==================== design 1
Figure 1. Wires at chosen ports, followed through buffers (design 1).
Scale: 3 px per um.
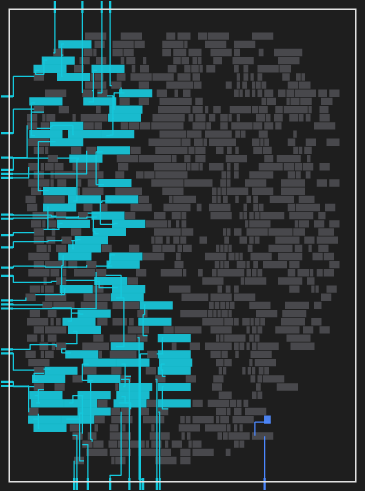
Figure 2. Sequential cells coloured by netlist name (design 1).
Scale: 2 px per um. Other sequential cells in the stronger grey, the rest of the logic in the fainter grey.
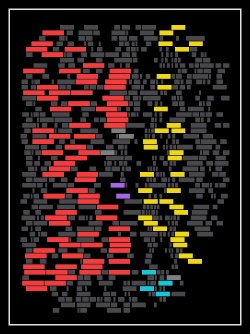
Figure 3. Clock routing (design 1).
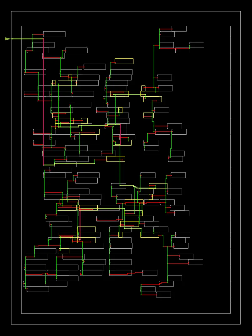
$ cat src/rtl/regfile_wport_arbiter_pkg.sv
`default_nettype none
// +----------------------------------------------------------------------------+
// | regfile_wport_arbiter_pkg : shared widths, constants and entry type         |
// | Revision: 1.0                                                              |
// +----------------------------------------------------------------------------+
package regfile_wport_arbiter_pkg;
  localparam int          c_reg_addr_bus_width = 5;
  localparam int          c_reg_data_bus_width = 32;
  localparam logic        c_enable_signal      = 1'b1;
  localparam logic        c_disable_signal     = 1'b0;
  localparam logic [31:0] c_zero_word          = 32'h0000_0000;
  localparam int          c_lu_fifo_depth      = 2;
  localparam int          c_starve_limit       = 4;

  typedef struct packed {
    logic [c_reg_addr_bus_width-1:0] addr;
    logic [c_reg_data_bus_width-1:0] data;
  } wport_entry_t;
endpackage
`default_nettype wire

$ cat src/rtl/regfile_wport_arbiter_if.sv
`default_nettype none
// +----------------------------------------------------------------------------+
// | regfile_wport_arbiter_if : writeback, LU, decode and regfile port bundle   |
// | Revision: 1.0                                                              |
// +----------------------------------------------------------------------------+
interface regfile_wport_arbiter_if;
  import regfile_wport_arbiter_pkg::*;

  logic                            wb_we;
  logic [c_reg_addr_bus_width-1:0] wb_waddr;
  logic [c_reg_data_bus_width-1:0] wb_wdata;
  logic                            lu_issue;
  logic [c_reg_addr_bus_width-1:0] lu_issue_addr;
  logic                            lu_valid;
  logic                            lu_ready;
  logic [c_reg_addr_bus_width-1:0] lu_waddr;
  logic [c_reg_data_bus_width-1:0] lu_wdata;
  logic                            id_re1;
  logic                            id_re2;
  logic [c_reg_addr_bus_width-1:0] id_raddr1;
  logic [c_reg_addr_bus_width-1:0] id_raddr2;
  logic                            id_we;
  logic [c_reg_addr_bus_width-1:0] id_waddr;
  logic                            hazard;
  logic                            stall_req;
  logic                            rf_we;
  logic [c_reg_addr_bus_width-1:0] rf_waddr;
  logic [c_reg_data_bus_width-1:0] rf_wdata;

  modport master (
    output wb_we, wb_waddr, wb_wdata, lu_issue, lu_issue_addr,
    output lu_valid, lu_waddr, lu_wdata,
    output id_re1, id_re2, id_raddr1, id_raddr2, id_we, id_waddr,
    input  lu_ready, hazard, stall_req, rf_we, rf_waddr, rf_wdata
  );

  modport slave (
    input  wb_we, wb_waddr, wb_wdata, lu_issue, lu_issue_addr,
    input  lu_valid, lu_waddr, lu_wdata,
    input  id_re1, id_re2, id_raddr1, id_raddr2, id_we, id_waddr,
    output lu_ready, hazard, stall_req, rf_we, rf_waddr, rf_wdata
  );
endinterface
`default_nettype wire

$ cat src/rtl/regfile_wport_arbiter_wport_fifo.sv
`default_nettype none
// +----------------------------------------------------------------------------+
// | wport_fifo : synchronous FIFO of addr+data LU results, registered count    |
// | Revision: 1.0                                                              |
// +----------------------------------------------------------------------------+
module wport_fifo
  import regfile_wport_arbiter_pkg::*;
#(
  parameter int  DEPTH = 2,
  localparam int PTR_W = $clog2(DEPTH),
  localparam int CNT_W = PTR_W + 1
) (
  input  wire logic         clk,
  input  wire logic         rst,
  input  wire logic         push,
  input  wire wport_entry_t push_data,
  input  wire logic         pop,
  output wport_entry_t      head,
  output logic [CNT_W-1:0]  count
);
  wport_entry_t     r_mem [DEPTH];
  logic [PTR_W-1:0] r_wr_ptr;
  logic [PTR_W-1:0] r_rd_ptr;
  logic [CNT_W-1:0] r_count;

  // Pointers wrap naturally because DEPTH is a power of two.
  always_ff @(posedge clk) begin
    if (rst) begin
      r_wr_ptr <= '0;
      r_rd_ptr <= '0;
      r_count  <= '0;
    end else begin
      if (push) r_wr_ptr <= r_wr_ptr + PTR_W'(1);
      if (pop)  r_rd_ptr <= r_rd_ptr + PTR_W'(1);
      case ({push, pop})
        2'b10:   r_count <= r_count + CNT_W'(1);
        2'b01:   r_count <= r_count - CNT_W'(1);
        default: r_count <= r_count;
      endcase
    end
  end

  always_ff @(posedge clk) begin
    if (push) r_mem[r_wr_ptr] <= push_data;
  end

  assign head  = r_mem[r_rd_ptr];
  assign count = r_count;
endmodule
`default_nettype wire

$ cat src/rtl/regfile_wport_arbiter.sv
`default_nettype none
// +----------------------------------------------------------------------------+
// | regfile_wport_arbiter : shares the regfile write port between WB and LU    |
// | Revision: 1.0                                                              |
// +----------------------------------------------------------------------------+
module regfile_wport_arbiter
  import regfile_wport_arbiter_pkg::*;
#(
  parameter int FIFO_DEPTH   = c_lu_fifo_depth,
  parameter int STARVE_LIMIT = c_starve_limit
) (
  input wire logic               clk,
  input wire logic               rst,
  regfile_wport_arbiter_if.slave bus
);
  localparam int         CNT_W = $clog2(FIFO_DEPTH) + 1;
  localparam logic [3:0] LIMIT = 4'(STARVE_LIMIT);

  wport_entry_t     w_head;
  wport_entry_t     w_push_data;
  logic [CNT_W-1:0] w_count;
  logic             w_lu_ready;
  logic             w_push;
  logic             w_nonempty;
  logic             w_wb_own;
  logic             w_pop;
  logic             w_commit;
  logic [31:0]      r_pending;
  logic [31:0]      w_pending_nxt;
  logic [3:0]       r_wait_cnt;
  logic [3:0]       w_wait_nxt;
  logic             r_stall;
  logic             w_rd1_haz;
  logic             w_rd2_haz;
  logic             w_wr_haz;

  assign w_lu_ready  = !rst && (w_count < CNT_W'(FIFO_DEPTH));
  assign w_push      = bus.lu_valid && w_lu_ready;
  assign w_push_data = '{addr: bus.lu_waddr, data: bus.lu_wdata};
  assign w_nonempty  = (w_count != '0);
  assign w_wb_own    = bus.wb_we && (bus.wb_waddr != '0);
  assign w_pop       = !rst && !w_wb_own && w_nonempty;
  assign w_commit    = w_pop && (w_head.addr != '0);

  wport_fifo #(.DEPTH(FIFO_DEPTH)) u_fifo (
    .clk       (clk),
    .rst       (rst),
    .push      (w_push),
    .push_data (w_push_data),
    .pop       (w_pop),
    .head      (w_head),
    .count     (w_count)
  );

  // A zero-address LU result is popped with rf_we low so it only frees its slot.
  always_comb begin
    bus.rf_we    = c_disable_signal;
    bus.rf_waddr = '0;
    bus.rf_wdata = c_zero_word;
    if (!rst) begin
      if (w_wb_own) begin
        bus.rf_we    = c_enable_signal;
        bus.rf_waddr = bus.wb_waddr;
        bus.rf_wdata = bus.wb_wdata;
      end else if (w_nonempty) begin
        bus.rf_we    = (w_head.addr != '0);
        bus.rf_waddr = w_head.addr;
        bus.rf_wdata = w_head.data;
      end
    end
  end

  always_comb begin
    w_pending_nxt = r_pending;
    if (w_commit) w_pending_nxt[w_head.addr] = 1'b0;
    if (bus.lu_issue && (bus.lu_issue_addr != '0)) w_pending_nxt[bus.lu_issue_addr] = 1'b1;
    w_pending_nxt[0] = 1'b0;
  end

  always_comb begin
    w_wait_nxt = r_wait_cnt;
    if (!w_nonempty || w_pop)   w_wait_nxt = '0;
    else if (r_wait_cnt != 4'hF) w_wait_nxt = r_wait_cnt + 4'd1;
  end

  always_ff @(posedge clk) begin
    if (rst) begin
      r_pending  <= '0;
      r_wait_cnt <= '0;
      r_stall    <= 1'b0;
    end else begin
      r_pending  <= w_pending_nxt;
      r_wait_cnt <= w_wait_nxt;
      r_stall    <= (w_wait_nxt >= LIMIT);
    end
  end

  // Reads of the address being committed see the regfile bypass; WAW does not.
  assign w_rd1_haz = bus.id_re1 && r_pending[bus.id_raddr1] &&
                     !(w_commit && (w_head.addr == bus.id_raddr1));
  assign w_rd2_haz = bus.id_re2 && r_pending[bus.id_raddr2] &&
                     !(w_commit && (w_head.addr == bus.id_raddr2));
  assign w_wr_haz  = bus.id_we && r_pending[bus.id_waddr];

  assign bus.hazard    = !rst && (w_rd1_haz || w_rd2_haz || w_wr_haz);
  assign bus.stall_req = !rst && r_stall;
  assign bus.lu_ready  = w_lu_ready;
endmodule
`default_nettype wire
$ cat src/flat_wrapper.sv
// flat-port wrapper written by rule: the top's interface ports become plain ports
module regfile_wport_arbiter_flat import regfile_wport_arbiter_pkg::*;
#(
  parameter int FIFO_DEPTH   = c_lu_fifo_depth,
  parameter int STARVE_LIMIT = c_starve_limit
)
  (clk, rst, bus_wb_we, bus_wb_waddr, bus_wb_wdata, bus_lu_issue, bus_lu_issue_addr, bus_lu_valid, bus_lu_waddr, bus_lu_wdata, bus_id_re1, bus_id_re2, bus_id_raddr1, bus_id_raddr2, bus_id_we, bus_id_waddr, bus_lu_ready, bus_hazard, bus_stall_req, bus_rf_we, bus_rf_waddr, bus_rf_wdata);
  regfile_wport_arbiter_if bus_i ();
  input wire logic clk;
  input wire logic rst;
  input wire logic [$bits(bus_i.wb_we)-1:0] bus_wb_we;
  input wire logic [$bits(bus_i.wb_waddr)-1:0] bus_wb_waddr;
  input wire logic [$bits(bus_i.wb_wdata)-1:0] bus_wb_wdata;
  input wire logic [$bits(bus_i.lu_issue)-1:0] bus_lu_issue;
  input wire logic [$bits(bus_i.lu_issue_addr)-1:0] bus_lu_issue_addr;
  input wire logic [$bits(bus_i.lu_valid)-1:0] bus_lu_valid;
  input wire logic [$bits(bus_i.lu_waddr)-1:0] bus_lu_waddr;
  input wire logic [$bits(bus_i.lu_wdata)-1:0] bus_lu_wdata;
  input wire logic [$bits(bus_i.id_re1)-1:0] bus_id_re1;
  input wire logic [$bits(bus_i.id_re2)-1:0] bus_id_re2;
  input wire logic [$bits(bus_i.id_raddr1)-1:0] bus_id_raddr1;
  input wire logic [$bits(bus_i.id_raddr2)-1:0] bus_id_raddr2;
  input wire logic [$bits(bus_i.id_we)-1:0] bus_id_we;
  input wire logic [$bits(bus_i.id_waddr)-1:0] bus_id_waddr;
  output wire logic [$bits(bus_i.lu_ready)-1:0] bus_lu_ready;
  output wire logic [$bits(bus_i.hazard)-1:0] bus_hazard;
  output wire logic [$bits(bus_i.stall_req)-1:0] bus_stall_req;
  output wire logic [$bits(bus_i.rf_we)-1:0] bus_rf_we;
  output wire logic [$bits(bus_i.rf_waddr)-1:0] bus_rf_waddr;
  output wire logic [$bits(bus_i.rf_wdata)-1:0] bus_rf_wdata;
  assign bus_i.wb_we = bus_wb_we;
  assign bus_i.wb_waddr = bus_wb_waddr;
  assign bus_i.wb_wdata = bus_wb_wdata;
  assign bus_i.lu_issue = bus_lu_issue;
  assign bus_i.lu_issue_addr = bus_lu_issue_addr;
  assign bus_i.lu_valid = bus_lu_valid;
  assign bus_i.lu_waddr = bus_lu_waddr;
  assign bus_i.lu_wdata = bus_lu_wdata;
  assign bus_i.id_re1 = bus_id_re1;
  assign bus_i.id_re2 = bus_id_re2;
  assign bus_i.id_raddr1 = bus_id_raddr1;
  assign bus_i.id_raddr2 = bus_id_raddr2;
  assign bus_i.id_we = bus_id_we;
  assign bus_i.id_waddr = bus_id_waddr;
  assign bus_lu_ready = bus_i.lu_ready;
  assign bus_hazard = bus_i.hazard;
  assign bus_stall_req = bus_i.stall_req;
  assign bus_rf_we = bus_i.rf_we;
  assign bus_rf_waddr = bus_i.rf_waddr;
  assign bus_rf_wdata = bus_i.rf_wdata;
  regfile_wport_arbiter #(.FIFO_DEPTH(FIFO_DEPTH), .STARVE_LIMIT(STARVE_LIMIT)) u_core (.clk(clk), .rst(rst), .bus(bus_i));
endmodule
$ cat config.mk
export PLATFORM = sky130hd
export DESIGN_NAME = regfile_wport_arbiter_flat
export DESIGN_NICKNAME = d
export VERILOG_FILES = /design/src/rtl/regfile_wport_arbiter_pkg.sv /design/src/rtl/regfile_wport_arbiter_if.sv /design/src/rtl/regfile_wport_arbiter_wport_fifo.sv /design/src/rtl/regfile_wport_arbiter.sv /design/src/flat_wrapper.sv
export SDC_FILE = /design/constraint.sdc
export NUM_CORES = 1
export LEC_CHECK = 0
export CORE_ASPECT_RATIO = 1.4
export CORE_MARGIN = 5
export CORE_UTILIZATION = 37
export DETAILED_ROUTE_END_ITERATION = 7
export MAX_ROUTING_LAYER = met4
export PLACE_DENSITY_LB_ADDON = 0.08
export SLEW_MARGIN = 20
export SYNTH_ARGS = -nofsm -noshare
export SYNTH_HDL_FRONTEND = slang
export SYNTH_SLANG_ARGS = --single-unit
export TNS_END_PERCENT = 10
$ cat constraint.sdc
create_clock -name clk -period 2.9 [get_ports clk]
set_input_delay 0.435 -clock clk [delete_from_list [all_inputs] [get_ports clk]]
set_output_delay 0.435 -clock clk [all_outputs]
set_load 0.1 [all_outputs]
==> CHANGELOG.md <==
### Changed

- Outcome: completed
- Most Crowded Layer GR: met2
- Cycle use final: 0.9926
- Multiplexer area fraction after synthesis: 0.1795
- Die Span Y: roughly 160 um
- Synth async-reset ratio: 0
- Biggest regs: u_core.u_fifo.r_mem: 74 flops, u_core.r_pending: 31 flops, u_core.r_wait_cnt: 4 flops
- Ys cells: just over 500
- Critical path endpoint category: output port
- Initial antenna violation count: 0
- Die Wd: between 100 and 150 um
- Comb_multi_in: ~360
- Largest register FFs: between 70 and 80
- Post-Route WL: 16440 um
- Die area: about 0.018 mm2
- Drt wl/cell: 18.79 um
- Post-DP HPWL: about 13000 um
- HP Class: reg -> reg
- R2R depth: 6
- Tap cell count: around 190
- Biggest register: u_core.u_fifo.r_mem
- Max-area cell class: flip-flops and latches
- Share of cells above drive strength 1: 0.2518
- Leakage: 0.003079 uW
- Final ANT Viol Nets: 0
- DP Area: roughly 0.0079 mm2
- Worst reg2reg path endpoint: u_core.u_fifo.count[1]
- Grt ovf: 0
- Crit path cell chain: clkdlybuf4s50_1, buf_12, mux4_2, mux2i_1, nand3_1, o311a_1, nand3_1, nand3_2, buf_12
- XOR Share, Synth: 0.02302
- CP startpoint kind: input pin
- WS Path Type: in -> out
- Wl on met1: 6025 um
- Worst Setup EP: bus_hazard
- Root Buffer: clkbuf_16
About Figure 1:
port	colour	bits	direction	edge	end cells	wire
bus_stall_req	blue	1	output	bottom	1	23.9 um
bus_lu_wdata	cyan	32	input	19 left, 9 bottom, 4 top	64	1170 um

About Figure 2:
name in the netlist	colour	sequential cells
u_core.r_pending	yellow	31
u_core.u_fifo.r_mem	red	74
u_core.u_fifo.count	purple	2
u_core.r_wait_cnt	cyan	4
not coloured	4

About Figure 3:
CTS buffer count: 17
registers: 115
clock sink count: 115
number of clock buffers in the layout: 25
Latency at later pin: 0.40 ns

[per-stage QoR]
stage          hold slack [ns]  utilization
4_1_cts                 0.5137       0.5685
3_5_place_dp            0.5023       0.5257
3_3_place_gp            0.4838       0.5257
5_1_grt                 0.5376       0.5735
2_1_floorplan           0.4684            -
6_report                0.5177       0.5735
[tightest hold or removal path, stage by stage, from the launching register on]
cell and delay, ns:
dfxtp_1 0.33, o21ai_0 0.08, a21oi_1 0.06
[report_power, final]
part	total [uW]	switching (uW)	internal (uW)
logic	1010	586	425
registers	1850	37.7	1810
clock network	2020	683	1330
total	4870	1310	3570

==================== design 2
[src/rtl/nand_logic_pkg.sv]
// Shared operation encodings for the nand-built logic pipeline.
package nand_logic_pkg;

  localparam int unsigned OP_W = 3;

  localparam logic [OP_W-1:0] OP_AND  = 3'd0;
  localparam logic [OP_W-1:0] OP_OR   = 3'd1;
  localparam logic [OP_W-1:0] OP_NOT  = 3'd2;
  localparam logic [OP_W-1:0] OP_NAND = 3'd3;
  localparam logic [OP_W-1:0] OP_NOR  = 3'd4;
  localparam logic [OP_W-1:0] OP_XOR  = 3'd5;
  localparam logic [OP_W-1:0] OP_XNOR = 3'd6;
  localparam logic [OP_W-1:0] OP_PASS = 3'd7;

endpackage

[src/rtl/nand_bit_cell.sv]
// One-bit logic cell: every data function is derived from 2-input nand gates,
// and only the final op select is behavioural.
module nand_bit_cell
  import nand_logic_pkg::*;
(
  input  logic            a,
  input  logic            b,
  input  logic [OP_W-1:0] op,
  output logic            y
);

  wire not_a, not_b, nand_ab, and_ab, or_ab, nor_ab;
  wire xor_t1, xor_t2, xor_ab, xnor_ab, pass_a;

  nand g_not_a   (not_a,   a,       a);
  nand g_not_b   (not_b,   b,       b);
  nand g_nand    (nand_ab, a,       b);
  nand g_and     (and_ab,  nand_ab, nand_ab);
  nand g_or      (or_ab,   not_a,   not_b);
  nand g_nor     (nor_ab,  or_ab,   or_ab);
  // Classic 4-nand xor shares the nand(a,b) term.
  nand g_xor_t1  (xor_t1,  a,       nand_ab);
  nand g_xor_t2  (xor_t2,  b,       nand_ab);
  nand g_xor     (xor_ab,  xor_t1,  xor_t2);
  nand g_xnor    (xnor_ab, xor_ab,  xor_ab);
  nand g_pass    (pass_a,  not_a,   not_a);

  always_comb begin
    y = pass_a;
    unique case (op)
      OP_AND:  y = and_ab;
      OP_OR:   y = or_ab;
      OP_NOT:  y = not_a;
      OP_NAND: y = nand_ab;
      OP_NOR:  y = nor_ab;
      OP_XOR:  y = xor_ab;
      OP_XNOR: y = xnor_ab;
      OP_PASS: y = pass_a;
      default: y = pass_a;
    endcase
  end

endmodule

[src/rtl/nand_logic_pipe.sv]
// Vector nand-built logic unit feeding a STAGES-deep valid/ready pipeline with
// bubble collapse and a count of completed output handshakes.
module nand_logic_pipe
  import nand_logic_pkg::*;
#(
  parameter int unsigned WIDTH  = 8,
  parameter int unsigned STAGES = 2,
  parameter int unsigned CNT_W  = 16
) (
  input  logic             clk,
  input  logic             rst_n,
  input  logic             in_valid,
  output logic             in_ready,
  input  logic [WIDTH-1:0] in_a,
  input  logic [WIDTH-1:0] in_b,
  input  logic [OP_W-1:0]  in_op,
  output logic             out_valid,
  input  logic             out_ready,
  output logic [WIDTH-1:0] out_y,
  output logic [OP_W-1:0]  out_op,
  output logic [CNT_W-1:0] op_count
);

  logic [WIDTH-1:0]  y_comb;
  logic [STAGES-1:0] stage_valid;
  logic [STAGES-1:0] load;
  logic [WIDTH-1:0]  stage_y  [STAGES];
  logic [OP_W-1:0]   stage_op [STAGES];
  logic [CNT_W-1:0]  count_q;

  for (genvar i = 0; i < WIDTH; i++) begin : g_cell
    nand_bit_cell u_cell (
      .a  (in_a[i]),
      .b  (in_b[i]),
      .op (in_op),
      .y  (y_comb[i])
    );
  end

  // A stage may load when it is empty or its successor loads; walk from the output back.
  always_comb begin : load_chain
    logic adv;
    adv  = out_ready;
    load = '0;
    for (int k = int'(STAGES) - 1; k >= 0; k--) begin
      adv     = !stage_valid[k] || adv;
      load[k] = adv;
    end
  end

  for (genvar k = 0; k < STAGES; k++) begin : g_stage
    logic             up_valid;
    logic [WIDTH-1:0] up_y;
    logic [OP_W-1:0]  up_op;
    logic             valid_q;
    logic [WIDTH-1:0] y_q;
    logic [OP_W-1:0]  op_q;

    if (k == 0) begin : g_head
      assign up_valid = in_valid;
      assign up_y     = y_comb;
      assign up_op    = in_op;
    end else begin : g_body
      assign up_valid = stage_valid[k-1];
      assign up_y     = stage_y[k-1];
      assign up_op    = stage_op[k-1];
    end

    // Payload only moves with a valid token so idle operands never reach held stages.
    always_ff @(posedge clk or negedge rst_n) begin
      if (!rst_n) begin
        valid_q <= 1'b0;
        y_q     <= '0;
        op_q    <= '0;
      end else if (load[k]) begin
        valid_q <= up_valid;
        if (up_valid) begin
          y_q  <= up_y;
          op_q <= up_op;
        end
      end
    end

    assign stage_valid[k] = valid_q;
    assign stage_y[k]     = y_q;
    assign stage_op[k]    = op_q;
  end

  always_ff @(posedge clk or negedge rst_n) begin
    if (!rst_n) begin
      count_q <= '0;
    end else if (out_valid && out_ready) begin
      count_q <= count_q + CNT_W'(1);
    end
  end

  assign in_ready  = load[0];
  assign out_valid = stage_valid[STAGES-1];
  assign out_y     = stage_y[STAGES-1];
  assign out_op    = stage_op[STAGES-1];
  assign op_count  = count_q;

endmodule
[config.mk]
export PLATFORM = sky130hd
export DESIGN_NAME = nand_logic_pipe
export DESIGN_NICKNAME = d
export VERILOG_FILES = /design/src/rtl/nand_logic_pkg.sv /design/src/rtl/nand_bit_cell.sv /design/src/rtl/nand_logic_pipe.sv
export SDC_FILE = /design/constraint.sdc
export NUM_CORES = 1
export LEC_CHECK = 0
export CORE_UTILIZATION = 45
export CTS_CLUSTER_DIAMETER = 30
export DETAILED_ROUTE_END_ITERATION = 6
export DONT_BUFFER_PORTS = 1
export PLACE_DENSITY = 0.7
export SLEW_MARGIN = 5
export SYNTH_ARGS = -nofsm -noshare
export SYNTH_HDL_FRONTEND = slang
export SYNTH_SLANG_ARGS = --single-unit
export TNS_END_PERCENT = 50
[constraint.sdc]
create_clock -name clk -period 2 [get_ports clk]
set_clock_uncertainty 0.05 [all_clocks]
set_input_delay 0.5 -clock clk [delete_from_list [all_inputs] [get_ports clk]]
set_output_delay 0.5 -clock clk [all_outputs]
set_load 0.005 [all_outputs]
Figure 4. Sequential cells coloured by netlist name (design 2).
Scale: 4 px per um. Other sequential cells in the stronger grey, the rest of the logic in the fainter grey.
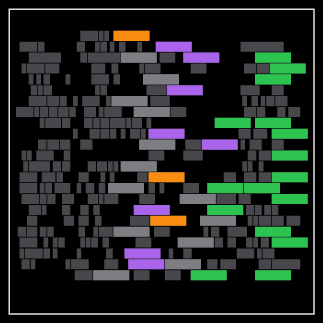
name in the netlist	colour	sequential cells
op_count	green	16
out_y	purple	8
g_stage.op_q	orange	3

Figure 5. Clock routing (design 2).
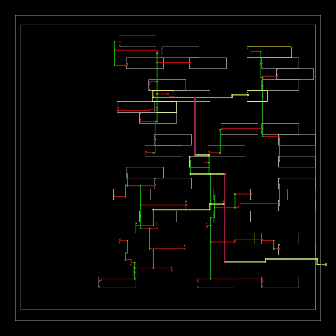
clk pwr: 707 uW
CTS buffer count: 5
clock sink count: 40
registers: 40
number of clock buffers in the layout: 7

Figure 6. Wires at chosen ports, followed through buffers (design 2).
Scale: 6 px per um.
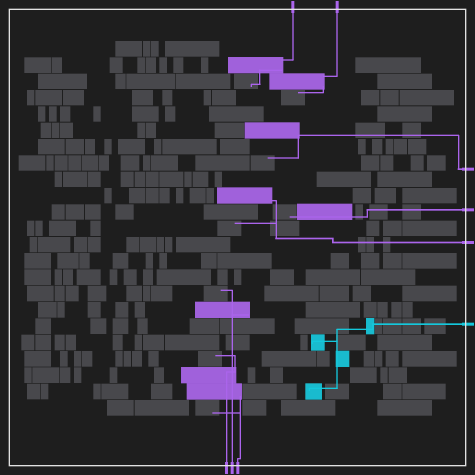
port	colour	bits	direction	edge	end cells	wire
out_y	purple	8	output	3 bottom, 3 right, 2 top	8	225 um
out_ready	cyan	1	input	right	4	41.0 um

-- cell usage in the layout (no fill, tap or decap), types with 2 or more instances in the layout --
cell,n
nand3_1,4
mux2i_1,3
nand2b_1,8
o21ai_1,2
o21ai_0,14
a21boi_1,2
nor2_1,14
clkbuf_8,7
buf_4,2
ha_1,17
nor2b_1,9
dfrtp_1,40
nand4b_1,3
nand4_1,4
mux2_2,16
nand2_1,24
inv_1,18
o22ai_1,4
xnor2_1,8
a32o_1,2
nor3_1,4
mux4_2,2
a21oi_1,10
and4_1,3
xor2_1,7
a211oi_1,5
o31ai_1,3
==> CHANGELOG.md <==
### Changed

- Outcome: completed
- Leakage: around 0.0012 uW
- Comb_multi_in: ~180
- Die Wd: ~76 um
- Worst-path clk slew: 0.08 ns
- Internal: between 1500 and 2000 uW
- Share of cells above drive strength 1: 0.1285
- Max-area cell class: multi-input combinational cells
- Sequential area share after synthesis: 0.4082
- Wl on met1: roughly 2000 um
- Pre-Place Util: 0.4741
- I/O Buffers: 0
- Vias in the first global route: approximately 1600
- Hold Fails Final Rpt: 0
- RSZ-0062 raised after global routing: no
- Worst hold start: in_valid
- Power Density: ~850 mW/mm2
- CP startpoint kind: register
- Cycle use final: 0.7841
- Final core area utilization: 0.5102
- Top cells by area: dfrtp_1 41%, ha_1 8.7%, mux2_2 7.3%

==================== design 3
### src/rtl/countdown_w_autoreload.sv
// countdown_w_autoreload
//   Loadable down-counter with one-shot / periodic auto-reload.
//   A start pulse latches reload_value and periodic and enters RUN.
//   The count decrements on enabled cycles. An enabled cycle at zero is an
//   expiry: expired pulses for one cycle and expire_cnt increments,
//   saturating at 255. In periodic mode the count reloads and stays in RUN.
//   In one-shot mode the counter parks in DONE.
//   Per-edge priority: stop > start > counting.
// Ports
//   clk          : clock, rising edge
//   rst          : asynchronous reset, active high
//   en           : count enable (pauses the count when low)
//   start        : load reload_value / periodic and enter RUN
//   stop         : abort to IDLE
//   periodic     : 1 = auto-reload on expiry, 0 = one-shot (sampled at start)
//   reload_value : start/reload count (sampled at start)
//   value        : current count
//   busy         : high while in RUN
//   expired      : one-cycle pulse on each expiry
//   expire_cnt   : expiries since last start, saturating at 255
module countdown_w_autoreload #(
  parameter int WIDTH = 8
) (
  input  logic             clk,
  input  logic             rst,
  input  logic             en,
  input  logic             start,
  input  logic             stop,
  input  logic             periodic,
  input  logic [WIDTH-1:0] reload_value,
  output logic [WIDTH-1:0] value,
  output logic             busy,
  output logic             expired,
  output logic [7:0]       expire_cnt
);

  localparam logic [1:0] S_IDLE = 2'd0;
  localparam logic [1:0] S_RUN  = 2'd1;
  localparam logic [1:0] S_DONE = 2'd2;

  logic [1:0]       state;
  logic [WIDTH-1:0] reload_lat;
  logic             periodic_lat;

  function automatic logic [7:0] sat_inc8(input logic [7:0] x);
    return (x == 8'hFF) ? x : x + 8'd1;
  endfunction

  always_ff @(posedge clk or posedge rst) begin
    if (rst) begin
      state        <= S_IDLE;
      value        <= '0;
      busy         <= 1'b0;
      expired      <= 1'b0;
      expire_cnt   <= 8'd0;
      reload_lat   <= '0;
      periodic_lat <= 1'b0;
    end else begin
      expired <= 1'b0;
      if (stop) begin
        // Abort: expire_cnt is intentionally kept for inspection.
        state <= S_IDLE;
        value <= '0;
        busy  <= 1'b0;
      end else if (start) begin
        // A start in RUN overrides any expiry that would fall on this edge.
        reload_lat   <= reload_value;
        periodic_lat <= periodic;
        value        <= reload_value;
        expire_cnt   <= 8'd0;
        busy         <= 1'b1;
        state        <= S_RUN;
      end else if (state == S_RUN && en) begin
        if (value != '0) begin
          value <= value - 1'b1;
        end else begin
          expired    <= 1'b1;
          expire_cnt <= sat_inc8(expire_cnt);
          if (periodic_lat) begin
            value <= reload_lat;
          end else begin
            busy  <= 1'b0;
            state <= S_DONE;
          end
        end
      end
    end
  end

endmodule

### config.mk
export PLATFORM = sky130hd
export DESIGN_NAME = countdown_w_autoreload
export DESIGN_NICKNAME = d
export VERILOG_FILES = /design/src/rtl/countdown_w_autoreload.sv
export SDC_FILE = /design/constraint.sdc
export NUM_CORES = 1
export LEC_CHECK = 0
export ABC_AREA = 1
export CORE_MARGIN = 2
export CORE_UTILIZATION = 33
export DETAILED_ROUTE_END_ITERATION = 6
export DONT_BUFFER_PORTS = 1
export GPL_TIMING_DRIVEN = 0
export PLACE_DENSITY = 0.44
export SLEW_MARGIN = 20
export SYNTH_ARGS = -nofsm -noshare
export SYNTH_HDL_FRONTEND = slang
export SYNTH_SLANG_ARGS = --single-unit
export TNS_END_PERCENT = 30
### constraint.sdc
create_clock -name clk -period 2.5 [get_ports clk]
set_input_delay 0.5 -clock clk [delete_from_list [all_inputs] [get_ports clk]]
set_output_delay 0.5 -clock clk [all_outputs]
set_load 0.02 [all_outputs]
==> CHANGELOG.md <==
### Changed

- Register Area: 700.7 um2
- Setup TNS: 0 ns
- IO Pins: 32
- Top logic family: simple AND/OR/NAND/NOR gates
- Biggest regs: expire_cnt: 8 flops, reload_lat: 8 flops, value: 8 flops
- Core ar.: roughly 0.0048 mm2
- R2R depth: 10
- Critical path endpoint category: register
- Cell taking the most area after synthesis: dfrtp_1
- Leakage: between 0.0008 and 0.0009 uW
- Top delay family on crit path: simple AND/OR/NAND/NOR gates
- OpenROAD warning count: 27
- Worst-Margin Slew: ~0.59 ns
- Worst-path clk slew: ~0.1 ns
- DP Area: between 0.0015 and 0.002 mm2
- CTS resizes: 0
- CTS Hold Bufs: 0
- Setup Buffers After CTS: 0
- Comb power frac: 0.237
- Post-DP HPWL: approximately 2900 um
- DRC: 0
- First-pass GRT wire length: approximately 6500 um
- Outcome: completed
- Switch Pwr: 425.0 uW
- Worst Path Buf+Inv: 3
- Clock sink count: 28
==> per-layer routing <==
layer,part of all wire,wire length [um],up-vias,global-route usage
met5,0,0,-,0
met4,0.016,61,0,0.05159
met3,0.065,247,7,0.03388
met2,0.43,1655,36,0.2340
met1,0.49,1854,648,0.2134
li1,-,-,703,-
==> final cells by class <==
| cell class | count | area share |
|---|---|---|
| Clock buffer | 4 | 0.03103 |
| Inverter | 32 | 0.06911 |
| Tap cell | 67 | 0.04725 |
| Buffer | 3 | 0.01551 |
| Multi-Input combinational cell | 157 | 0.4422 |
| Sequential cell | 28 | 0.3949 |
Figure 7. Gate families picked out (design 3).
Scale: 4 px per um.
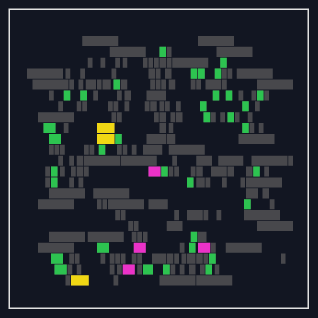
family	colour	cells
adder and majority cells	yellow	3
XOR/XNOR gates	magenta	4
inverting AOI/OAI gates	green	35

Figure 8. Clock routing (design 3).
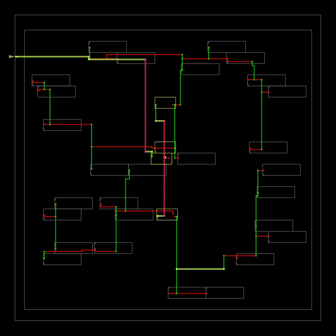
clk pwr: 292 uW
CTS buffer count: 3
clock skew: 0.007139 ns
registers: 28
Latency at later pin: 0.28 ns


==================== design 4
Figure 9. Clock routing (design 4).
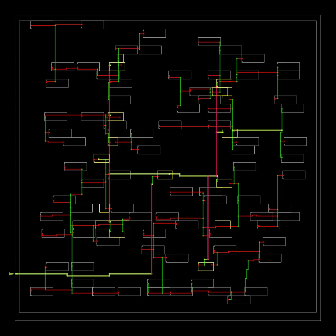
Figure 10. Wires at chosen ports, followed through buffers (design 4).
Scale: 4 px per um.
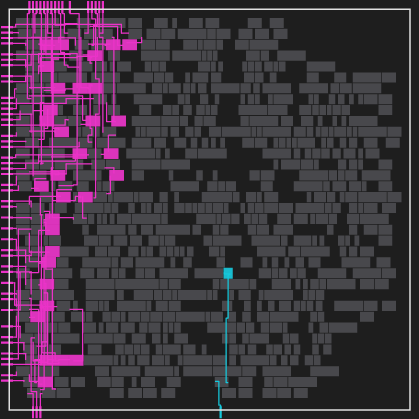
$ cat config.mk
export PLATFORM = sky130hd
export DESIGN_NAME = switch_out_arbiter
export DESIGN_NICKNAME = d
export VERILOG_FILES = /design/src/rtl/switch_out_arbiter.sv
export SDC_FILE = /design/constraint.sdc
export NUM_CORES = 1
export LEC_CHECK = 0
export CORE_UTILIZATION = 45
export DETAILED_ROUTE_END_ITERATION = 7
export GPL_TIMING_DRIVEN = 0
export PLACE_DENSITY = 0.81
export SLEW_MARGIN = 25
export SYNTH_ARGS = -nofsm -noshare
export SYNTH_HDL_FRONTEND = slang
export SYNTH_SLANG_ARGS = --single-unit
$ cat constraint.sdc
create_clock -name clk -period 7.5 [get_ports clk]
set_clock_uncertainty 0.2 [all_clocks]
set_input_delay 1.5 -clock clk [delete_from_list [all_inputs] [get_ports clk]]
set_output_delay 1.5 -clock clk [all_outputs]
set_load 0.05 [all_outputs]
$ cat src/rtl/switch_out_arbiter.sv
// ----------------------------------------------------------------------------
// switch_out_arbiter
//
// Egress stage for one output port of a 4-port switch. Up to NUM_SRC input
// FIFOs present a head packet that targets this port. Each cycle one of them
// is picked by round-robin and popped. The chosen packet is loaded into a
// one-entry output register that drives out_valid/out_pkt under out_ready
// backpressure. A saturating counter per source records how many packets
// were forwarded from that source.
//
// Ports
//   clk        clock, sole domain
//   rst        synchronous, active-high reset
//   req        req[i]: FIFO i is non-empty and its head targets this port
//   req_pkt    head packet of FIFO i at [i*PKT_W +: PKT_W]
//   pop        one-hot, combinational; dequeues the winning FIFO this cycle
//   out_valid  output register holds a packet
//   out_pkt    packet held in the output register
//   out_ready  sink takes out_pkt on the edge when out_valid & out_ready
//   fwd_cnt    forwarded-packet count of source i at [i*CNT_W +: CNT_W]
// ----------------------------------------------------------------------------
module switch_out_arbiter #(
    parameter int unsigned NUM_SRC = 4,
    parameter int unsigned PKT_W   = 16,
    parameter int unsigned CNT_W   = 16
) (
    input  logic                     clk,
    input  logic                     rst,
    input  logic [NUM_SRC-1:0]       req,
    input  logic [NUM_SRC*PKT_W-1:0] req_pkt,
    output logic [NUM_SRC-1:0]       pop,
    output logic                     out_valid,
    output logic [PKT_W-1:0]         out_pkt,
    input  logic                     out_ready,
    output logic [NUM_SRC*CNT_W-1:0] fwd_cnt
);

    localparam int unsigned PTR_W = (NUM_SRC > 1) ? $clog2(NUM_SRC) : 1;

    // The FSM state is the output-register occupancy, so out_valid is the state bit.
    localparam logic StEmpty = 1'b0;
    localparam logic StFull  = 1'b1;

    // Pointer resets to the last source so that source 0 is scanned first.
    localparam logic [PTR_W-1:0] PtrReset = PTR_W'(NUM_SRC - 1);

    logic             state_q;
    logic             state_d;
    logic [PKT_W-1:0] pkt_q;
    logic [PTR_W-1:0] rr_ptr_q;

    logic             any_req;
    logic [PTR_W-1:0] winner;
    logic [PTR_W-1:0] cand;
    logic             can_load;
    logic             load;

    logic [PKT_W-1:0] pkt_arr [NUM_SRC];

    // ------------------------------------------------------------------------
    // Round-robin grant: first requester after rr_ptr, wrapping around.
    // ------------------------------------------------------------------------
    always_comb begin
        any_req = 1'b0;
        winner  = rr_ptr_q;
        cand    = '0;
        for (int unsigned k = 1; k <= NUM_SRC; k++) begin
            cand = PTR_W'((32'(rr_ptr_q) + k) % NUM_SRC);
            if (!any_req && req[cand]) begin
                any_req = 1'b1;
                winner  = cand;
            end
        end
    end

    // The register can take a new packet when it is empty or being drained now.
    assign can_load = (state_q == StEmpty) || out_ready;
    assign load     = can_load && any_req;

    // Pop is suppressed during reset so the FIFO loses no entry.
    always_comb begin
        pop = '0;
        if (load && !rst) begin
            pop[winner] = 1'b1;
        end
    end

    // ------------------------------------------------------------------------
    // Occupancy FSM
    // ------------------------------------------------------------------------
    always_comb begin
        state_d = state_q;
        case (state_q)
            StEmpty: begin
                if (any_req) begin
                    state_d = StFull;
                end
            end
            StFull: begin
                // Drained with nothing to refill goes empty; refill keeps it full
                // with no bubble; a stall holds the packet.
                if (out_ready && !any_req) begin
                    state_d = StEmpty;
                end
            end
            default: state_d = StEmpty;
        endcase
    end

    always_ff @(posedge clk) begin
        if (rst) begin
            state_q  <= StEmpty;
            pkt_q    <= '0;
            rr_ptr_q <= PtrReset;
        end else begin
            state_q <= state_d;
            if (load) begin
                pkt_q    <= pkt_arr[winner];
                rr_ptr_q <= winner;
            end
        end
    end

    assign out_valid = (state_q == StFull);
    assign out_pkt   = pkt_q;

    // ------------------------------------------------------------------------
    // Per-source packet slicing and saturating forwarded counters
    // ------------------------------------------------------------------------
    for (genvar i = 0; i < NUM_SRC; i++) begin : g_src
        logic [CNT_W-1:0] cnt_q;

        assign pkt_arr[i] = req_pkt[i*PKT_W +: PKT_W];

        always_ff @(posedge clk) begin
            if (rst) begin
                cnt_q <= '0;
            end else if (load && (winner == PTR_W'(i)) && (cnt_q != '1)) begin
                cnt_q <= cnt_q + CNT_W'(1);
            end
        end

        assign fwd_cnt[i*CNT_W +: CNT_W] = cnt_q;
    end

endmodule

==> CHANGELOG.md <==
### Changed

- Outcome: completed
- Std cell rows: 35
- Setup WS post-layout: 1.106 ns
- Top logic family: simple AND/OR/NAND/NOR gates
- Net Sw Frac: 0.3208
- Slew headroom: 0.5873
- Setup WS pre-CTS: 1.099 ns
- EDFF count, synth: 0
- Critical path arrival: around 4.7 ns
- Ant. Diodes: 0
- Clock share of power: 0.309
- Worst-Margin Slew: between 0.6 and 0.7 ns
- Root Buffer: clkbuf_8
- Crit-path max FO: 10
- Overall Global Routing Usage: 0.2514
- CTS max path bufs: 2
- Yosys aoi share: 0.1154
- First-pass GRT wire length: around 20000 um
- Fin cells: a little over 800
- Number of synthesized register bits: just over 80
- Worst Setup EP: pop[2]
- Final Max Tran Viols: 0
- Sequential area share after synthesis: 0.3859
- Mapped Cells: a little over 500
- Top cells by count: 83 x dfxtp_1, 59 x nor2_1, 39 x nand2_1
- Vias in the first global route: about 4300
- Hold Crit Endpoint: out_pkt[7]
- Area share, top type: 0.3859
- Area grow syn2layout: 44.49%
- Pwr top: sequential cells
- Synth async-reset ratio: 0
- Tot Pwr: between 1000 and 1500 uW
- Grt ovf: 0
Notes on Figure 9 above:
number of clock buffers in the layout: 11
clock sink count: 83
clk pwr: 340 uW
CTS buffer count: 9

Notes on Figure 10 above:
port	colour	bits	direction	edge	end cells	wire
req_pkt	magenta	64	input	45 left, 16 top, 3 bottom	32	1410 um
out_ready	cyan	1	input	bottom	1	38.3 um

-- cell type report --
cell class / instances / area, um2 / share of cell area
Timing Repair Buffer: 154 / 1541 / 0.2478
Clock inverter: 5 / 61.31 / 0.009855
Buffer: 24 / 102.6 / 0.01649
Inverter: 13 / 48.80 / 0.007844
Sequential cell: 83 / 1662 / 0.2671
Tap cell: 129 / 161.4 / 0.02595
Clock buffer: 11 / 151.4 / 0.02434
Multi-Input combinational cell: 390 / 2492 / 0.4006
-- sequential cells by signal, summed over array words and instances (netlist names) --
name         cells
g_src.cnt_q     64
out_pkt         16
out_valid        1
rr_ptr_q         2

==================== design 5
Figure 11. Sequential cells coloured by netlist name (design 5).
Scale: 1 px per um. Other sequential cells in the stronger grey, the rest of the logic in the fainter grey.
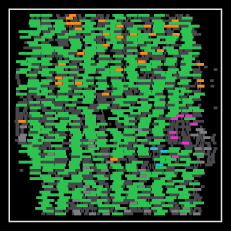
Figure 12. Gate families picked out (design 5).
Scale: 2 px per um.
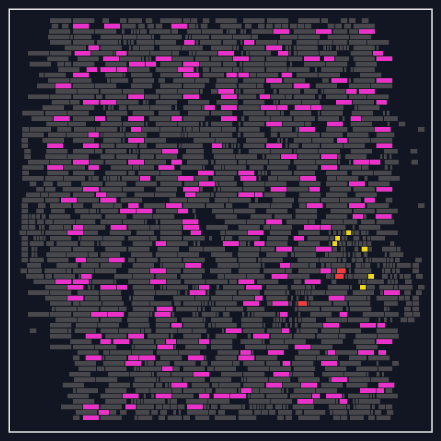
Figure 13. Wiring by layer (design 5).
Scale: 2 px per um.
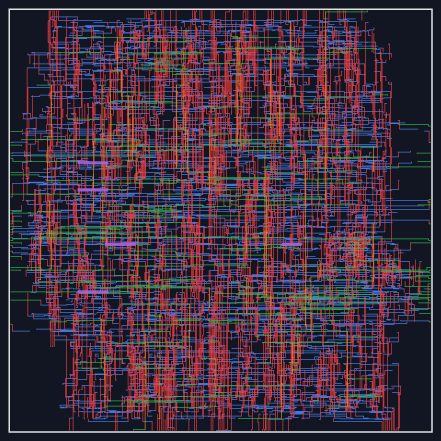
--- src/rtl/ef_tmr32_seq_pkg.sv ---
// Shared definitions for the timer duty-cycle sequencer: state encoding and
// the bit layout of one table entry.
package ef_tmr32_seq_pkg;

  typedef enum logic [1:0] {
    IDLE = 2'd0,
    ARM  = 2'd1,
    RUN  = 2'd2
  } seq_state_t;

  localparam int CMP_W    = 32;
  localparam int CMPX_LSB = 0;
  localparam int CMPY_LSB = CMPX_LSB + CMP_W;
  localparam int RPT_LSB  = CMPY_LSB + CMP_W;

  function automatic int entry_width(input int rptw);
    return RPT_LSB + rptw;
  endfunction

endpackage

--- src/rtl/ef_tmr32_seq_tbl.sv ---
// Sequencer entry table: one synchronous write port and one combinational
// read port, so a same-cycle read sees the contents from before the write.
module ef_tmr32_seq_tbl
  import ef_tmr32_seq_pkg::*;
#(
  parameter int DEPTH = 8,
  parameter int AW    = 3,
  parameter int EW    = 72
) (
  input  logic          clk,
  input  logic          wr_en,
  input  logic [AW-1:0] wr_addr,
  input  logic [EW-1:0] wr_data,
  input  logic [AW-1:0] rd_addr,
  output logic [EW-1:0] rd_data
);

  logic [EW-1:0] mem [DEPTH];

  // Table contents survive reset on purpose; software reprograms them.
  always_ff @(posedge clk) begin
    if (wr_en) begin
      mem[wr_addr] <= wr_data;
    end
  end

  assign rd_data = mem[rd_addr];

endmodule

--- src/rtl/ef_tmr32_seq.sv ---
// Duty-cycle sequencer in front of the 32-bit timer: steps cmpx/cmpy through
// a table, swapping only on timer period boundaries.
module ef_tmr32_seq
  import ef_tmr32_seq_pkg::*;
#(
  parameter int DEPTH = 8,
  parameter int AW    = 3,
  parameter int RPTW  = 8
) (
  input  logic            clk,
  input  logic            rst,
  input  logic            cfg_wr,
  input  logic [AW-1:0]   cfg_addr,
  input  logic [31:0]     cfg_cmpx,
  input  logic [31:0]     cfg_cmpy,
  input  logic [RPTW-1:0] cfg_rpt,
  input  logic [AW-1:0]   seq_last,
  input  logic            seq_loop,
  input  logic            start,
  input  logic            stop,
  input  logic            timeout_flag,
  output logic            tmr_en,
  output logic [31:0]     cmpx,
  output logic [31:0]     cmpy,
  output logic            busy,
  output logic [AW-1:0]   idx,
  output logic            done
);

  localparam int EW = entry_width(RPTW);

  seq_state_t      state;
  logic            te_d;
  logic            te_rise;
  logic [RPTW-1:0] rpt_cnt;
  logic [AW-1:0]   nxt_idx;
  logic [EW-1:0]   wr_data;
  logic [EW-1:0]   rd_data;
  logic [31:0]     ld_cmpx;
  logic [31:0]     ld_cmpy;
  logic [RPTW-1:0] ld_rpt;

  assign te_rise = timeout_flag & ~te_d;
  assign wr_data = {cfg_rpt, cfg_cmpy, cfg_cmpx};

  // Outside RUN the only possible load is entry 0 (a fresh start).
  always_comb begin
    nxt_idx = '0;
    if (state == RUN && idx != seq_last) begin
      nxt_idx = idx + AW'(1);
    end
  end

  ef_tmr32_seq_tbl #(
    .DEPTH (DEPTH),
    .AW    (AW),
    .EW    (EW)
  ) u_tbl (
    .clk     (clk),
    .wr_en   (cfg_wr),
    .wr_addr (cfg_addr),
    .wr_data (wr_data),
    .rd_addr (nxt_idx),
    .rd_data (rd_data)
  );

  assign ld_cmpx = rd_data[CMPX_LSB +: CMP_W];
  assign ld_cmpy = rd_data[CMPY_LSB +: CMP_W];
  assign ld_rpt  = rd_data[RPT_LSB +: RPTW];

  always_ff @(posedge clk) begin
    if (rst) begin
      state   <= IDLE;
      tmr_en  <= 1'b0;
      cmpx    <= '0;
      cmpy    <= '0;
      busy    <= 1'b0;
      idx     <= '0;
      done    <= 1'b0;
      rpt_cnt <= '0;
      te_d    <= 1'b0;
    end else begin
      done <= 1'b0;
      te_d <= timeout_flag;
      case (state)
        IDLE: begin
          tmr_en <= 1'b0;
          if (start && !stop) begin
            state   <= ARM;
            busy    <= 1'b1;
            idx     <= '0;
            cmpx    <= ld_cmpx;
            cmpy    <= ld_cmpy;
            rpt_cnt <= ld_rpt;
          end
        end
        ARM: begin
          // Holding te_d high hides a timeout that was already asserted.
          te_d <= 1'b1;
          if (stop) begin
            state <= IDLE;
            busy  <= 1'b0;
          end else begin
            state  <= RUN;
            tmr_en <= 1'b1;
          end
        end
        RUN: begin
          if (stop) begin
            state  <= IDLE;
            busy   <= 1'b0;
            tmr_en <= 1'b0;
          end else if (te_rise) begin
            if (rpt_cnt != '0) begin
              rpt_cnt <= rpt_cnt - RPTW'(1);
            end else if (idx != seq_last || seq_loop) begin
              idx     <= nxt_idx;
              cmpx    <= ld_cmpx;
              cmpy    <= ld_cmpy;
              rpt_cnt <= ld_rpt;
            end else begin
              state  <= IDLE;
              busy   <= 1'b0;
              tmr_en <= 1'b0;
              done   <= 1'b1;
            end
          end
        end
        default: begin
          state  <= IDLE;
          busy   <= 1'b0;
          tmr_en <= 1'b0;
        end
      endcase
    end
  end

endmodule

--- config.mk ---
export PLATFORM = sky130hd
export DESIGN_NAME = ef_tmr32_seq
export DESIGN_NICKNAME = d
export VERILOG_FILES = /design/src/rtl/ef_tmr32_seq_pkg.sv /design/src/rtl/ef_tmr32_seq_tbl.sv /design/src/rtl/ef_tmr32_seq.sv
export SDC_FILE = /design/constraint.sdc
export NUM_CORES = 1
export LEC_CHECK = 0
export ABC_CLOCK_PERIOD_IN_PS = 15700
export CORE_MARGIN = 3
export CORE_UTILIZATION = 60
export DETAILED_ROUTE_END_ITERATION = 10
export GPL_TIMING_DRIVEN = 0
export HOLD_SLACK_MARGIN = 0.15
export PLACE_DENSITY = 0.8
export SYNTH_ARGS = -nofsm -noshare
export SYNTH_HDL_FRONTEND = slang
export SYNTH_HIERARCHICAL = 1
export SYNTH_SLANG_ARGS = --single-unit
export TNS_END_PERCENT = 1
--- constraint.sdc ---
create_clock -name clk -period 15.7 [get_ports clk]
set_input_delay 3.14 -clock clk [delete_from_list [all_inputs] [get_ports clk]]
set_output_delay 3.14 -clock clk [all_outputs]
set_load 0.03 [all_outputs]
==> CHANGELOG.md <==
### Changed

- Outcome: completed
- Tap cell count: 532
- Core ar.: just over 0.04 mm2
- Post-DP HPWL: about 34000 um
- Worst-path clk slew: ~0.06 ns
- Largest net degree at the start of global routing: 26
- GRT met2 Usage: 0.4002
- Drt wl/cell: roughly 26 um
- Most Crowded Layer GR: met2
- CTS tree: yes
- Comb_multi_in: ~520
- Crit path depth: 11
- R2R setup slack: between 10 and 15 ns
- Top logic family: multiplexers
- Hold Fails Final Rpt: 0
- Cell variety after synth: 49
- Flop pwr share: 0.539
- Most frequent logic cell in the layout: edfxtp_1
- Die Span Y: roughly 210 um
- Vias: between 10000 and 15000
- Synth top cell by count: edfxtp_1
- Worst stage delay on the critical path: between 0.7 and 0.8 ns
- Setup WS pre-CTS: 9.315 ns
- Post-route cell area: around 0.03 mm2
- Max-area cell class: flip-flops and latches
- Overall Global Routing Usage: 0.2540
- Final Max Tran Viols: 0
- Ant. Diodes: 4
- Clock skew: 0.02239 ns
- Worst-Margin Slew: 1.098 ns
- Top delay family on crit path: buffers and inverters
- Yosys warns: 6
- Cell taking the most area after synthesis: edfxtp_1
- Register Area: 0.01892 mm2
- Top logic cells by instance count in the layout: 576 x edfxtp_1, 153 x clkdlybuf4s50_1, 144 x mux4_2, 140 x nand2_1, 81 x dfxtp_1
- Pre-Place Util: 0.6115
- Critical path endpoint category: register
- Worst r2r src: idx[1]
- Crit path time final: 5.889 ns
- Worst Path Buf+Inv: 4
- Top cells by count: 576 x edfxtp_1, 144 x mux4_2, 140 x nand2_1
- Post-Route WL: 55260 um
- Worst VDD drop: between 0.1 and 0.15 mV
Notes on Figure 11 above:
name in the netlist	colour	sequential cells
rpt_cnt	magenta	8
idx	cyan	3
u_tbl/mem	green	576
cmpy	orange	32

Notes on Figure 12 above:
family	colour	cells
adder and majority cells	red	3
multiplexers	magenta	216
AND-OR and OR-AND gates	yellow	6

Notes on Figure 13 above:
layer	colour	wire length
metal 2	red	27.1 mm
metal 3	green	5020 um
metal 1	blue	21.4 mm
metal 5	purple	63.5 um
metal 4	orange	1710 um

==> power by group through the flow <==
| stage | registers [uW] | clock network [uW] | logic [uW] |
|---|---|---|---|
| 2_1_floorplan | 2030 | 0 | 77.5 |
| 3_3_place_gp | 2020 | 0 | 171 |
| 3_5_place_dp | 2020 | 0 | 187 |
| 4_1_cts | 1980 | 1530 | 189 |
| 5_1_grt | 1980 | 1600 | 201 |
| 6_report | 1980 | 1510 | 188 |
==> sequential cells by signal, summed over array words and instances (netlist names) <==
register,cells
rpt_cnt,8
te_d,1
idx,3
busy,1
cmpy,32
done,1
cmpx,32
tmr_en,1
state,2
u_tbl/mem,576

==================== design 6
`src/rtl/project_pkg.sv`:
```
// Shared types and constants for the SRAM owner sequencer.
package project_pkg;

    typedef enum logic [1:0] {
        S_IDLE,
        S_RX,
        S_LAUNCH,
        S_WAIT
    } seq_state_t;

    localparam int OWNER_DISP       = 0;
    localparam int OWNER_RX         = 1;
    localparam int OWNER_STAGE_BASE = 2;

    // Index width that stays legal when there is only one stage.
    function automatic int idx_width(input int n);
        return (n > 1) ? $clog2(n) : 1;
    endfunction

endpackage

```
`src/rtl/sram_stage_sequencer_stage_pick.sv`:
```
// Finds the next unmasked stage in run order, or the first one when 'first' is set.
module stage_pick
    import project_pkg::*;
#(
    parameter int NUM_STAGES = 3,
    parameter int DESCENDING = 1,
    parameter int IDX_W      = idx_width(NUM_STAGES)
) (
    input  logic [IDX_W-1:0]      cur_index,
    input  logic                  first,
    input  logic [NUM_STAGES-1:0] skip_mask,
    output logic [IDX_W-1:0]      next_index,
    output logic                  none
);

    // Later loop iterations overwrite earlier ones, so the scan direction
    // is chosen so the last hit is the nearest stage in run order.
    always_comb begin
        next_index = '0;
        none       = 1'b1;
        if (DESCENDING != 0) begin
            for (int i = 0; i < NUM_STAGES; i++) begin
                if (!skip_mask[i] && (first || (IDX_W'(i) < cur_index))) begin
                    next_index = IDX_W'(i);
                    none       = 1'b0;
                end
            end
        end else begin
            for (int i = NUM_STAGES - 1; i >= 0; i--) begin
                if (!skip_mask[i] && (first || (IDX_W'(i) > cur_index))) begin
                    next_index = IDX_W'(i);
                    none       = 1'b0;
                end
            end
        end
    end

endmodule

```
`src/rtl/sram_stage_sequencer.sv`:
```
// SRAM owner sequencer: UART image load with idle timeout, chained decode
// stages with start/done handshakes, then hand-off to the display client.
module sram_stage_sequencer
    import project_pkg::*;
#(
    parameter int NUM_STAGES = 3,
    parameter int ADDR_W     = 18,
    parameter int DATA_W     = 16,
    parameter int TIMER_W    = 26,
    parameter int TIMEOUT    = 49999999,
    parameter int DESCENDING = 1,
    localparam int OWNER_W   = $clog2(NUM_STAGES + 2),
    localparam int IDX_W     = idx_width(NUM_STAGES)
) (
    input  logic                           Clock_50,
    input  logic                           Resetn,
    input  logic                           Rx_line,
    output logic                           Rx_initialize,
    output logic                           Rx_enable,
    input  logic [ADDR_W-1:0]              Rx_address,
    input  logic [DATA_W-1:0]              Rx_write_data,
    input  logic                           Rx_we_n,
    output logic [NUM_STAGES-1:0]          Stage_start,
    input  logic [NUM_STAGES-1:0]          Stage_done,
    input  logic [NUM_STAGES*ADDR_W-1:0]   Stage_address,
    input  logic [NUM_STAGES*DATA_W-1:0]   Stage_write_data,
    input  logic [NUM_STAGES-1:0]          Stage_we_n,
    input  logic [NUM_STAGES-1:0]          Skip_mask,
    input  logic [ADDR_W-1:0]              Disp_address,
    output logic [ADDR_W-1:0]              SRAM_address,
    output logic [DATA_W-1:0]              SRAM_write_data,
    output logic                           SRAM_we_n,
    output logic [OWNER_W-1:0]             Owner,
    output logic                           Display_enable,
    output logic                           Busy
);

    localparam logic [TIMER_W-1:0] TIMEOUT_T = TIMER_W'(TIMEOUT);

    seq_state_t              state_reg;
    logic [IDX_W-1:0]        index_reg;
    logic [TIMER_W-1:0]      timer_reg;
    logic                    rx_init_reg;
    logic                    rx_enable_reg;
    logic [NUM_STAGES-1:0]   start_reg;
    logic                    disp_en_reg;

    logic [IDX_W-1:0]        pick_index;
    logic                    pick_none;

    logic [ADDR_W-1:0]       stage_addr [NUM_STAGES];
    logic [DATA_W-1:0]       stage_data [NUM_STAGES];

    genvar gi;
    generate
        for (gi = 0; gi < NUM_STAGES; gi++) begin : g_slice
            assign stage_addr[gi] = Stage_address[gi*ADDR_W +: ADDR_W];
            assign stage_data[gi] = Stage_write_data[gi*DATA_W +: DATA_W];
        end
    endgenerate

    // In S_RX the search starts from the head of the run order.
    stage_pick #(
        .NUM_STAGES (NUM_STAGES),
        .DESCENDING (DESCENDING),
        .IDX_W      (IDX_W)
    ) u_stage_pick (
        .cur_index  (index_reg),
        .first      (state_reg == S_RX),
        .skip_mask  (Skip_mask),
        .next_index (pick_index),
        .none       (pick_none)
    );

    always_ff @(posedge Clock_50 or negedge Resetn) begin
        if (!Resetn) begin
            state_reg     <= S_IDLE;
            index_reg     <= '0;
            timer_reg     <= '0;
            rx_init_reg   <= 1'b0;
            rx_enable_reg <= 1'b0;
            start_reg     <= '0;
            disp_en_reg   <= 1'b0;
        end else begin
            case (state_reg)
                S_IDLE: begin
                    timer_reg     <= '0;
                    rx_init_reg   <= 1'b0;
                    rx_enable_reg <= 1'b0;
                    if (!Rx_line) begin
                        state_reg   <= S_RX;
                        rx_init_reg <= 1'b1;
                        disp_en_reg <= 1'b0;
                    end
                end
                S_RX: begin
                    rx_init_reg   <= 1'b0;
                    rx_enable_reg <= rx_init_reg;
                    if (timer_reg == TIMEOUT_T) begin
                        timer_reg <= '0;
                        if (pick_none) begin
                            state_reg   <= S_IDLE;
                            disp_en_reg <= 1'b1;
                        end else begin
                            index_reg <= pick_index;
                            state_reg <= S_LAUNCH;
                        end
                    end else if (!Rx_we_n) begin
                        timer_reg <= '0;
                    end else begin
                        timer_reg <= timer_reg + 1'b1;
                    end
                end
                S_LAUNCH: begin
                    rx_enable_reg <= 1'b0;
                    start_reg     <= NUM_STAGES'(1) << index_reg;
                    state_reg     <= S_WAIT;
                end
                S_WAIT: begin
                    rx_enable_reg <= 1'b0;
                    // Dropping start here leaves the following S_LAUNCH cycle with all starts low.
                    if (Stage_done[index_reg]) begin
                        start_reg <= '0;
                        if (pick_none) begin
                            state_reg   <= S_IDLE;
                            disp_en_reg <= 1'b1;
                        end else begin
                            index_reg <= pick_index;
                            state_reg <= S_LAUNCH;
                        end
                    end
                end
                default: begin
                    state_reg <= S_IDLE;
                end
            endcase
        end
    end

    always_comb begin
        SRAM_address    = Disp_address;
        SRAM_write_data = '0;
        SRAM_we_n       = 1'b1;
        Owner           = OWNER_W'(OWNER_DISP);
        case (state_reg)
            S_RX: begin
                SRAM_address    = Rx_address;
                SRAM_write_data = Rx_write_data;
                SRAM_we_n       = Rx_we_n;
                Owner           = OWNER_W'(OWNER_RX);
            end
            S_LAUNCH, S_WAIT: begin
                SRAM_address    = stage_addr[index_reg];
                SRAM_write_data = stage_data[index_reg];
                SRAM_we_n       = Stage_we_n[index_reg];
                Owner           = OWNER_W'(OWNER_STAGE_BASE) + OWNER_W'(index_reg);
            end
            default: begin
            end
        endcase
    end

    assign Rx_initialize  = rx_init_reg;
    assign Rx_enable      = rx_enable_reg;
    assign Stage_start    = start_reg;
    assign Display_enable = disp_en_reg;
    assign Busy           = (state_reg != S_IDLE);

endmodule

```
`config.mk`:
```
export PLATFORM = sky130hd
export DESIGN_NAME = sram_stage_sequencer
export DESIGN_NICKNAME = d
export VERILOG_FILES = /design/src/rtl/project_pkg.sv /design/src/rtl/sram_stage_sequencer_stage_pick.sv /design/src/rtl/sram_stage_sequencer.sv
export SDC_FILE = /design/constraint.sdc
export NUM_CORES = 1
export LEC_CHECK = 0
export CAP_MARGIN = 20
export CORE_UTILIZATION = 34
export DETAILED_ROUTE_END_ITERATION = 16
export GPL_ROUTABILITY_DRIVEN = 0
export HOLD_SLACK_MARGIN = 0.02
export PLACE_DENSITY = 0.89
export SYNTH_ARGS = -nofsm -noshare
export SYNTH_HDL_FRONTEND = slang
export SYNTH_SLANG_ARGS = --single-unit
export TNS_END_PERCENT = 100
```
`constraint.sdc`:
```
create_clock -name Clock_50 -period 2.1 [get_ports Clock_50]
set_input_delay 0.42 -clock Clock_50 [delete_from_list [all_inputs] [get_ports Clock_50]]
set_output_delay 0.42 -clock Clock_50 [all_outputs]
set_load 0.005 [all_outputs]
```
==> CHANGELOG.md <==
### Changed

- Outcome: complete, but fails checks
- Failing checks: negative setup slack
- Registers: 36
- DP Area: about 0.0058 mm2
- Number of synthesized register bits: 36
- Nets: just under 900
- Slowest-stage cell, CP: or4b_1
- Crit path depth: 6
- Cell taking the most area after synthesis: dfrtp_1
- Top cells by area: dfrtp_1 28%, mux2i_1 17%, o21ai_0 9.8%
- Setup WS post-layout: -0.2317 ns
- Final Max Tran Viols: 0
- Grt ovf: 0
- Critical path arrival: around 2.5 ns
- Logic share of the area: 0.3732
- Drt wl/cell: slightly below 20 um
- Number of clock buffers in the layout: 6
- Final setup fails: 50
- Clock network area share: 0.01596
- GRT met2 Usage: 0.5698
- RSZ-0062 raised after global routing: yes
- Power Density: between 900 and 1000 mW/mm2
- Pre-Place Util: 0.3519
- MaxCap Viol Count: 0
- Ant. Diodes: 0
- Crit-path max FO: 5
-- logic make-up (layout without fill, tap and decap cells) --
group           Yosys count  in the layout  share of synthesized area
buf+inv                  44            315                    0.05848
flops                    36             36                     0.2770
fa+ha+maj                 1              1                   0.003847
compound gates          144            144                     0.2574
simple gates            160            160                     0.2274
mux                      57             57                     0.1758
-- report_power, final --
part / switching [uW] / internal [uW]
combinational: 2380 / 2580
clock: 271 / 353
sequential: 103 / 793
-- per-layer routing --
metal	wire (um)	vias up
met5	0	-
met4	660	0
met3	1407	65
met2	8869	292
met1	5769	2302
li1	-	2147
Figure 14. Gate families picked out (design 6).
Scale: 4 px per um.
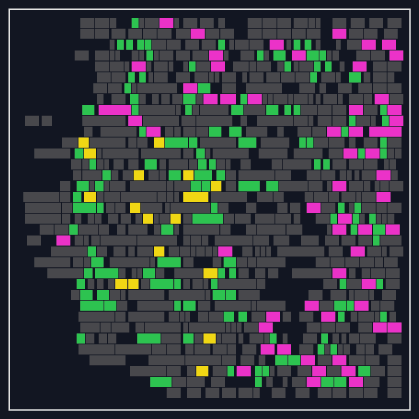
family	colour	cells
multiplexers	magenta	57
inverting AOI/OAI gates	green	127
AND-OR and OR-AND gates	yellow	17

Figure 15. Wires at chosen ports, followed through buffers (design 6).
Scale: 4 px per um.
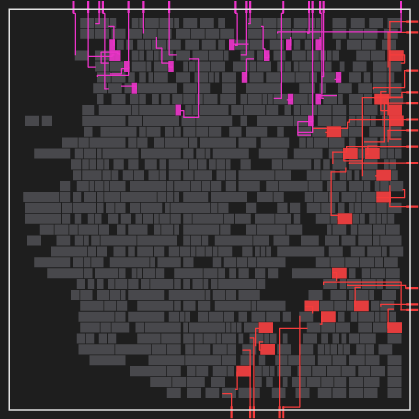
port	colour	bits	direction	edge	end cells	wire
Disp_address	red	18	input	13 right, 5 bottom	18	435 um
Rx_write_data	magenta	16	input	top	16	375 um

Figure 16. Sequential cells coloured by netlist name (design 6).
Scale: 3 px per um. Other sequential cells in the stronger grey, the rest of the logic in the fainter grey.
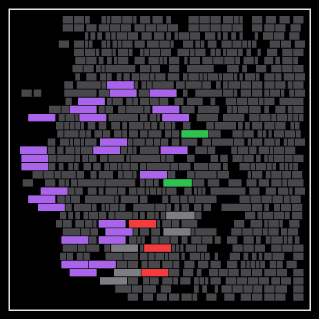
name in the netlist	colour	sequential cells
index_reg	green	2
Stage_start	red	3
timer_reg	purple	26
not coloured	5


==================== design 7
`src/rtl/skin_ellipse_classify_pkg.sv`:
```
// Shared constants, stage tag type and fixed-point helpers for the skin-cluster ellipse test.
// Default ellipse constants are common with the transcb/transcr stages.
package skin_ellipse_classify_pkg;

    localparam int CX     = 109;
    localparam int CY     = 152;
    localparam int COS_Q8 = -209;
    localparam int SIN_Q8 = 147;
    localparam int ECX    = 2;
    localparam int ECY    = 2;
    localparam int INV_A2 = 102;
    localparam int INV_B2 = 333;

    localparam int LATENCY  = 5;
    localparam int DIFF_W   = 9;
    localparam int PROD_W   = 18;
    localparam int SUM_W    = 19;
    localparam int COORD_W  = 10;
    localparam int SQ_W     = 20;
    localparam int ACC_W    = 32;

    localparam logic [ACC_W-1:0] UNIT_Q16 = 32'd65536;

    typedef struct packed {
        logic valid;
        logic sof;
        logic eof;
    } pix_tag_t;

    // Q8 rotation result back to integer (floor toward -inf), then apply the post-rotation offset.
    function automatic logic signed [COORD_W-1:0] shift_off(
        input logic signed [SUM_W-1:0] sum,
        input int                      off
    );
        logic signed [SUM_W-1:0] sh;
        sh = sum >>> 8;
        sh = sh - SUM_W'(off);
        return sh[COORD_W-1:0];
    endfunction

endpackage

```
`src/rtl/skin_ellipse_math.sv`:
```
// Five-stage ellipse membership datapath: centre, rotate, offset, square, weighted sum and compare.
// Frame markers ride alongside each pixel in a tag shift register of matching depth.
module skin_ellipse_math
    import skin_ellipse_classify_pkg::*;
(
    input  logic       clk,
    input  logic       rst,
    input  logic [7:0] transcb_i,
    input  logic [7:0] transcr_i,
    input  logic       valid_i,
    input  logic       sof_i,
    input  logic       eof_i,
    output logic       skin_o,
    output logic       valid_o,
    output logic       sof_o,
    output logic       eof_o
);

    localparam logic signed [DIFF_W-1:0] CX_S   = DIFF_W'(CX);
    localparam logic signed [DIFF_W-1:0] CY_S   = DIFF_W'(CY);
    localparam logic signed [PROD_W-1:0] COS_S  = PROD_W'(COS_Q8);
    localparam logic signed [PROD_W-1:0] SIN_S  = PROD_W'(SIN_Q8);
    localparam logic [ACC_W-1:0]         INV_A2_U = ACC_W'(INV_A2);
    localparam logic [ACC_W-1:0]         INV_B2_U = ACC_W'(INV_B2);

    pix_tag_t tag_q [0:LATENCY-1];

    logic signed [DIFF_W-1:0]  dcb_q, dcb_d, dcr_q, dcr_d;
    logic signed [PROD_W-1:0]  p0_q, p0_d, p1_q, p1_d, p2_q, p2_d, p3_q, p3_d;
    logic signed [SUM_W-1:0]   sum_x, sum_y;
    logic signed [COORD_W-1:0] x_q, x_d, y_q, y_d;
    logic signed [SQ_W-1:0]    xs, ys;
    logic [SQ_W-1:0]           x2_q, x2_d, y2_q, y2_d;
    logic [ACC_W-1:0]          acc;
    logic                      skin_q, skin_d;

    generate
        for (genvar gi = 0; gi < LATENCY; gi++) begin : g_tag
            always_ff @(posedge clk) begin
                if (rst) begin
                    tag_q[gi] <= '0;
                end else if (gi == 0) begin
                    tag_q[gi] <= '{valid: valid_i, sof: sof_i, eof: eof_i};
                end else begin
                    tag_q[gi] <= tag_q[gi-1];
                end
            end
        end
    endgenerate

    always_comb begin
        dcb_d = $signed({1'b0, transcb_i}) - CX_S;
        dcr_d = $signed({1'b0, transcr_i}) - CY_S;

        p0_d = COS_S * PROD_W'(dcb_q);
        p1_d = SIN_S * PROD_W'(dcr_q);
        p2_d = SIN_S * PROD_W'(dcb_q);
        p3_d = COS_S * PROD_W'(dcr_q);

        sum_x = SUM_W'(p0_q) + SUM_W'(p1_q);
        sum_y = SUM_W'(p3_q) - SUM_W'(p2_q);
        x_d   = shift_off(sum_x, ECX);
        y_d   = shift_off(sum_y, ECY);

        xs   = SQ_W'(x_q);
        ys   = SQ_W'(y_q);
        x2_d = xs * xs;
        y2_d = ys * ys;

        // Ellipse boundary itself counts as inside.
        acc    = {12'd0, x2_q} * INV_A2_U + {12'd0, y2_q} * INV_B2_U;
        skin_d = tag_q[3].valid && (acc <= UNIT_Q16);
    end

    always_ff @(posedge clk) begin
        if (rst) begin
            dcb_q  <= '0;
            dcr_q  <= '0;
            p0_q   <= '0;
            p1_q   <= '0;
            p2_q   <= '0;
            p3_q   <= '0;
            x_q    <= '0;
            y_q    <= '0;
            x2_q   <= '0;
            y2_q   <= '0;
            skin_q <= 1'b0;
        end else begin
            dcb_q  <= dcb_d;
            dcr_q  <= dcr_d;
            p0_q   <= p0_d;
            p1_q   <= p1_d;
            p2_q   <= p2_d;
            p3_q   <= p3_d;
            x_q    <= x_d;
            y_q    <= y_d;
            x2_q   <= x2_d;
            y2_q   <= y2_d;
            skin_q <= skin_d;
        end
    end

    assign skin_o  = skin_q;
    assign valid_o = tag_q[LATENCY-1].valid;
    assign sof_o   = tag_q[LATENCY-1].sof;
    assign eof_o   = tag_q[LATENCY-1].eof;

endmodule

```
`src/rtl/skin_ellipse_classify.sv`:
```
// Skin classifier top: ellipse datapath plus a saturating per-frame skin-pixel counter.
// The frame count and done pulse land one clock after the eof pixel's decision.
module skin_ellipse_classify
    import skin_ellipse_classify_pkg::*;
#(
    parameter int COUNT_W = 20
) (
    input  logic               clk,
    input  logic               rst,
    input  logic [7:0]         transcb,
    input  logic [7:0]         transcr,
    input  logic               in_valid,
    input  logic               in_sof,
    input  logic               in_eof,
    output logic               skin,
    output logic               skin_valid,
    output logic [COUNT_W-1:0] frame_skin_count,
    output logic               frame_done
);

    localparam logic [COUNT_W-1:0] CNT_MAX = '1;

    logic               m_skin, m_valid, m_sof, m_eof;
    logic [COUNT_W-1:0] run_q, run_d, base;
    logic [COUNT_W-1:0] frame_cnt_q, frame_cnt_d;
    logic               frame_done_q, frame_done_d;

    skin_ellipse_math u_math (
        .clk       (clk),
        .rst       (rst),
        .transcb_i (transcb),
        .transcr_i (transcr),
        .valid_i   (in_valid),
        .sof_i     (in_sof),
        .eof_i     (in_eof),
        .skin_o    (m_skin),
        .valid_o   (m_valid),
        .sof_o     (m_sof),
        .eof_o     (m_eof)
    );

    // sof restarts the run, discarding any partial frame without a done pulse.
    always_comb begin
        run_d        = run_q;
        frame_cnt_d  = frame_cnt_q;
        frame_done_d = 1'b0;
        base         = m_sof ? '0 : run_q;
        if (m_valid) begin
            if (m_skin && (base != CNT_MAX)) begin
                run_d = base + COUNT_W'(1);
            end else begin
                run_d = base;
            end
            if (m_eof) begin
                frame_cnt_d  = run_d;
                frame_done_d = 1'b1;
            end
        end
    end

    always_ff @(posedge clk) begin
        if (rst) begin
            run_q        <= '0;
            frame_cnt_q  <= '0;
            frame_done_q <= 1'b0;
        end else begin
            run_q        <= run_d;
            frame_cnt_q  <= frame_cnt_d;
            frame_done_q <= frame_done_d;
        end
    end

    assign skin             = m_skin;
    assign skin_valid       = m_valid;
    assign frame_skin_count = frame_cnt_q;
    assign frame_done       = frame_done_q;

endmodule

```
`config.mk`:
```
export PLATFORM = sky130hd
export DESIGN_NAME = skin_ellipse_classify
export DESIGN_NICKNAME = d
export VERILOG_FILES = /design/src/rtl/skin_ellipse_classify_pkg.sv /design/src/rtl/skin_ellipse_math.sv /design/src/rtl/skin_ellipse_classify.sv
export SDC_FILE = /design/constraint.sdc
export NUM_CORES = 1
export LEC_CHECK = 0
export ABC_AREA = 1
export CORE_MARGIN = 2
export CORE_UTILIZATION = 45
export CTS_CLUSTER_SIZE = 20
export DETAILED_ROUTE_END_ITERATION = 12
export PLACE_DENSITY_LB_ADDON = 0.3
export SYNTH_ARGS = -nofsm -noshare
export SYNTH_HDL_FRONTEND = slang
export SYNTH_SLANG_ARGS = --single-unit
```
`constraint.sdc`:
```
create_clock -name clk -period 12.5 [get_ports clk]
set_input_delay 3.75 -clock clk [delete_from_list [all_inputs] [get_ports clk]]
set_output_delay 3.75 -clock clk [all_outputs]
set_load 0.1 [all_outputs]
```
==> CHANGELOG.md <==
### Changed

- Post-Synth Adder-Cell Area: 0.4404
- Crit-path max FO: 2
- Nets: a little under 5000
- Initial antenna violation count: 0
- Met3 WL post-DR: 2392 um
- Top cells by area: fa_1 24%, ha_1 20%, dfxtp_1 14%
- Cell taking the most area after synthesis: fa_1
- Grt ovf: 0
- Outcome: completed
- Met1 usage: 0.2713
- Most Crowded Layer GR: met2
- Final ANT Viol Nets: 0
- Area grow syn2layout: 7.654%
- Drt wl/cell: 13.97 um
- Synth top cell by count: inv_1
- Fmax: between 0.15 and 0.2 GHz
- Logic share of the area: 0.6746
- GR Util met3: 0.02098
- CTS max path bufs: 3
- Core ar.: around 0.065 mm2
- Fin cells: approximately 4800
- Setup WS post-layout: between 6 and 7 ns
- Fill cells: around 6600
- Die Wd: approximately 260 um
- Simple share: 0.1813
- Register Area: 0.004024 mm2
- DRC: 0
- CP startpoint kind: register
- Top cells by count: 1023 x inv_1, 728 x nand2_1, 480 x ha_1
- R2R depth: 23
- Setup WS pre-CTS: between 6 and 7 ns
worst paths after layout:
check	from	end	slack [ns]
max	frame_skin_count[6]	frame_skin_count[6]	6.50
min	u_math.tag_q[0][1]	u_math.tag_q[1][1]	0.40
max reg2reg	u_math.x2_q[5]	u_math.skin_o	6.89
min reg2reg	u_math.tag_q[0][1]	u_math.tag_q[1][1]	0.40
Figure 17. Clock routing (design 7).
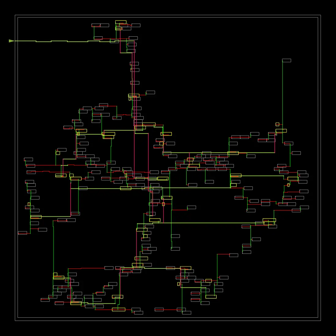
clock skew: 0.04234 ns
registers: 201
clock sink count: 201
number of clock buffers in the layout: 34

Figure 18. Wiring by layer (design 7).
Scale: 1.5 px per um.
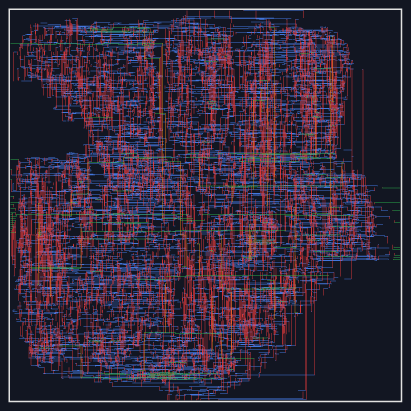
layer	colour	wire length
metal 2	red	32.4 mm
metal 3	green	2390 um
metal 1	blue	31.6 mm
metal 4	orange	1310 um


==================== design 8
Figure 19. Gate families picked out (design 8).
Scale: 2 px per um.
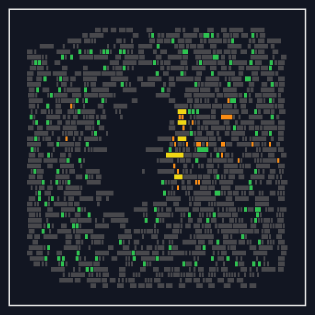
Figure 20. Wires at chosen ports, followed through buffers (design 8).
Scale: 3 px per um.
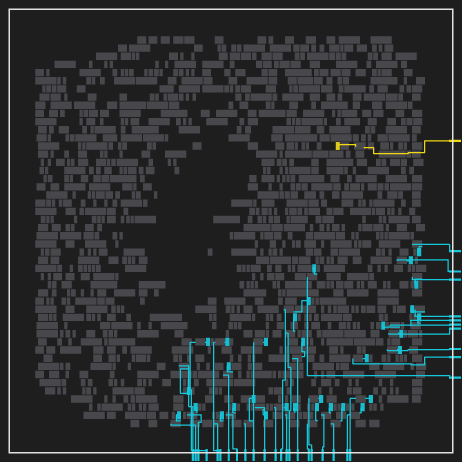
Figure 21. Wiring by layer (design 8).
Scale: 2 px per um.
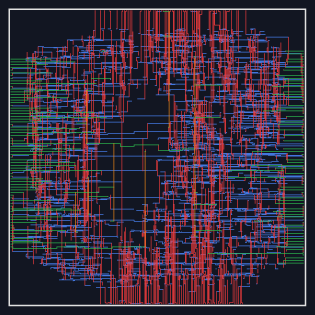
$ cat config.mk
export PLATFORM = sky130hd
export DESIGN_NAME = mem_port_arbiter
export DESIGN_NICKNAME = d
export VERILOG_FILES = /design/src/rtl/mem_port_arbiter.sv
export SDC_FILE = /design/constraint.sdc
export NUM_CORES = 1
export LEC_CHECK = 0
export ABC_AREA = 1
export CORE_MARGIN = 8
export CORE_UTILIZATION = 33
export CTS_BUF_LIST = sky130_fd_sc_hd__clkbuf_4 sky130_fd_sc_hd__clkbuf_8 sky130_fd_sc_hd__clkbuf_16
export CTS_CLUSTER_DIAMETER = 50
export DETAILED_ROUTE_END_ITERATION = 7
export GPL_TIMING_DRIVEN = 0
export PLACE_DENSITY = 0.67
export SYNTH_ARGS = -nofsm -noshare
export SYNTH_HDL_FRONTEND = slang
export SYNTH_SLANG_ARGS = --single-unit
$ cat constraint.sdc
create_clock -name clk -period 1.8 [get_ports clk]
set_clock_uncertainty 0.1 [all_clocks]
set_input_delay 0.36 -clock clk [delete_from_list [all_inputs] [get_ports clk]]
set_output_delay 0.36 -clock clk [all_outputs]
set_load 0.02 [all_outputs]
$ cat src/rtl/mem_port_arbiter.sv
// Arbitrates a single-ported RAM between instruction fetch and data load/store.
// Data has priority; a streak counter caps how long a pending fetch can be starved.
module mem_port_arbiter #(
  parameter int ADDR_W     = 32,
  parameter int DATA_W     = 32,
  parameter int STARVE_MAX = 4
) (
  input  logic                clk,
  input  logic                reset,
  input  logic                flush,
  input  logic                if_req,
  input  logic [ADDR_W-1:0]   if_addr,
  output logic [DATA_W-1:0]   if_rdata,
  output logic                if_valid,
  input  logic                d_req,
  input  logic                d_we,
  input  logic [DATA_W/8-1:0] d_be,
  input  logic [ADDR_W-1:0]   d_addr,
  input  logic [DATA_W-1:0]   d_wdata,
  output logic [DATA_W-1:0]   d_rdata,
  output logic                d_valid,
  output logic                mem_req,
  output logic                mem_we,
  output logic [DATA_W/8-1:0] mem_be,
  output logic [ADDR_W-1:0]   mem_addr,
  output logic [DATA_W-1:0]   mem_wdata,
  input  logic                mem_ack,
  input  logic [DATA_W-1:0]   mem_rdata,
  output logic                ram_ready
);

  localparam logic [3:0] STREAK_MAX = 4'(STARVE_MAX);

  typedef enum logic [1:0] {
    IDLE,
    GRANT_IF,
    GRANT_D
  } state_t;

  state_t     state;
  logic [3:0] streak;
  logic       flush_pend;
  logic       if_starved;
  logic       d_pick;

  // Priority is decided on the raw requests; a requester whose valid pulse is
  // still high has its req masked, so its branch idles instead of yielding.
  always_comb begin
    if_starved = if_req & (streak == STREAK_MAX);
    d_pick     = d_req & ~if_starved;
  end

  assign ram_ready = ~((if_req & ~if_valid & ~flush) | (d_req & ~d_valid));

  // NOTE: all state here uses non-blocking assignments so every branch reads pre-edge values.
  always_ff @(posedge clk) begin
    if (reset) begin
      state      <= IDLE;
      streak     <= '0;
      flush_pend <= 1'b0;
      mem_req    <= 1'b0;
      mem_we     <= 1'b0;
      mem_be     <= '0;
      mem_addr   <= '0;
      mem_wdata  <= '0;
      if_valid   <= 1'b0;
      if_rdata   <= '0;
      d_valid    <= 1'b0;
      d_rdata    <= '0;
    end else begin
      if_valid <= 1'b0;
      d_valid  <= 1'b0;
      case (state)
        IDLE: begin
          if (d_pick) begin
            if (!d_valid) begin
              state     <= GRANT_D;
              mem_req   <= 1'b1;
              mem_we    <= d_we;
              mem_be    <= d_we ? d_be : '1;
              mem_addr  <= d_addr;
              mem_wdata <= d_wdata;
              if (!if_req) begin
                streak <= '0;
              end else if (streak != STREAK_MAX) begin
                streak <= streak + 4'd1;
              end
            end
          end else if (if_req && !flush && !if_valid) begin
            state      <= GRANT_IF;
            mem_req    <= 1'b1;
            mem_we     <= 1'b0;
            mem_be     <= '1;
            mem_addr   <= if_addr;
            streak     <= '0;
            flush_pend <= 1'b0;
          end
        end

        GRANT_IF: begin
          if (mem_ack) begin
            state      <= IDLE;
            mem_req    <= 1'b0;
            flush_pend <= 1'b0;
            // A flush seen at any point during the fetch drops its result.
            if (!flush && !flush_pend) begin
              if_valid <= 1'b1;
              if_rdata <= mem_rdata;
            end
          end else if (flush) begin
            flush_pend <= 1'b1;
          end
        end

        GRANT_D: begin
          if (mem_ack) begin
            state   <= IDLE;
            mem_req <= 1'b0;
            d_valid <= 1'b1;
            if (!mem_we) begin
              d_rdata <= mem_rdata;
            end
          end
        end

        default: state <= IDLE;
      endcase
    end
  end

endmodule

==> CHANGELOG.md <==
### Changed

- IO Pins: 276
- Latency at later pin: roughly 0.42 ns
- Crit path depth: 12
- RSZ-0062 raised after global routing: yes
- Worst Path Buf+Inv: 4
- Logic area: roughly 0.0026 mm2
- Fmax: about 0.55 GHz
- Final setup fails: 5
- Mapped Cells: 788
- CTS tree: yes
- Failing checks: negative setup slack
- Setup WS post-layout: -0.003791 ns
- Ant. Diodes: 2
- Max-area cell class: non-clock buffers
- Top cells by count: 214 x nor2_1, 157 x nand2_1, 143 x dfxtp_1
- Slew headroom: 0.6102
- Crit-path max FO: 8
- Worst hold start: flush_pend
- CTS H-tree lvls: 4
- Post-route cell area: roughly 0.0097 mm2
- Most frequent logic cell in the layout: nor2_1
- Outcome: complete, but fails checks
- Main synth FF type: dfxtp_1
- Flop share of the area: 0.2971
- Pre-Place Util: 0.3338
- DP Area: 0.008727 mm2
- Largest net degree at the start of global routing: 17
- HP Class: reg -> reg
- Critical path endpoint category: register
- Wl on met1: roughly 8500 um
- Number of clock buffers in the layout: 24
- GR Util met3: 0.08797
- Vias in the first global route: 5874
- Critical path arrival: 1.98 ns
- Mapped Avg Cell Area: ~7.2 um2
Notes on Figure 19 above:
family	colour	cells
inverting AOI/OAI gates	green	138
inverters	orange	24
adder and majority cells	yellow	5

Notes on Figure 20 above:
port	colour	bits	direction	edge	end cells	wire
if_addr	cyan	32	input	22 bottom, 10 right	32	874 um
ram_ready	yellow	1	output	right	1	41.5 um

Notes on Figure 21 above:
layer	colour	wire length
metal 1	blue	8540 um
metal 2	red	10300 um
metal 4	orange	299 um
metal 3	green	2090 um

==> timing repair <==
item,4_1_cts,5_1_grt
gates resized,182,89
gates cloned,0,3
setup buffers,2,13
hold buffers,0,0
pin swaps,3,8
setup endpoints to repair,269,133
==> power by group <==
part	switching [uW]	internal [uW]	total (uW)
clock	1360	2380	3730
sequential	142	3450	3600
combinational	1240	1030	2270
==> kinds of logic (layout without fill, tap and decap cells) <==
group,Yosys count,after routing,share of synthesized area
compound gates,138,138,0.1233
xor+xnor,1,1,0.001539
fa+ha+maj,5,5,0.01099
buf+inv,75,399,0.06088
flops,143,143,0.5029
other cells,0,2,0
simple gates,426,426,0.3004

==================== design 9
<file path="src/rtl/muldiv_pkg.sv">
// rtl/muldiv_pkg.sv - shared operation and state types for the HI/LO multiply/divide unit
package muldiv_pkg;

    typedef enum logic [1:0] {
        OP_MULT  = 2'd0,
        OP_MULTU = 2'd1,
        OP_DIV   = 2'd2,
        OP_DIVU  = 2'd3
    } muldiv_op_t;

    typedef enum logic {
        MD_IDLE = 1'b0,
        MD_RUN  = 1'b1
    } md_state_t;

    function automatic logic op_is_signed(input muldiv_op_t op);
        return !op[0];
    endfunction

    function automatic logic op_is_div(input muldiv_op_t op);
        return op[1];
    endfunction

endpackage

</file>
<file path="src/rtl/muldiv_core.sv">
// rtl/muldiv_core.sv - radix-2 iterative multiply/divide datapath with sign fix-up
module muldiv_core
    import muldiv_pkg::*;
#(
    parameter int WIDTH = 32
) (
    input  logic               clk,
    input  logic               reset,
    input  logic               load_i,
    input  logic               run_i,
    input  muldiv_op_t         op_i,
    input  logic [WIDTH-1:0]   a_i,
    input  logic [WIDTH-1:0]   b_i,
    output logic [2*WIDTH-1:0] result_o,
    output logic               finish_o
);
    localparam int CW = $clog2(WIDTH);

    logic               div_q;
    logic               neg_lo_q;
    logic               neg_hi_q;
    logic [CW-1:0]      cnt_q;
    logic [2*WIDTH-1:0] p_q;
    logic [WIDTH-1:0]   d_q;

    logic               a_neg, b_neg;
    logic [WIDTH-1:0]   a_abs, b_abs;
    logic [WIDTH:0]     sum;
    logic [WIDTH:0]     shifted;
    logic [WIDTH-1:0]   diff;
    logic               ge;
    logic [2*WIDTH-1:0] p_d;
    logic [WIDTH-1:0]   quo, rem;

    assign a_neg = op_is_signed(op_i) & a_i[WIDTH-1];
    assign b_neg = op_is_signed(op_i) & b_i[WIDTH-1];
    assign a_abs = a_neg ? -a_i : a_i;
    assign b_abs = b_neg ? -b_i : b_i;

    // p_q holds {partial product, multiplier} or {remainder, dividend/quotient}
    always_comb begin
        sum     = {1'b0, p_q[2*WIDTH-1:WIDTH]} + {1'b0, {WIDTH{p_q[0]}} & d_q};
        shifted = {p_q[2*WIDTH-1:WIDTH], p_q[WIDTH-1]};
        ge      = shifted >= {1'b0, d_q};
        diff    = shifted[WIDTH-1:0] - d_q;
        if (div_q) begin
            p_d = {ge ? diff : shifted[WIDTH-1:0], p_q[WIDTH-2:0], ge};
        end else begin
            p_d = {sum, p_q[WIDTH-1:1]};
        end
        quo = p_d[WIDTH-1:0];
        rem = p_d[2*WIDTH-1:WIDTH];
        if (div_q) begin
            result_o = {neg_hi_q ? -rem : rem, neg_lo_q ? -quo : quo};
        end else begin
            result_o = neg_lo_q ? -p_d : p_d;
        end
    end

    assign finish_o = run_i && (cnt_q == '0);

    always_ff @(posedge clk or posedge reset) begin
        if (reset) begin
            div_q    <= 1'b0;
            neg_lo_q <= 1'b0;
            neg_hi_q <= 1'b0;
            cnt_q    <= '0;
            p_q      <= '0;
            d_q      <= '0;
        end else if (load_i) begin
            div_q    <= op_is_div(op_i);
            cnt_q    <= CW'(WIDTH - 1);
            // A zero divisor keeps the quotient all ones and the remainder equal to op_a
            neg_lo_q <= (a_neg ^ b_neg) && !(op_is_div(op_i) && (b_i == '0));
            neg_hi_q <= a_neg;
            if (op_is_div(op_i)) begin
                p_q <= {{WIDTH{1'b0}}, a_abs};
                d_q <= b_abs;
            end else begin
                p_q <= {{WIDTH{1'b0}}, b_abs};
                d_q <= a_abs;
            end
        end else if (run_i) begin
            p_q   <= p_d;
            cnt_q <= cnt_q - 1'b1;
        end
    end

endmodule

</file>
<file path="src/rtl/hilo_muldiv.sv">
// rtl/hilo_muldiv.sv - HI/LO register file with start/kill handshake around the iterative mul/div core
module hilo_muldiv
    import muldiv_pkg::*;
#(
    parameter int WIDTH = 32
) (
    input  logic             clk,
    input  logic             reset,
    input  logic             start,
    input  muldiv_op_t       op,
    input  logic [WIDTH-1:0] op_a,
    input  logic [WIDTH-1:0] op_b,
    input  logic             kill,
    input  logic             hi_write,
    input  logic             lo_write,
    input  logic [WIDTH-1:0] hi_data,
    input  logic [WIDTH-1:0] lo_data,
    output logic [WIDTH-1:0] hi,
    output logic [WIDTH-1:0] lo,
    output logic             busy,
    output logic             done
);
    md_state_t          state_q;
    logic [WIDTH-1:0]   hi_q, lo_q, hi_d, lo_d;
    logic               done_q;
    logic               mask_hi_q, mask_lo_q;
    logic               accept, run, finish;
    logic [2*WIDTH-1:0] result;

    assign accept = start && (state_q == MD_IDLE) && !kill;
    assign run    = (state_q == MD_RUN) && !kill;

    muldiv_core #(.WIDTH(WIDTH)) u_core (
        .clk      (clk),
        .reset    (reset),
        .load_i   (accept),
        .run_i    (run),
        .op_i     (op),
        .a_i      (op_a),
        .b_i      (op_b),
        .result_o (result),
        .finish_o (finish)
    );

    // Direct writes take priority over a result landing on the same edge
    always_comb begin
        hi_d = hi_q;
        lo_d = lo_q;
        if (hi_write) begin
            hi_d = hi_data;
        end else if (finish && !mask_hi_q) begin
            hi_d = result[2*WIDTH-1:WIDTH];
        end
        if (lo_write) begin
            lo_d = lo_data;
        end else if (finish && !mask_lo_q) begin
            lo_d = result[WIDTH-1:0];
        end
    end

    always_ff @(posedge clk or posedge reset) begin
        if (reset) begin
            state_q   <= MD_IDLE;
            hi_q      <= '0;
            lo_q      <= '0;
            done_q    <= 1'b0;
            mask_hi_q <= 1'b0;
            mask_lo_q <= 1'b0;
        end else begin
            hi_q   <= hi_d;
            lo_q   <= lo_d;
            done_q <= finish;
            case (state_q)
                MD_IDLE: begin
                    if (accept) begin
                        state_q   <= MD_RUN;
                        mask_hi_q <= 1'b0;
                        mask_lo_q <= 1'b0;
                    end
                end
                MD_RUN: begin
                    if (hi_write) mask_hi_q <= 1'b1;
                    if (lo_write) mask_lo_q <= 1'b1;
                    if (kill || finish) state_q <= MD_IDLE;
                end
                default: state_q <= MD_IDLE;
            endcase
        end
    end

    assign hi   = hi_q;
    assign lo   = lo_q;
    assign busy = (state_q == MD_RUN);
    assign done = done_q;

endmodule

</file>
<file path="config.mk">
export PLATFORM = sky130hd
export DESIGN_NAME = hilo_muldiv
export DESIGN_NICKNAME = d
export VERILOG_FILES = /design/src/rtl/muldiv_pkg.sv /design/src/rtl/muldiv_core.sv /design/src/rtl/hilo_muldiv.sv
export SDC_FILE = /design/constraint.sdc
export NUM_CORES = 1
export LEC_CHECK = 0
export CAP_MARGIN = 20
export CORE_AREA = 5 5 207 209
export CTS_CLUSTER_DIAMETER = 60
export CTS_CLUSTER_SIZE = 25
export DETAILED_ROUTE_END_ITERATION = 8
export DIE_AREA = 0 0 212 214
export HOLD_SLACK_MARGIN = 0.03
export PLACE_DENSITY = 0.66
export SYNTH_ARGS = -nofsm -noshare
export SYNTH_HDL_FRONTEND = slang
export SYNTH_HIERARCHICAL = 1
export SYNTH_SLANG_ARGS = --single-unit
</file>
<file path="constraint.sdc">
create_clock -name clk -period 11.9 [get_ports clk]
set_input_delay 2.975 -clock clk [delete_from_list [all_inputs] [get_ports clk]]
set_output_delay 2.975 -clock clk [all_outputs]
set_load 0.005 [all_outputs]
</file>
Figure 22. Clock routing (design 9).
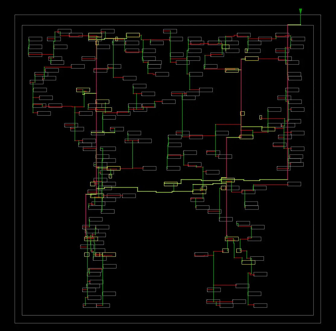
CTS buffer count: 17
registers: 172

==> CHANGELOG.md <==
### Changed

- Outcome: completed
- Internal: around 1900 uW
- Comb. pwr: about 2400 uW
- Share of cells above drive strength 1: 0.07331
- Synth top cell by count: nand2_1
- Met3 WL post-DR: around 4300 um
- MaxCap Viol Count: 0
- CTS tree: yes
- CTS resizes: 0
- Sequential area share after synthesis: 0.2380
- Synth async-reset ratio: 1.000
- Ant. Diodes: 0
- Post-Synth Adder-Cell Area: 0.05064
- Cell mode on critical path: nor2_1
- Setup WS post-layout: roughly 5.7 ns
- GR Util met3: 0.03994
- CTS H-tree lvls: 4
- Via-to-Cell Ratio: approximately 6.1
- Worst reg2reg path endpoint: hi[20]
- Simple share: 0.2504
- Largest net degree at the start of global routing: ~100
- Die Wd: about 210 um
- Setup Buffers After CTS: 0
- WHS: between 0.5 and 0.6 ns
- Switch Pwr: around 1900 uW
- OpenROAD warning count: 27
- IO Pins: just over 200
- Setup WS pre-CTS: roughly 5.3 ns
- Tot Pwr: 3788 uW
- R2R setup slack: roughly 5.7 ns
- Grt ovf: 0
- Pre-Place Util: 0.4450
- GRT met2 Usage: 0.4628
- EDFF count, synth: 0
- Flop pwr share: 0.226
- Clk pwr: approximately 560 uW
- Worst-path clk slew: ~0.070 ns
- Crit path time final: roughly 6.2 ns
- Die area: approximately 0.045 mm2
- Mapped Cells: around 2300
- Vias: roughly 18000
- Top cells by count: 258 x nand2_1, 201 x nor2_1, 172 x dfrtp_1
- Critical path endpoint category: register
- Met1 usage: 0.3872
- Leakage: between 0.008 and 0.009 uW
- Ys cells: roughly 2300
- Crit path depth: 23
- WS Path Type: reg -> reg
- Area grow syn2layout: 15.09%
- Mapped Avg Cell Area: 7.937 um2
- CP startpoint kind: register
- Worst Path Buf+Inv: 2
- Setup TNS: 0 ns
Figure 23. Gate families picked out (design 9).
Scale: 2 px per um.
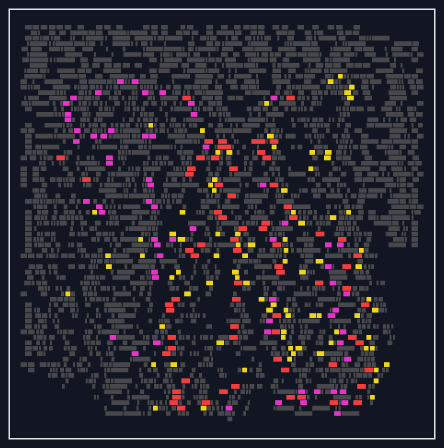
family	colour	cells
AND-OR and OR-AND gates	yellow	86
adder and majority cells	red	72
multiplexers	magenta	64

==> layout make-up <==
cell class / instances / area (um2)
clock inverter: 11 / 110.1
inverter: 137 / 516.7
multi-input combinational: 1820 / 12580
tap: 532 / 665.6
clock buffer: 21 / 450.4
timing repair buffer: 226 / 2190
fill: 3934 / 19830
sequential: 172 / 4308
==> worst reg2reg max path, delay by kind of cell, from the launching register on <==
family | cells | cell delay [ns]
compound gates | 6 | 1.23
xor+xnor | 1 | 0.17
fa+ha+maj | 2 | 0.69
buf+inv | 2 | 0.29
flops | 1 | 0.49
simple gates | 12 | 3.16

==================== design 10
Figure 24. Clock routing (design 10).
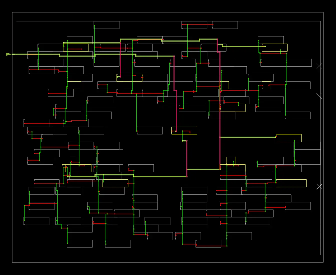
Figure 25. Sequential cells coloured by netlist name (design 10).
Scale: 2 px per um. Other sequential cells in the stronger grey, the rest of the logic in the fainter grey.
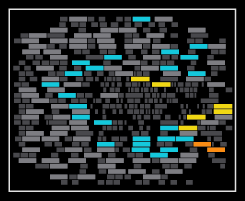
File: src/rtl/i2s_tx_ece10243upb.sv
// I2S transmitter: one-entry valid/ready holding buffer feeding a 2*SLOT_W-bit I2S frame.
// Optional UNDERRUN_CNT_EN adds a saturating underrun_count output.
module i2s_tx_ece10243upb #(
  parameter int DATA_W   = 24,
  parameter int SLOT_W   = 32,
  parameter int BCLK_DIV = 4
) (
  input  logic              clk,
  input  logic              reset,
  input  logic [DATA_W-1:0] in_left,
  input  logic [DATA_W-1:0] in_right,
  input  logic              in_valid,
  output logic              in_ready,
  output logic              i2s_bclk,
  output logic              i2s_lrck,
  output logic              i2s_sdata,
`ifdef UNDERRUN_CNT_EN
  output logic [15:0]       underrun_count,
`endif
  output logic              underrun
);

  localparam int FRAME = 2 * SLOT_W;
  localparam int B_W   = $clog2(FRAME);
  localparam int DIV_W = (BCLK_DIV > 1) ? $clog2(BCLK_DIV) : 1;
  localparam int IDX_W = (DATA_W > 1) ? $clog2(DATA_W) : 1;

  logic [DIV_W-1:0]  div_cnt_q, div_cnt_d;
  logic              bclk_q, bclk_d;
  logic [B_W-1:0]    b_q, b_d;
  logic              lrck_q, lrck_d;
  logic              sdata_q, sdata_d;
  logic              underrun_q, underrun_d;
  logic              full_q, full_d;
  logic [DATA_W-1:0] buf_l_q, buf_l_d, buf_r_q, buf_r_d;
  logic [DATA_W-1:0] frm_l_q, frm_l_d, frm_r_q, frm_r_d;

  logic              div_wrap, fall, frame_start, right_slot, data_bit;
  logic [B_W-1:0]    b_next, p, rel;
  logic [DATA_W-1:0] chan;

  always_comb begin
    div_wrap    = (div_cnt_q == DIV_W'(BCLK_DIV - 1));
    fall        = div_wrap & bclk_q;
    frame_start = fall & (b_q == B_W'(FRAME - 1));
    b_next      = (b_q == B_W'(FRAME - 1)) ? '0 : b_q + B_W'(1);
    right_slot  = (b_next >= B_W'(SLOT_W));
    p           = right_slot ? b_next - B_W'(SLOT_W) : b_next;
    rel         = B_W'(DATA_W) - p;
    chan        = right_slot ? frm_r_q : frm_l_q;
    // One-bit I2S delay: slot position p carries sample bit DATA_W-p.
    data_bit    = ((p != '0) && (p <= B_W'(DATA_W))) ? chan[rel[IDX_W-1:0]] : 1'b0;
  end

  always_comb begin
    div_cnt_d  = div_wrap ? '0 : div_cnt_q + DIV_W'(1);
    bclk_d     = div_wrap ? ~bclk_q : bclk_q;
    b_d        = b_q;
    lrck_d     = lrck_q;
    sdata_d    = sdata_q;
    underrun_d = 1'b0;
    full_d     = full_q;
    buf_l_d    = buf_l_q;
    buf_r_d    = buf_r_q;
    frm_l_d    = frm_l_q;
    frm_r_d    = frm_r_q;

    if (fall) begin
      b_d     = b_next;
      lrck_d  = right_slot;
      sdata_d = data_bit;
    end

    if (frame_start) begin
      if (full_q) begin
        frm_l_d = buf_l_q;
        frm_r_d = buf_r_q;
        full_d  = 1'b0;
      end else begin
        underrun_d = 1'b1;
      end
    end

    // Gated on the pre-edge full flag, so an unload edge never also captures.
    if (in_valid && !full_q) begin
      buf_l_d = in_left;
      buf_r_d = in_right;
      full_d  = 1'b1;
    end
  end

  always_ff @(posedge clk or negedge reset) begin
    if (!reset) begin
      div_cnt_q  <= '0;
      bclk_q     <= 1'b0;
      b_q        <= B_W'(FRAME - 1);
      lrck_q     <= 1'b0;
      sdata_q    <= 1'b0;
      underrun_q <= 1'b0;
      full_q     <= 1'b0;
      buf_l_q    <= '0;
      buf_r_q    <= '0;
      frm_l_q    <= '0;
      frm_r_q    <= '0;
    end else begin
      div_cnt_q  <= div_cnt_d;
      bclk_q     <= bclk_d;
      b_q        <= b_d;
      lrck_q     <= lrck_d;
      sdata_q    <= sdata_d;
      underrun_q <= underrun_d;
      full_q     <= full_d;
      buf_l_q    <= buf_l_d;
      buf_r_q    <= buf_r_d;
      frm_l_q    <= frm_l_d;
      frm_r_q    <= frm_r_d;
    end
  end

`ifdef UNDERRUN_CNT_EN
  logic [15:0] cnt_q, cnt_d;

  always_comb begin
    cnt_d = cnt_q;
    if (underrun_d && (cnt_q != '1)) cnt_d = cnt_q + 16'd1;
  end

  always_ff @(posedge clk or negedge reset) begin
    if (!reset) cnt_q <= '0;
    else        cnt_q <= cnt_d;
  end

  assign underrun_count = cnt_q;
`endif

  assign in_ready  = ~full_q;
  assign i2s_bclk  = bclk_q;
  assign i2s_lrck  = lrck_q;
  assign i2s_sdata = sdata_q;
  assign underrun  = underrun_q;

endmodule

File: config.mk
export PLATFORM = sky130hd
export DESIGN_NAME = i2s_tx_ece10243upb
export DESIGN_NICKNAME = d
export VERILOG_FILES = /design/src/rtl/i2s_tx_ece10243upb.sv
export SDC_FILE = /design/constraint.sdc
export NUM_CORES = 1
export LEC_CHECK = 0
export CORE_ASPECT_RATIO = 0.8
export CORE_MARGIN = 1
export CORE_UTILIZATION = 50
export DETAILED_ROUTE_END_ITERATION = 7
export PLACE_DENSITY = 0.77
export SYNTH_ARGS = -nofsm -noshare
export SYNTH_HDL_FRONTEND = slang
export SYNTH_SLANG_ARGS = --single-unit
export TNS_END_PERCENT = 100
File: constraint.sdc
create_clock -name clk -period 3.6 [get_ports clk]
set_input_delay 1.08 -clock clk [delete_from_list [all_inputs] [get_ports clk]]
set_output_delay 1.08 -clock clk [all_outputs]
set_load 0.01 [all_outputs]
==> CHANGELOG.md <==
### Changed

- CTS Hold Bufs: 0
- Vias in the first global route: approximately 3200
- GRT met2 Usage: 0.3142
- Final Max Tran Viols: 0
- Comb. pwr: roughly 150 uW
- Top delay family on crit path: AND-OR/OR-AND gates
- Register Area: 0.002735 mm2
- Multiplexer area fraction after synthesis: 0.2575
- Post-synth net total: 419
- Final setup fails: 0
- Worst-Margin Slew: around 0.66 ns
- First-pass GRT wire length: between 15000 and 20000 um
- Flop share of the area: 0.4700
- Crit-path max FO: 14
- Yosys aoi share: 0.06989
- Core ar.: between 0.009 and 0.01 mm2
- Critical path arrival: just over 3 ns
- DP Cell Count: roughly 520
- Nets: 466
- Cycle use final: 0.7864
- Number of synthesized register bits: 109
- Worst Path Buf+Inv: 0
- Outcome: complete, but fails checks
- WS Path Type: reg -> reg
- Largest net degree at the start of global routing: between 60 and 70
- First drt pass iteration count: 6
- Seq power: 1330 uW
- Clock sink count: approximately 110
- Max layer used: met4
- Logic share of the area: 0.3483
- Slew headroom: 0.5589
- CTS H-tree lvls: 3
- Fin cells: about 530
- Non-clk invs: 5
- Comb_multi_in: ~230
- Area share, top type: 0.5293
- CTS resizes: 0
- IO Pins: between 50 and 60
- Simple share: 0.06937
- Share of cells above drive strength 1: 0.3237
- Hold Fails Final Rpt: 0
- Most Crowded Layer GR: met2
- Setup WS pre-CTS: 0.7632 ns
- Overall Global Routing Usage: 0.2142
- Top logic family: multiplexers
- Power Density: roughly 420 mW/mm2
- Layout non-clock buf frac: 0.1023
- RSZ-0062 raised after global routing: no
- Most frequent logic cell in the layout: mux2_2
- Tap cell count: 115
- Met3 WL post-DR: roughly 560 um
- Crit path time final: between 2 and 3 ns
- Setup Buffers After CTS: 0
- Post-Synth Adder-Cell Area: 0.005139
- MaxCap Viol Count: 0
- DRC: 3
- Tot Pwr: 2470 uW
- Failing checks: design-rule violations
- DP Area: roughly 0.0055 mm2
- Detailed router's first-iteration violation count: roughly 210
- Final core area utilization: 0.6278
- OpenROAD warning count: 26
- Post-Syn Area: approximately 0.0049 mm2
About Figure 24:
Latency at later pin: 0.35 ns
clk pwr: 989 uW
CTS buffer count: 9
clock skew: 0.005693 ns
number of clock buffers in the layout: 11

About Figure 25:
name in the netlist	colour	sequential cells
frm_r_q	cyan	24
div_cnt_q	orange	2
b_q	yellow	6

## final timing paths
path / endpoint / slack, ns / cells past startpoint
min reg2reg: div_cnt_q[0] / 0.43 / 1
max in group asynchronous: b_q[5] / 2.06 / 2
min: div_cnt_q[0] / 0.43 / 1
min in group asynchronous: div_cnt_q[1] / 0.75 / 1
max: i2s_sdata / 0.77 / 8
max reg2reg: i2s_sdata / 0.77 / 8
## cells by family after synthesis
kind of cell,count (synthesis)
mux,112
fa+ha+maj,2
buf+inv,27
xor+xnor,7
simple gates,60
compound gates,49
flops,109

==================== design 11
Figure 26. Gate families picked out (design 11).
Scale: 4 px per um.
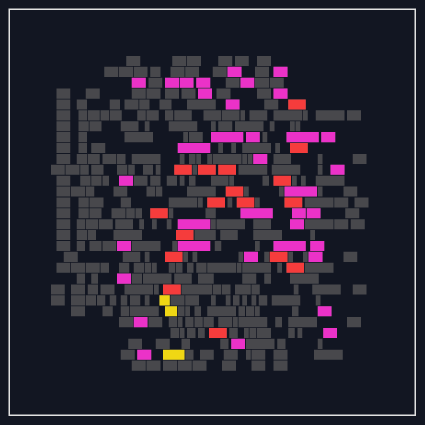
===== src/rtl/logic_op_scheduler_if.sv =====
// Request/response bundle for logic_op_scheduler.
//   master: requester/consumer side (drives req_valid/op/a/b and rsp_ready)
//   slave : scheduler side (drives req_ready and rsp_valid/data/id)
// Requester i owns bit i of req_valid/req_ready, bits [2i+1:2i] of req_op
// and slice i (WIDTH bits) of req_a/req_b.
interface logic_op_scheduler_if #(
  parameter int unsigned NREQ  = 4,
  parameter int unsigned WIDTH = 8,
  parameter int unsigned IDW   = $clog2(NREQ)
);
  logic [NREQ-1:0]       req_valid;
  logic [NREQ-1:0]       req_ready;
  logic [2*NREQ-1:0]     req_op;
  logic [WIDTH*NREQ-1:0] req_a;
  logic [WIDTH*NREQ-1:0] req_b;
  logic                  rsp_valid;
  logic                  rsp_ready;
  logic [WIDTH-1:0]      rsp_data;
  logic [IDW-1:0]        rsp_id;

  modport master (
    output req_valid, req_op, req_a, req_b, rsp_ready,
    input  req_ready, rsp_valid, rsp_data, rsp_id
  );

  modport slave (
    input  req_valid, req_op, req_a, req_b, rsp_ready,
    output req_ready, rsp_valid, rsp_data, rsp_id
  );
endinterface


===== src/rtl/logic_op_scheduler.sv =====
// Shares one bitwise logic unit (AND/OR/XOR/NOT b) between NREQ requesters.
// One request is granted at a time, executed, and returned on a single
// response port tagged with the requester index.
//
// Ports:
//   clk  - clock, rising edge
//   rst  - synchronous active-high reset
//   bus  - logic_op_scheduler_if.slave: per-requester valid/ready/op/a/b,
//          response valid/ready/data/id
//   busy - high whenever the scheduler is not idle
//
// Build option: define LOGIC_SCHED_FIXED_PRIO_EN for fixed priority (lowest
// asserted index wins, no rotating pointer). Default is round-robin.
module logic_op_scheduler #(
  parameter int unsigned NREQ  = 4,
  parameter int unsigned WIDTH = 8,
  parameter int unsigned IDW   = $clog2(NREQ)
) (
  input  logic                 clk,
  input  logic                 rst,
  logic_op_scheduler_if.slave  bus,
  output logic                 busy
);

  typedef enum logic [1:0] {StIdle, StExec, StResp} state_e;

  localparam logic [IDW:0] NReqW = (IDW+1)'(NREQ);

  state_e           state_q, state_d;
  logic [IDW-1:0]   win_q;
  logic [1:0]       op_q;
  logic [WIDTH-1:0] a_q, b_q;
  logic [WIDTH-1:0] data_q;
  logic [IDW-1:0]   id_q;
  logic [WIDTH-1:0] result;

  logic [IDW-1:0]   scan_base;
  logic             grant_any;
  logic [IDW-1:0]   grant_idx;
  logic             accept;

  logic [1:0]       op_arr [NREQ];
  logic [WIDTH-1:0] a_arr  [NREQ];
  logic [WIDTH-1:0] b_arr  [NREQ];

  // Unpack the flat per-requester buses so the winner can be muxed by index.
  for (genvar g = 0; g < NREQ; g++) begin : g_unpack
    assign op_arr[g] = bus.req_op[2*g +: 2];
    assign a_arr[g]  = bus.req_a[WIDTH*g +: WIDTH];
    assign b_arr[g]  = bus.req_b[WIDTH*g +: WIDTH];
  end

  // Scan upward from scan_base with wrap; the first valid index wins.
  always_comb begin
    logic [IDW:0] sum;
    grant_any = 1'b0;
    grant_idx = '0;
    sum       = '0;
    for (int unsigned k = 0; k < NREQ; k++) begin
      sum = {1'b0, scan_base} + (IDW+1)'(k);
      if (sum >= NReqW) sum = sum - NReqW;
      if (!grant_any && bus.req_valid[sum[IDW-1:0]]) begin
        grant_any = 1'b1;
        grant_idx = sum[IDW-1:0];
      end
    end
  end

  assign accept = (state_q == StIdle) && grant_any;

`ifdef LOGIC_SCHED_FIXED_PRIO_EN
  assign scan_base = '0;
`else
  logic [IDW-1:0] ptr_q;

  // Pointer moves past the winner on each grant only.
  always_ff @(posedge clk) begin
    if (rst) begin
      ptr_q <= '0;
    end else if (accept) begin
      ptr_q <= (grant_idx == IDW'(NREQ - 1)) ? '0 : grant_idx + IDW'(1);
    end
  end

  assign scan_base = ptr_q;
`endif

  // FSM next state and grant output.
  always_comb begin
    state_d       = state_q;
    bus.req_ready = '0;
    unique case (state_q)
      StIdle: begin
        if (grant_any) begin
          bus.req_ready[grant_idx] = 1'b1;
          state_d                  = StExec;
        end
      end
      StExec:  state_d = StResp;
      StResp:  if (bus.rsp_ready) state_d = StIdle;
      default: state_d = StIdle;
    endcase
  end

  // Shared logic unit.
  always_comb begin
    result = '0;
    unique case (op_q)
      2'b00: result = a_q & b_q;
      2'b01: result = a_q | b_q;
      2'b10: result = a_q ^ b_q;
      2'b11: result = ~b_q;
    endcase
  end

  always_ff @(posedge clk) begin
    if (rst) begin
      state_q <= StIdle;
      win_q   <= '0;
      op_q    <= '0;
      a_q     <= '0;
      b_q     <= '0;
      data_q  <= '0;
      id_q    <= '0;
    end else begin
      state_q <= state_d;
      if (accept) begin
        win_q <= grant_idx;
        op_q  <= op_arr[grant_idx];
        a_q   <= a_arr[grant_idx];
        b_q   <= b_arr[grant_idx];
      end
      if (state_q == StExec) begin
        data_q <= result;
        id_q   <= win_q;
      end
    end
  end

  assign bus.rsp_valid = (state_q == StResp);
  assign bus.rsp_data  = data_q;
  assign bus.rsp_id    = id_q;
  assign busy          = (state_q != StIdle);

endmodule


===== src/flat_wrapper.sv =====
// flat-port wrapper written by rule: the top's interface ports become plain ports
module logic_op_scheduler_flat 
#(
  parameter int unsigned NREQ  = 4,
  parameter int unsigned WIDTH = 8,
  parameter int unsigned IDW   = $clog2(NREQ)
)
  (clk, rst, busy, bus_req_valid, bus_req_op, bus_req_a, bus_req_b, bus_rsp_ready, bus_req_ready, bus_rsp_valid, bus_rsp_data, bus_rsp_id);
  logic_op_scheduler_if #(.NREQ(NREQ), .WIDTH(WIDTH), .IDW(IDW)) bus_i ();
  input  logic clk;
  input  logic rst;
  output logic busy;
  input wire logic [$bits(bus_i.req_valid)-1:0] bus_req_valid;
  input wire logic [$bits(bus_i.req_op)-1:0] bus_req_op;
  input wire logic [$bits(bus_i.req_a)-1:0] bus_req_a;
  input wire logic [$bits(bus_i.req_b)-1:0] bus_req_b;
  input wire logic [$bits(bus_i.rsp_ready)-1:0] bus_rsp_ready;
  output wire logic [$bits(bus_i.req_ready)-1:0] bus_req_ready;
  output wire logic [$bits(bus_i.rsp_valid)-1:0] bus_rsp_valid;
  output wire logic [$bits(bus_i.rsp_data)-1:0] bus_rsp_data;
  output wire logic [$bits(bus_i.rsp_id)-1:0] bus_rsp_id;
  assign bus_i.req_valid = bus_req_valid;
  assign bus_i.req_op = bus_req_op;
  assign bus_i.req_a = bus_req_a;
  assign bus_i.req_b = bus_req_b;
  assign bus_i.rsp_ready = bus_rsp_ready;
  assign bus_req_ready = bus_i.req_ready;
  assign bus_rsp_valid = bus_i.rsp_valid;
  assign bus_rsp_data = bus_i.rsp_data;
  assign bus_rsp_id = bus_i.rsp_id;
  logic_op_scheduler #(.NREQ(NREQ), .WIDTH(WIDTH), .IDW(IDW)) u_core (.clk(clk), .rst(rst), .bus(bus_i), .busy(busy));
endmodule

===== config.mk =====
export PLATFORM = sky130hd
export DESIGN_NAME = logic_op_scheduler_flat
export DESIGN_NICKNAME = d
export VERILOG_FILES = /design/src/rtl/logic_op_scheduler_if.sv /design/src/rtl/logic_op_scheduler.sv /design/src/flat_wrapper.sv
export SDC_FILE = /design/constraint.sdc
export NUM_CORES = 1
export LEC_CHECK = 0
export CAP_MARGIN = 40
export CORE_MARGIN = 10
export CORE_UTILIZATION = 38
export CTS_BUF_LIST = sky130_fd_sc_hd__clkbuf_2
export DETAILED_ROUTE_END_ITERATION = 12
export HOLD_SLACK_MARGIN = 0.05
export PLACE_DENSITY = 0.71
export RECOVER_POWER = 25
export SYNTH_ARGS = -nofsm -noshare
export SYNTH_HDL_FRONTEND = slang
export SYNTH_SLANG_ARGS = --single-unit

===== constraint.sdc =====
create_clock -name clk -period 5.36 [get_ports clk]
set_input_delay 0.536 -clock clk [delete_from_list [all_inputs] [get_ports clk]]
set_output_delay 0.536 -clock clk [all_outputs]
set_load 0.03 [all_outputs]

==> CHANGELOG.md <==
### Changed

- Number of synthesized register bits: 34
- Post-Syn Area: around 0.0025 mm2
- DP Area: ~0.0035 mm2
- Logic area: roughly 0.0016 mm2
- Initial antenna violation count: 0
- Vias in the first global route: 2377
- Cell mode on critical path: clkdlybuf4s50_1
- Final Max Tran Viols: 0
- Pre-Place Util: 0.3918
- Worst-Margin Slew: 0.7968 ns
- Post-Synth Adder-Cell Area: 0.08500
- Layout non-clock buf frac: 0.2774
- Internal: 533.3 uW
- EDFF count, synth: 0
- CTS H-tree lvls: 2
- Die area: about 0.010 mm2
- Hold Crit Endpoint: u_core.win_q[0]
- Nets: 457
- Main synth FF type: dfxtp_1
- HP Class: reg -> reg
- Multiplexer area fraction after synthesis: 0.1840
- Post-Route WL: between 6000 and 7000 um
- Number of clock buffers in the layout: 6
- DRC: 0
- Worst hold start: u_core.win_q[0]
- MaxCap Viol Count: 0
- Logic share of the area: 0.4615
- Via-to-Cell Ratio: between 5 and 6
- Overall Global Routing Usage: 0.1353
- Worst r2r src: u_core.ptr_q[1]
- Max-area cell class: multi-input combinational cells
- Yosys aoi share: 0.2125
- Comb power frac: 0.469
- Vias: between 2000 and 2500
- Hold Fails Final Rpt: 0
- Slowest-stage cell, CP: clkdlybuf4s50_1
- IO Pins: around 95
- Top cells by area: dfxtp_1 27%, mux2i_1 11%, ha_1 8.5%
- Critical path endpoint category: output port
- Registers: 34
- Outcome: completed
- Yosys warns: 0
- Net Sw Frac: 0.3780
- CTS buffer count: 5
- CP required: just under 5 ns
- Latency at later pin: 0.37 ns
- RSZ-0062 raised after global routing: no
## Picture notes: Figure 26
family	colour	cells
multiplexers	magenta	36
adder and majority cells	red	17
AND-OR and OR-AND gates	yellow	3

## cells in the final DEF, fill, tap and decap left out, drive strengths merged, types with 3 or more instances in the layout
cell / instances
a21boi: 18
a21oi: 7
and3: 18
buf: 3
clkbuf: 6
clkdlybuf4s50: 93
clkinv: 3
dfxtp: 34
ha: 17
inv: 26
mux2i: 28
mux4: 8
nand2: 24
nand2b: 6
nor2: 16
nor2b: 3
nor3: 4
nor4: 3
o211ai: 18
o21ai: 18
## tightest hold or removal path, cell delays in order (launching register included)
cell     delay, ns
dfxtp_1       0.34
nand2_1       0.05
a21oi_1       0.05

==================== design 12
Figure 27. Wires at chosen ports, followed through buffers (design 12).
Scale: 3 px per um.
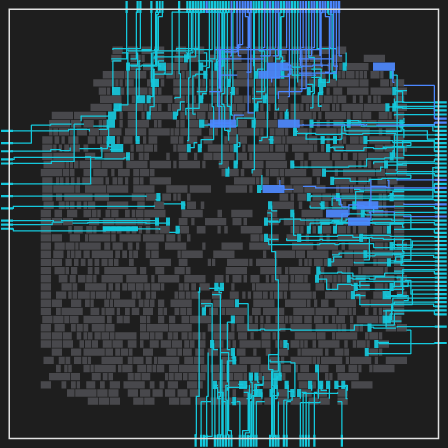
Figure 28. Clock routing (design 12).
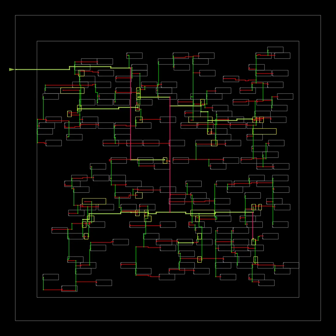
## config.mk

```make
export PLATFORM = sky130hd
export DESIGN_NAME = vec_unpack_writer
export DESIGN_NICKNAME = d
export VERILOG_FILES = /design/src/rtl/vec_unpack_writer.sv
export SDC_FILE = /design/constraint.sdc
export NUM_CORES = 1
export LEC_CHECK = 0
export CAP_MARGIN = 30
export CORE_MARGIN = 10
export CORE_UTILIZATION = 53
export CTS_BUF_LIST = sky130_fd_sc_hd__clkbuf_2
export DETAILED_ROUTE_END_ITERATION = 8
export PLACE_DENSITY = 0.88
export SETUP_SLACK_MARGIN = 0.02
export SYNTH_ARGS = -nofsm -noshare
export SYNTH_HDL_FRONTEND = slang
export SYNTH_SLANG_ARGS = --single-unit
```

## constraint.sdc

```tcl
create_clock -name clk -period 3.2 [get_ports clk]
set_clock_uncertainty 0.1 [all_clocks]
set_input_delay 0.96 -clock clk [delete_from_list [all_inputs] [get_ports clk]]
set_output_delay 0.96 -clock clk [all_outputs]
set_load 0.01 [all_outputs]
```

## src/rtl/vec_unpack_writer.sv

```systemverilog
// Captures a packed vector result and writes it out one lane per memory word, MSB lane first.
// Optional build macro VEC_UNPACK_SKIP_ZERO_EN: all-zero lanes are skipped (no write, address still advances).
module vec_unpack_writer #(
  parameter int LANES       = 16,
  parameter int LANE_W      = 8,
  parameter int WORD_W      = 32,
  parameter int ADDR_W      = 32,
  parameter int ADDR_STRIDE = 4
) (
  input  logic                    clk,
  input  logic                    rst,
  input  logic                    in_valid,
  output logic                    in_ready,
  input  logic [LANES*LANE_W-1:0] result_v,
  input  logic [ADDR_W-1:0]       base_addr,
  input  logic                    sign_ext,
  output logic                    mem_we,
  output logic [ADDR_W-1:0]       mem_addr,
  output logic [WORD_W-1:0]       mem_wdata,
  input  logic                    mem_ready,
  output logic                    busy,
  output logic                    done
);

  localparam int VEC_W = LANES * LANE_W;
  localparam int CNT_W = (LANES > 1) ? $clog2(LANES) : 1;

  typedef enum logic [1:0] {IDLE, WRITE, DONE} state_t;

  state_t            state;
  logic [VEC_W-1:0]  data_q;
  logic              sign_q;
  logic [CNT_W-1:0]  lane_cnt;
  logic [VEC_W-1:0]  data_next;
  logic              last_lane;
  logic              advance;

  function automatic logic [WORD_W-1:0] extend(input logic [LANE_W-1:0] lane, input logic sx);
    logic [WORD_W-1:0] w;
    w = '0;
    w[LANE_W-1:0] = lane;
    for (int i = LANE_W; i < WORD_W; i++) w[i] = sx & lane[LANE_W-1];
    return w;
  endfunction

  function automatic logic lane_write(input logic [LANE_W-1:0] lane);
`ifdef VEC_UNPACK_SKIP_ZERO_EN
    return |lane;
`else
    return (lane == lane);
`endif
  endfunction

  // The captured vector shifts left so the current lane always sits in the top slice.
  assign data_next = data_q << LANE_W;
  assign last_lane = (lane_cnt == CNT_W'(LANES - 1));

`ifdef VEC_UNPACK_SKIP_ZERO_EN
  assign advance = mem_ready || !mem_we;
`else
  assign advance = mem_ready;
`endif

  always_ff @(posedge clk) begin
    if (!rst) begin
      state     <= IDLE;
      in_ready  <= 1'b1;
      mem_we    <= 1'b0;
      mem_addr  <= '0;
      mem_wdata <= '0;
      busy      <= 1'b0;
      done      <= 1'b0;
      lane_cnt  <= '0;
      data_q    <= '0;
      sign_q    <= 1'b0;
    end else begin
      case (state)
        IDLE: begin
          if (in_valid) begin
            data_q    <= result_v;
            sign_q    <= sign_ext;
            lane_cnt  <= '0;
            mem_addr  <= base_addr;
            mem_wdata <= extend(result_v[VEC_W-1 -: LANE_W], sign_ext);
            mem_we    <= lane_write(result_v[VEC_W-1 -: LANE_W]);
            in_ready  <= 1'b0;
            busy      <= 1'b1;
            state     <= WRITE;
          end
        end
        WRITE: begin
          if (advance) begin
            if (last_lane) begin
              mem_we <= 1'b0;
              done   <= 1'b1;
              state  <= DONE;
            end else begin
              lane_cnt  <= lane_cnt + CNT_W'(1);
              data_q    <= data_next;
              mem_addr  <= mem_addr + ADDR_W'(ADDR_STRIDE);
              mem_wdata <= extend(data_next[VEC_W-1 -: LANE_W], sign_q);
              mem_we    <= lane_write(data_next[VEC_W-1 -: LANE_W]);
            end
          end
        end
        DONE: begin
          done     <= 1'b0;
          busy     <= 1'b0;
          in_ready <= 1'b1;
          state    <= IDLE;
        end
        default: state <= IDLE;
      endcase
    end
  end

endmodule

```

==> CHANGELOG.md <==
### Changed

- RSZ-0062 raised after global routing: no
- Slew headroom: 0.5011
- Number of synthesized register bits: between 150 and 200
- Initial antenna violation count: 2
- Power Density: 475.8 mW/mm2
- Setup TNS: 0 ns
- Vias: slightly above 8000
- CP startpoint: mem_addr[13]
- Crit path cell chain: clkdlybuf4s50_1
- Synth async-reset ratio: 0
- Area share, top type: 0.4321
- Cell variety after synth: a little under 50
- Overall Global Routing Usage: 0.2414
- Internal: 3544 uW
- Max layer used: met5
- Global placer's final weighted congestion: approximately 0.92
- Vias in the first global route: ~8000
- Post-Syn Area: 0.007969 mm2
- DP Area: 0.01033 mm2
- CP required: ~2.1 ns
- Drt wl/cell: 17.91 um
- Fill cells: about 1200
- CTS resizes: 1
- Slowest-stage cell, CP: clkdlybuf4s50_1
- Pre-Place Util: 0.5442
- XOR Share, Synth: 0.001099
- Cell taking the most area after synthesis: dfxtp_1
- Via-to-Cell Ratio: just under 6
- Yosys warns: 0
- MaxCap Viol Count: 0
- Chip Area, Yosys: between 0.007 and 0.008 mm2
- Detailed router's first-iteration violation count: 714
- Die Span Y: around 140 um
- Worst VDD drop: between 0.3 and 0.4 mV
- Setup Buffers After CTS: 0
- Clk pwr: roughly 1400 uW
- Crit path depth: 1
- Top logic family: simple AND/OR/NAND/NOR gates
- DRC: 0
- Largest net degree at the start of global routing: roughly 73
- GRT met2 Usage: 0.3937
- WS Path Type: reg -> out
- Pwr top: sequential cells
- CTS Hold Bufs: 0
- R2R setup slack: approximately 0.86 ns
- Hold Fails Final Rpt: 0
- Die area: just over 0.02 mm2
- Final core area utilization: 0.7267
- CTS H-tree lvls: 4
- Latency at later pin: ~0.74 ns
- EDFF count, synth: 0
- Seq power: approximately 2500 uW
- Leakage: 0.003906 uW
- Top delay family on crit path: buffers and inverters
- Comb power frac: 0.230
- CTS max path bufs: 2
- Flop pwr share: 0.501
- Core ar.: roughly 0.015 mm2
- First-pass GRT wire length: about 40000 um
- First drt pass iteration count: 5
- Mapped Avg Cell Area: 7.699 um2
- Outcome: completed
About Figure 27:
port	colour	bits	direction	edge	end cells	wire
mem_wdata	blue	32	output	26 top, 6 right	9	879 um
result_v	cyan	128	input	49 right, 38 top, 30 bottom, 11 left	129	4760 um

About Figure 28:
registers: 172
clock sink count: 172

## area by class of cell
type | count | area (um2) | share of cell area
multi-input combinational | 744 | 3985 | 0.3745
sequential | 172 | 3447 | 0.3239
timing repair buffer | 258 | 2655 | 0.2495
tap | 184 | 230.2 | 0.02163
clock inverter | 15 | 219.0 | 0.02058
clock buffer | 17 | 85.08 | 0.007995
inverter | 4 | 17.52 | 0.001646
antenna | 1 | 2.502 | 0.0002352
## sequential cells by signal, summed over array words and instances (netlist names)
signal	cells
data_q	120
mem_addr	32
mem_wdata	9
lane_cnt	4
state	2
busy	1
done	1
in_ready	1
mem_we	1
sign_q	1

==================== design 13
--- config.mk ---
export PLATFORM = sky130hd
export DESIGN_NAME = vec4_stream_unpack
export DESIGN_NICKNAME = d
export VERILOG_FILES = /design/src/rtl/glut_pkg.sv /design/src/rtl/glut_sync_fifo.sv /design/src/rtl/vec4_stream_unpack.sv
export SDC_FILE = /design/constraint.sdc
export NUM_CORES = 1
export LEC_CHECK = 0
export ABC_AREA = 1
export CAP_MARGIN = 20
export CORE_MARGIN = 2
export CORE_UTILIZATION = 40
export CTS_CLUSTER_DIAMETER = 80
export DETAILED_ROUTE_END_ITERATION = 10
export GPL_ROUTABILITY_DRIVEN = 0
export PLACE_DENSITY_LB_ADDON = 0.25
export SLEW_MARGIN = 10
export SYNTH_ARGS = -nofsm -noshare
export SYNTH_HDL_FRONTEND = slang
export SYNTH_SLANG_ARGS = --single-unit
--- constraint.sdc ---
create_clock -name clk -period 8.15 [get_ports clk]
set_input_delay 1.63 -clock clk [delete_from_list [all_inputs] [get_ports clk]]
set_output_delay 1.63 -clock clk [all_outputs]
set_load 0.01 [all_outputs]
--- src/rtl/glut_pkg.sv ---
// ======================================================================
// glut_pkg : shared lane/vector geometry and unpacker state encoding
// Revision : 1.0
// ======================================================================
`default_nettype none

package glut_pkg;

   localparam int LANE_W     = 32;
   localparam int LANES      = 4;
   localparam int VEC_W      = 128;
   localparam int LANE_IDX_W = $clog2(LANES);

   localparam logic [LANE_IDX_W-1:0] LAST_LANE = LANE_IDX_W'(LANES - 1);

   typedef enum logic [0:0] {
      ST_EMPTY = 1'b0,
      ST_EMIT  = 1'b1
   } unpack_state_e;

   function automatic logic [LANE_W-1:0] lane_sel(
      input logic [VEC_W-1:0]      vec,
      input logic [LANE_IDX_W-1:0] idx
   );
      return vec[idx*LANE_W +: LANE_W];
   endfunction

endpackage

`default_nettype wire

--- src/rtl/glut_sync_fifo.sv ---
// ======================================================================
// glut_sync_fifo : single-clock FIFO, fall-through read, registered level
// Revision : 1.0
// ======================================================================
`default_nettype none

module glut_sync_fifo #(
   parameter int WIDTH = 128,
   parameter int DEPTH = 8
) (
   input  logic                     clk,
   input  logic                     rst,
   input  logic                     push,
   input  logic                     pop,
   input  logic [WIDTH-1:0]         wdata,
   output logic [WIDTH-1:0]         rdata,
   output logic                     full,
   output logic                     empty,
   output logic [$clog2(DEPTH):0]   level
);

   localparam int AW = $clog2(DEPTH);

   logic [WIDTH-1:0] mem [DEPTH];
   logic [AW:0]      wr_ptr_q, wr_ptr_d;
   logic [AW:0]      rd_ptr_q, rd_ptr_d;
   logic [AW:0]      level_q, level_d;
   logic             do_wr, do_rd;

   // Pointers carry one extra wrap bit: equal means empty, MSB-only difference means full.
   assign empty = (wr_ptr_q == rd_ptr_q);
   assign full  = (wr_ptr_q[AW] != rd_ptr_q[AW]) && (wr_ptr_q[AW-1:0] == rd_ptr_q[AW-1:0]);
   assign rdata = mem[rd_ptr_q[AW-1:0]];
   assign level = level_q;

   always_comb begin
      do_rd    = pop && !empty;
      do_wr    = push && (!full || do_rd);
      wr_ptr_d = do_wr ? wr_ptr_q + 1'b1 : wr_ptr_q;
      rd_ptr_d = do_rd ? rd_ptr_q + 1'b1 : rd_ptr_q;
      case ({do_wr, do_rd})
         2'b10:   level_d = level_q + 1'b1;
         2'b01:   level_d = level_q - 1'b1;
         default: level_d = level_q;
      endcase
   end

   always_ff @(posedge clk) begin
      if (rst) begin
         wr_ptr_q <= '0;
         rd_ptr_q <= '0;
         level_q  <= '0;
      end else begin
         wr_ptr_q <= wr_ptr_d;
         rd_ptr_q <= rd_ptr_d;
         level_q  <= level_d;
      end
   end

   always_ff @(posedge clk) begin
      if (do_wr) begin
         mem[wr_ptr_q[AW-1:0]] <= wdata;
      end
   end

endmodule

`default_nettype wire

--- src/rtl/vec4_stream_unpack.sv ---
// ======================================================================
// vec4_stream_unpack : 128-bit beat FIFO unpacked to a framed 32-bit stream
// Revision : 1.0
// ======================================================================
`default_nettype none

module vec4_stream_unpack
   import glut_pkg::*;
#(
   parameter int FIFO_DEPTH = 8,
   parameter int FRAME_W    = 8
) (
   input  logic                          clk,
   input  logic                          rst,
   input  logic                          clear,
   input  logic [FRAME_W-1:0]            frame_len,
   input  logic                          s_tvalid,
   input  logic [VEC_W-1:0]              s_tdata,
   output logic                          m_tvalid,
   input  logic                          m_tready,
   output logic [LANE_W-1:0]             m_tdata,
   output logic                          m_tlast,
   output logic [$clog2(FIFO_DEPTH):0]   fifo_level,
   output logic                          overflow
);

   function automatic logic [FRAME_W-1:0] last_beat(input logic [FRAME_W-1:0] f);
      return (f == '0) ? '0 : f - 1'b1;
   endfunction

   logic                   flush, hs;
   logic                   fifo_full, fifo_empty, fifo_pop;
   logic [VEC_W-1:0]       fifo_rdata;

   unpack_state_e          state_q, state_d;
   logic [VEC_W-1:0]       beat_q, beat_d;
   logic [LANE_IDX_W-1:0]  lane_q, lane_d;
   logic [FRAME_W-1:0]     cnt_q, cnt_d;
   logic [FRAME_W-1:0]     flen_q, flen_d;
   logic                   m_tvalid_q, m_tvalid_d;
   logic [LANE_W-1:0]      m_tdata_q, m_tdata_d;
   logic                   m_tlast_q, m_tlast_d;
   logic                   overflow_q, overflow_d;

   assign flush = rst | clear;
   assign hs    = m_tvalid_q & m_tready;

   glut_sync_fifo #(
      .WIDTH (VEC_W),
      .DEPTH (FIFO_DEPTH)
   ) u_fifo (
      .clk   (clk),
      .rst   (flush),
      .push  (s_tvalid),
      .pop   (fifo_pop),
      .wdata (s_tdata),
      .rdata (fifo_rdata),
      .full  (fifo_full),
      .empty (fifo_empty),
      .level (fifo_level)
   );

   always_comb begin
      state_d  = state_q;
      beat_d   = beat_q;
      lane_d   = lane_q;
      cnt_d    = cnt_q;
      fifo_pop = 1'b0;
      case (state_q)
         ST_EMPTY: begin
            if (!fifo_empty) begin
               fifo_pop = 1'b1;
               beat_d   = fifo_rdata;
               lane_d   = '0;
               state_d  = ST_EMIT;
            end
         end
         ST_EMIT: begin
            if (hs) begin
               if (lane_q == LAST_LANE) begin
                  cnt_d  = (cnt_q == last_beat(flen_q)) ? '0 : cnt_q + 1'b1;
                  lane_d = '0;
                  // Refill straight from the FIFO so consecutive beats leave no bubble.
                  if (!fifo_empty) begin
                     fifo_pop = 1'b1;
                     beat_d   = fifo_rdata;
                  end else begin
                     state_d = ST_EMPTY;
                  end
               end else begin
                  lane_d = lane_q + 1'b1;
               end
            end
         end
         default: state_d = ST_EMPTY;
      endcase

      flen_d     = (cnt_d == '0 && lane_d == '0) ? frame_len : flen_q;
      m_tvalid_d = (state_d == ST_EMIT);
      m_tdata_d  = m_tvalid_d ? lane_sel(beat_d, lane_d) : '0;
      m_tlast_d  = m_tvalid_d && (lane_d == LAST_LANE) && (cnt_d == last_beat(flen_d));
      overflow_d = overflow_q | (s_tvalid & fifo_full & ~fifo_pop);
   end

   always_ff @(posedge clk) begin
      if (flush) begin
         state_q    <= ST_EMPTY;
         beat_q     <= '0;
         lane_q     <= '0;
         cnt_q      <= '0;
         flen_q     <= '0;
         m_tvalid_q <= 1'b0;
         m_tdata_q  <= '0;
         m_tlast_q  <= 1'b0;
         overflow_q <= 1'b0;
      end else begin
         state_q    <= state_d;
         beat_q     <= beat_d;
         lane_q     <= lane_d;
         cnt_q      <= cnt_d;
         flen_q     <= flen_d;
         m_tvalid_q <= m_tvalid_d;
         m_tdata_q  <= m_tdata_d;
         m_tlast_q  <= m_tlast_d;
         overflow_q <= overflow_d;
      end
   end

   assign m_tvalid = m_tvalid_q;
   assign m_tdata  = m_tdata_q;
   assign m_tlast  = m_tlast_q;
   assign overflow = overflow_q;

endmodule

`default_nettype wire

Figure 29. Wiring by layer (design 13).
Scale: 1 px per um.
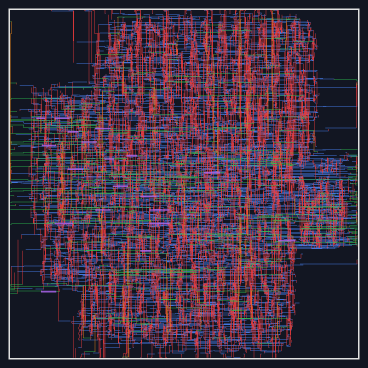
layer	colour	wire length
metal 5	purple	250 um
metal 4	orange	2910 um
metal 1	blue	55.7 mm
metal 2	red	58.5 mm
metal 3	green	9020 um

Figure 30. Wires at chosen ports, followed through buffers (design 13).
Scale: 1.5 px per um.
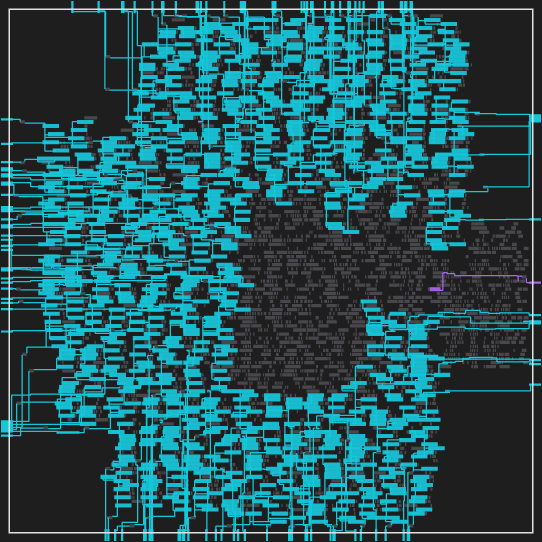
port	colour	bits	direction	edge	end cells	wire
m_tvalid	purple	1	output	right	1	78.3 um
s_tdata	cyan	128	input	44 top, 37 bottom, 36 left, 11 right	1024	16000 um

==> CHANGELOG.md <==
### Changed

- Worst r2r src: m_tvalid
- CP startpoint: m_tready
- Slew headroom: 0.2508
- Setup TNS: 0 ns
- Final core area utilization: 0.4646
- Cycle use final: 0.6446
- Sequential area share after synthesis: 0.7326
- Largest register FFs: roughly 1000
- R2R setup slack: roughly 3.8 ns
- Wl on met1: around 56000 um
- CTS H-tree lvls: 3
- Die Wd: roughly 350 um
- Logic area: roughly 0.011 mm2
- Tap cell count: ~1500
- MaxCap Viol Count: 0
- Critical path arrival: just under 6 ns
- Synth async-reset ratio: 0
- Most Crowded Layer GR: met2
- First-pass GRT wire length: ~190000 um
- Mapped Avg Cell Area: 12.19 um2
- WS Path Type: in -> reg
- XOR Share, Synth: 0.002221
- Outcome: completed
- Area share, top type: 0.6497
- Layout non-clock buf frac: 0.04222
- Ant. Diodes: 12
- I/O Buffers: between 150 and 200
[critical path, delay by kind of cell]
family / cells / cell delay (ns)
adders and majority gates: 1 / 0.27
buffers and inverters: 5 / 0.90
and+or+nand+nor: 20 / 3.08
[power breakdown]
part,switching [uW],internal (uW)
Sequential,49.7,6880
Combinational,860,368
Clock,2340,3230
Total,3250,10500
[worst paths after layout]
path,depth (start not counted),end
worst min register to register,2,overflow
worst min-delay path,2,overflow
worst max-delay path,26,m_tlast
worst max register to register,25,m_tlast

==================== design 14
$ cat config.mk
export PLATFORM = sky130hd
export DESIGN_NAME = divider16x8
export DESIGN_NICKNAME = d
export VERILOG_FILES = /design/src/rtl/divider16x8.sv
export SDC_FILE = /design/constraint.sdc
export NUM_CORES = 1
export LEC_CHECK = 0
export CORE_ASPECT_RATIO = 0.9
export CORE_MARGIN = 5
export CORE_UTILIZATION = 35
export DETAILED_ROUTE_END_ITERATION = 8
export PLACE_DENSITY = 0.62
export REMOVE_ABC_BUFFERS = 1
export SETUP_SLACK_MARGIN = 0.2
export SLEW_MARGIN = 0
export SYNTH_ARGS = -nofsm -noshare
export SYNTH_HDL_FRONTEND = slang
export SYNTH_SLANG_ARGS = --single-unit
$ cat constraint.sdc
create_clock -name clk -period 2.1 [get_ports clk]
set_clock_uncertainty 0.2 [all_clocks]
set_input_delay 0.42 -clock clk [delete_from_list [all_inputs] [get_ports clk]]
set_output_delay 0.42 -clock clk [all_outputs]
set_load 0.005 [all_outputs]
$ cat src/rtl/divider16x8.sv
// Sequential restoring divider: DW-bit dividend by VW-bit divisor, one quotient bit per cycle.
// Start/done handshake; divide-by-zero short-circuits the iteration and raises DZ.
module divider16x8 #(
    parameter int unsigned DW = 16,
    parameter int unsigned VW = 8
) (
    input  logic          clk,
    input  logic          rst,
    input  logic          start,
    input  logic [DW-1:0] P,
    input  logic [VW-1:0] B,
    output logic          ready,
    output logic          done,
    output logic [DW-1:0] Q,
    output logic [VW-1:0] R,
    output logic          DZ
);

    localparam int unsigned CW = (DW > 1) ? $clog2(DW) : 1;

    typedef enum logic [1:0] {
        IDLE = 2'd0,
        CALC = 2'd1,
        DONE = 2'd2
    } state_t;

    state_t        state;
    state_t        state_nxt;
    logic [CW-1:0] cnt;
    logic [DW-1:0] quo;
    logic [VW:0]   rem;
    logic [VW-1:0] div;
    logic          dz_op;
    logic          finish_c;
    logic [VW:0]   shifted_c;
    logic [VW:0]   diff_c;
    logic          ge_c;

    // State register
    always_ff @(posedge clk) begin
        if (rst) begin
            state <= IDLE;
        end else begin
            state <= state_nxt;
        end
    end

    // Next-state logic; DONE holds an extra cycle only for a zero divisor (cnt preloaded to 1)
    always_comb begin
        state_nxt = state;
        finish_c  = 1'b0;
        case (state)
            IDLE: begin
                if (start) begin
                    state_nxt = (B == '0) ? DONE : CALC;
                end
            end
            CALC: begin
                if (cnt == CW'(DW - 1)) begin
                    state_nxt = DONE;
                end
            end
            DONE: begin
                if (cnt == '0) begin
                    finish_c  = 1'b1;
                    state_nxt = IDLE;
                end
            end
            default: state_nxt = IDLE;
        endcase
    end

    // One restoring step: shift in the next dividend bit, subtract if it fits
    always_comb begin
        shifted_c = {rem[VW-1:0], quo[DW-1]};
        diff_c    = shifted_c - {1'b0, div};
        ge_c      = (shifted_c >= {1'b0, div});
    end

    // Datapath and registered outputs
    always_ff @(posedge clk) begin
        if (rst) begin
            cnt   <= '0;
            quo   <= '0;
            rem   <= '0;
            div   <= '0;
            dz_op <= 1'b0;
            ready <= 1'b1;
            done  <= 1'b0;
            Q     <= '0;
            R     <= '0;
            DZ    <= 1'b0;
        end else begin
            ready <= (state_nxt == IDLE);
            done  <= finish_c;
            case (state)
                IDLE: begin
                    if (start) begin
                        quo   <= P;
                        div   <= B;
                        rem   <= '0;
                        dz_op <= (B == '0);
                        cnt   <= (B == '0) ? CW'(1) : '0;
                    end
                end
                CALC: begin
                    quo <= {quo[DW-2:0], ge_c};
                    rem <= ge_c ? diff_c : shifted_c;
                    cnt <= (cnt == CW'(DW - 1)) ? '0 : CW'(cnt + 1'b1);
                end
                DONE: begin
                    if (cnt != '0) begin
                        cnt <= CW'(cnt - 1'b1);
                    end else begin
                        Q  <= dz_op ? '1 : quo;
                        R  <= dz_op ? '0 : rem[VW-1:0];
                        DZ <= dz_op;
                    end
                end
                default: ;
            endcase
        end
    end

endmodule

Figure 31. Wiring by layer (design 14).
Scale: 3 px per um.
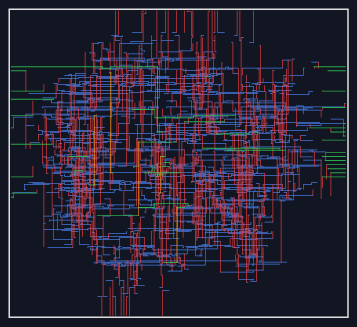
layer	colour	wire length
metal 3	green	425 um
metal 4	orange	137 um
metal 2	red	4510 um
metal 1	blue	4290 um

==> CHANGELOG.md <==
### Changed

- DP Area: around 0.0041 mm2
- CTS max path bufs: 2
- Clk pwr: between 900 and 1000 uW
- Fmax: between 0.5 and 0.6 GHz
- Multiplexer area fraction after synthesis: 0.04845
- Post-Route WL: between 9000 and 10000 um
- Root Buffer: clkbuf_8
- CP required: between 2 and 2.5 ns
- Global placer's final weighted congestion: around 0.83
- Synth top cell by count: dfxtp_1
- Grt ovf: 0
- Worst stage delay on the critical path: around 0.32 ns
- Post-Syn Area: roughly 0.0033 mm2
- Top cells by area: dfxtp_1 40%, nor3_1 5.5%, ha_1 5.3%
- Via-to-Cell Ratio: roughly 5.2
- EDFF count, synth: 0
- Flop pwr share: 0.429
- WHS: 0.2213 ns
- Vias: ~3200
- Max layer used: met4
- Crit-path max FO: 4
- Tot Pwr: 3148 uW
- Chip Area, Yosys: roughly 0.0033 mm2
- Yosys warns: 0
- Internal: approximately 2200 uW
- Mapped Avg Cell Area: 8.390 um2
- Die Wd: 112.4 um
- Pwr top: sequential cells
- Pre-Place Util: 0.3606
- Post-route cell area: ~0.0048 mm2
- Met3 WL post-DR: between 400 and 500 um
- Detailed router's first-iteration violation count: roughly 180
- Area grow syn2layout: 45.34%
- CTS tree: yes
- Hold Fails Final Rpt: 0
- Drt wl/cell: about 15 um
- CTS buffer count: 9
- Leakage: around 0.0018 uW
- Post-Synth Adder-Cell Area: 0.05905
- Ys cells: between 300 and 400
- IO Pins: approximately 54
- Top cells by count: 66 x dfxtp_1, 46 x nand2_1, 43 x nor2_1
- CTS Hold Bufs: 0
- HP Class: in -> reg
- Fin cells: 609
- Setup TNS: 0 ns
- Top logic cells by instance count in the layout: 52 x clkdlybuf4s50_1, 49 x dfxtp_1, 45 x nand2_1, 42 x nor2_1, 42 x buf_4
- First drt pass iteration count: 6
- Critical path arrival: 1.99 ns
- DP Cell Count: 575
- Final setup fails: 0
- Cycle use final: 0.9400
- Yosys aoi share: 0.1821
- Min-Delay Path Depth: 2
- Top logic family: simple AND/OR/NAND/NOR gates
- R2R depth: 9
- Post-DP HPWL: 6172 um
- Number of synthesized register bits: approximately 66
- Hold Crit Endpoint: R[0]
- Main synth FF type: dfxtp_1
- Simple share: 0.2388
- Area share, top type: 0.3997
- Most Crowded Layer GR: met2
- Net Sw Frac: 0.3077
- GRT met2 Usage: 0.2483
- Outcome: completed
- Worst Path Buf+Inv: 3
- Final core area utilization: 0.5242
layout make-up:
| type | instances | area, um2 |
|---|---|---|
| Timing Repair Buffer | 102 | 925.9 |
| Inverter | 18 | 72.57 |
| Tap cell | 122 | 152.6 |
| Clock buffer | 10 | 137.6 |
| Sequential cell | 66 | 1350 |
| Multi-Input combinational cell | 285 | 2123 |
| Fill cell | 846 | 4362 |
| Clock inverter | 6 | 42.54 |
sequential cells by signal, indices dropped and copies added (netlist names), 2 cells and up:
| register | cells |
|---|---|
| rem | 8 |
| R | 8 |
| state | 2 |
| cnt | 4 |
| Q | 16 |
| div | 8 |
| quo | 16 |

==================== design 15
Figure 32. Gate families picked out (design 15).
Scale: 4 px per um.
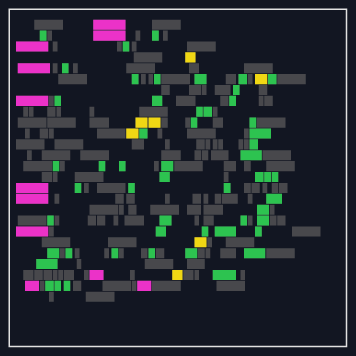
[src/rtl/uart_pkg.sv]
// Shared constants for the UART transmit path: arbiter FSM encodings, the
// default watchdog limit matched to tx_ctl's slowest baud, and a width helper.
package uart_pkg;

   localparam logic [1:0] ST_IDLE = 2'd0;
   localparam logic [1:0] ST_SEND = 2'd1;
   localparam logic [1:0] ST_GAP  = 2'd2;

   localparam int unsigned TX_TIMEOUT_DEFAULT = 32'd100000;

   // Ceiling log2, clamped to 1 so a derived vector width is always legal.
   function automatic int unsigned clog2(input int unsigned value);
      int unsigned width;
      width = 32'd1;
      for (int unsigned i = 32'd1; i < 32'd32; i++) begin
         if ((32'd1 << i) < value) begin
            width = i + 32'd1;
         end
      end
      return width;
   endfunction

endpackage

[src/rtl/rr_arb_pick.sv]
// Combinational round-robin pick: first asserted request strictly after
// last_i, wrapping NREQ-1 -> 0, so last_i itself has the lowest priority.
module rr_arb_pick
   import uart_pkg::*;
#(
   parameter int unsigned NREQ = 4,
   parameter int unsigned IDW  = clog2(NREQ)
) (
   input  logic [NREQ-1:0] req_i,
   input  logic [IDW-1:0]  last_i,
   output logic            valid_o,
   output logic [IDW-1:0]  winner_o
);

   int unsigned      cand;
   logic [IDW-1:0]   cand_idx;

   // Scan from furthest to nearest candidate so the nearest one overwrites last.
   always_comb begin
      winner_o = '0;
      cand     = 32'd0;
      cand_idx = '0;
      for (int unsigned k = NREQ; k >= 32'd1; k--) begin
         cand     = (32'(last_i) + k) % NREQ;
         cand_idx = IDW'(cand);
         winner_o = req_i[cand_idx] ? cand_idx : winner_o;
      end
   end

   assign valid_o = |req_i;

endmodule

[src/rtl/uart_tx_arbiter.sv]
// Round-robin sharing of the single UART transmit datapath between NREQ byte
// requesters, with inter-frame gap and a watchdog against a stuck tx_ctl.
module uart_tx_arbiter
   import uart_pkg::*;
#(
   parameter int unsigned NREQ       = 4,
   parameter int unsigned GAP_CYCLES = 1,
   parameter int unsigned TIMEOUT    = TX_TIMEOUT_DEFAULT
) (
   input  logic                   clk,
   input  logic                   rst,
   input  logic [NREQ-1:0]        req,
   input  logic [NREQ*8-1:0]      req_data,
   output logic [NREQ-1:0]        ack,
   output logic [clog2(NREQ)-1:0] grant_id,
   output logic                   tx_en_sig,
   output logic [7:0]             tx_data,
   input  logic                   tx_done_sig,
   output logic                   busy,
   output logic                   timeout_err
);

   localparam int unsigned IDW = clog2(NREQ);
   localparam int unsigned WDW = clog2(TIMEOUT + 32'd1);
   localparam int unsigned GCW = clog2(GAP_CYCLES + 32'd1);

   localparam logic [WDW-1:0] WDOG_LAST = WDW'(TIMEOUT - 32'd1);
   localparam logic [GCW-1:0] GAP_LAST  = GCW'(GAP_CYCLES - 32'd1);
   localparam logic [IDW-1:0] LAST_RST  = IDW'(NREQ - 32'd1);

   logic [1:0]      state_q,   state_d;
   logic [IDW-1:0]  last_q,    last_d;
   logic [WDW-1:0]  wdog_q,    wdog_d;
   logic [GCW-1:0]  gap_q,     gap_d;
   logic            tx_en_q,   tx_en_d;
   logic [7:0]      tx_data_q, tx_data_d;
   logic [IDW-1:0]  grant_q,   grant_d;
   logic [NREQ-1:0] ack_q,     ack_d;
   logic            err_q,     err_d;
   logic            busy_q,    busy_d;

   logic            pick_valid;
   logic [IDW-1:0]  pick_winner;

   rr_arb_pick #(
      .NREQ (NREQ),
      .IDW  (IDW)
   ) u_pick (
      .req_i    (req),
      .last_i   (last_q),
      .valid_o  (pick_valid),
      .winner_o (pick_winner)
   );

   // Next-state and next-output computation for the IDLE/SEND/GAP sequence.
   always_comb begin
      state_d   = state_q;
      last_d    = last_q;
      wdog_d    = wdog_q;
      gap_d     = gap_q;
      tx_en_d   = tx_en_q;
      tx_data_d = tx_data_q;
      grant_d   = grant_q;
      ack_d     = '0;
      err_d     = 1'b0;
      case (state_q)
         ST_IDLE: begin
            if (pick_valid) begin
               tx_data_d = req_data[{pick_winner, 3'b000} +: 8];
               grant_d   = pick_winner;
               ack_d     = {{(NREQ-1){1'b0}}, 1'b1} << pick_winner;
               tx_en_d   = 1'b1;
               wdog_d    = '0;
               state_d   = ST_SEND;
            end else begin
               tx_en_d   = 1'b0;
            end
         end
         ST_SEND: begin
            // Completion takes precedence over a watchdog expiring on the same cycle.
            if (tx_done_sig) begin
               tx_en_d = 1'b0;
               last_d  = grant_q;
               gap_d   = '0;
               state_d = ST_GAP;
            end else if (wdog_q == WDOG_LAST) begin
               tx_en_d = 1'b0;
               err_d   = 1'b1;
               last_d  = grant_q;
               gap_d   = '0;
               state_d = ST_GAP;
            end else begin
               wdog_d  = wdog_q + WDW'(1'b1);
            end
         end
         ST_GAP: begin
            if (gap_q == GAP_LAST) begin
               state_d = ST_IDLE;
            end else begin
               gap_d   = gap_q + GCW'(1'b1);
            end
         end
         default: begin
            state_d = ST_IDLE;
            tx_en_d = 1'b0;
         end
      endcase
      busy_d = (state_d != ST_IDLE);
   end

   // State, counter and output registers with synchronous reset.
   always_ff @(posedge clk) begin
      if (rst) begin
         state_q   <= ST_IDLE;
         last_q    <= LAST_RST;
         wdog_q    <= '0;
         gap_q     <= '0;
         tx_en_q   <= 1'b0;
         tx_data_q <= 8'h00;
         grant_q   <= '0;
         ack_q     <= '0;
         err_q     <= 1'b0;
         busy_q    <= 1'b0;
      end else begin
         state_q   <= state_d;
         last_q    <= last_d;
         wdog_q    <= wdog_d;
         gap_q     <= gap_d;
         tx_en_q   <= tx_en_d;
         tx_data_q <= tx_data_d;
         grant_q   <= grant_d;
         ack_q     <= ack_d;
         err_q     <= err_d;
         busy_q    <= busy_d;
      end
   end

   assign ack         = ack_q;
   assign grant_id    = grant_q;
   assign tx_en_sig   = tx_en_q;
   assign tx_data     = tx_data_q;
   assign busy        = busy_q;
   assign timeout_err = err_q;

endmodule
[config.mk]
export PLATFORM = sky130hd
export DESIGN_NAME = uart_tx_arbiter
export DESIGN_NICKNAME = d
export VERILOG_FILES = /design/src/rtl/uart_pkg.sv /design/src/rtl/rr_arb_pick.sv /design/src/rtl/uart_tx_arbiter.sv
export SDC_FILE = /design/constraint.sdc
export NUM_CORES = 1
export LEC_CHECK = 0
export CORE_UTILIZATION = 30
export CTS_CLUSTER_SIZE = 20
export DETAILED_ROUTE_END_ITERATION = 7
export DONT_BUFFER_PORTS = 1
export PLACE_DENSITY = 0.46
export SLEW_MARGIN = 40
export SYNTH_ARGS = -nofsm -noshare
export SYNTH_HDL_FRONTEND = slang
export SYNTH_HIERARCHICAL = 1
export SYNTH_SLANG_ARGS = --single-unit
[constraint.sdc]
create_clock -name clk -period 5.6 [get_ports clk]
set_input_delay 0.56 -clock clk [delete_from_list [all_inputs] [get_ports clk]]
set_output_delay 0.56 -clock clk [all_outputs]
set_load 0.01 [all_outputs]
==> CHANGELOG.md <==
### Changed

- Outcome: complete, but fails checks
- Failing checks: design-rule violations
- Power Density: approximately 270 mW/mm2
- Worst reg2reg path endpoint: wdog_q[5]
- Cell taking the most area after synthesis: dfxtp_1
- Registers: 38
- DRC: 1
- Setup Buffers After CTS: 0
- Flop pwr share: 0.517
- CTS resizes: 0
- Die area: 0.007043 mm2
- Met3 WL post-DR: between 400 and 500 um
- Sequential area share after synthesis: 0.3779
- Clock share of power: 0.317
- Ant. Diodes: 0
- CP required: 5.80 ns
- Setup TNS: 0 ns
- IO Pins: approximately 56
- CTS H-tree lvls: 2
- Tap cell count: about 77
- Final core area utilization: 0.3333
- Setup WS pre-CTS: approximately 3.4 ns
- Grt ovf: 0
- Slew headroom: 0.5528
- Yosys warns: 6
- Yosys aoi share: 0.2157
- Worst stage delay on the critical path: 0.50 ns
- R2R depth: 6
- CP startpoint: wdog_q[0]
- Overall Global Routing Usage: 0.1449
- Slowest-stage cell, CP: o21ai_2
- Top cells by count: 41 x nand2_1, 38 x dfxtp_1, 22 x a21oi_1
- Crit path time final: 2.211 ns
- Critical path endpoint category: register
- Worst hold start: rst
- Fmax: between 0.4 and 0.5 GHz
- Flop share of the area: 0.3553
- Leakage: just over 0.0007 uW
- Critical path arrival: 2.41 ns
- Nets: 265
- Comb. pwr: between 90 and 100 uW
- Global placer's final weighted congestion: slightly above 0.7
- Post-Synth Adder-Cell Area: 0.006215
- Logic share of the area: 0.5465
- Hold Fails Final Rpt: 0
- Worst Path Buf+Inv: 0
- Plain + repair buffers: 2
- Crit path depth: 6
- Worst-Margin Slew: between 0.6 and 0.7 ns
- First-pass GRT wire length: ~8100 um
- Min-Delay Path Depth: 1
- Seq power: 302 uW
- Metal2 WL: between 2000 and 2500 um
- Worst r2r src: wdog_q[0]
- Clock network area share: 0.03741
- Biggest register: wdog_q
- Root Buffer: clkbuf_8
- Clock skew: ~0.0076 ns
- Final ANT Viol Nets: 0
- EDFF count, synth: 0
- WS Path Type: reg -> reg
- Setup WS post-layout: between 3 and 4 ns
- Initial antenna violation count: 0
Notes on Figure 32 above:
family	colour	cells
AND-OR and OR-AND gates	yellow	7
inverting AOI/OAI gates	green	53
multiplexers	magenta	11

-- layout by cell type, fill, tap and decap left out, drive strengths merged, types with 4 or more instances in the layout --
cell type,n
nor2,18
a311oi,4
nand3,6
and3,4
clkbuf,6
nand2b,5
a21oi,23
inv,5
o32ai,5
a31oi,4
mux4,8
nor4,4
nor3,5
o21ai,9
dfxtp,38
nand2,42
-- cell families (layout without fill, tap and decap cells) --
family / Yosys count / count (layout)
muxes: 11 / 11
adders and majority gates: 1 / 1
AOI/OAI and AO/OA: 60 / 60
DFF: 38 / 38
and+or+nand+nor: 101 / 101
buffers and inverters: 19 / 14

==================== design 16
Figure 33. Gate families picked out (design 16).
Scale: 3 px per um.
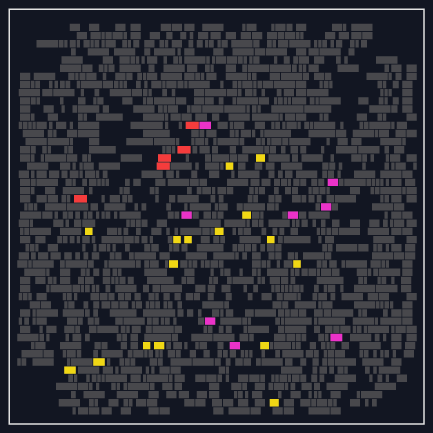
Figure 34. Wiring by layer (design 16).
Scale: 3 px per um.
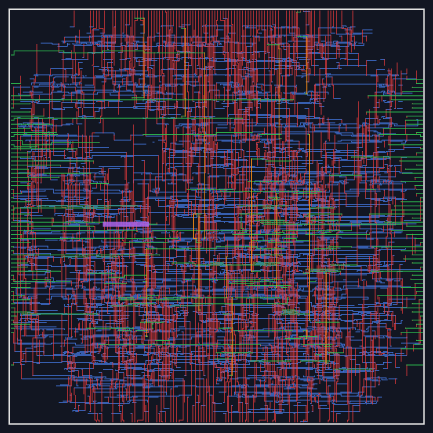
### config.mk
export PLATFORM = sky130hd
export DESIGN_NAME = if_fetch
export DESIGN_NICKNAME = d
export VERILOG_FILES = /design/src/rtl/if_fetch.sv
export SDC_FILE = /design/constraint.sdc
export NUM_CORES = 1
export LEC_CHECK = 0
export CAP_MARGIN = 20
export CORE_MARGIN = 2
export CORE_UTILIZATION = 48
export DETAILED_ROUTE_END_ITERATION = 10
export PLACE_DENSITY = 0.78
export SLEW_MARGIN = 40
export SYNTH_ARGS = -nofsm -noshare
export SYNTH_HDL_FRONTEND = slang
export SYNTH_SLANG_ARGS = --single-unit
### constraint.sdc
create_clock -name clk -period 3.55 [get_ports clk]
set_clock_uncertainty 0.1 [all_clocks]
set_input_delay 0.5325 -clock clk [delete_from_list [all_inputs] [get_ports clk]]
set_output_delay 0.5325 -clock clk [all_outputs]
set_load 0.01 [all_outputs]
### src/rtl/if_fetch.sv
//==============================================================================
// if_fetch : instruction-fetch unit, owns the PC and a one-deep imem handshake
// Revision : 1.0  initial release
//==============================================================================
`default_nettype none

module if_fetch #(
  parameter logic [63:0] RESET_PC = 64'd0,
  parameter logic [31:0] NOP      = 32'h0000_0013
) (
  input  logic        clk,
  input  logic        rst,
  input  logic        stall,
  input  logic        jb,
  input  logic [63:0] jb_pc,
  output logic        imem_req,
  output logic [63:0] imem_addr,
  input  logic        imem_ready,
  input  logic        imem_rvalid,
  input  logic [31:0] imem_rdata,
  output logic [63:0] current_pc,
  output logic [31:0] inst,
  output logic        waiting
);

  localparam logic [1:0] S_IDLE  = 2'd0;
  localparam logic [1:0] S_REQ   = 2'd1;
  localparam logic [1:0] S_RESP  = 2'd2;
  localparam logic [1:0] S_VALID = 2'd3;

  logic [1:0]  r_state;
  logic [63:0] r_pc;
  logic        r_drop;
  logic [63:0] r_pc_buf;
  logic [31:0] r_inst_buf;

  always_ff @(posedge clk) begin
    if (!rst) begin
      r_state    <= S_IDLE;
      r_pc       <= RESET_PC;
      r_drop     <= 1'b0;
      r_pc_buf   <= 64'd0;
      r_inst_buf <= NOP;
    end else begin
      case (r_state)
        S_IDLE: r_state <= S_REQ;

        S_REQ: begin
          if (imem_ready) begin
            r_state <= S_RESP;
            if (jb) begin
              r_drop <= 1'b1;
              r_pc   <= jb_pc;
            end
          end else if (jb) begin
            r_pc <= jb_pc;
          end
        end

        S_RESP: begin
          // A redirect while a response is in flight marks that response stale.
          if (jb) begin
            r_pc <= jb_pc;
            if (imem_rvalid) begin
              r_drop  <= 1'b0;
              r_state <= S_REQ;
            end else begin
              r_drop <= 1'b1;
            end
          end else if (imem_rvalid) begin
            if (r_drop) begin
              r_drop  <= 1'b0;
              r_state <= S_REQ;
            end else begin
              r_inst_buf <= imem_rdata;
              r_pc_buf   <= r_pc;
              r_state    <= S_VALID;
            end
          end
        end

        S_VALID: begin
          if (jb) begin
            r_pc    <= jb_pc;
            r_state <= S_REQ;
          end else if (!stall) begin
            r_pc    <= r_pc + 64'd4;
            r_state <= S_REQ;
          end
        end

        default: r_state <= S_IDLE;
      endcase
    end
  end

  logic w_valid;
  assign w_valid    = (r_state == S_VALID);
  assign imem_req   = (r_state == S_REQ);
  assign imem_addr  = {r_pc[63:2], 2'b00};
  assign waiting    = !w_valid;
  assign current_pc = r_pc_buf;
  assign inst       = w_valid ? r_inst_buf : NOP;

endmodule

`default_nettype wire

==> CHANGELOG.md <==
### Changed

- Final core area utilization: 0.6558
- Vias in the first global route: around 8100
- Worst-path clk slew: 0.06 ns
- Net Sw Frac: 0.2800
- Crit path time final: between 3 and 4 ns
- First drt pass iteration count: 5
- Worst Path Buf+Inv: 0
- Tap cell count: approximately 230
- Critical path endpoint category: register
- Largest net degree at the start of global routing: ~140
- CTS Hold Bufs: 0
- HP Class: reg -> reg
- Number of synthesized register bits: around 160
- CTS H-tree lvls: 4
- Wl on met1: 11560 um
- Fin cells: 1547
- Vias: roughly 8800
- Setup WS post-layout: between 0.4 and 0.5 ns
- R2R setup slack: approximately 0.48 ns
- Slew headroom: 0.4794
- Core ar.: 0.01742 mm2
- Pre-Place Util: 0.4928
- Registers: roughly 160
- Die area: ~0.019 mm2
- Hold Crit Endpoint: r_inst_buf[2]
- Outcome: completed
- Worst Setup EP: r_pc[38]
- Slowest-stage cell, CP: nor4_1
- Register Area: 0.003263 mm2
- Internal: about 3500 uW
- Logic area: roughly 0.0044 mm2
- WHS: between 0.3 and 0.4 ns
- Root Buffer: clkbuf_16
- Overall Global Routing Usage: 0.2808
- Seq power: ~2100 uW
- IO Pins: ~260
Notes on Figure 33 above:
family	colour	cells
AND-OR and OR-AND gates	yellow	16
adder and majority cells	red	5
multiplexers	magenta	8

Notes on Figure 34 above:
layer	colour	wire length
metal 4	orange	442 um
metal 3	green	2440 um
metal 1	blue	11600 um
metal 5	purple	13.8 um
metal 2	red	12900 um

synthesized netlist by cell type (16+ instances only):
cell type | instances | area share
nor2_1 | 42 | 0.018
nor3_1 | 19 | 0.011
dfxtp_1 | 163 | 0.38
nand3_1 | 55 | 0.032
buf_4 | 65 | 0.057
and2_1 | 36 | 0.026
nand2_1 | 290 | 0.13
clkbuf_1 | 66 | 0.029
a21oi_1 | 138 | 0.080
o21ai_0 | 31 | 0.018
and3_1 | 16 | 0.012
nand4_1 | 32 | 0.023
a31oi_1 | 16 | 0.012

==================== design 17
Figure 35. Clock routing (design 17).
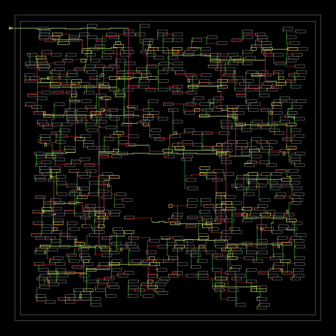
### config.mk
export PLATFORM = sky130hd
export DESIGN_NAME = tile_map_writer_flat
export DESIGN_NICKNAME = d
export VERILOG_FILES = /design/src/rtl/tile_map_writer_pkg.sv /design/src/rtl/tile_map_writer_if.sv /design/src/rtl/tile_map_writer_tile_index.sv /design/src/rtl/tile_map_writer.sv /design/src/flat_wrapper.sv
export SDC_FILE = /design/constraint.sdc
export NUM_CORES = 2
export LEC_CHECK = 0
export CAP_MARGIN = 25
export CORE_MARGIN = 5
export CORE_UTILIZATION = 46
export CTS_CLUSTER_DIAMETER = 200
export DETAILED_ROUTE_END_ITERATION = 6
export PLACE_DENSITY_LB_ADDON = 0.1
export SLEW_MARGIN = 20
export SYNTH_ARGS = -nofsm -noshare
export SYNTH_HDL_FRONTEND = slang
export SYNTH_HIERARCHICAL = 1
export SYNTH_SLANG_ARGS = --single-unit
### constraint.sdc
create_clock -name frame_clk -period 19.4 [get_ports frame_clk]
set_input_delay 1.94 -clock frame_clk [delete_from_list [all_inputs] [get_ports frame_clk]]
set_output_delay 1.94 -clock frame_clk [all_outputs]
set_load 0.1 [all_outputs]
### src/rtl/tile_map_writer_pkg.sv
// Shared tile codes, playfield geometry and FSM state type for the tile map
// writer and the tank collision logic.
package tile_pkg;

    localparam logic [1:0] TILE_EMPTY   = 2'd0;
    localparam logic [1:0] TILE_BRICK   = 2'd1;
    localparam logic [1:0] TILE_STEEL   = 2'd2;
    localparam logic [1:0] TILE_DAMAGED = 2'd3;

    localparam int MAP_W      = 20;
    localparam int MAP_H      = 15;
    localparam int MAP_CELLS  = MAP_W * MAP_H;
    localparam int TILE_SHIFT = 5;

    typedef enum logic {
        ST_LOAD,
        ST_RUN
    } tile_state_t;

endpackage

### src/rtl/tile_map_writer_if.sv
// Shell-impact request channel: the shell logic drives a pixel coordinate,
// the tile map writer answers with hit_ready.
interface tile_map_writer_if;

    logic       hit_valid;
    logic [9:0] hit_x;
    logic [9:0] hit_y;
    logic       hit_ready;

    modport master (
        output hit_valid,
        output hit_x,
        output hit_y,
        input  hit_ready
    );

    modport slave (
        input  hit_valid,
        input  hit_x,
        input  hit_y,
        output hit_ready
    );

endinterface

### src/rtl/tile_map_writer_tile_index.sv
// Pixel coordinate to playfield cell index, with an in_range flag for
// coordinates beyond the right or bottom edge. Purely combinational.
module tile_index #(
    parameter int MAP_W      = tile_pkg::MAP_W,
    parameter int MAP_H      = tile_pkg::MAP_H,
    parameter int TILE_SHIFT = tile_pkg::TILE_SHIFT
) (
    input  logic [9:0] x,
    input  logic [9:0] y,
    output logic [8:0] idx,
    output logic       in_range
);

    logic [9:0] row;
    logic [9:0] col;

    // Out-of-range coordinates report index 0 so callers never see a wrapped cell.
    always_comb begin
        row      = y >> TILE_SHIFT;
        col      = x >> TILE_SHIFT;
        in_range = (int'(row) < MAP_H) && (int'(col) < MAP_W);
        idx      = in_range ? 9'(int'(row) * MAP_W + int'(col)) : 9'd0;
    end

endmodule

### src/rtl/tile_map_writer.sv
// Playfield tile map: loads a level from ROM, then applies shell hits to bricks.
// Define TILE_MAP_DAMAGE_EN for two-hit bricks (1 -> 3 -> 0); otherwise bricks break in one hit.
module tile_map_writer #(
    parameter int MAP_W      = 20,
    parameter int MAP_H      = 15,
    parameter int TILE_SHIFT = 5
) (
    input  logic              frame_clk,
    input  logic              Reset,
    input  logic              level_load,
    input  logic [1:0]        level_sel,
    output logic [10:0]       rom_addr,
    input  logic [1:0]        rom_data,
    tile_map_writer_if.slave  hit,
    output logic [1:0]        map [MAP_W*MAP_H],
    output logic              load_done,
    output logic [8:0]        walls_left,
    output logic              level_clear
);

    import tile_pkg::*;

    localparam int CELLS = MAP_W * MAP_H;

    tile_state_t state;
    logic [8:0]  cnt;
    logic [1:0]  level;
    logic        hit_ready_r;
    logic        upd_pending;
    logic [8:0]  upd_idx;
    logic        upd_in_range;

    logic [8:0]  hit_idx;
    logic        hit_in_range;
    logic [8:0]  addr_cnt;
    logic [1:0]  load_code;
    logic [1:0]  hit_code;
    logic [1:0]  hit_new;

    assign hit.hit_ready = hit_ready_r;

    tile_index #(
        .MAP_W      (MAP_W),
        .MAP_H      (MAP_H),
        .TILE_SHIFT (TILE_SHIFT)
    ) u_tile_index (
        .x        (hit.hit_x),
        .y        (hit.hit_y),
        .idx      (hit_idx),
        .in_range (hit_in_range)
    );

    // On the final write cycle cnt sits one past the last cell; hold the address in range.
    always_comb begin
        addr_cnt = (cnt == 9'(CELLS)) ? 9'(CELLS - 1) : cnt;
        rom_addr = 11'(int'(level) * CELLS + int'(addr_cnt));
    end

    always_comb begin
        load_code = rom_data;
`ifndef TILE_MAP_DAMAGE_EN
        if (rom_data == TILE_DAMAGED)
            load_code = TILE_BRICK;
`endif
    end

    always_comb begin
        hit_code = map[upd_idx];
        hit_new  = hit_code;
        case (hit_code)
`ifdef TILE_MAP_DAMAGE_EN
            TILE_BRICK:   hit_new = TILE_DAMAGED;
`else
            TILE_BRICK:   hit_new = TILE_EMPTY;
`endif
            TILE_DAMAGED: hit_new = TILE_EMPTY;
            default:      hit_new = hit_code;
        endcase
    end

    // level_load outranks everything, so a hit waiting in its update cycle is simply dropped.
    always_ff @(posedge frame_clk or posedge Reset) begin
        if (Reset) begin
            state        <= ST_LOAD;
            cnt          <= 9'd0;
            level        <= 2'd0;
            walls_left   <= 9'd0;
            load_done    <= 1'b0;
            hit_ready_r  <= 1'b0;
            level_clear  <= 1'b0;
            upd_pending  <= 1'b0;
            upd_idx      <= 9'd0;
            upd_in_range <= 1'b0;
            for (int i = 0; i < CELLS; i++)
                map[i] <= TILE_EMPTY;
        end else begin
            level_clear <= 1'b0;
            if (level_load) begin
                state       <= ST_LOAD;
                cnt         <= 9'd0;
                level       <= level_sel;
                walls_left  <= 9'd0;
                load_done   <= 1'b0;
                hit_ready_r <= 1'b0;
                upd_pending <= 1'b0;
            end else begin
                case (state)
                    ST_LOAD: begin
                        if (cnt != 9'd0) begin
                            map[cnt - 9'd1] <= load_code;
                            if (load_code == TILE_BRICK || load_code == TILE_DAMAGED)
                                walls_left <= walls_left + 9'd1;
                        end
                        if (cnt == 9'(CELLS)) begin
                            state       <= ST_RUN;
                            load_done   <= 1'b1;
                            hit_ready_r <= 1'b1;
                        end else begin
                            cnt <= cnt + 9'd1;
                        end
                    end
                    ST_RUN: begin
                        if (upd_pending) begin
                            upd_pending <= 1'b0;
                            hit_ready_r <= 1'b1;
                            if (upd_in_range && hit_new != hit_code) begin
                                map[upd_idx] <= hit_new;
                                if (hit_new == TILE_EMPTY) begin
                                    assert (walls_left != 9'd0);
                                    walls_left <= walls_left - 9'd1;
                                    if (walls_left == 9'd1)
                                        level_clear <= 1'b1;
                                end
                            end
                        end else if (hit.hit_valid && hit_ready_r) begin
                            upd_pending  <= 1'b1;
                            hit_ready_r  <= 1'b0;
                            upd_idx      <= hit_idx;
                            upd_in_range <= hit_in_range;
                        end
                    end
                    default: state <= ST_LOAD;
                endcase
            end
        end
    end

endmodule

### src/flat_wrapper.sv
// flat-port wrapper written by rule: the top's interface ports become plain ports
module tile_map_writer_flat import tile_pkg::*;
#(
    parameter int MAP_W      = 20,
    parameter int MAP_H      = 15,
    parameter int TILE_SHIFT = 5
)
  (frame_clk, Reset, level_load, level_sel, rom_addr, rom_data, map, load_done, walls_left, level_clear, hit_hit_valid, hit_hit_x, hit_hit_y, hit_hit_ready);
  tile_map_writer_if hit_i ();
  input  logic frame_clk;
  input  logic Reset;
  input  logic level_load;
  input  logic [1:0] level_sel;
  output logic [10:0] rom_addr;
  input  logic [1:0] rom_data;
  output logic [1:0] map[MAP_W*MAP_H];
  output logic load_done;
  output logic [8:0] walls_left;
  output logic level_clear;
  input wire logic [$bits(hit_i.hit_valid)-1:0] hit_hit_valid;
  input wire logic [$bits(hit_i.hit_x)-1:0] hit_hit_x;
  input wire logic [$bits(hit_i.hit_y)-1:0] hit_hit_y;
  output wire logic [$bits(hit_i.hit_ready)-1:0] hit_hit_ready;
  assign hit_i.hit_valid = hit_hit_valid;
  assign hit_i.hit_x = hit_hit_x;
  assign hit_i.hit_y = hit_hit_y;
  assign hit_hit_ready = hit_i.hit_ready;
  tile_map_writer #(.MAP_W(MAP_W), .MAP_H(MAP_H), .TILE_SHIFT(TILE_SHIFT)) u_core (.frame_clk(frame_clk), .Reset(Reset), .level_load(level_load), .level_sel(level_sel), .rom_addr(rom_addr), .rom_data(rom_data), .hit(hit_i), .map(map), .load_done(load_done), .walls_left(walls_left), .level_clear(level_clear));
endmodule
==> CHANGELOG.md <==
### Changed

- Outcome: completed
- Nets: roughly 3900
- Flop pwr share: 0.408
- Most frequent logic cell in the layout: clkdlybuf4s50_1
- Post-Syn Area: between 0.03 and 0.04 mm2
- I/O Buffers: between 600 and 700
- GRT met2 Usage: 0.6500
- Pre-Place Util: 0.4624
- Setup Buffers After CTS: 0
- Hold Crit Endpoint: u_core/map[568]
- Final core area utilization: 0.6025
- IO Pins: about 650
- Worst-path clk slew: around 0.06 ns
- Critical path arrival: 9.61 ns
- Chip Area, Yosys: ~0.035 mm2
- Area grow syn2layout: 30.29%
- Final ANT Viol Nets: 0
- Vias in the first global route: about 36000
- Die Wd: between 200 and 300 um
- Switch Pwr: around 1100 uW
- Clock network area share: 0.05377
- Min-Delay Path Depth: 1
- Initial antenna violation count: 9
- Net Sw Frac: 0.3171
About Figure 35:
clock sink count: 635
Latency at later pin: 0.64 ns
registers: 635
clk pwr: 1440 uW
number of clock buffers in the layout: 111

[Yosys cell counts, drive strengths merged, types with 36 or more instances]
cell     number
dfrtp       635
nand2       397
o22ai       293
clkbuf      284
o21ai       256
o2bb2ai     245
a32o        238
nor2        135
mux4        123
buf          99
a22o         93
mux2i        77
a22oi        47
nand3        41
mux2         36
[kinds of logic after synthesis]
family,Yosys count,share of synthesized area
fa+ha+maj,31,0.01171
simple gates,731,0.09486
xor+xnor,31,0.007744
mux,236,0.1126
compound gates,1266,0.2700
buf+inv,405,0.04989
flops,635,0.4532

==================== design 18
## src/rtl/tff_toggle_arb.sv

```systemverilog
// Two-requester round-robin arbiter driving a bank of T flip-flops.
// The winner's mask is applied for len+1 non-held cycles, then the pointer moves on.
module tff_toggle_arb #(
   parameter int WIDTH = 4,
   parameter int LENW  = 3
) (
   input  logic             clk,
   input  logic             reset,
   input  logic             req0,
   input  logic [WIDTH-1:0] mask0,
   input  logic [LENW-1:0]  len0,
   input  logic             req1,
   input  logic [WIDTH-1:0] mask1,
   input  logic [LENW-1:0]  len1,
   input  logic             hold,
   output logic             gnt0,
   output logic             gnt1,
   output logic [WIDTH-1:0] T,
   output logic [WIDTH-1:0] Q,
   output logic             busy
);

   // Handshake: a request is sampled only in IDLE; the grant pulse marks the
   // first BURST cycle and requesters must not expect any other acknowledge.
   typedef enum logic {
      IDLE  = 1'b0,
      BURST = 1'b1
   } state_t;

   state_t           state;
   state_t           state_nxt;
   logic [WIDTH-1:0] mask_q;
   logic [WIDTH-1:0] mask_nxt;
   logic [LENW-1:0]  cnt;
   logic [LENW-1:0]  cnt_nxt;
   logic             owner;
   logic             owner_nxt;
   logic             ptr;
   logic             ptr_nxt;
   logic             gnt0_nxt;
   logic             gnt1_nxt;
   logic             win1;

   // ptr high means requester 1 wins the next tie.
   assign win1 = (req0 && req1) ? ptr : req1;

   always_ff @(posedge clk or posedge reset) begin
      if (reset) begin
         state  <= IDLE;
         mask_q <= '0;
         cnt    <= '0;
         owner  <= 1'b0;
         ptr    <= 1'b0;
         gnt0   <= 1'b0;
         gnt1   <= 1'b0;
      end else begin
         state  <= state_nxt;
         mask_q <= mask_nxt;
         cnt    <= cnt_nxt;
         owner  <= owner_nxt;
         ptr    <= ptr_nxt;
         gnt0   <= gnt0_nxt;
         gnt1   <= gnt1_nxt;
      end
   end

   always_comb begin
      state_nxt = state;
      mask_nxt  = mask_q;
      cnt_nxt   = cnt;
      owner_nxt = owner;
      ptr_nxt   = ptr;
      gnt0_nxt  = 1'b0;
      gnt1_nxt  = 1'b0;
      case (state)
         IDLE: begin
            if (req0 || req1) begin
               state_nxt = BURST;
               owner_nxt = win1;
               mask_nxt  = win1 ? mask1 : mask0;
               cnt_nxt   = win1 ? len1 : len0;
               gnt0_nxt  = !win1;
               gnt1_nxt  = win1;
            end
         end
         BURST: begin
            // hold freezes the burst entirely; the count only moves on applied cycles.
            if (!hold) begin
               if (cnt == '0) begin
                  state_nxt = IDLE;
                  ptr_nxt   = !owner;
               end else begin
                  cnt_nxt = cnt - 1'b1;
               end
            end
         end
         default: state_nxt = IDLE;
      endcase
   end

   assign T    = (state == BURST && !hold) ? mask_q : '0;
   assign busy = (state == BURST);

   always_ff @(posedge clk or posedge reset) begin
      if (reset) begin
         Q <= '0;
      end else begin
         Q <= Q ^ T;
      end
   end

   a_one_grant: assert property (@(posedge clk) disable iff (reset) !(gnt0 && gnt1));
   a_grant_in_burst: assert property (@(posedge clk) disable iff (reset) (gnt0 || gnt1) |-> busy);

endmodule

```

## config.mk

```make
export PLATFORM = sky130hd
export DESIGN_NAME = tff_toggle_arb
export DESIGN_NICKNAME = d
export VERILOG_FILES = /design/src/rtl/tff_toggle_arb.sv
export SDC_FILE = /design/constraint.sdc
export NUM_CORES = 1
export LEC_CHECK = 0
export ABC_AREA = 1
export CAP_MARGIN = 20
export CORE_ASPECT_RATIO = 0.75
export CORE_MARGIN = 3
export CORE_UTILIZATION = 43
export CTS_BUF_LIST = sky130_fd_sc_hd__clkbuf_2 sky130_fd_sc_hd__clkbuf_4 sky130_fd_sc_hd__clkbuf_8
export CTS_CLUSTER_SIZE = 8
export DETAILED_ROUTE_END_ITERATION = 10
export PLACE_DENSITY = 0.87
export SETUP_SLACK_MARGIN = 0.15
export SYNTH_ARGS = -nofsm -noshare
export SYNTH_HDL_FRONTEND = slang
export SYNTH_SLANG_ARGS = --single-unit
```

## constraint.sdc

```tcl
create_clock -name clk -period 1.3 [get_ports clk]
set_input_delay 0.13 -clock clk [delete_from_list [all_inputs] [get_ports clk]]
set_output_delay 0.13 -clock clk [all_outputs]
set_load 0.02 [all_outputs]
```

Figure 36. Wires at chosen ports, followed through buffers (design 18).
Scale: 8 px per um.
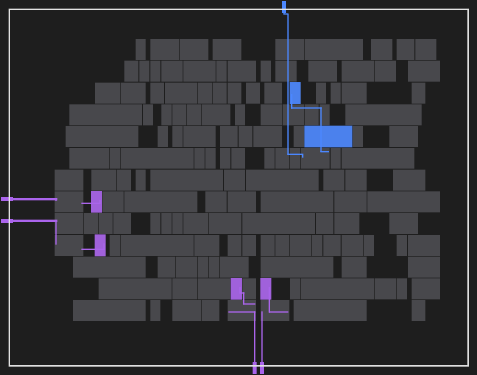
port	colour	bits	direction	edge	end cells	wire
mask0	purple	4	input	2 bottom, 2 left	4	44.8 um
req0	blue	1	input	top	2	32.2 um

==> CHANGELOG.md <==
### Changed

- EDFF count, synth: 0
- Ant. Diodes: 0
- Setup Buffers After CTS: 4
- Comb. pwr: 1780 uW
- CTS max path bufs: 2
- Outcome: completed
- First-pass GRT wire length: approximately 3500 um
- Fin cells: about 170
- Pwr top: combinational logic
- Setup WS pre-CTS: -0.4340 ns
- Post-Syn Area: between 800 and 900 um2
- Main synth FF type: dfrtp_1
- DRC: 0
- Top logic family: simple AND/OR/NAND/NOR gates
- Non-clk invs: 18
- Fmax: slightly above 0.8 GHz
- Post-synth net total: roughly 120
- CTS tree: yes
- Fill cells: 113
- Crit-path max FO: 5
- Area share, top type: 0.4741
- Vias in the first global route: approximately 790
- Number of synthesized register bits: 16
- Ys cells: ~100
[worst paths after layout]
path / startpoint / end / slack [ns] / depth (start not counted)
worst max-delay path: busy / T[2] / 0.06 / 5
worst min-delay path: reset / Q[2] / 0.14 / 3
worst max register to register: busy / mask_q[2] / 0.09 / 7
worst min register to register: owner / ptr / 0.48 / 1
max in group asynchronous: reset / busy / 0.97 / 3
min in group clk: mask0[0] / mask_q[0] / 0.44 / 3
[layer usage]
metal	track usage	up-vias	share of wire
li1	-	407	-
met2	0.3394	30	0.51
met5	0	-	0
met1	0.2070	378	0.41
met4	0.05093	0	0.0099
met3	0.06414	2	0.064

==================== design 19
### src/rtl/spi_ip_xfer_ctrl.sv
// SPI master transfer sequencer: chip-select setup, N-bit shift, chip-select hold.
// Optional abort input enabled by defining SPI_IP_XFER_CTRL_ABORT_EN.
module spi_ip_xfer_ctrl #(
   parameter int DATA_WIDTH     = 32,
   parameter int LEN_WIDTH      = 5,
   parameter int CS_SETUP_TICKS = 2,
   parameter int CS_HOLD_TICKS  = 2
) (
   input  logic                  xc_clk_i,
   input  logic                  xc_rst_i,
   input  logic                  xc_start_i,
   input  logic [DATA_WIDTH-1:0] xc_tx_data_i,
   input  logic [LEN_WIDTH-1:0]  xc_len_i,
   input  logic                  xc_lsb_first_i,
   input  logic                  xc_tick_i,
   input  logic                  xc_tick_launch_i,
   input  logic                  xc_tick_capture_i,
   input  logic                  xc_miso_i,
`ifdef SPI_IP_XFER_CTRL_ABORT_EN
   input  logic                  xc_abort_i,
`endif
   output logic                  xc_en_tick_o,
   output logic                  xc_en_sck_o,
   output logic                  xc_en_lc_o,
   output logic                  xc_cs_n_o,
   output logic                  xc_mosi_o,
   output logic [DATA_WIDTH-1:0] xc_rx_data_o,
   output logic                  xc_busy_o,
   output logic                  xc_done_o
);

   localparam int TICK_MAX = (CS_SETUP_TICKS > CS_HOLD_TICKS) ? CS_SETUP_TICKS : CS_HOLD_TICKS;
   localparam int TCW      = $clog2(TICK_MAX + 1);
   localparam int CCW      = LEN_WIDTH + 1;
   localparam logic [TCW-1:0] SETUP_LAST = TCW'(CS_SETUP_TICKS - 1);
   localparam logic [TCW-1:0] HOLD_LAST  = TCW'(CS_HOLD_TICKS - 1);

   typedef enum logic [2:0] {
      S_IDLE,
      S_SETUP,
      S_SHIFT,
      S_HOLD,
      S_DONE
   } state_t;

   state_t                state_q, state_d;
   logic [DATA_WIDTH-1:0] tx_q, tx_d;
   logic [LEN_WIDTH-1:0]  len_q, len_d;
   logic                  lsb_q, lsb_d;
   logic [TCW-1:0]        tick_cnt_q, tick_cnt_d;
   logic [CCW-1:0]        cap_cnt_q, cap_cnt_d;
   logic [DATA_WIDTH-1:0] rx_q, rx_d;
   logic [DATA_WIDTH-1:0] rx_data_q, rx_data_d;
   logic                  mosi_q, mosi_d;
   logic                  cs_n_q, cs_n_d;
   logic                  en_tick_q, en_tick_d;
   logic                  en_sck_q, en_sck_d;
   logic                  en_lc_q, en_lc_d;
   logic                  busy_q, busy_d;
   logic                  done_q, done_d;
   logic [LEN_WIDTH-1:0]  bit_idx;
   logic                  abort;

`ifdef SPI_IP_XFER_CTRL_ABORT_EN
   assign abort = xc_abort_i;
`else
   assign abort = 1'b0;
`endif

   always_comb begin
      state_d    = state_q;
      tx_d       = tx_q;
      len_d      = len_q;
      lsb_d      = lsb_q;
      tick_cnt_d = tick_cnt_q;
      cap_cnt_d  = cap_cnt_q;
      rx_d       = rx_q;
      rx_data_d  = rx_data_q;
      mosi_d     = mosi_q;
      // The next bit to launch is indexed by how many bits have been captured so far.
      bit_idx    = lsb_q ? cap_cnt_q[LEN_WIDTH-1:0] : (len_q - cap_cnt_q[LEN_WIDTH-1:0]);

      case (state_q)
         S_IDLE: begin
            if (xc_start_i) begin
               tx_d       = xc_tx_data_i;
               len_d      = xc_len_i;
               lsb_d      = xc_lsb_first_i;
               mosi_d     = xc_lsb_first_i ? xc_tx_data_i[0] : xc_tx_data_i[xc_len_i];
               tick_cnt_d = '0;
               cap_cnt_d  = '0;
               rx_d       = '0;
               state_d    = S_SETUP;
            end
         end
         S_SETUP: begin
            if (xc_tick_i) begin
               if (tick_cnt_q == SETUP_LAST) state_d = S_SHIFT;
               else                          tick_cnt_d = tick_cnt_q + TCW'(1);
            end
         end
         S_SHIFT: begin
            if (xc_tick_capture_i) begin
               // LSB-first bits drop straight into their final position; MSB-first shift in.
               if (lsb_q) rx_d[cap_cnt_q[LEN_WIDTH-1:0]] = xc_miso_i;
               else       rx_d = {rx_q[DATA_WIDTH-2:0], xc_miso_i};
               cap_cnt_d = cap_cnt_q + CCW'(1);
               if (cap_cnt_q == {1'b0, len_q}) begin
                  tick_cnt_d = '0;
                  state_d    = S_HOLD;
               end
            end else if (xc_tick_launch_i && (cap_cnt_q != '0)) begin
               mosi_d = tx_q[bit_idx];
            end
         end
         S_HOLD: begin
            if (xc_tick_i) begin
               if (tick_cnt_q == HOLD_LAST) begin
                  rx_data_d = rx_q;
                  state_d   = S_DONE;
               end else begin
                  tick_cnt_d = tick_cnt_q + TCW'(1);
               end
            end
         end
         S_DONE:  state_d = S_IDLE;
         default: state_d = S_IDLE;
      endcase

      if (abort && ((state_q == S_SETUP) || (state_q == S_SHIFT))) begin
         tick_cnt_d = '0;
         state_d    = S_HOLD;
      end

      // Outputs follow the next state so they are registered alongside it.
      cs_n_d    = (state_d == S_IDLE) || (state_d == S_DONE);
      en_tick_d = (state_d == S_SETUP) || (state_d == S_SHIFT) || (state_d == S_HOLD);
      en_sck_d  = (state_d == S_SHIFT);
      en_lc_d   = (state_d == S_SHIFT);
      busy_d    = (state_d != S_IDLE);
      done_d    = (state_d == S_DONE);
   end

   always_ff @(posedge xc_clk_i) begin
      if (xc_rst_i) begin
         state_q    <= S_IDLE;
         tx_q       <= '0;
         len_q      <= '0;
         lsb_q      <= 1'b0;
         tick_cnt_q <= '0;
         cap_cnt_q  <= '0;
         rx_q       <= '0;
         rx_data_q  <= '0;
         mosi_q     <= 1'b0;
         cs_n_q     <= 1'b1;
         en_tick_q  <= 1'b0;
         en_sck_q   <= 1'b0;
         en_lc_q    <= 1'b0;
         busy_q     <= 1'b0;
         done_q     <= 1'b0;
      end else begin
         state_q    <= state_d;
         tx_q       <= tx_d;
         len_q      <= len_d;
         lsb_q      <= lsb_d;
         tick_cnt_q <= tick_cnt_d;
         cap_cnt_q  <= cap_cnt_d;
         rx_q       <= rx_d;
         rx_data_q  <= rx_data_d;
         mosi_q     <= mosi_d;
         cs_n_q     <= cs_n_d;
         en_tick_q  <= en_tick_d;
         en_sck_q   <= en_sck_d;
         en_lc_q    <= en_lc_d;
         busy_q     <= busy_d;
         done_q     <= done_d;
      end
   end

   assign xc_en_tick_o = en_tick_q;
   assign xc_en_sck_o  = en_sck_q;
   assign xc_en_lc_o   = en_lc_q;
   assign xc_cs_n_o    = cs_n_q;
   assign xc_mosi_o    = mosi_q;
   assign xc_rx_data_o = rx_data_q;
   assign xc_busy_o    = busy_q;
   assign xc_done_o    = done_q;

endmodule

### config.mk
export PLATFORM = sky130hd
export DESIGN_NAME = spi_ip_xfer_ctrl
export DESIGN_NICKNAME = d
export VERILOG_FILES = /design/src/rtl/spi_ip_xfer_ctrl.sv
export SDC_FILE = /design/constraint.sdc
export NUM_CORES = 1
export LEC_CHECK = 0
export ABC_AREA = 0
export CORE_MARGIN = 4
export CORE_UTILIZATION = 37
export CTS_CLUSTER_DIAMETER = 80
export CTS_CLUSTER_SIZE = 28
export DETAILED_ROUTE_END_ITERATION = 10
export GPL_TIMING_DRIVEN = 0
export SLEW_MARGIN = 20
export SYNTH_ARGS = -nofsm -noshare
export SYNTH_HDL_FRONTEND = slang
export SYNTH_SLANG_ARGS = --single-unit
### constraint.sdc
create_clock -name xc_clk_i -period 2.3 [get_ports xc_clk_i]
set_input_delay 0.69 -clock xc_clk_i [delete_from_list [all_inputs] [get_ports xc_clk_i]]
set_output_delay 0.69 -clock xc_clk_i [all_outputs]
set_load 0.05 [all_outputs]
Figure 37. Wires at chosen ports, followed through buffers (design 19).
Scale: 4 px per um.
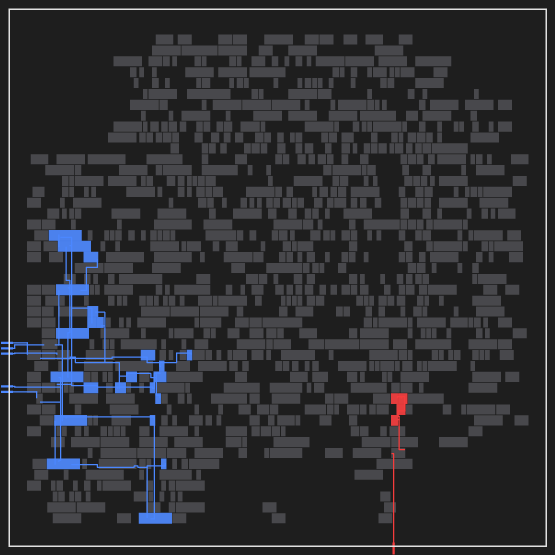
port	colour	bits	direction	edge	end cells	wire
xc_len_i	blue	5	input	left	23	436 um
xc_tick_i	red	1	input	bottom	4	42.5 um

Figure 38. Wiring by layer (design 19).
Scale: 3 px per um.
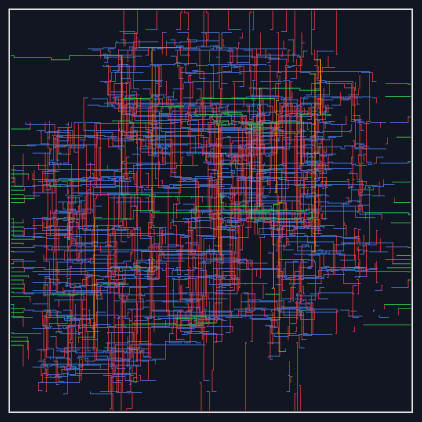
layer	colour	wire length
metal 1	blue	7190 um
metal 2	red	7430 um
metal 4	orange	515 um
metal 3	green	845 um

==> CHANGELOG.md <==
### Changed

- RSZ-0062 raised after global routing: yes
- Switch Pwr: approximately 1300 uW
- Outcome: complete, but fails checks
- Area grow syn2layout: 30.91%
- Main synth FF type: dfxtp_1
- WHS: 0.4489 ns
- Synth async-reset ratio: 0
- Mapped Avg Cell Area: about 8.1 um2
- Latency at later pin: ~0.42 ns
- Final setup fails: 1
- Overall Global Routing Usage: 0.1817
- Logic area: 0.003178 mm2
- Seq power: ~2100 uW
- Top logic cells by instance count in the layout: 146 x nand2_1, 115 x dfxtp_1, 106 x a21oi_1, 68 x clkdlybuf4s50_1, 45 x nand3_1
- R2R depth: 10
- Setup WS post-layout: -0.2098 ns
- Failing checks: negative setup slack
- CTS H-tree lvls: 4
- Setup WS pre-CTS: -0.6078 ns
- Clock share of power: 0.495
- Area share, top type: 0.4064
- Grt ovf: 0
- Post-Synth Adder-Cell Area: 0.02263
- Most Crowded Layer GR: met2
- Pre-Place Util: 0.3814
- Post-Route WL: around 16000 um
- First-pass GRT wire length: between 20000 and 30000 um
- Clock network area share: 0.07843
- CP startpoint kind: register
- Pwr top: clock
- Fill cells: 1494
- Tap cell count: about 210
- Logic share of the area: 0.4142
- HP Class: reg -> reg
- Simple share: 0.2194
- Die area: approximately 0.018 mm2
- Wl on met1: ~7200 um
- Registers: about 120
- WS Path Type: reg -> reg
- Metal2 WL: around 7400 um
- Number of clock buffers in the layout: 22
- CTS tree: yes
- Cycle use final: 1.091
- Yosys warns: 0
Figure 39. Gate families picked out (design 19).
Scale: 3 px per um.
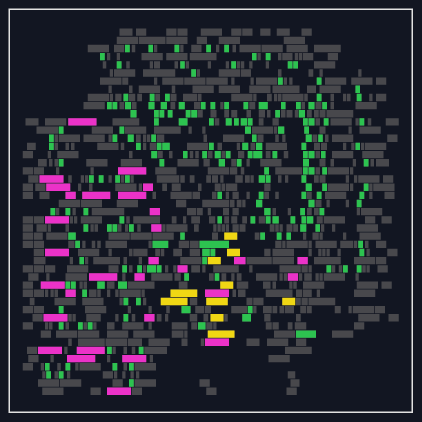
family	colour	cells
inverting AOI/OAI gates	green	185
adder and majority cells	yellow	10
multiplexers	magenta	30

==> worst max-delay path, cell delays in order (launching register included) <==
cell and delay [ns]:
dfxtp_2 0.32, inv_2 0.06, ha_4 0.13, inv_2 0.03
fa_1 0.48, mux2i_4 0.24, mux4_2 0.54, mux2i_1 0.19
mux2i_1 0.12, a21oi_2 0.16, a311oi_2 0.10
==> cells by family after synthesis <==
kind of cell               count (synthesis)
muxes                                     30
adders and majority gates                 10
and+or+nand+nor                          275
DFF                                      119
buffers and inverters                     98
xor gates and xnor gates                   8
AOI/OAI and AO/OA                        187

==================== design 20
Figure 40. Clock routing (design 20).
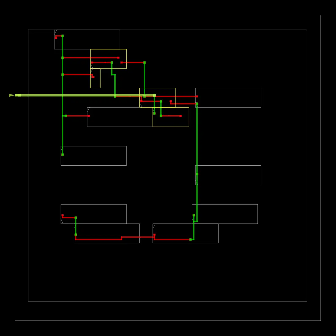
**config.mk**
```make
export PLATFORM = sky130hd
export DESIGN_NAME = gshare_index
export DESIGN_NICKNAME = d
export VERILOG_FILES = /design/src/rtl/gshare_index.sv
export SDC_FILE = /design/constraint.sdc
export NUM_CORES = 1
export LEC_CHECK = 0
export CORE_MARGIN = 1.5
export CORE_UTILIZATION = 31
export CTS_BUF_LIST = sky130_fd_sc_hd__clkbuf_8
export DETAILED_ROUTE_END_ITERATION = 10
export PLACE_DENSITY = 0.88
export REMOVE_ABC_BUFFERS = 1
export SYNTH_ARGS = -nofsm -noshare
export SYNTH_HDL_FRONTEND = slang
export SYNTH_SLANG_ARGS = --single-unit
```
**constraint.sdc**
```tcl
create_clock -name clk -period 2.3 [get_ports clk]
set_input_delay 0.46 -clock clk [delete_from_list [all_inputs] [get_ports clk]]
set_output_delay 0.46 -clock clk [all_outputs]
set_load 0.02 [all_outputs]
```
**src/rtl/gshare_index.sv**
```systemverilog
// gshare_index: index-policy stage in front of the pattern history table.
//
// The PHT lookup index is the FETCH PC XORed with a speculative global
// branch history. Each prediction made at lookup is shifted into that
// history right away. The stage tracks the one prediction in flight until
// DECODE resolves it. On a wrong prediction the speculative history is
// rebuilt from the committed history, which holds resolved outcomes only.
//
// Optional feature: define GSHARE_STATS_EN to add the stat_resolves and
// stat_mispredicts counter outputs. Without it those ports do not exist.
module gshare_index #(
    parameter int IWIDTH = 6,   // PHT index width, must match the PHT
    parameter int HWIDTH = 4,   // global history length, 2..IWIDTH
    parameter int PC_LSB = 2    // lowest PC bit used in the index
) (
    input  logic              clk,
    input  logic              reset,
    input  logic              en,
    input  logic              lookup_valid,
    input  logic [31:0]       pc,
    input  logic              pred,
    input  logic              resolve_valid,
    input  logic              resolve_taken,
    output logic [IWIDTH-1:0] index,
    output logic [HWIDTH-1:0] spec_hist,
    output logic              mispredict
`ifdef GSHARE_STATS_EN
    ,
    output logic [31:0]       stat_resolves,
    output logic [31:0]       stat_mispredicts
`endif
);

    // Architectural state
    logic [HWIDTH-1:0] r_spec_hist;    // history including unresolved predictions
    logic [HWIDTH-1:0] r_commit_hist;  // history of resolved outcomes only
    logic              r_pend_valid;   // a prediction is waiting in DECODE
    logic              r_pend_pred;    // the direction that was predicted

    // Combinational helpers
    logic [IWIDTH-1:0] w_hist_ext;     // spec history zero-extended to IWIDTH
    logic [IWIDTH-1:0] w_pc_field;     // PC bits that select the PHT entry
    logic              w_accept;       // DECODE resolve matches a pending record
    logic              w_mispredict;   // accepted resolve disagrees with prediction
    logic [HWIDTH-1:0] w_commit_next;  // committed history with this outcome appended
    logic [HWIDTH-1:0] w_spec_shift;   // spec history with the new prediction appended
    logic              w_unused_bits;  // PC bits outside the field and the oldest commit bit

    // History occupies the low bits of the index. Bits above HWIDTH are
    // zero, so those bits come straight from the PC.
    for (genvar gi = 0; gi < IWIDTH; gi++) begin : g_hist_ext
        if (gi < HWIDTH) begin : g_hist_bit
            assign w_hist_ext[gi] = r_spec_hist[gi];
        end else begin : g_zero_bit
            assign w_hist_ext[gi] = 1'b0;
        end
    end

    assign w_pc_field    = pc[PC_LSB +: IWIDTH];
    assign w_accept      = resolve_valid && r_pend_valid;
    assign w_mispredict  = en && w_accept && (resolve_taken != r_pend_pred);
    assign w_commit_next = {r_commit_hist[HWIDTH-2:0], resolve_taken};
    assign w_spec_shift  = {r_spec_hist[HWIDTH-2:0], pred};

    // Index depends only on registered history and pc. That keeps a
    // combinational path through the PHT and back into pred from forming.
    assign index      = w_pc_field ^ w_hist_ext;
    assign spec_hist  = r_spec_hist;
    assign mispredict = w_mispredict;

    // The byte-offset and high PC bits are not used by the index. The oldest
    // committed bit only ever shifts out.
    assign w_unused_bits = ^{pc, r_commit_hist[HWIDTH-1]};

    // Update the committed and speculative histories and the pending record.
    // A repair takes priority over a same-cycle lookup, which is on the wrong path.
    always_ff @(posedge clk or posedge reset) begin
        if (reset) begin
            r_spec_hist   <= '0;
            r_commit_hist <= '0;
            r_pend_valid  <= 1'b0;
            r_pend_pred   <= 1'b0;
        end else if (en) begin
            if (w_accept) begin
                r_commit_hist <= w_commit_next;
            end

            if (w_mispredict) begin
                r_spec_hist  <= w_commit_next;
                r_pend_valid <= 1'b0;
            end else if (lookup_valid) begin
                r_spec_hist  <= w_spec_shift;
                r_pend_valid <= 1'b1;
                r_pend_pred  <= pred;
            end else begin
                r_pend_valid <= 1'b0;
            end
        end
    end

`ifdef GSHARE_STATS_EN
    logic [31:0] r_stat_resolves;
    logic [31:0] r_stat_mispredicts;

    // Event counters that wrap freely. Both count only while the pipeline advances.
    always_ff @(posedge clk or posedge reset) begin
        if (reset) begin
            r_stat_resolves    <= 32'd0;
            r_stat_mispredicts <= 32'd0;
        end else begin
            if (en && w_accept) begin
                r_stat_resolves <= r_stat_resolves + 32'd1;
            end
            if (w_mispredict) begin
                r_stat_mispredicts <= r_stat_mispredicts + 32'd1;
            end
        end
    end

    assign stat_resolves    = r_stat_resolves;
    assign stat_mispredicts = r_stat_mispredicts;
`endif

endmodule
```
==> CHANGELOG.md <==
### Changed

- Max-area cell class: multi-input combinational cells
- Seq power: 250 uW
- Core ar.: between 0.001 and 0.0015 mm2
- Global placer's final weighted congestion: roughly 0.72
- WHS: approximately 0.5 ns
- DRC: 0
- CTS resizes: 1
- Number of synthesized register bits: 9
- Flop share of the area: 0.2927
- Overall Global Routing Usage: 0.1387
- GR Util met3: 0.08511
- Outcome: completed
- Main synth FF type: dfrtp_1
- DP Cell Count: just over 80
- Cell variety after synth: 20
- Cycle use final: 0.9406
- Worst Path Buf+Inv: 2
- Die Wd: approximately 43 um
- Final core area utilization: 0.5168
- First-pass GRT wire length: 1883 um
- Fin cells: about 87
- Share of cells above drive strength 1: 0.2254
- Met1 usage: 0.1432
- DP Area: roughly 730 um2
- HP Class: in -> async
- Logic share of the area: 0.3187
- Area share, top type: 0.4569
- Largest register FFs: 4
- Setup WS post-layout: between 0.1 and 0.15 ns
- Registers: 9
- Switch Pwr: about 230 uW
- Critical path arrival: around 1.7 ns
- Final Max Tran Viols: 0
- Mapped Cells: between 40 and 50
- Via-to-Cell Ratio: between 5 and 6
- Top delay family on crit path: buffers and inverters
Notes on Figure 40 above:
number of clock buffers in the layout: 3
clock skew: 0.0007464 ns

-- worst paths after layout --
| kind | slack [ns] | cells past startpoint | end | from |
|---|---|---|---|---|
| max in group asynchronous | 1.55 | 2 | spec_hist[2] | reset |
| min | 0.50 | 2 | r_commit_hist[2] | reset |
| max | 0.14 | 3 | index[1] | pc[3] |
| min in group clk | 0.51 | 1 | r_commit_hist[2] | r_commit_hist[2] |
| min reg2reg | 0.51 | 1 | r_commit_hist[2] | r_commit_hist[2] |
| max reg2reg | 0.80 | 4 | r_pend_pred | r_pend_pred |

==================== design 21
[config.mk]
export PLATFORM = sky130hd
export DESIGN_NAME = turret_servo_sequencer
export DESIGN_NICKNAME = d
export VERILOG_FILES = /design/src/rtl/turret_pkg.sv /design/src/rtl/pwm_frame_timer.sv /design/src/rtl/turret_servo_sequencer.sv
export SDC_FILE = /design/constraint.sdc
export NUM_CORES = 1
export LEC_CHECK = 0
export CAP_MARGIN = 20
export CORE_UTILIZATION = 57
export CTS_BUF_LIST = sky130_fd_sc_hd__clkbuf_4
export CTS_CLUSTER_DIAMETER = 100
export DETAILED_ROUTE_END_ITERATION = 7
export PLACE_DENSITY_LB_ADDON = 0.25
export SYNTH_ARGS = -nofsm -noshare
export SYNTH_HDL_FRONTEND = slang
export SYNTH_SLANG_ARGS = --single-unit
[constraint.sdc]
create_clock -name SYSCLK -period 6.3 [get_ports SYSCLK]
set_clock_uncertainty 0.15 [all_clocks]
set_input_delay 1.26 -clock SYSCLK [delete_from_list [all_inputs] [get_ports SYSCLK]]
set_output_delay 1.26 -clock SYSCLK [all_outputs]
set_load 0.005 [all_outputs]
[src/rtl/turret_pkg.sv]
// turret_pkg: shared types, defaults and helpers
// for the pan/tilt servo pulse sequencer.
package turret_pkg;

  typedef enum logic [1:0] {
    IDLE,
    UPD0,
    UPD1
  } state_e;

  localparam bit PAN  = 1'b0;
  localparam bit TILT = 1'b1;

  localparam int MIN_US_D    = 1000;
  localparam int MAX_US_D    = 2000;
  localparam int CENTER_US_D = 1500;
  localparam int STEP_US_D   = 10;

  function automatic logic [31:0] clamp(
    input logic [31:0] v,
    input logic [31:0] lo,
    input logic [31:0] hi
  );
    if (v < lo) return lo;
    if (v > hi) return hi;
    return v;
  endfunction

endpackage

[src/rtl/pwm_frame_timer.sv]
// pwm_frame_timer: 1 us tick prescaler plus
// frame counter; free-running, never gated.
module pwm_frame_timer #(
  parameter int CLK_DIV  = 10,
  parameter int FRAME_US = 20000,
  parameter int W        = 16
) (
  input  logic         SYSCLK,
  input  logic         NSYSRESET,
  output logic         tick,
  output logic [W-1:0] frame_cnt,
  output logic         wrap
);

  localparam int PW = $clog2(CLK_DIV);

  logic [PW-1:0] presc_q, presc_d;
  logic [W-1:0]  frame_q, frame_d;

  // next prescaler / frame count
  always_comb begin
    tick    = presc_q == PW'(CLK_DIV - 1);
    wrap    = tick && (frame_q == W'(FRAME_US - 1));
    presc_d = tick ? '0 : presc_q + 1'b1;
    frame_d = frame_q;
    if (wrap) frame_d = '0;
    else if (tick) frame_d = frame_q + 1'b1;
  end

  // timebase registers
  always_ff @(posedge SYSCLK or negedge NSYSRESET) begin
    if (!NSYSRESET) begin
      presc_q <= '0;
      frame_q <= '0;
    end else begin
      presc_q <= presc_d;
      frame_q <= frame_d;
    end
  end

  assign frame_cnt = frame_q;

endmodule

[src/rtl/turret_servo_sequencer.sv]
// turret_servo_sequencer: two-channel servo PWM
// with per-frame bounded slew toward targets.
module turret_servo_sequencer
  import turret_pkg::*;
#(
  parameter int CLK_DIV   = 10,
  parameter int FRAME_US  = 20000,
  parameter int MIN_US    = MIN_US_D,
  parameter int MAX_US    = MAX_US_D,
  parameter int CENTER_US = CENTER_US_D,
  parameter int STEP_US   = STEP_US_D,
  parameter int W         = 16
) (
  input  logic         SYSCLK,
  input  logic         NSYSRESET,
  input  logic         enable,
  input  logic         cmd_valid,
  output logic         cmd_ready,
  input  logic         cmd_chan,
  input  logic [W-1:0] cmd_target,
  output logic         cmd_err,
  output logic [1:0]   pwm_out,
  output logic [1:0]   at_target,
  output logic         frame_strobe
);

  localparam logic [W-1:0] CENTER_W = W'(CENTER_US);
  localparam logic [W-1:0] STEP_W   = W'(STEP_US);
  localparam logic signed [W:0] STEP_S = (W+1)'(STEP_US);

  state_e state_q, state_d;
  logic [1:0][W-1:0] cur_q, cur_d;
  logic [1:0][W-1:0] tgt_q, tgt_d;
  logic [1:0] pwm_q, pwm_d;
  logic err_q, err_d;
  logic strobe_q, strobe_d;
  logic alive_q, alive_d;

  logic tick, wrap;
  logic [W-1:0] frame_cnt;
  logic sel, upd, acc;
  logic [W-1:0] cur_s, tgt_s, step_w, tgt_c;
  logic signed [W:0] diff;

  pwm_frame_timer #(
    .CLK_DIV (CLK_DIV),
    .FRAME_US(FRAME_US),
    .W       (W)
  ) u_timer (
    .SYSCLK   (SYSCLK),
    .NSYSRESET(NSYSRESET),
    .tick     (tick),
    .frame_cnt(frame_cnt),
    .wrap     (wrap)
  );

  assign upd = (state_q == UPD0) || (state_q == UPD1);
  assign sel = (state_q == UPD1);
  assign acc = cmd_valid && cmd_ready;
  assign tgt_c = W'(clamp(32'(cmd_target),
                          32'(MIN_US), 32'(MAX_US)));

  // shared slew step for the channel being updated
  always_comb begin
    cur_s  = cur_q[sel];
    tgt_s  = tgt_q[sel];
    diff   = $signed({1'b0, tgt_s}) - $signed({1'b0, cur_s});
    step_w = tgt_s;
    if (diff > STEP_S) step_w = cur_s + STEP_W;
    else if (diff < -STEP_S) step_w = cur_s - STEP_W;
  end

  // sequencer next state, command capture, pwm compare
  always_comb begin
    state_d  = state_q;
    cur_d    = cur_q;
    tgt_d    = tgt_q;
    alive_d  = 1'b1;
    strobe_d = wrap;
    err_d    = acc && (tgt_c != cmd_target);
    unique case (state_q)
      IDLE:    if (tick && wrap) state_d = UPD0;
      UPD0:    state_d = UPD1;
      UPD1:    state_d = IDLE;
      default: state_d = IDLE;
    endcase
    if (upd && enable) cur_d[sel] = step_w;
    if (acc) tgt_d[cmd_chan] = tgt_c;
    pwm_d[PAN]  = enable && (frame_cnt < cur_q[PAN]);
    pwm_d[TILT] = enable && (frame_cnt < cur_q[TILT]);
  end

  // state and datapath registers
  always_ff @(posedge SYSCLK or negedge NSYSRESET) begin
    if (!NSYSRESET) begin
      state_q  <= IDLE;
      cur_q    <= {2{CENTER_W}};
      tgt_q    <= {2{CENTER_W}};
      pwm_q    <= '0;
      err_q    <= 1'b0;
      strobe_q <= 1'b0;
      alive_q  <= 1'b0;
    end else begin
      state_q  <= state_d;
      cur_q    <= cur_d;
      tgt_q    <= tgt_d;
      pwm_q    <= pwm_d;
      err_q    <= err_d;
      strobe_q <= strobe_d;
      alive_q  <= alive_d;
    end
  end

  assign cmd_ready    = alive_q && (state_q == IDLE);
  assign cmd_err      = err_q;
  assign pwm_out      = pwm_q;
  assign frame_strobe = strobe_q;
  assign at_target[PAN]  = cur_q[PAN] == tgt_q[PAN];
  assign at_target[TILT] = cur_q[TILT] == tgt_q[TILT];

endmodule

Figure 41. Clock routing (design 21).
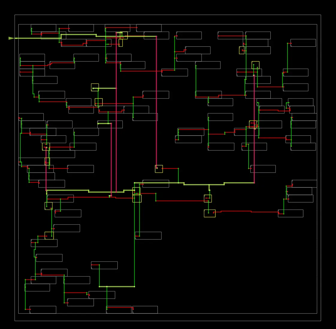
clock sink count: 91
number of clock buffers in the layout: 9
registers: 91
Latency at later pin: 0.50 ns
CTS buffer count: 9

Figure 42. Wiring by layer (design 21).
Scale: 3 px per um.
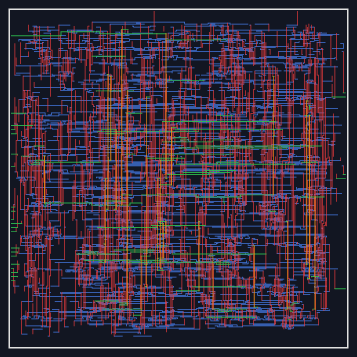
layer	colour	wire length
metal 2	red	8840 um
metal 1	blue	8030 um
metal 4	orange	781 um
metal 3	green	981 um

==> CHANGELOG.md <==
### Changed

- Outcome: completed
- Clock network area share: 0.01585
- Worst-Margin Slew: 1.041 ns
- Mapped Avg Cell Area: around 8.9 um2
- Largest net degree at the start of global routing: roughly 57
- Logic area: approximately 0.0043 mm2
- Tot Pwr: ~1200 uW
- Share of cells above drive strength 1: 0.1172
- Synth async-reset ratio: 1.000
- Die Wd: 112.3 um
- Met3 WL post-DR: between 900 and 1000 um
- R2R setup slack: 0.87 ns
- GR Util met3: 0.03996
- Cycle use final: 0.8624
- Mapped Cells: slightly below 800
- DP Cell Count: 929
- Vias: ~5900
- Fin cells: about 950
- OpenROAD warning count: 29
- Global placer's final weighted congestion: between 0.9 and 1
- Std cell rows: 39
- Die Span Y: around 110 um
- Switch Pwr: roughly 390 uW
- Worst hold start: u_timer.presc_q[2]
- Register Area: 0.002312 mm2
- Drt wl/cell: 19.72 um
- Metal2 WL: 8841 um
- Non-clk invs: 54
- Top logic cells by instance count in the layout: 82 x nand2_1, 63 x dfrtp_1, 54 x inv_1, 52 x o21ai_0, 52 x xnor2_1
Figure 43. Wires at chosen ports, followed through buffers (design 21).
Scale: 4 px per um.
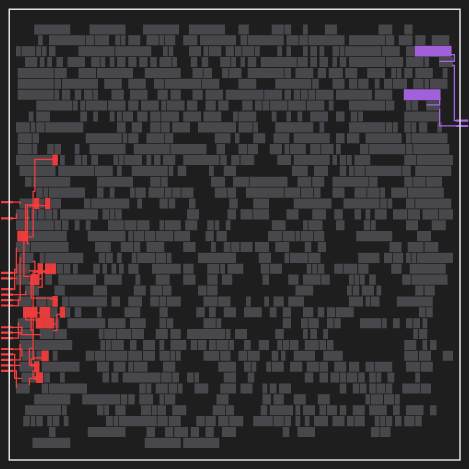
port	colour	bits	direction	edge	end cells	wire
cmd_target	red	16	input	left	18	261 um
pwm_out	purple	2	output	right	2	34.8 um

==> final timing paths <==
check / cells after the start / endpoint
worst max-delay path: 17 / cur_q[9]
worst min register to register: 1 / u_timer.presc_q[2]
worst min-delay path: 1 / u_timer.presc_q[2]
min in group asynchronous: 1 / tgt_q[31]
worst max register to register: 17 / cur_q[9]
max in group asynchronous: 2 / tgt_q[21]
==> stage by stage <==
stage | cell area (um2) | setup WS, ns
global placement | 7302 | 1.113
floorplan | 6934 | 0.4798
finish | 7420 | 0.8666
detailed placement | 7302 | 0.9556
CTS | 7420 | 0.9278
global route | 7420 | 0.6041

==================== design 22
Figure 44. Sequential cells coloured by netlist name (design 22).
Scale: 1.5 px per um. Other sequential cells in the stronger grey, the rest of the logic in the fainter grey.
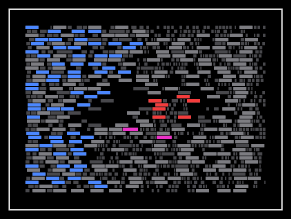
Figure 45. Gate families picked out (design 22).
Scale: 2 px per um.
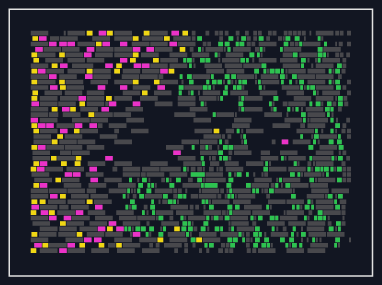
Figure 46. Clock routing (design 22).
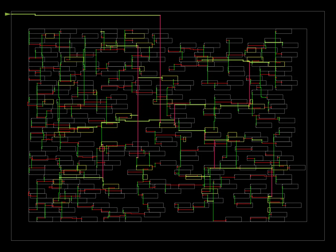
===== src/rtl/alu_mul_seq.sv =====
// Iterative shift-add multiplier that borrows the shared execute-stage ALU.
// Computes the low WIDTH bits of op_a*op_b, one ALU add per cycle, and
// stops early once no multiplier bits remain.
//
// Ports:
//   clk, reset            clock, asynchronous active-high reset
//   start, op_a, op_b     request and operands (sampled only in IDLE)
//   busy                  high while iterating (RUN)
//   done                  one-cycle completion pulse (DONE)
//   product, mul_ovf      result and overflow flag, held until next accept
//   alu_a, alu_b,         drive to the shared ALU inputs
//   alu_cntrl
//   alu_result,           returned ALU sum and carry
//   alu_carry_out
module alu_mul_seq #(
    parameter int unsigned WIDTH = 64,
    parameter int unsigned CNT_W = 7
) (
    input  logic             clk,
    input  logic             reset,
    input  logic             start,
    input  logic [WIDTH-1:0] op_a,
    input  logic [WIDTH-1:0] op_b,
    output logic             busy,
    output logic             done,
    output logic [WIDTH-1:0] product,
    output logic             mul_ovf,
    output logic [WIDTH-1:0] alu_a,
    output logic [WIDTH-1:0] alu_b,
    output logic [2:0]       alu_cntrl,
    input  logic [WIDTH-1:0] alu_result,
    input  logic             alu_carry_out
);

    localparam logic [2:0] ALU_ADD = 3'b010;

    typedef enum logic [1:0] {
        ST_IDLE,
        ST_RUN,
        ST_DONE
    } state_t;

    state_t             state_q, state_d;
    logic [WIDTH-1:0]   acc_q, acc_d;
    logic [WIDTH-1:0]   mcand_q, mcand_d;
    logic [WIDTH-1:0]   mplier_q, mplier_d;
    logic [CNT_W-1:0]   cnt_q, cnt_d;
    logic               ovf_q, ovf_d;
    logic               busy_q, busy_d;
    logic               done_q, done_d;
    logic [WIDTH-1:0]   product_q, product_d;
    logic               mul_ovf_q, mul_ovf_d;
    logic [WIDTH-1:0]   mplier_rest;

    // Multiplier bits still to be consumed after this iteration.
    assign mplier_rest = mplier_q >> 1;

    // ALU drive: accumulator plus the current partial product.
    assign alu_cntrl = ALU_ADD;
    assign alu_a     = acc_q;
    assign alu_b     = (state_q == ST_RUN && mplier_q[0]) ? mcand_q : '0;

    assign busy    = busy_q;
    assign done    = done_q;
    assign product = product_q;
    assign mul_ovf = mul_ovf_q;

    // Next-state and datapath.
    always_comb begin
        state_d   = state_q;
        acc_d     = acc_q;
        mcand_d   = mcand_q;
        mplier_d  = mplier_q;
        cnt_d     = cnt_q;
        ovf_d     = ovf_q;
        product_d = product_q;
        mul_ovf_d = mul_ovf_q;
        busy_d    = 1'b0;
        done_d    = 1'b0;

        case (state_q)
            ST_IDLE: begin
                if (start) begin
                    acc_d    = '0;
                    mcand_d  = op_a;
                    mplier_d = op_b;
                    cnt_d    = '0;
                    ovf_d    = 1'b0;
                    state_d  = (op_b != '0) ? ST_RUN : ST_DONE;
                end
            end
            ST_RUN: begin
                acc_d    = alu_result;
                mcand_d  = mcand_q << 1;
                mplier_d = mplier_rest;
                cnt_d    = cnt_q + CNT_W'(1);
                // Overflow: carry out of this add, or a multiplicand bit
                // shifted out while higher multiplier bits are still pending.
                ovf_d    = ovf_q
                         | (mplier_q[0] & alu_carry_out)
                         | (mcand_q[WIDTH-1] & (mplier_rest != '0));
                if (mplier_rest == '0 || cnt_q == CNT_W'(WIDTH - 1)) begin
                    state_d = ST_DONE;
                end
            end
            ST_DONE: begin
                state_d = ST_IDLE;
            end
            default: begin
                state_d = ST_IDLE;
            end
        endcase

        busy_d = (state_d == ST_RUN);
        done_d = (state_d == ST_DONE);

        // Result registers load only on entry to DONE.
        if (state_q != ST_DONE && state_d == ST_DONE) begin
            product_d = acc_d;
            mul_ovf_d = ovf_d;
        end
    end

    // State and datapath registers.
    always_ff @(posedge clk or posedge reset) begin
        if (reset) begin
            state_q   <= ST_IDLE;
            acc_q     <= '0;
            mcand_q   <= '0;
            mplier_q  <= '0;
            cnt_q     <= '0;
            ovf_q     <= 1'b0;
            busy_q    <= 1'b0;
            done_q    <= 1'b0;
            product_q <= '0;
            mul_ovf_q <= 1'b0;
        end else begin
            state_q   <= state_d;
            acc_q     <= acc_d;
            mcand_q   <= mcand_d;
            mplier_q  <= mplier_d;
            cnt_q     <= cnt_d;
            ovf_q     <= ovf_d;
            busy_q    <= busy_d;
            done_q    <= done_d;
            product_q <= product_d;
            mul_ovf_q <= mul_ovf_d;
        end
    end

endmodule


===== config.mk =====
export PLATFORM = sky130hd
export DESIGN_NAME = alu_mul_seq
export DESIGN_NICKNAME = d
export VERILOG_FILES = /design/src/rtl/alu_mul_seq.sv
export SDC_FILE = /design/constraint.sdc
export NUM_CORES = 1
export LEC_CHECK = 0
export CAP_MARGIN = 5
export CORE_ASPECT_RATIO = 0.7
export CORE_MARGIN = 10
export CORE_UTILIZATION = 63
export CTS_CLUSTER_DIAMETER = 80
export DETAILED_ROUTE_END_ITERATION = 12
export DONT_BUFFER_PORTS = 1
export GPL_ROUTABILITY_DRIVEN = 0
export PLACE_DENSITY = 0.79
export SETUP_SLACK_MARGIN = 0.02
export SLEW_MARGIN = 20
export SYNTH_ARGS = -nofsm -noshare
export SYNTH_HDL_FRONTEND = slang
export SYNTH_SLANG_ARGS = --single-unit

===== constraint.sdc =====
create_clock -name clk -period 14.31 [get_ports clk]
set_input_delay 4.293 -clock clk [delete_from_list [all_inputs] [get_ports clk]]
set_output_delay 4.293 -clock clk [all_outputs]
set_load 0.1 [all_outputs]

==> CHANGELOG.md <==
### Changed

- Outcome: completed
- Mapped Cells: a little over 1000
- Main synth FF type: dfrtp_1
- CTS Hold Bufs: 0
- Final ANT Viol Nets: 0
- WHS: about 0.48 ns
- Area share, top type: 0.5900
- Sequential area share after synthesis: 0.5900
- First-pass GRT wire length: slightly above 50000 um
- Critical path endpoint category: output port
- Post-Route WL: between 30000 and 40000 um
- Multiplexer area fraction after synthesis: 0.06504
- Die Span Y: 132.6 um
- Crit path time final: 8.299 ns
- Initial antenna violation count: 0
- Yosys aoi share: 0.1984
- Slew headroom: 0.2956
- Number of synthesized register bits: approximately 270
## Picture notes: Figure 44
name in the netlist	colour	sequential cells
cnt_q	red	7
product	blue	64
state_q	magenta	2

## Picture notes: Figure 45
family	colour	cells
multiplexers	magenta	66
AND-OR and OR-AND gates	yellow	67
inverting AOI/OAI gates	green	268

## Picture notes: Figure 46
Latency at later pin: 0.53 ns
CTS buffer count: 25

## routing by layer
layer  wire (um)  vias to the layer above  GRT usage  part of all wire
met1       12600                     4186     0.3337              0.38
li1            -                     3680          -                 -
met2       16110                      504     0.4199              0.48
met5           0                        -          0                 0
met3        4010                       53    0.09698              0.12
met4         731                        0    0.06906             0.022
## path summary, 6_finish.rpt
check                           start            to
max                        state_q[0]     alu_b[47]
min                          cnt_q[6]      cnt_q[6]
max reg2reg                state_q[0]      cnt_q[5]
min reg2reg                  cnt_q[6]      cnt_q[6]
max in group asynchronous       reset      alu_a[1]
min in group asynchronous       reset  mplier_q[16]

==================== design 23
Figure 47. Clock routing (design 23).
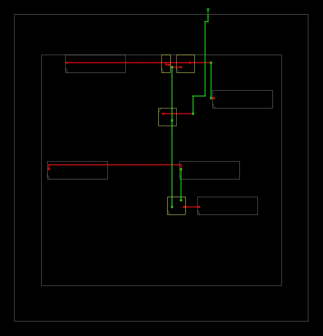
Figure 48. Cell sizes after repair (design 23).
Scale: 8 px per um.
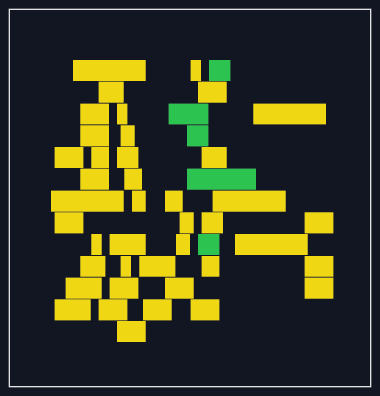
Figure 49. Gate families picked out (design 23).
Scale: 8 px per um.
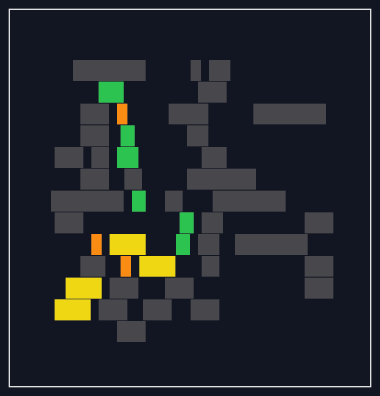
<file path="src/rtl/scan_counter_pkg.sv">
// Shared types, defaults and helpers for the scan counter family
// (display multiplexing, mole-slot selection, mole timer).
package scan_counter_pkg;

  typedef enum logic {DIR_DOWN = 1'b0, DIR_UP = 1'b1} count_dir_e;

  localparam int unsigned SCAN_WIDTH    = 32'd2;
  localparam int unsigned SCAN_MODULUS  = 32'd4;
  localparam int unsigned SCAN_PRESCALE = 32'd1;

  // Loaded values at or above the modulus pin to the top count.
  function automatic int unsigned clamp_count(input int unsigned v, input int unsigned modulus);
    if (v >= modulus) begin
      return modulus - 32'd1;
    end else begin
      return v;
    end
  endfunction

endpackage

</file>
<file path="src/rtl/tick_gen.sv">
// Enable-gated prescaler: emits a one-cycle tick every PRESCALE enabled clocks.
// Phase is held while en is low; restart re-aligns the phase to zero.
module tick_gen
  import scan_counter_pkg::*;
#(
  parameter int unsigned PRESCALE = SCAN_PRESCALE
) (
  input  logic clk,
  input  logic rst_n,
  input  logic en,
  input  logic restart,
  output logic tick
);

  localparam int unsigned PW = (PRESCALE > 32'd1) ? $clog2(PRESCALE) : 32'd1;
  localparam logic [PW-1:0] LAST = PW'(PRESCALE - 32'd1);

  if (PRESCALE < 32'd1) begin : g_bad_prescale
    $error("tick_gen: PRESCALE must be at least 1");
  end

  logic [PW-1:0] pre_cnt_r;

  assign tick = en & (pre_cnt_r == LAST);

  // Phase counter: wraps on tick, freezes when disabled.
  always_ff @(posedge clk or negedge rst_n) begin
    if (!rst_n) begin
      pre_cnt_r <= '0;
    end else if (restart || tick) begin
      pre_cnt_r <= '0;
    end else if (en) begin
      pre_cnt_r <= pre_cnt_r + PW'(1);
    end else begin
      pre_cnt_r <= pre_cnt_r;
    end
  end

endmodule

</file>
<file path="src/rtl/scan_counter.sv">
// Modulo-MODULUS up/down step counter with prescaler, clear, saturating
// load, step/wrap strobes and a one-hot decode of the registered count.
module scan_counter
  import scan_counter_pkg::*;
#(
  parameter int unsigned WIDTH    = SCAN_WIDTH,
  parameter int unsigned MODULUS  = SCAN_MODULUS,
  parameter int unsigned PRESCALE = SCAN_PRESCALE
) (
  input  logic               clk,
  input  logic               rst_n,
  input  logic               en,
  input  logic               up,
  input  logic               clr,
  input  logic               load,
  input  logic [WIDTH-1:0]   load_val,
  output logic [WIDTH-1:0]   value,
  output logic               step,
  output logic               wrap,
  output logic [MODULUS-1:0] onehot
);

  if (MODULUS < 32'd2 || MODULUS > (32'd1 << WIDTH)) begin : g_bad_modulus
    $error("scan_counter: MODULUS must lie in 2..2**WIDTH");
  end

  localparam logic [WIDTH-1:0] TOP = WIDTH'(MODULUS - 32'd1);

  logic               tick_s;
  count_dir_e         dir_s;
  logic [WIDTH-1:0]   value_r, value_n;
  logic               step_r, step_n;
  logic               wrap_r, wrap_n;
  logic [MODULUS-1:0] onehot_s;

  assign dir_s = count_dir_e'(up);

  tick_gen #(.PRESCALE(PRESCALE)) u_tick_gen (
    .clk     (clk),
    .rst_n   (rst_n),
    .en      (en),
    .restart (clr | load),
    .tick    (tick_s)
  );

  // Next count: clr beats load beats tick; strobes only on a tick.
  always_comb begin
    value_n = value_r;
    step_n  = 1'b0;
    wrap_n  = 1'b0;
    if (clr) begin
      value_n = '0;
    end else if (load) begin
      value_n = WIDTH'(clamp_count(32'(load_val), MODULUS));
    end else if (tick_s) begin
      step_n = 1'b1;
      case (dir_s)
        DIR_UP: begin
          if (value_r == TOP) begin
            value_n = '0;
            wrap_n  = 1'b1;
          end else begin
            value_n = value_r + WIDTH'(1);
          end
        end
        DIR_DOWN: begin
          if (value_r == '0) begin
            value_n = TOP;
            wrap_n  = 1'b1;
          end else begin
            value_n = value_r - WIDTH'(1);
          end
        end
        default: begin
          value_n = value_r;
        end
      endcase
    end else begin
      value_n = value_r;
    end
  end

  // Count and strobe registers.
  always_ff @(posedge clk or negedge rst_n) begin
    if (!rst_n) begin
      value_r <= '0;
      step_r  <= 1'b0;
      wrap_r  <= 1'b0;
    end else begin
      value_r <= value_n;
      step_r  <= step_n;
      wrap_r  <= wrap_n;
    end
  end

  // Decode from the registered count only, so inputs cannot glitch it.
  always_comb begin
    onehot_s = '0;
    for (int i = 0; i < int'(MODULUS); i++) begin
      onehot_s[i] = (value_r == WIDTH'(i));
    end
  end

  assign value  = value_r;
  assign step   = step_r;
  assign wrap   = wrap_r;
  assign onehot = onehot_s;

endmodule

</file>
<file path="config.mk">
export PLATFORM = sky130hd
export DESIGN_NAME = scan_counter
export DESIGN_NICKNAME = d
export VERILOG_FILES = /design/src/rtl/scan_counter_pkg.sv /design/src/rtl/tick_gen.sv /design/src/rtl/scan_counter.sv
export SDC_FILE = /design/constraint.sdc
export NUM_CORES = 1
export LEC_CHECK = 0
export CAP_MARGIN = 40
export CELL_PAD_IN_SITES_DETAIL_PLACEMENT = 1
export CELL_PAD_IN_SITES_GLOBAL_PLACEMENT = 1
export CORE_AREA = 4 4 41 43
export CTS_CLUSTER_DIAMETER = 100
export DETAILED_ROUTE_END_ITERATION = 16
export DIE_AREA = 0 0 45 47
export PLACE_DENSITY_LB_ADDON = 0.1
export SLEW_MARGIN = 20
export SYNTH_ARGS = -nofsm -noshare
export SYNTH_HDL_FRONTEND = slang
export SYNTH_SLANG_ARGS = --single-unit
</file>
<file path="constraint.sdc">
create_clock -name clk -period 3.1 [get_ports clk]
set_clock_uncertainty 0.2 [all_clocks]
set_input_delay 0.465 -clock clk [delete_from_list [all_inputs] [get_ports clk]]
set_output_delay 0.465 -clock clk [all_outputs]
set_load 0.05 [all_outputs]
</file>
==> CHANGELOG.md <==
### Changed

- Post-Route WL: ~790 um
- Detailed router's first-iteration violation count: 4
- Worst reg2reg path endpoint: value[1]
- Flop share of the area: 0.2475
- Nets: between 50 and 60
- Worst stage delay on the critical path: 0.81 ns
- Tap cell count: 15
- Hold Fails Final Rpt: 0
- Metal2 WL: around 440 um
- Top logic cells by instance count in the layout: 15 x clkdlybuf4s50_1, 5 x dfrtp_1, 4 x ha_1, 3 x inv_1, 3 x clkbuf_4
- Root Buffer: clkbuf_4
- Fin cells: 61
- Setup WS post-layout: ~0.67 ns
- Yosys warns: 0
- Max layer used: met3
- Area share, top type: 0.4032
- R2R setup slack: 1.51 ns
- Pwr top: clock
- Max-area cell class: multi-input combinational cells
- Post-route cell area: roughly 510 um2
- Outcome: completed
Notes on Figure 47 above:
registers: 5
number of clock buffers in the layout: 4
clk pwr: 76.6 uW
Latency at later pin: 0.24 ns

Notes on Figure 48 above:
size	colour	cells	share	most used
_0 and _1 cells	yellow	41	89%	clkdlybuf4s50_1
_3 and _4 cells	green	5	11%	clkbuf_4

Notes on Figure 49 above:
family	colour	cells
inverting AOI/OAI gates	green	6
adder and majority cells	yellow	4
inverters	orange	3

synth_stat cells:
cell type / n
dfrtp_1: 5
ha_1: 4
inv_1: 3
a21oi_1: 2
nor2b_1: 2
a221oi_1: 1
a22oi_1: 1
and2_1: 1
nand2b_1: 1
nand2b_4: 1
nor4b_1: 1
nor4b_4: 1
o21a_1: 1
o21ai_0: 1
o21ai_1: 1
xnor2_1: 1
sequential cells by signal, indices dropped and copies added, names as in the netlist:
name and flops:
wrap 1, value 2, u_tick_gen.pre_cnt_r 1, step 1

==================== design 24
Figure 50. Wires at chosen ports, followed through buffers (design 24).
Scale: 4 px per um.
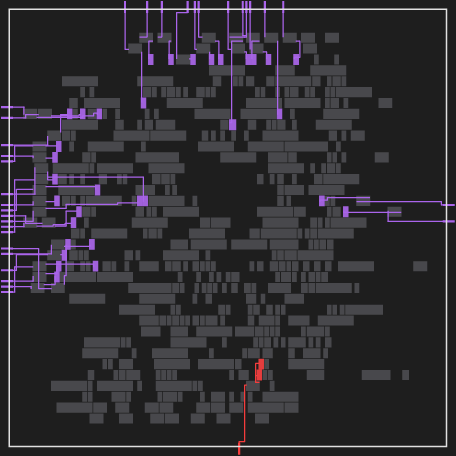
Figure 51. Gate families picked out (design 24).
Scale: 3 px per um.
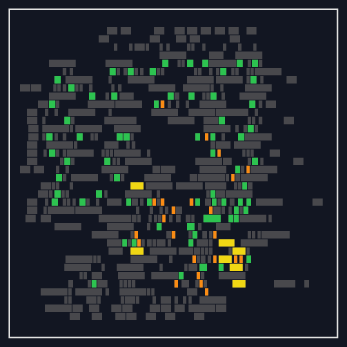
## src/rtl/sd_cmd_serializer.sv

```systemverilog
// SD command frame serializer.
// Takes a latched command through a start/busy/done handshake, builds the 48-bit frame
// {0, 1, index[5:0], arg[31:0], crc7[6:0], 1} and shifts it MSB-first onto the CMD line,
// one bit per enable tick. The CRC7 is accumulated while the first 40 bits go out.
// Response attributes are latched at accept and held for the response receiver.
module sd_cmd_serializer (
  input  logic        clock,
  input  logic        reset,
  input  logic        enable,
  input  logic        cmd_start,
  input  logic [5:0]  CommandIndex_in,
  input  logic [31:0] Argument_in,
  input  logic [1:0]  CommandType_in,
  input  logic        DataPresentState_in,
  input  logic        CommandIndezCheckEnable_in,
  input  logic        CommandCRCCheckEnable_in,
  input  logic [1:0]  ResponseTypeSelect_in,
  output logic        cmd_out,
  output logic        cmd_oe,
  output logic        busy,
  output logic        done,
  output logic        resp_expected,
  output logic        resp_long,
  output logic [1:0]  CommandType_q,
  output logic        DataPresentState_q,
  output logic        IndexChk_q,
  output logic        CRCChk_q,
  output logic [1:0]  RespType_q
);

  localparam logic [1:0] StIdle = 2'd0;
  localparam logic [1:0] StSend = 2'd1;
  localparam logic [1:0] StCrc  = 2'd2;
  localparam logic [1:0] StEnd  = 2'd3;

  logic [1:0]  state;
  logic [39:0] shreg;
  logic [6:0]  crc;
  logic [5:0]  bit_cnt;
  logic        crc_fb;
  logic [6:0]  crc_upd;

  // CRC7 (x^7 + x^3 + 1) step for the bit currently on the line.
  always_comb begin
    crc_fb  = crc[6] ^ shreg[39];
    crc_upd = {crc[5:0], 1'b0} ^ {3'b000, crc_fb, 2'b00, crc_fb};
  end

  // Frame sequencer: accept, shift header, shift CRC, end bit, done pulse.
  always_ff @(posedge clock or negedge reset) begin
    if (!reset) begin
      state              <= StIdle;
      shreg              <= '0;
      crc                <= '0;
      bit_cnt            <= '0;
      cmd_out            <= 1'b1;
      cmd_oe             <= 1'b0;
      busy               <= 1'b0;
      done               <= 1'b0;
      resp_expected      <= 1'b0;
      resp_long          <= 1'b0;
      CommandType_q      <= '0;
      DataPresentState_q <= 1'b0;
      IndexChk_q         <= 1'b0;
      CRCChk_q           <= 1'b0;
      RespType_q         <= '0;
    end else begin
      done <= 1'b0;
      unique case (state)
        StIdle: begin
          if (cmd_start) begin
            state              <= StSend;
            shreg              <= {2'b01, CommandIndex_in, Argument_in};
            crc                <= '0;
            bit_cnt            <= '0;
            cmd_out            <= 1'b0;  // start bit
            cmd_oe             <= 1'b1;
            busy               <= 1'b1;
            CommandType_q      <= CommandType_in;
            DataPresentState_q <= DataPresentState_in;
            IndexChk_q         <= CommandIndezCheckEnable_in;
            CRCChk_q           <= CommandCRCCheckEnable_in;
            RespType_q         <= ResponseTypeSelect_in;
            resp_expected      <= (ResponseTypeSelect_in != 2'b00);
            resp_long          <= (ResponseTypeSelect_in == 2'b01);
          end
        end
        StSend: begin
          if (enable) begin
            crc     <= crc_upd;
            shreg   <= {shreg[38:0], 1'b0};
            bit_cnt <= bit_cnt + 6'd1;
            if (bit_cnt == 6'd39) begin
              state   <= StCrc;
              cmd_out <= crc_upd[6];  // first CRC bit comes straight from the final update
            end else begin
              cmd_out <= shreg[38];
            end
          end
        end
        StCrc: begin
          if (enable) begin
            crc     <= {crc[5:0], 1'b0};
            bit_cnt <= bit_cnt + 6'd1;
            if (bit_cnt == 6'd46) begin
              state   <= StEnd;
              cmd_out <= 1'b1;  // end bit
            end else begin
              cmd_out <= crc[5];
            end
          end
        end
        StEnd: begin
          if (enable) begin
            state   <= StIdle;
            done    <= 1'b1;
            cmd_oe  <= 1'b0;
            cmd_out <= 1'b1;
            busy    <= 1'b0;
          end
        end
        default: state <= StIdle;
      endcase
    end
  end

endmodule

```

## config.mk

```make
export PLATFORM = sky130hd
export DESIGN_NAME = sd_cmd_serializer
export DESIGN_NICKNAME = d
export VERILOG_FILES = /design/src/rtl/sd_cmd_serializer.sv
export SDC_FILE = /design/constraint.sdc
export NUM_CORES = 1
export LEC_CHECK = 0
export ABC_AREA = 1
export CORE_MARGIN = 3
export CORE_UTILIZATION = 30
export DETAILED_ROUTE_END_ITERATION = 16
export SLEW_MARGIN = 20
export SYNTH_ARGS = -nofsm -noshare
export SYNTH_HDL_FRONTEND = slang
export SYNTH_SLANG_ARGS = --single-unit
```

## constraint.sdc

```tcl
create_clock -name clock -period 2.3 [get_ports clock]
set_input_delay 0.46 -clock clock [delete_from_list [all_inputs] [get_ports clock]]
set_output_delay 0.46 -clock clock [all_outputs]
set_load 0.02 [all_outputs]
```

==> CHANGELOG.md <==
### Changed

- R2R setup slack: about 0.33 ns
- Met3 WL post-DR: ~260 um
- Overall Global Routing Usage: 0.1222
- CTS H-tree lvls: 3
- Area share, top type: 0.5197
- Metal2 WL: roughly 3200 um
- GRT met2 Usage: 0.2009
- Vias: 2663
- Mapped Cells: between 300 and 400
- Net Sw Frac: 0.4032
- Pre-Place Util: 0.3164
- Met1 usage: 0.1563
- Final ANT Viol Nets: 0
- DP Area: around 0.004 mm2
- Comb. pwr: ~2600 uW
- Final core area utilization: 0.4144
- Fin cells: just under 600
- Hold Fails Final Rpt: 0
- Initial antenna violation count: 0
- Outcome: completed
- Worst-path clk slew: about 0.07 ns
- Setup TNS: 0 ns
- Layout non-clock buf frac: 0.1605
- CP startpoint kind: register
Notes on Figure 50 above:
port	colour	bits	direction	edge	end cells	wire
cmd_start	red	1	input	bottom	2	23.9 um
Argument_in	purple	32	input	18 left, 12 top, 2 right	32	607 um

Notes on Figure 51 above:
family	colour	cells
adder and majority cells	yellow	7
inverters	orange	23
inverting AOI/OAI gates	green	67

==> how the worst max path moves through the flow <==
stage,startpoint,to,slack [ns],depth (start not counted)
5_1_grt,state[0],crc[5],0.14,10
2_1_floorplan,state[1],shreg[10],0.75,8
3_3_place_gp,cmd_start,shreg[37],0.35,8
3_5_place_dp,cmd_start,shreg[11],0.31,8
6_report,state[0],crc[5],0.33,10
4_1_cts,state[0],crc[5],0.34,10

==================== design 25
[src/rtl/i2c_reg_sequencer.sv]
// I2C register sequencer: turns one host register read/write into the master's
// start / byte-write / byte-read / stop primitives and returns a single response.
module i2c_reg_sequencer #(
  parameter int unsigned ADDRESS_BITS   = 7,
  parameter int unsigned TIMEOUT_CYCLES = 200000
) (
  input  logic                    clk,
  input  logic                    resetN,
  input  logic                    reqValid,
  output logic                    reqReady,
  input  logic                    reqRead,
  input  logic [ADDRESS_BITS-1:0] reqDevAddr,
  input  logic [7:0]              reqRegAddr,
  input  logic [7:0]              reqWrData,
  output logic                    rspValid,
  input  logic                    rspReady,
  output logic [7:0]              rspData,
  output logic                    rspNack,
  output logic                    rspTimeout,
  output logic [9:0]              mDIn,
  output logic                    mReadNWrite,
  output logic                    mStart,
  output logic                    mStop,
  output logic                    mSendAck,
  input  logic [7:0]              mDOut,
  input  logic                    mDOutStrobe,
  input  logic                    mRecvAck,
  input  logic                    mBusy
);

  typedef enum logic [2:0] {StIdle, StIssue, StWaitHi, StWaitLo, StToStop, StResp} state_e;
  typedef enum logic [2:0] {
    StepStartW, StepWrReg, StepWrData, StepStartR, StepRead, StepStop
  } step_e;

  localparam logic [19:0] TimerLast = 20'(TIMEOUT_CYCLES - 1);

  state_e                  state_q, state_d;
  step_e                   step_q, step_d;
  logic                    read_q, read_d;
  logic [ADDRESS_BITS-1:0] dev_q, dev_d;
  logic [7:0]              reg_q, reg_d;
  logic [7:0]              wdata_q, wdata_d;
  logic [19:0]             timer_q, timer_d;
  logic [7:0]              rd_byte_q, rd_byte_d;
  logic                    rd_seen_q, rd_seen_d;
  logic                    req_ready_q, req_ready_d;
  logic                    rsp_valid_q, rsp_valid_d;
  logic [7:0]              rsp_data_q, rsp_data_d;
  logic                    rsp_nack_q, rsp_nack_d;
  logic                    rsp_timeout_q, rsp_timeout_d;
  logic [9:0]              m_din_q, m_din_d;
  logic                    m_rnw_q, m_rnw_d;
  logic                    m_start_q, m_start_d;
  logic                    m_stop_q, m_stop_d;
  logic                    timeout;

  // Next-state: step sequencing, timer, NACK/timeout handling, registered command lines.
  always_comb begin
    state_d       = state_q;
    step_d        = step_q;
    read_d        = read_q;
    dev_d         = dev_q;
    reg_d         = reg_q;
    wdata_d       = wdata_q;
    timer_d       = timer_q;
    rd_byte_d     = rd_byte_q;
    rd_seen_d     = rd_seen_q;
    rsp_data_d    = rsp_data_q;
    rsp_nack_d    = rsp_nack_q;
    rsp_timeout_d = rsp_timeout_q;
    m_din_d       = m_din_q;
    m_rnw_d       = m_rnw_q;
    m_start_d     = m_start_q;
    m_stop_d      = m_stop_q;
    timeout       = 1'b0;

    unique case (state_q)
      StIdle: begin
        if (reqValid && req_ready_q) begin
          read_d        = reqRead;
          dev_d         = reqDevAddr;
          reg_d         = reqRegAddr;
          wdata_d       = reqWrData;
          step_d        = StepStartW;
          rd_seen_d     = 1'b0;
          rsp_data_d    = 8'h00;
          rsp_nack_d    = 1'b0;
          rsp_timeout_d = 1'b0;
          state_d       = StIssue;
        end
      end
      StIssue: begin
        timer_d   = '0;
        m_start_d = 1'b0;
        m_stop_d  = 1'b0;
        m_rnw_d   = 1'b0;
        m_din_d   = '0;
        case (step_q)
          StepStartW: begin m_start_d = 1'b1; m_din_d = 10'(dev_q); end
          StepStartR: begin m_start_d = 1'b1; m_rnw_d = 1'b1; m_din_d = 10'(dev_q); end
          StepWrReg:  m_din_d = {2'b00, reg_q};
          StepWrData: m_din_d = {2'b00, wdata_q};
          StepRead:   m_rnw_d = 1'b1;
          default:    m_stop_d = 1'b1;
        endcase
        state_d = StWaitHi;
      end
      StWaitHi: begin
        if (timer_q == TimerLast) begin
          timeout = 1'b1;
        end else begin
          timer_d = timer_q + 20'd1;
          if (mBusy) begin
            m_start_d = 1'b0;
            m_stop_d  = 1'b0;
            state_d   = StWaitLo;
          end
        end
      end
      StWaitLo: begin
        if (timer_q == TimerLast) begin
          timeout = 1'b1;
        end else begin
          timer_d = timer_q + 20'd1;
          if (mDOutStrobe && step_q == StepRead) begin
            rd_byte_d = mDOut;
            rd_seen_d = 1'b1;
          end
          if (!mBusy) begin
            state_d = StIssue;
            // A NACK on any address/write slot skips straight to STOP.
            case (step_q)
              StepStartW: step_d = mRecvAck ? StepWrReg : StepStop;
              StepWrReg:  step_d = !mRecvAck ? StepStop : (read_q ? StepStartR : StepWrData);
              StepWrData: step_d = StepStop;
              StepStartR: step_d = mRecvAck ? StepRead : StepStop;
              StepRead: begin
                rsp_data_d = (mDOutStrobe || !rd_seen_q) ? mDOut : rd_byte_q;
                step_d     = StepStop;
              end
              default: state_d = StResp;
            endcase
            if (!mRecvAck && step_q != StepRead && step_q != StepStop) begin
              rsp_nack_d = 1'b1;
            end
          end
        end
      end
      StToStop: begin
        state_d = StResp;
      end
      StResp: begin
        if (rspReady) state_d = StIdle;
      end
      default: state_d = StIdle;
    endcase

    // Abort: one stop pulse unless the stop itself hung, then report.
    if (timeout) begin
      rsp_timeout_d = 1'b1;
      m_start_d     = 1'b0;
      if (step_q == StepStop) begin
        state_d = StResp;
      end else begin
        m_stop_d = 1'b1;
        state_d  = StToStop;
      end
    end

    if (state_d == StResp) begin
      m_start_d = 1'b0;
      m_stop_d  = 1'b0;
      m_rnw_d   = 1'b0;
      m_din_d   = '0;
    end
    req_ready_d = (state_d == StIdle);
    rsp_valid_d = (state_d == StResp);
  end

  // State and registered outputs; async reset drops any transaction in flight.
  always_ff @(posedge clk or negedge resetN) begin
    if (!resetN) begin
      state_q       <= StIdle;
      step_q        <= StepStartW;
      read_q        <= 1'b0;
      dev_q         <= '0;
      reg_q         <= 8'h00;
      wdata_q       <= 8'h00;
      timer_q       <= '0;
      rd_byte_q     <= 8'h00;
      rd_seen_q     <= 1'b0;
      req_ready_q   <= 1'b0;
      rsp_valid_q   <= 1'b0;
      rsp_data_q    <= 8'h00;
      rsp_nack_q    <= 1'b0;
      rsp_timeout_q <= 1'b0;
      m_din_q       <= '0;
      m_rnw_q       <= 1'b0;
      m_start_q     <= 1'b0;
      m_stop_q      <= 1'b0;
    end else begin
      state_q       <= state_d;
      step_q        <= step_d;
      read_q        <= read_d;
      dev_q         <= dev_d;
      reg_q         <= reg_d;
      wdata_q       <= wdata_d;
      timer_q       <= timer_d;
      rd_byte_q     <= rd_byte_d;
      rd_seen_q     <= rd_seen_d;
      req_ready_q   <= req_ready_d;
      rsp_valid_q   <= rsp_valid_d;
      rsp_data_q    <= rsp_data_d;
      rsp_nack_q    <= rsp_nack_d;
      rsp_timeout_q <= rsp_timeout_d;
      m_din_q       <= m_din_d;
      m_rnw_q       <= m_rnw_d;
      m_start_q     <= m_start_d;
      m_stop_q      <= m_stop_d;
    end
  end

  assign reqReady    = req_ready_q;
  assign rspValid    = rsp_valid_q;
  assign rspData     = rsp_data_q;
  assign rspNack     = rsp_nack_q;
  assign rspTimeout  = rsp_timeout_q;
  assign mDIn        = m_din_q;
  assign mReadNWrite = m_rnw_q;
  assign mStart      = m_start_q;
  assign mStop       = m_stop_q;
  // Single-byte reads always end with NACK from the master.
  assign mSendAck    = 1'b0;

endmodule
[config.mk]
export PLATFORM = sky130hd
export DESIGN_NAME = i2c_reg_sequencer
export DESIGN_NICKNAME = d
export VERILOG_FILES = /design/src/rtl/i2c_reg_sequencer.sv
export SDC_FILE = /design/constraint.sdc
export NUM_CORES = 1
export LEC_CHECK = 0
export ABC_AREA = 1
export CORE_ASPECT_RATIO = 0.9
export CORE_MARGIN = 2
export CORE_UTILIZATION = 35
export DETAILED_ROUTE_END_ITERATION = 6
export GPL_ROUTABILITY_DRIVEN = 0
export MAX_ROUTING_LAYER = met4
export PLACE_DENSITY = 0.53
export SYNTH_ARGS = -nofsm -noshare
export SYNTH_HDL_FRONTEND = slang
export SYNTH_SLANG_ARGS = --single-unit
[constraint.sdc]
create_clock -name clk -period 4.2 [get_ports clk]
set_input_delay 1.26 -clock clk [delete_from_list [all_inputs] [get_ports clk]]
set_output_delay 1.26 -clock clk [all_outputs]
set_load 0.01 [all_outputs]
Figure 52. Gate families picked out (design 25).
Scale: 3 px per um.
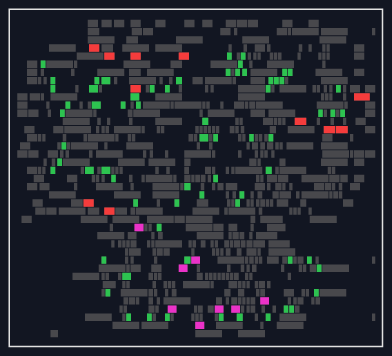
family	colour	cells
XOR/XNOR gates	magenta	8
inverting AOI/OAI gates	green	67
multiplexers	red	11

Figure 53. Wires at chosen ports, followed through buffers (design 25).
Scale: 4 px per um.
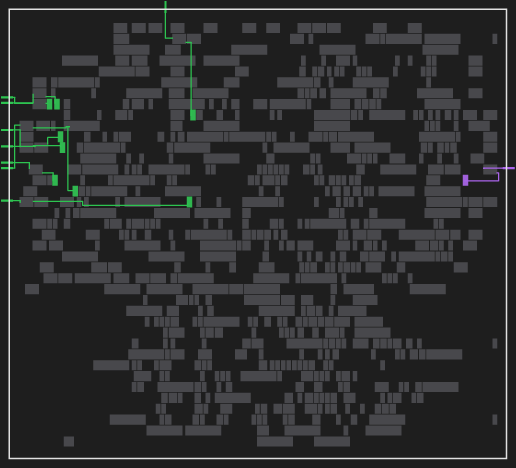
port	colour	bits	direction	edge	end cells	wire
reqRegAddr	green	8	input	7 left, 1 top	8	165 um
mDOutStrobe	purple	1	input	right	1	16.4 um

Figure 54. Sequential cells coloured by netlist name (design 25).
Scale: 2 px per um. Other sequential cells in the stronger grey, the rest of the logic in the fainter grey.
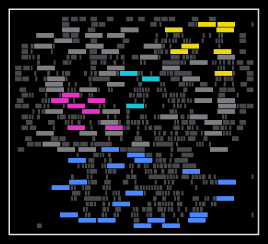
name in the netlist	colour	sequential cells
dev_q	magenta	7
step_q	cyan	3
timer_q	blue	20
rspData	yellow	8

==> CHANGELOG.md <==
### Changed

- Drt wl/cell: 13.84 um
- Pre-Place Util: 0.3571
- Met3 WL post-DR: just under 600 um
- CTS resizes: 0
- Yosys warns: 0
- RSZ-0062 raised after global routing: no
- Core ar.: roughly 0.013 mm2
- Top cells by area: dfrtp_1 45%, nand2_1 15%, inv_1 4.8%
- CTS tree: yes
- First drt pass iteration count: 7
- Comb_multi_in: approximately 400
- I/O Buffers: 61
- Non-clk invs: slightly above 70
- Worst hold start: rd_seen_q
- Ys cells: between 500 and 600
- Slowest-stage cell, CP: clkdlybuf4s50_1
- IO Pins: 65
- HP Class: reg -> reg
- OpenROAD warning count: 26
- WS Path Type: in -> reg
- Simple share: 0.3314
- Area grow syn2layout: 22.12%
- Logic share of the area: 0.3772
- Main synth FF type: dfrtp_1
- Hold Fails Final Rpt: 0
- Root Buffer: clkbuf_16
- Post-Route WL: roughly 11000 um
- Outcome: completed
- Overall Global Routing Usage: 0.1738
- Number of clock buffers in the layout: 11
- Critical path arrival: 3.25 ns
- Die Span Y: 111.9 um
- DRC: 0
- Worst-Margin Slew: ~1.1 ns
- Vias in the first global route: 3659
- Std cell rows: 39
- R2R setup slack: between 1.5 and 2 ns
- Synth async-reset ratio: 1.000
- Wl on met1: between 5000 and 6000 um
- Power Density: between 500 and 600 mW/mm2
- Setup Buffers After CTS: 0
- Clock sink count: 82
- Number of synthesized register bits: just over 80
- Post-DP HPWL: approximately 8000 um
- Most frequent logic cell in the layout: nand2_1
- CP startpoint kind: input pin
- Cell taking the most area after synthesis: dfrtp_1
- Cell mode on critical path: nand2_1
- Largest net degree at the start of global routing: a little over 80
- Die Wd: 123.9 um
- Crit path cell chain: clkdlybuf4s50_1, nand2_1, nor2_2, buf_4, inv_1, nand2_1, inv_1, nor2_2, nand2_1, nand2_1
- Fin cells: 792
- CTS buffer count: 9
- Worst VDD drop: around 0.26 mV
- Max layer used: met4
- Yosys aoi share: 0.08230
- Clock network area share: 0.05224
- CTS max path bufs: 2
- Setup TNS: 0 ns
- Tap cell count: approximately 160
- Chip Area, Yosys: approximately 0.0045 mm2
- Share of cells above drive strength 1: 0.1274
## sequential cells by signal, indices dropped and copies added, names as in the netlist
name	cells
rspTimeout	1
read_q	1
reqReady	1
rspNack	1
timer_q	20
rd_byte_q	8
rd_seen_q	1
step_q	3
state_q	3
wdata_q	8
rspValid	1
mDIn	8
mStart	1
reg_q	8
mStop	1
dev_q	7
mReadNWrite	1
rspData	8
## power breakdown
group | switching, uW | total (uW) | internal, uW
clock | 324 | 759 | 435
combinational | 745 | 1220 | 479
sequential | 138 | 1170 | 1030
## critical path, delay by kind of cell
kind	cells	cell delay [ns]
and+or+nand+nor	6	0.85
buffers and inverters	4	1.14

==================== design 26
<file path="config.mk">
export PLATFORM = sky130hd
export DESIGN_NAME = rom_loader_flat
export DESIGN_NICKNAME = d
export VERILOG_FILES = /design/src/rtl/rom_loader_if.sv /design/src/rtl/rom_loader.sv /design/src/flat_wrapper.sv
export SDC_FILE = /design/constraint.sdc
export NUM_CORES = 1
export LEC_CHECK = 0
export ABC_AREA = 1
export CORE_MARGIN = 2
export CORE_UTILIZATION = 45
export DETAILED_ROUTE_END_ITERATION = 16
export GPL_ROUTABILITY_DRIVEN = 0
export PLACE_DENSITY_LB_ADDON = 0.05
export SETUP_SLACK_MARGIN = 0.2
export SYNTH_ARGS = -nofsm -noshare
export SYNTH_HDL_FRONTEND = slang
export SYNTH_SLANG_ARGS = --single-unit
export TNS_END_PERCENT = 20
</file>
<file path="constraint.sdc">
create_clock -name clk -period 3.1 [get_ports clk]
set_input_delay 0.31 -clock clk [delete_from_list [all_inputs] [get_ports clk]]
set_output_delay 0.31 -clock clk [all_outputs]
set_load 0.03 [all_outputs]
</file>
<file path="src/rtl/rom_loader_if.sv">
// Byte-stream and memory-write bundle of the ROM loader.
// slave  : the loader (consumes bytes, drives the byte write port).
// master : the surroundings (byte source plus the instruction memory).
interface rom_loader_if #(
  parameter int ADDR_W = 32
) ();
  logic              byte_valid_i;
  logic [7:0]        byte_data_i;
  logic              byte_ready_o;
  logic              we_o;
  logic [ADDR_W-1:0] waddr_o;
  logic [7:0]        wdata_o;

  modport master (
    output byte_valid_i, byte_data_i,
    input  byte_ready_o, we_o, waddr_o, wdata_o
  );

  modport slave (
    input  byte_valid_i, byte_data_i,
    output byte_ready_o, we_o, waddr_o, wdata_o
  );
endinterface

</file>
<file path="src/rtl/rom_loader.sv">
// Instruction ROM loader: parses a framed byte stream (sync, 32-bit length,
// payload, 8-bit additive checksum), writes the payload byte by byte into the
// instruction memory and keeps the core in reset until a verified image is in.
module rom_loader #(
  parameter int ROM_SIZE = 4096,
  parameter int ADDR_W   = 32
) (
  input  logic         clk,
  input  logic         rst,
  input  logic         start_i,
  rom_loader_if.slave  bus,
  output logic         cpu_hold_o,
  output logic         busy_o,
  output logic         done_o,
  output logic         err_o
);

  typedef enum logic [2:0] {
    IDLE, SYNC, LEN, DATA, CSUM, DONE, ERR
  } state_t;

  state_t            state_reg, state_next;
  logic [31:0]       len_reg, len_next;
  logic [1:0]        len_cnt_reg, len_cnt_next;
  logic [ADDR_W-1:0] idx_reg, idx_next;
  logic [7:0]        sum_reg, sum_next;
  logic              we_reg, we_next;
  logic [ADDR_W-1:0] waddr_reg, waddr_next;
  logic [7:0]        wdata_reg, wdata_next;

  logic              byte_ready;
  logic              accept;
  logic [31:0]       len_shift;

  // Ready and status flags depend on the state only.
  assign byte_ready = (state_reg == SYNC) || (state_reg == LEN) ||
                      (state_reg == DATA) || (state_reg == CSUM);
  assign busy_o     = byte_ready;
  assign done_o     = (state_reg == DONE);
  assign err_o      = (state_reg == ERR);
  // The core only runs when idle after reset or after a good image.
  assign cpu_hold_o = (state_reg != IDLE) && (state_reg != DONE);

  assign bus.byte_ready_o = byte_ready;
  assign bus.we_o         = we_reg;
  assign bus.waddr_o      = waddr_reg;
  assign bus.wdata_o      = wdata_reg;

  // State and datapath registers; reset returns every output to 0.
  always_ff @(posedge clk) begin
    if (rst) begin
      state_reg   <= IDLE;
      len_reg     <= '0;
      len_cnt_reg <= '0;
      idx_reg     <= '0;
      sum_reg     <= '0;
      we_reg      <= 1'b0;
      waddr_reg   <= '0;
      wdata_reg   <= '0;
    end else begin
      state_reg   <= state_next;
      len_reg     <= len_next;
      len_cnt_reg <= len_cnt_next;
      idx_reg     <= idx_next;
      sum_reg     <= sum_next;
      we_reg      <= we_next;
      waddr_reg   <= waddr_next;
      wdata_reg   <= wdata_next;
    end
  end

  // Frame parser: next state, length/index/sum updates and the write request.
  always_comb begin
    state_next   = state_reg;
    len_next     = len_reg;
    len_cnt_next = len_cnt_reg;
    idx_next     = idx_reg;
    sum_next     = sum_reg;
    we_next      = 1'b0;
    waddr_next   = waddr_reg;
    wdata_next   = wdata_reg;
    accept       = byte_ready && bus.byte_valid_i;
    len_shift    = {len_reg[23:0], bus.byte_data_i};

    case (state_reg)
      IDLE: begin
        if (start_i) state_next = SYNC;
      end
      SYNC: begin
        if (accept && (bus.byte_data_i == 8'hA5)) begin
          state_next   = LEN;
          len_next     = '0;
          len_cnt_next = '0;
          idx_next     = '0;
          sum_next     = '0;
        end
      end
      LEN: begin
        if (accept) begin
          len_next     = len_shift;
          len_cnt_next = len_cnt_reg + 2'd1;
          if (len_cnt_reg == 2'd3) begin
            if (len_shift > 32'(ROM_SIZE))  state_next = ERR;
            else if (len_shift == 32'd0)    state_next = CSUM;
            else                            state_next = DATA;
          end
        end
      end
      DATA: begin
        if (accept) begin
          we_next    = 1'b1;
          waddr_next = idx_reg;
          wdata_next = bus.byte_data_i;
          sum_next   = sum_reg + bus.byte_data_i;
          // Index is held on the last byte so it never reaches ROM_SIZE.
          if (32'(idx_reg) == (len_reg - 32'd1)) state_next = CSUM;
          else                                   idx_next   = idx_reg + ADDR_W'(1);
        end
      end
      CSUM: begin
        if (accept) state_next = (bus.byte_data_i == sum_reg) ? DONE : ERR;
      end
      DONE, ERR: begin
        if (start_i) state_next = SYNC;
      end
      default: state_next = IDLE;
    endcase
  end

endmodule

</file>
<file path="src/flat_wrapper.sv">
// flat-port wrapper written by rule: the top's interface ports become plain ports
module rom_loader_flat 
#(
  parameter int ROM_SIZE = 4096,
  parameter int ADDR_W   = 32
)
  (clk, rst, start_i, cpu_hold_o, busy_o, done_o, err_o, bus_byte_valid_i, bus_byte_data_i, bus_byte_ready_o, bus_we_o, bus_waddr_o, bus_wdata_o);
  rom_loader_if #(.ADDR_W(ADDR_W)) bus_i ();
  input  logic clk;
  input  logic rst;
  input  logic start_i;
  output logic cpu_hold_o;
  output logic busy_o;
  output logic done_o;
  output logic err_o;
  input wire logic [$bits(bus_i.byte_valid_i)-1:0] bus_byte_valid_i;
  input wire logic [$bits(bus_i.byte_data_i)-1:0] bus_byte_data_i;
  output wire logic [$bits(bus_i.byte_ready_o)-1:0] bus_byte_ready_o;
  output wire logic [$bits(bus_i.we_o)-1:0] bus_we_o;
  output wire logic [$bits(bus_i.waddr_o)-1:0] bus_waddr_o;
  output wire logic [$bits(bus_i.wdata_o)-1:0] bus_wdata_o;
  assign bus_i.byte_valid_i = bus_byte_valid_i;
  assign bus_i.byte_data_i = bus_byte_data_i;
  assign bus_byte_ready_o = bus_i.byte_ready_o;
  assign bus_we_o = bus_i.we_o;
  assign bus_waddr_o = bus_i.waddr_o;
  assign bus_wdata_o = bus_i.wdata_o;
  rom_loader #(.ROM_SIZE(ROM_SIZE), .ADDR_W(ADDR_W)) u_core (.clk(clk), .rst(rst), .start_i(start_i), .bus(bus_i), .cpu_hold_o(cpu_hold_o), .busy_o(busy_o), .done_o(done_o), .err_o(err_o));
endmodule
</file>
Figure 55. Sequential cells coloured by netlist name (design 26).
Scale: 2 px per um. Other sequential cells in the stronger grey, the rest of the logic in the fainter grey.
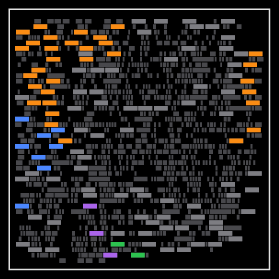
name in the netlist	colour	sequential cells
u_core.bus.wdata_o	blue	8
u_core.state_reg	purple	3
u_core.len_cnt_reg	green	2
u_core.bus.waddr_o	orange	32

==> CHANGELOG.md <==
### Changed

- Die area: between 0.015 and 0.02 mm2
- Synth top cell by count: nand2_1
- Crit path depth: 17
- Grt ovf: 0
- Setup WS post-layout: around 0.48 ns
- Hold Fails Final Rpt: 0
- Crit-path max FO: 32
- Top cells by count: 217 x nand2_1, 206 x nor2_1, 118 x dfxtp_1
- Chip Area, Yosys: between 0.007 and 0.008 mm2
- RSZ-0062 raised after global routing: no
- Critical path arrival: ~2.9 ns
- EDFF count, synth: 0
- Ys cells: 1084
- Post-Route WL: about 22000 um
- Cell variety after synth: 39
- Synth async-reset ratio: 0
- Via-to-Cell Ratio: 5.317
- MaxCap Viol Count: 0
- Initial antenna violation count: 0
- Min-Delay Path Depth: 4
- Die Span Y: between 100 and 150 um
- Nets: roughly 1100
- Yosys aoi share: 0.1417
- OpenROAD warning count: 27
- First drt pass iteration count: 6
- Std cell rows: 45
- Outcome: completed
- CP startpoint kind: register
- CTS H-tree lvls: 4
Figure 56. Wiring by layer (design 26).
Scale: 3 px per um.
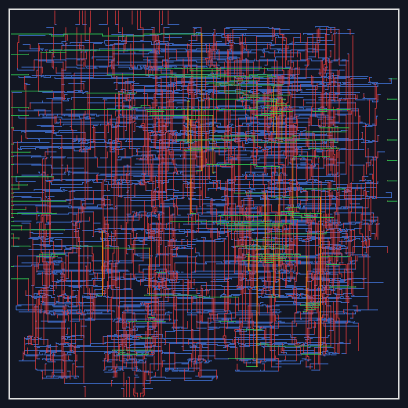
layer	colour	wire length
metal 4	orange	410 um
metal 2	red	9410 um
metal 1	blue	10400 um
metal 3	green	1370 um

## layer usage
metal / global-route usage / wire length [um] / up-vias
met2: 0.4099 / 9405 / 242
met5: 0 / 0 / -
li1: - / - / 3600
met4: 0.07801 / 410 / 0
met1: 0.3792 / 10440 / 3233
met3: 0.05780 / 1370 / 39
## where the power goes
part	switching [uW]	internal, uW
registers	176	1650
logic	1920	1040
clock network	693	1480
total	2790	4170
## worst paths after layout
kind	to	slack, ns
min reg2reg	u_core.sum_reg[0]	0.47
min	u_core.bus.waddr_o[14]	0.23
max reg2reg	u_core.idx_reg[21]	0.48
max	u_core.idx_reg[21]	0.48

==================== design 27
Figure 57. Cell sizes after repair (design 27).
Scale: 8 px per um.
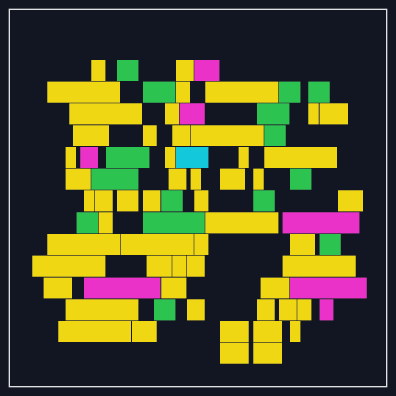
Figure 58. Wires at chosen ports, followed through buffers (design 27).
Scale: 10 px per um.
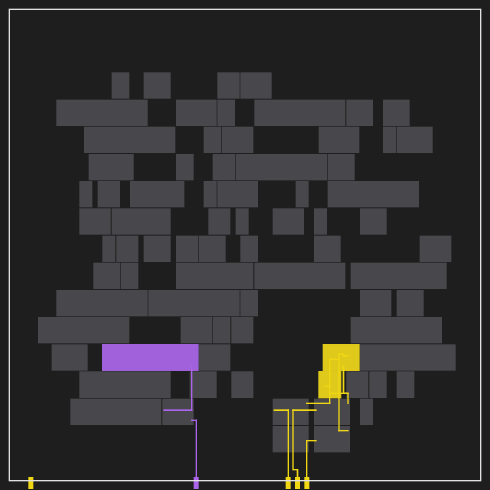
Figure 59. Wiring by layer (design 27).
Scale: 8 px per um.
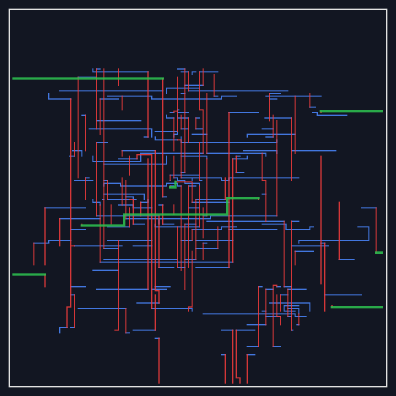
`config.mk`:
```
export PLATFORM = sky130hd
export DESIGN_NAME = direction_controller
export DESIGN_NICKNAME = d
export VERILOG_FILES = /design/src/rtl/direction_controller.sv
export SDC_FILE = /design/constraint.sdc
export NUM_CORES = 1
export LEC_CHECK = 0
export ABC_AREA = 0
export CELL_PAD_IN_SITES_DETAIL_PLACEMENT = 0
export CELL_PAD_IN_SITES_GLOBAL_PLACEMENT = 1
export CORE_MARGIN = 2
export CORE_UTILIZATION = 35
export CTS_CLUSTER_SIZE = 20
export DETAILED_ROUTE_END_ITERATION = 8
export PLACE_DENSITY = 0.67
export SETUP_SLACK_MARGIN = 0.2
export SYNTH_ARGS = -nofsm -noshare
export SYNTH_HDL_FRONTEND = slang
export SYNTH_SLANG_ARGS = --single-unit
```
`constraint.sdc`:
```
create_clock -name clk -period 1.7 [get_ports clk]
set_clock_uncertainty 0.15 [all_clocks]
set_input_delay 0.34 -clock clk [delete_from_list [all_inputs] [get_ports clk]]
set_output_delay 0.34 -clock clk [all_outputs]
set_load 0.005 [all_outputs]
```
`src/rtl/direction_controller.sv`:
```
// Direction controller: debounced button toggles, bounce-mode limit reversal.
// Latency: button to btn_level is 2 + DEBOUNCE_CYCLES edges; toggle one edge later; dir_change one edge after that.
// Backpressure: none; count and mode are sampled every cycle, and the counter follows up_down unconditionally.
module direction_controller #(
  parameter int unsigned DEBOUNCE_CYCLES = 4,
  parameter int unsigned CNT_W           = 4
) (
  input  logic             clk,
  input  logic             rst,
  input  logic             btn,
  input  logic             mode,
  input  logic [CNT_W-1:0] count,
  output logic             up_down,
  output logic             dir_change,
  output logic             btn_level
);

  typedef enum logic {
    DOWN = 1'b0,
    UP   = 1'b1
  } state_e;

  // Reversal limits: turning at max-1 or at 1 lets the counter take one more
  // step in the old direction, so it peaks at max and bottoms at zero.
  localparam logic [CNT_W-1:0] HI_LIMIT  = {{(CNT_W-1){1'b1}}, 1'b0};
  localparam logic [CNT_W-1:0] LO_LIMIT  = CNT_W'(1);
  localparam logic [7:0]       STAB_LAST = 8'(DEBOUNCE_CYCLES - 1);

  logic       sync1_q, sync2_q;
  logic [7:0] stab_cnt_q, stab_cnt_d;
  logic       btn_level_q, btn_level_d;
  logic       btn_prev_q;
  logic       press;
  logic       at_hi, at_lo;
  state_e     state_q, state_d;
  state_e     state_prev_q;
  logic       dir_change_q, dir_change_d;

  // Two-flop synchronizer for the asynchronous pushbutton.
  always_ff @(posedge clk or posedge rst) begin
    if (rst) begin
      sync1_q <= 1'b0;
      sync2_q <= 1'b0;
    end else begin
      sync1_q <= btn;
      sync2_q <= sync1_q;
    end
  end

  // Debounce: count consecutive samples that differ from the current level;
  // any agreeing sample restarts the count from zero.
  always_comb begin
    stab_cnt_d  = '0;
    btn_level_d = btn_level_q;
    if (sync2_q != btn_level_q) begin
      if (stab_cnt_q == STAB_LAST) begin
        btn_level_d = sync2_q;
      end else begin
        stab_cnt_d = stab_cnt_q + 8'd1;
      end
    end
  end

  // Debounce state and the previous level used for press edge detection.
  always_ff @(posedge clk or posedge rst) begin
    if (rst) begin
      stab_cnt_q  <= '0;
      btn_level_q <= 1'b0;
      btn_prev_q  <= 1'b0;
    end else begin
      stab_cnt_q  <= stab_cnt_d;
      btn_level_q <= btn_level_d;
      btn_prev_q  <= btn_level_q;
    end
  end

  assign press = btn_level_q & ~btn_prev_q;
  assign at_hi = (count >= HI_LIMIT);
  assign at_lo = (count <= LO_LIMIT);

  // Next direction: a bounce-mode limit reversal takes priority and swallows
  // a coincident press, so the state flips exactly once.
  always_comb begin
    state_d = state_q;
    if (state_q == UP) begin
      if (mode && at_hi) begin
        state_d = DOWN;
      end else if (press) begin
        state_d = DOWN;
      end
    end else begin
      if (mode && at_lo) begin
        state_d = UP;
      end else if (press) begin
        state_d = UP;
      end
    end
  end

  // Pulse one cycle after the direction register has changed.
  always_comb begin
    dir_change_d = (state_q != state_prev_q);
  end

  // Direction state, its one-cycle history and the change pulse.
  always_ff @(posedge clk or posedge rst) begin
    if (rst) begin
      state_q      <= UP;
      state_prev_q <= UP;
      dir_change_q <= 1'b0;
    end else begin
      state_q      <= state_d;
      state_prev_q <= state_q;
      dir_change_q <= dir_change_d;
    end
  end

  assign up_down    = (state_q == UP);
  assign dir_change = dir_change_q;
  assign btn_level  = btn_level_q;

endmodule

```
==> CHANGELOG.md <==
### Changed

- Top cells by area: dfrtp_1 50%, dfstp_2 8.1%, xor2_1 5.4%
- Cell variety after synth: 23
- Flop share of the area: 0.4292
- Slowest-stage cell, CP: or4_4
- Power Density: about 1200 mW/mm2
- Cycle use final: 0.9922
- Detailed router's first-iteration violation count: 6
- Cell taking the most area after synthesis: dfrtp_1
- Chip Area, Yosys: between 600 and 700 um2
- Initial antenna violation count: 0
- Clk pwr: roughly 190 uW
- Mapped Cells: between 50 and 60
- Top delay family on crit path: simple AND/OR/NAND/NOR gates
- Crit path depth: 3
- Register Area: between 300 and 400 um2
- Setup TNS: 0 ns
- Setup Buffers After CTS: 3
- Tap cell count: 25
- Final ANT Viol Nets: 0
- R2R setup slack: 0.01 ns
- Share of cells above drive strength 1: 0.2987
- Top cells by count: 13 x dfrtp_1, 5 x a21oi_1, 4 x nor2_1, 4 x xor2_1
- IO Pins: 11
- RSZ-0062 raised after global routing: yes
- Internal: ~770 uW
- CP required: approximately 1.7 ns
- Plain + repair buffers: 17
- Die Span Y: ~47 um
- XOR Share, Synth: 0.06770
- I/O Buffers: 9
- Clock share of power: 0.172
- Final setup fails: 0
- Hold Fails Final Rpt: 0
- CTS tree: yes
- Outcome: completed
- Critical path arrival: 1.70 ns
- Worst stage delay on the critical path: approximately 0.59 ns
Notes on Figure 57 above:
size	colour	cells	share
_3 and _4 cells	green	15	19%
_2 cells	magenta	7	9.1%
_6 and larger	cyan	1	1.3%
_0 and _1 cells	yellow	54	70%

Notes on Figure 58 above:
port	colour	bits	direction	edge	end cells	wire
count	yellow	4	input	bottom	2	45.7 um
btn_level	purple	1	output	bottom	1	13.2 um

Notes on Figure 59 above:
layer	colour	wire length
metal 1	blue	527 um
metal 2	red	603 um
metal 3	green	63.9 um

[metal layers]
layer	share of wire	global-route usage
met1	0.44	0.1563
met5	0	0
met4	0	0.05000
met3	0.053	0.05769
met2	0.50	0.2000
[through the flow]
stage                     std cells  area, um2  power [uW]  hold WS [ns]  setup slack (ns)
final                           102      883.3        1097        0.2090           0.01326
after global routing            102      883.3        1176        0.2246          -0.02385
after CTS                       102      853.3        1045        0.2111           0.01333
after detailed placement         95      800.8       814.3        0.1966           0.01842
after global placement           95      800.8       806.0        0.1874           0.02993
after floorplan                  57      646.9       664.9       0.09005           0.07031


==> gallery <==
Gate families picked out.
(a)
Scale: 1.5 px per um.
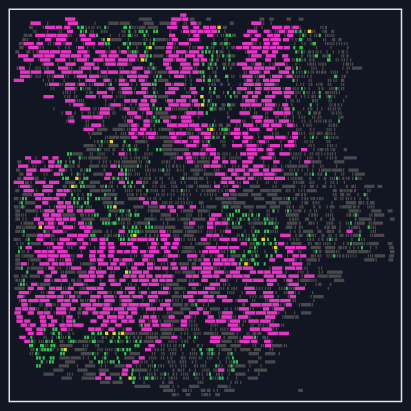
(b)
Scale: 3 px per um.
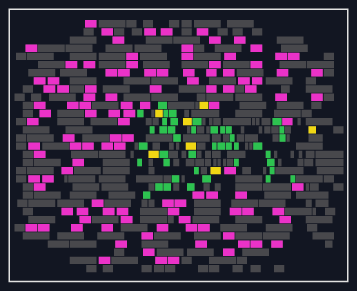
(c)
Scale: 4 px per um.
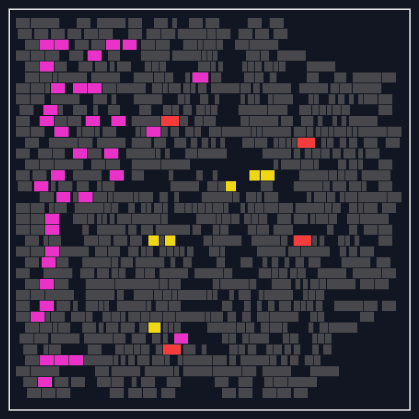
(d)
Scale: 8 px per um.
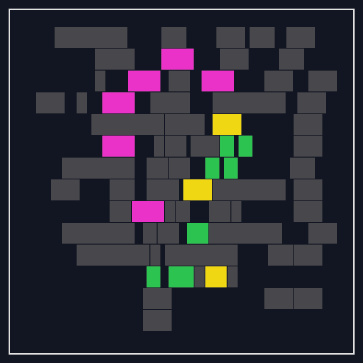
(e)
Scale: 3 px per um.
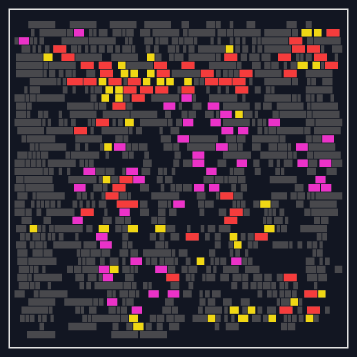
(f)
Scale: 4 px per um.
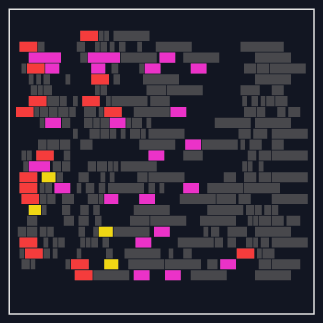
- design 4 = (c)
- design 21 = (e)
- design 10 = (b)
- design 20 = (d)
- design 7 = (a)
- design 2 = (f)
- largest die: (a)


==> notes/layouts.md <==
Pictures saved along the way, in no particular order.

Clock routing.
Plate I
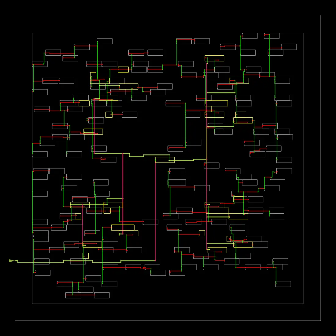
Plate II
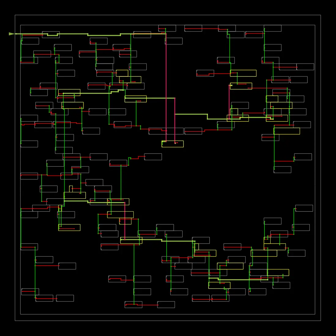
Plate III
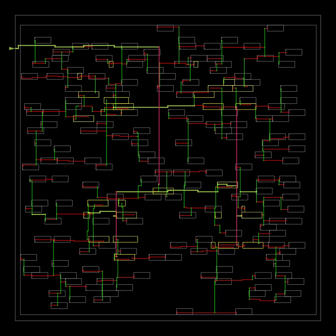
Plate IV
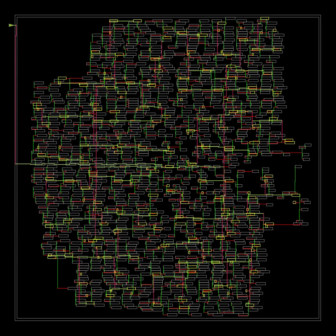
Plate V
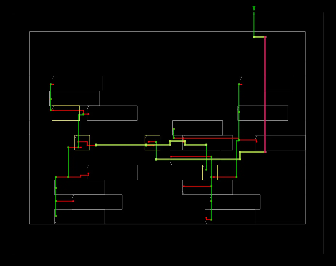
Plate VI
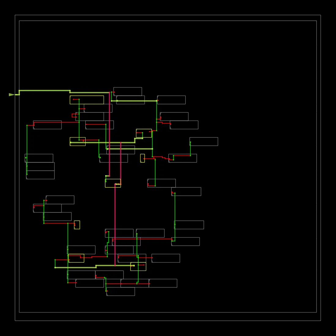
| from | picture |
|---|---|
| design 18 | Plate V |
| design 16 | Plate III |
| design 8 | Plate I |
| design 26 | Plate II |
| design 13 | Plate IV |
| design 6 | Plate VI |
The one with the most sequential cells is Plate IV.

Power is estimated from default activity; no workload was simulated.
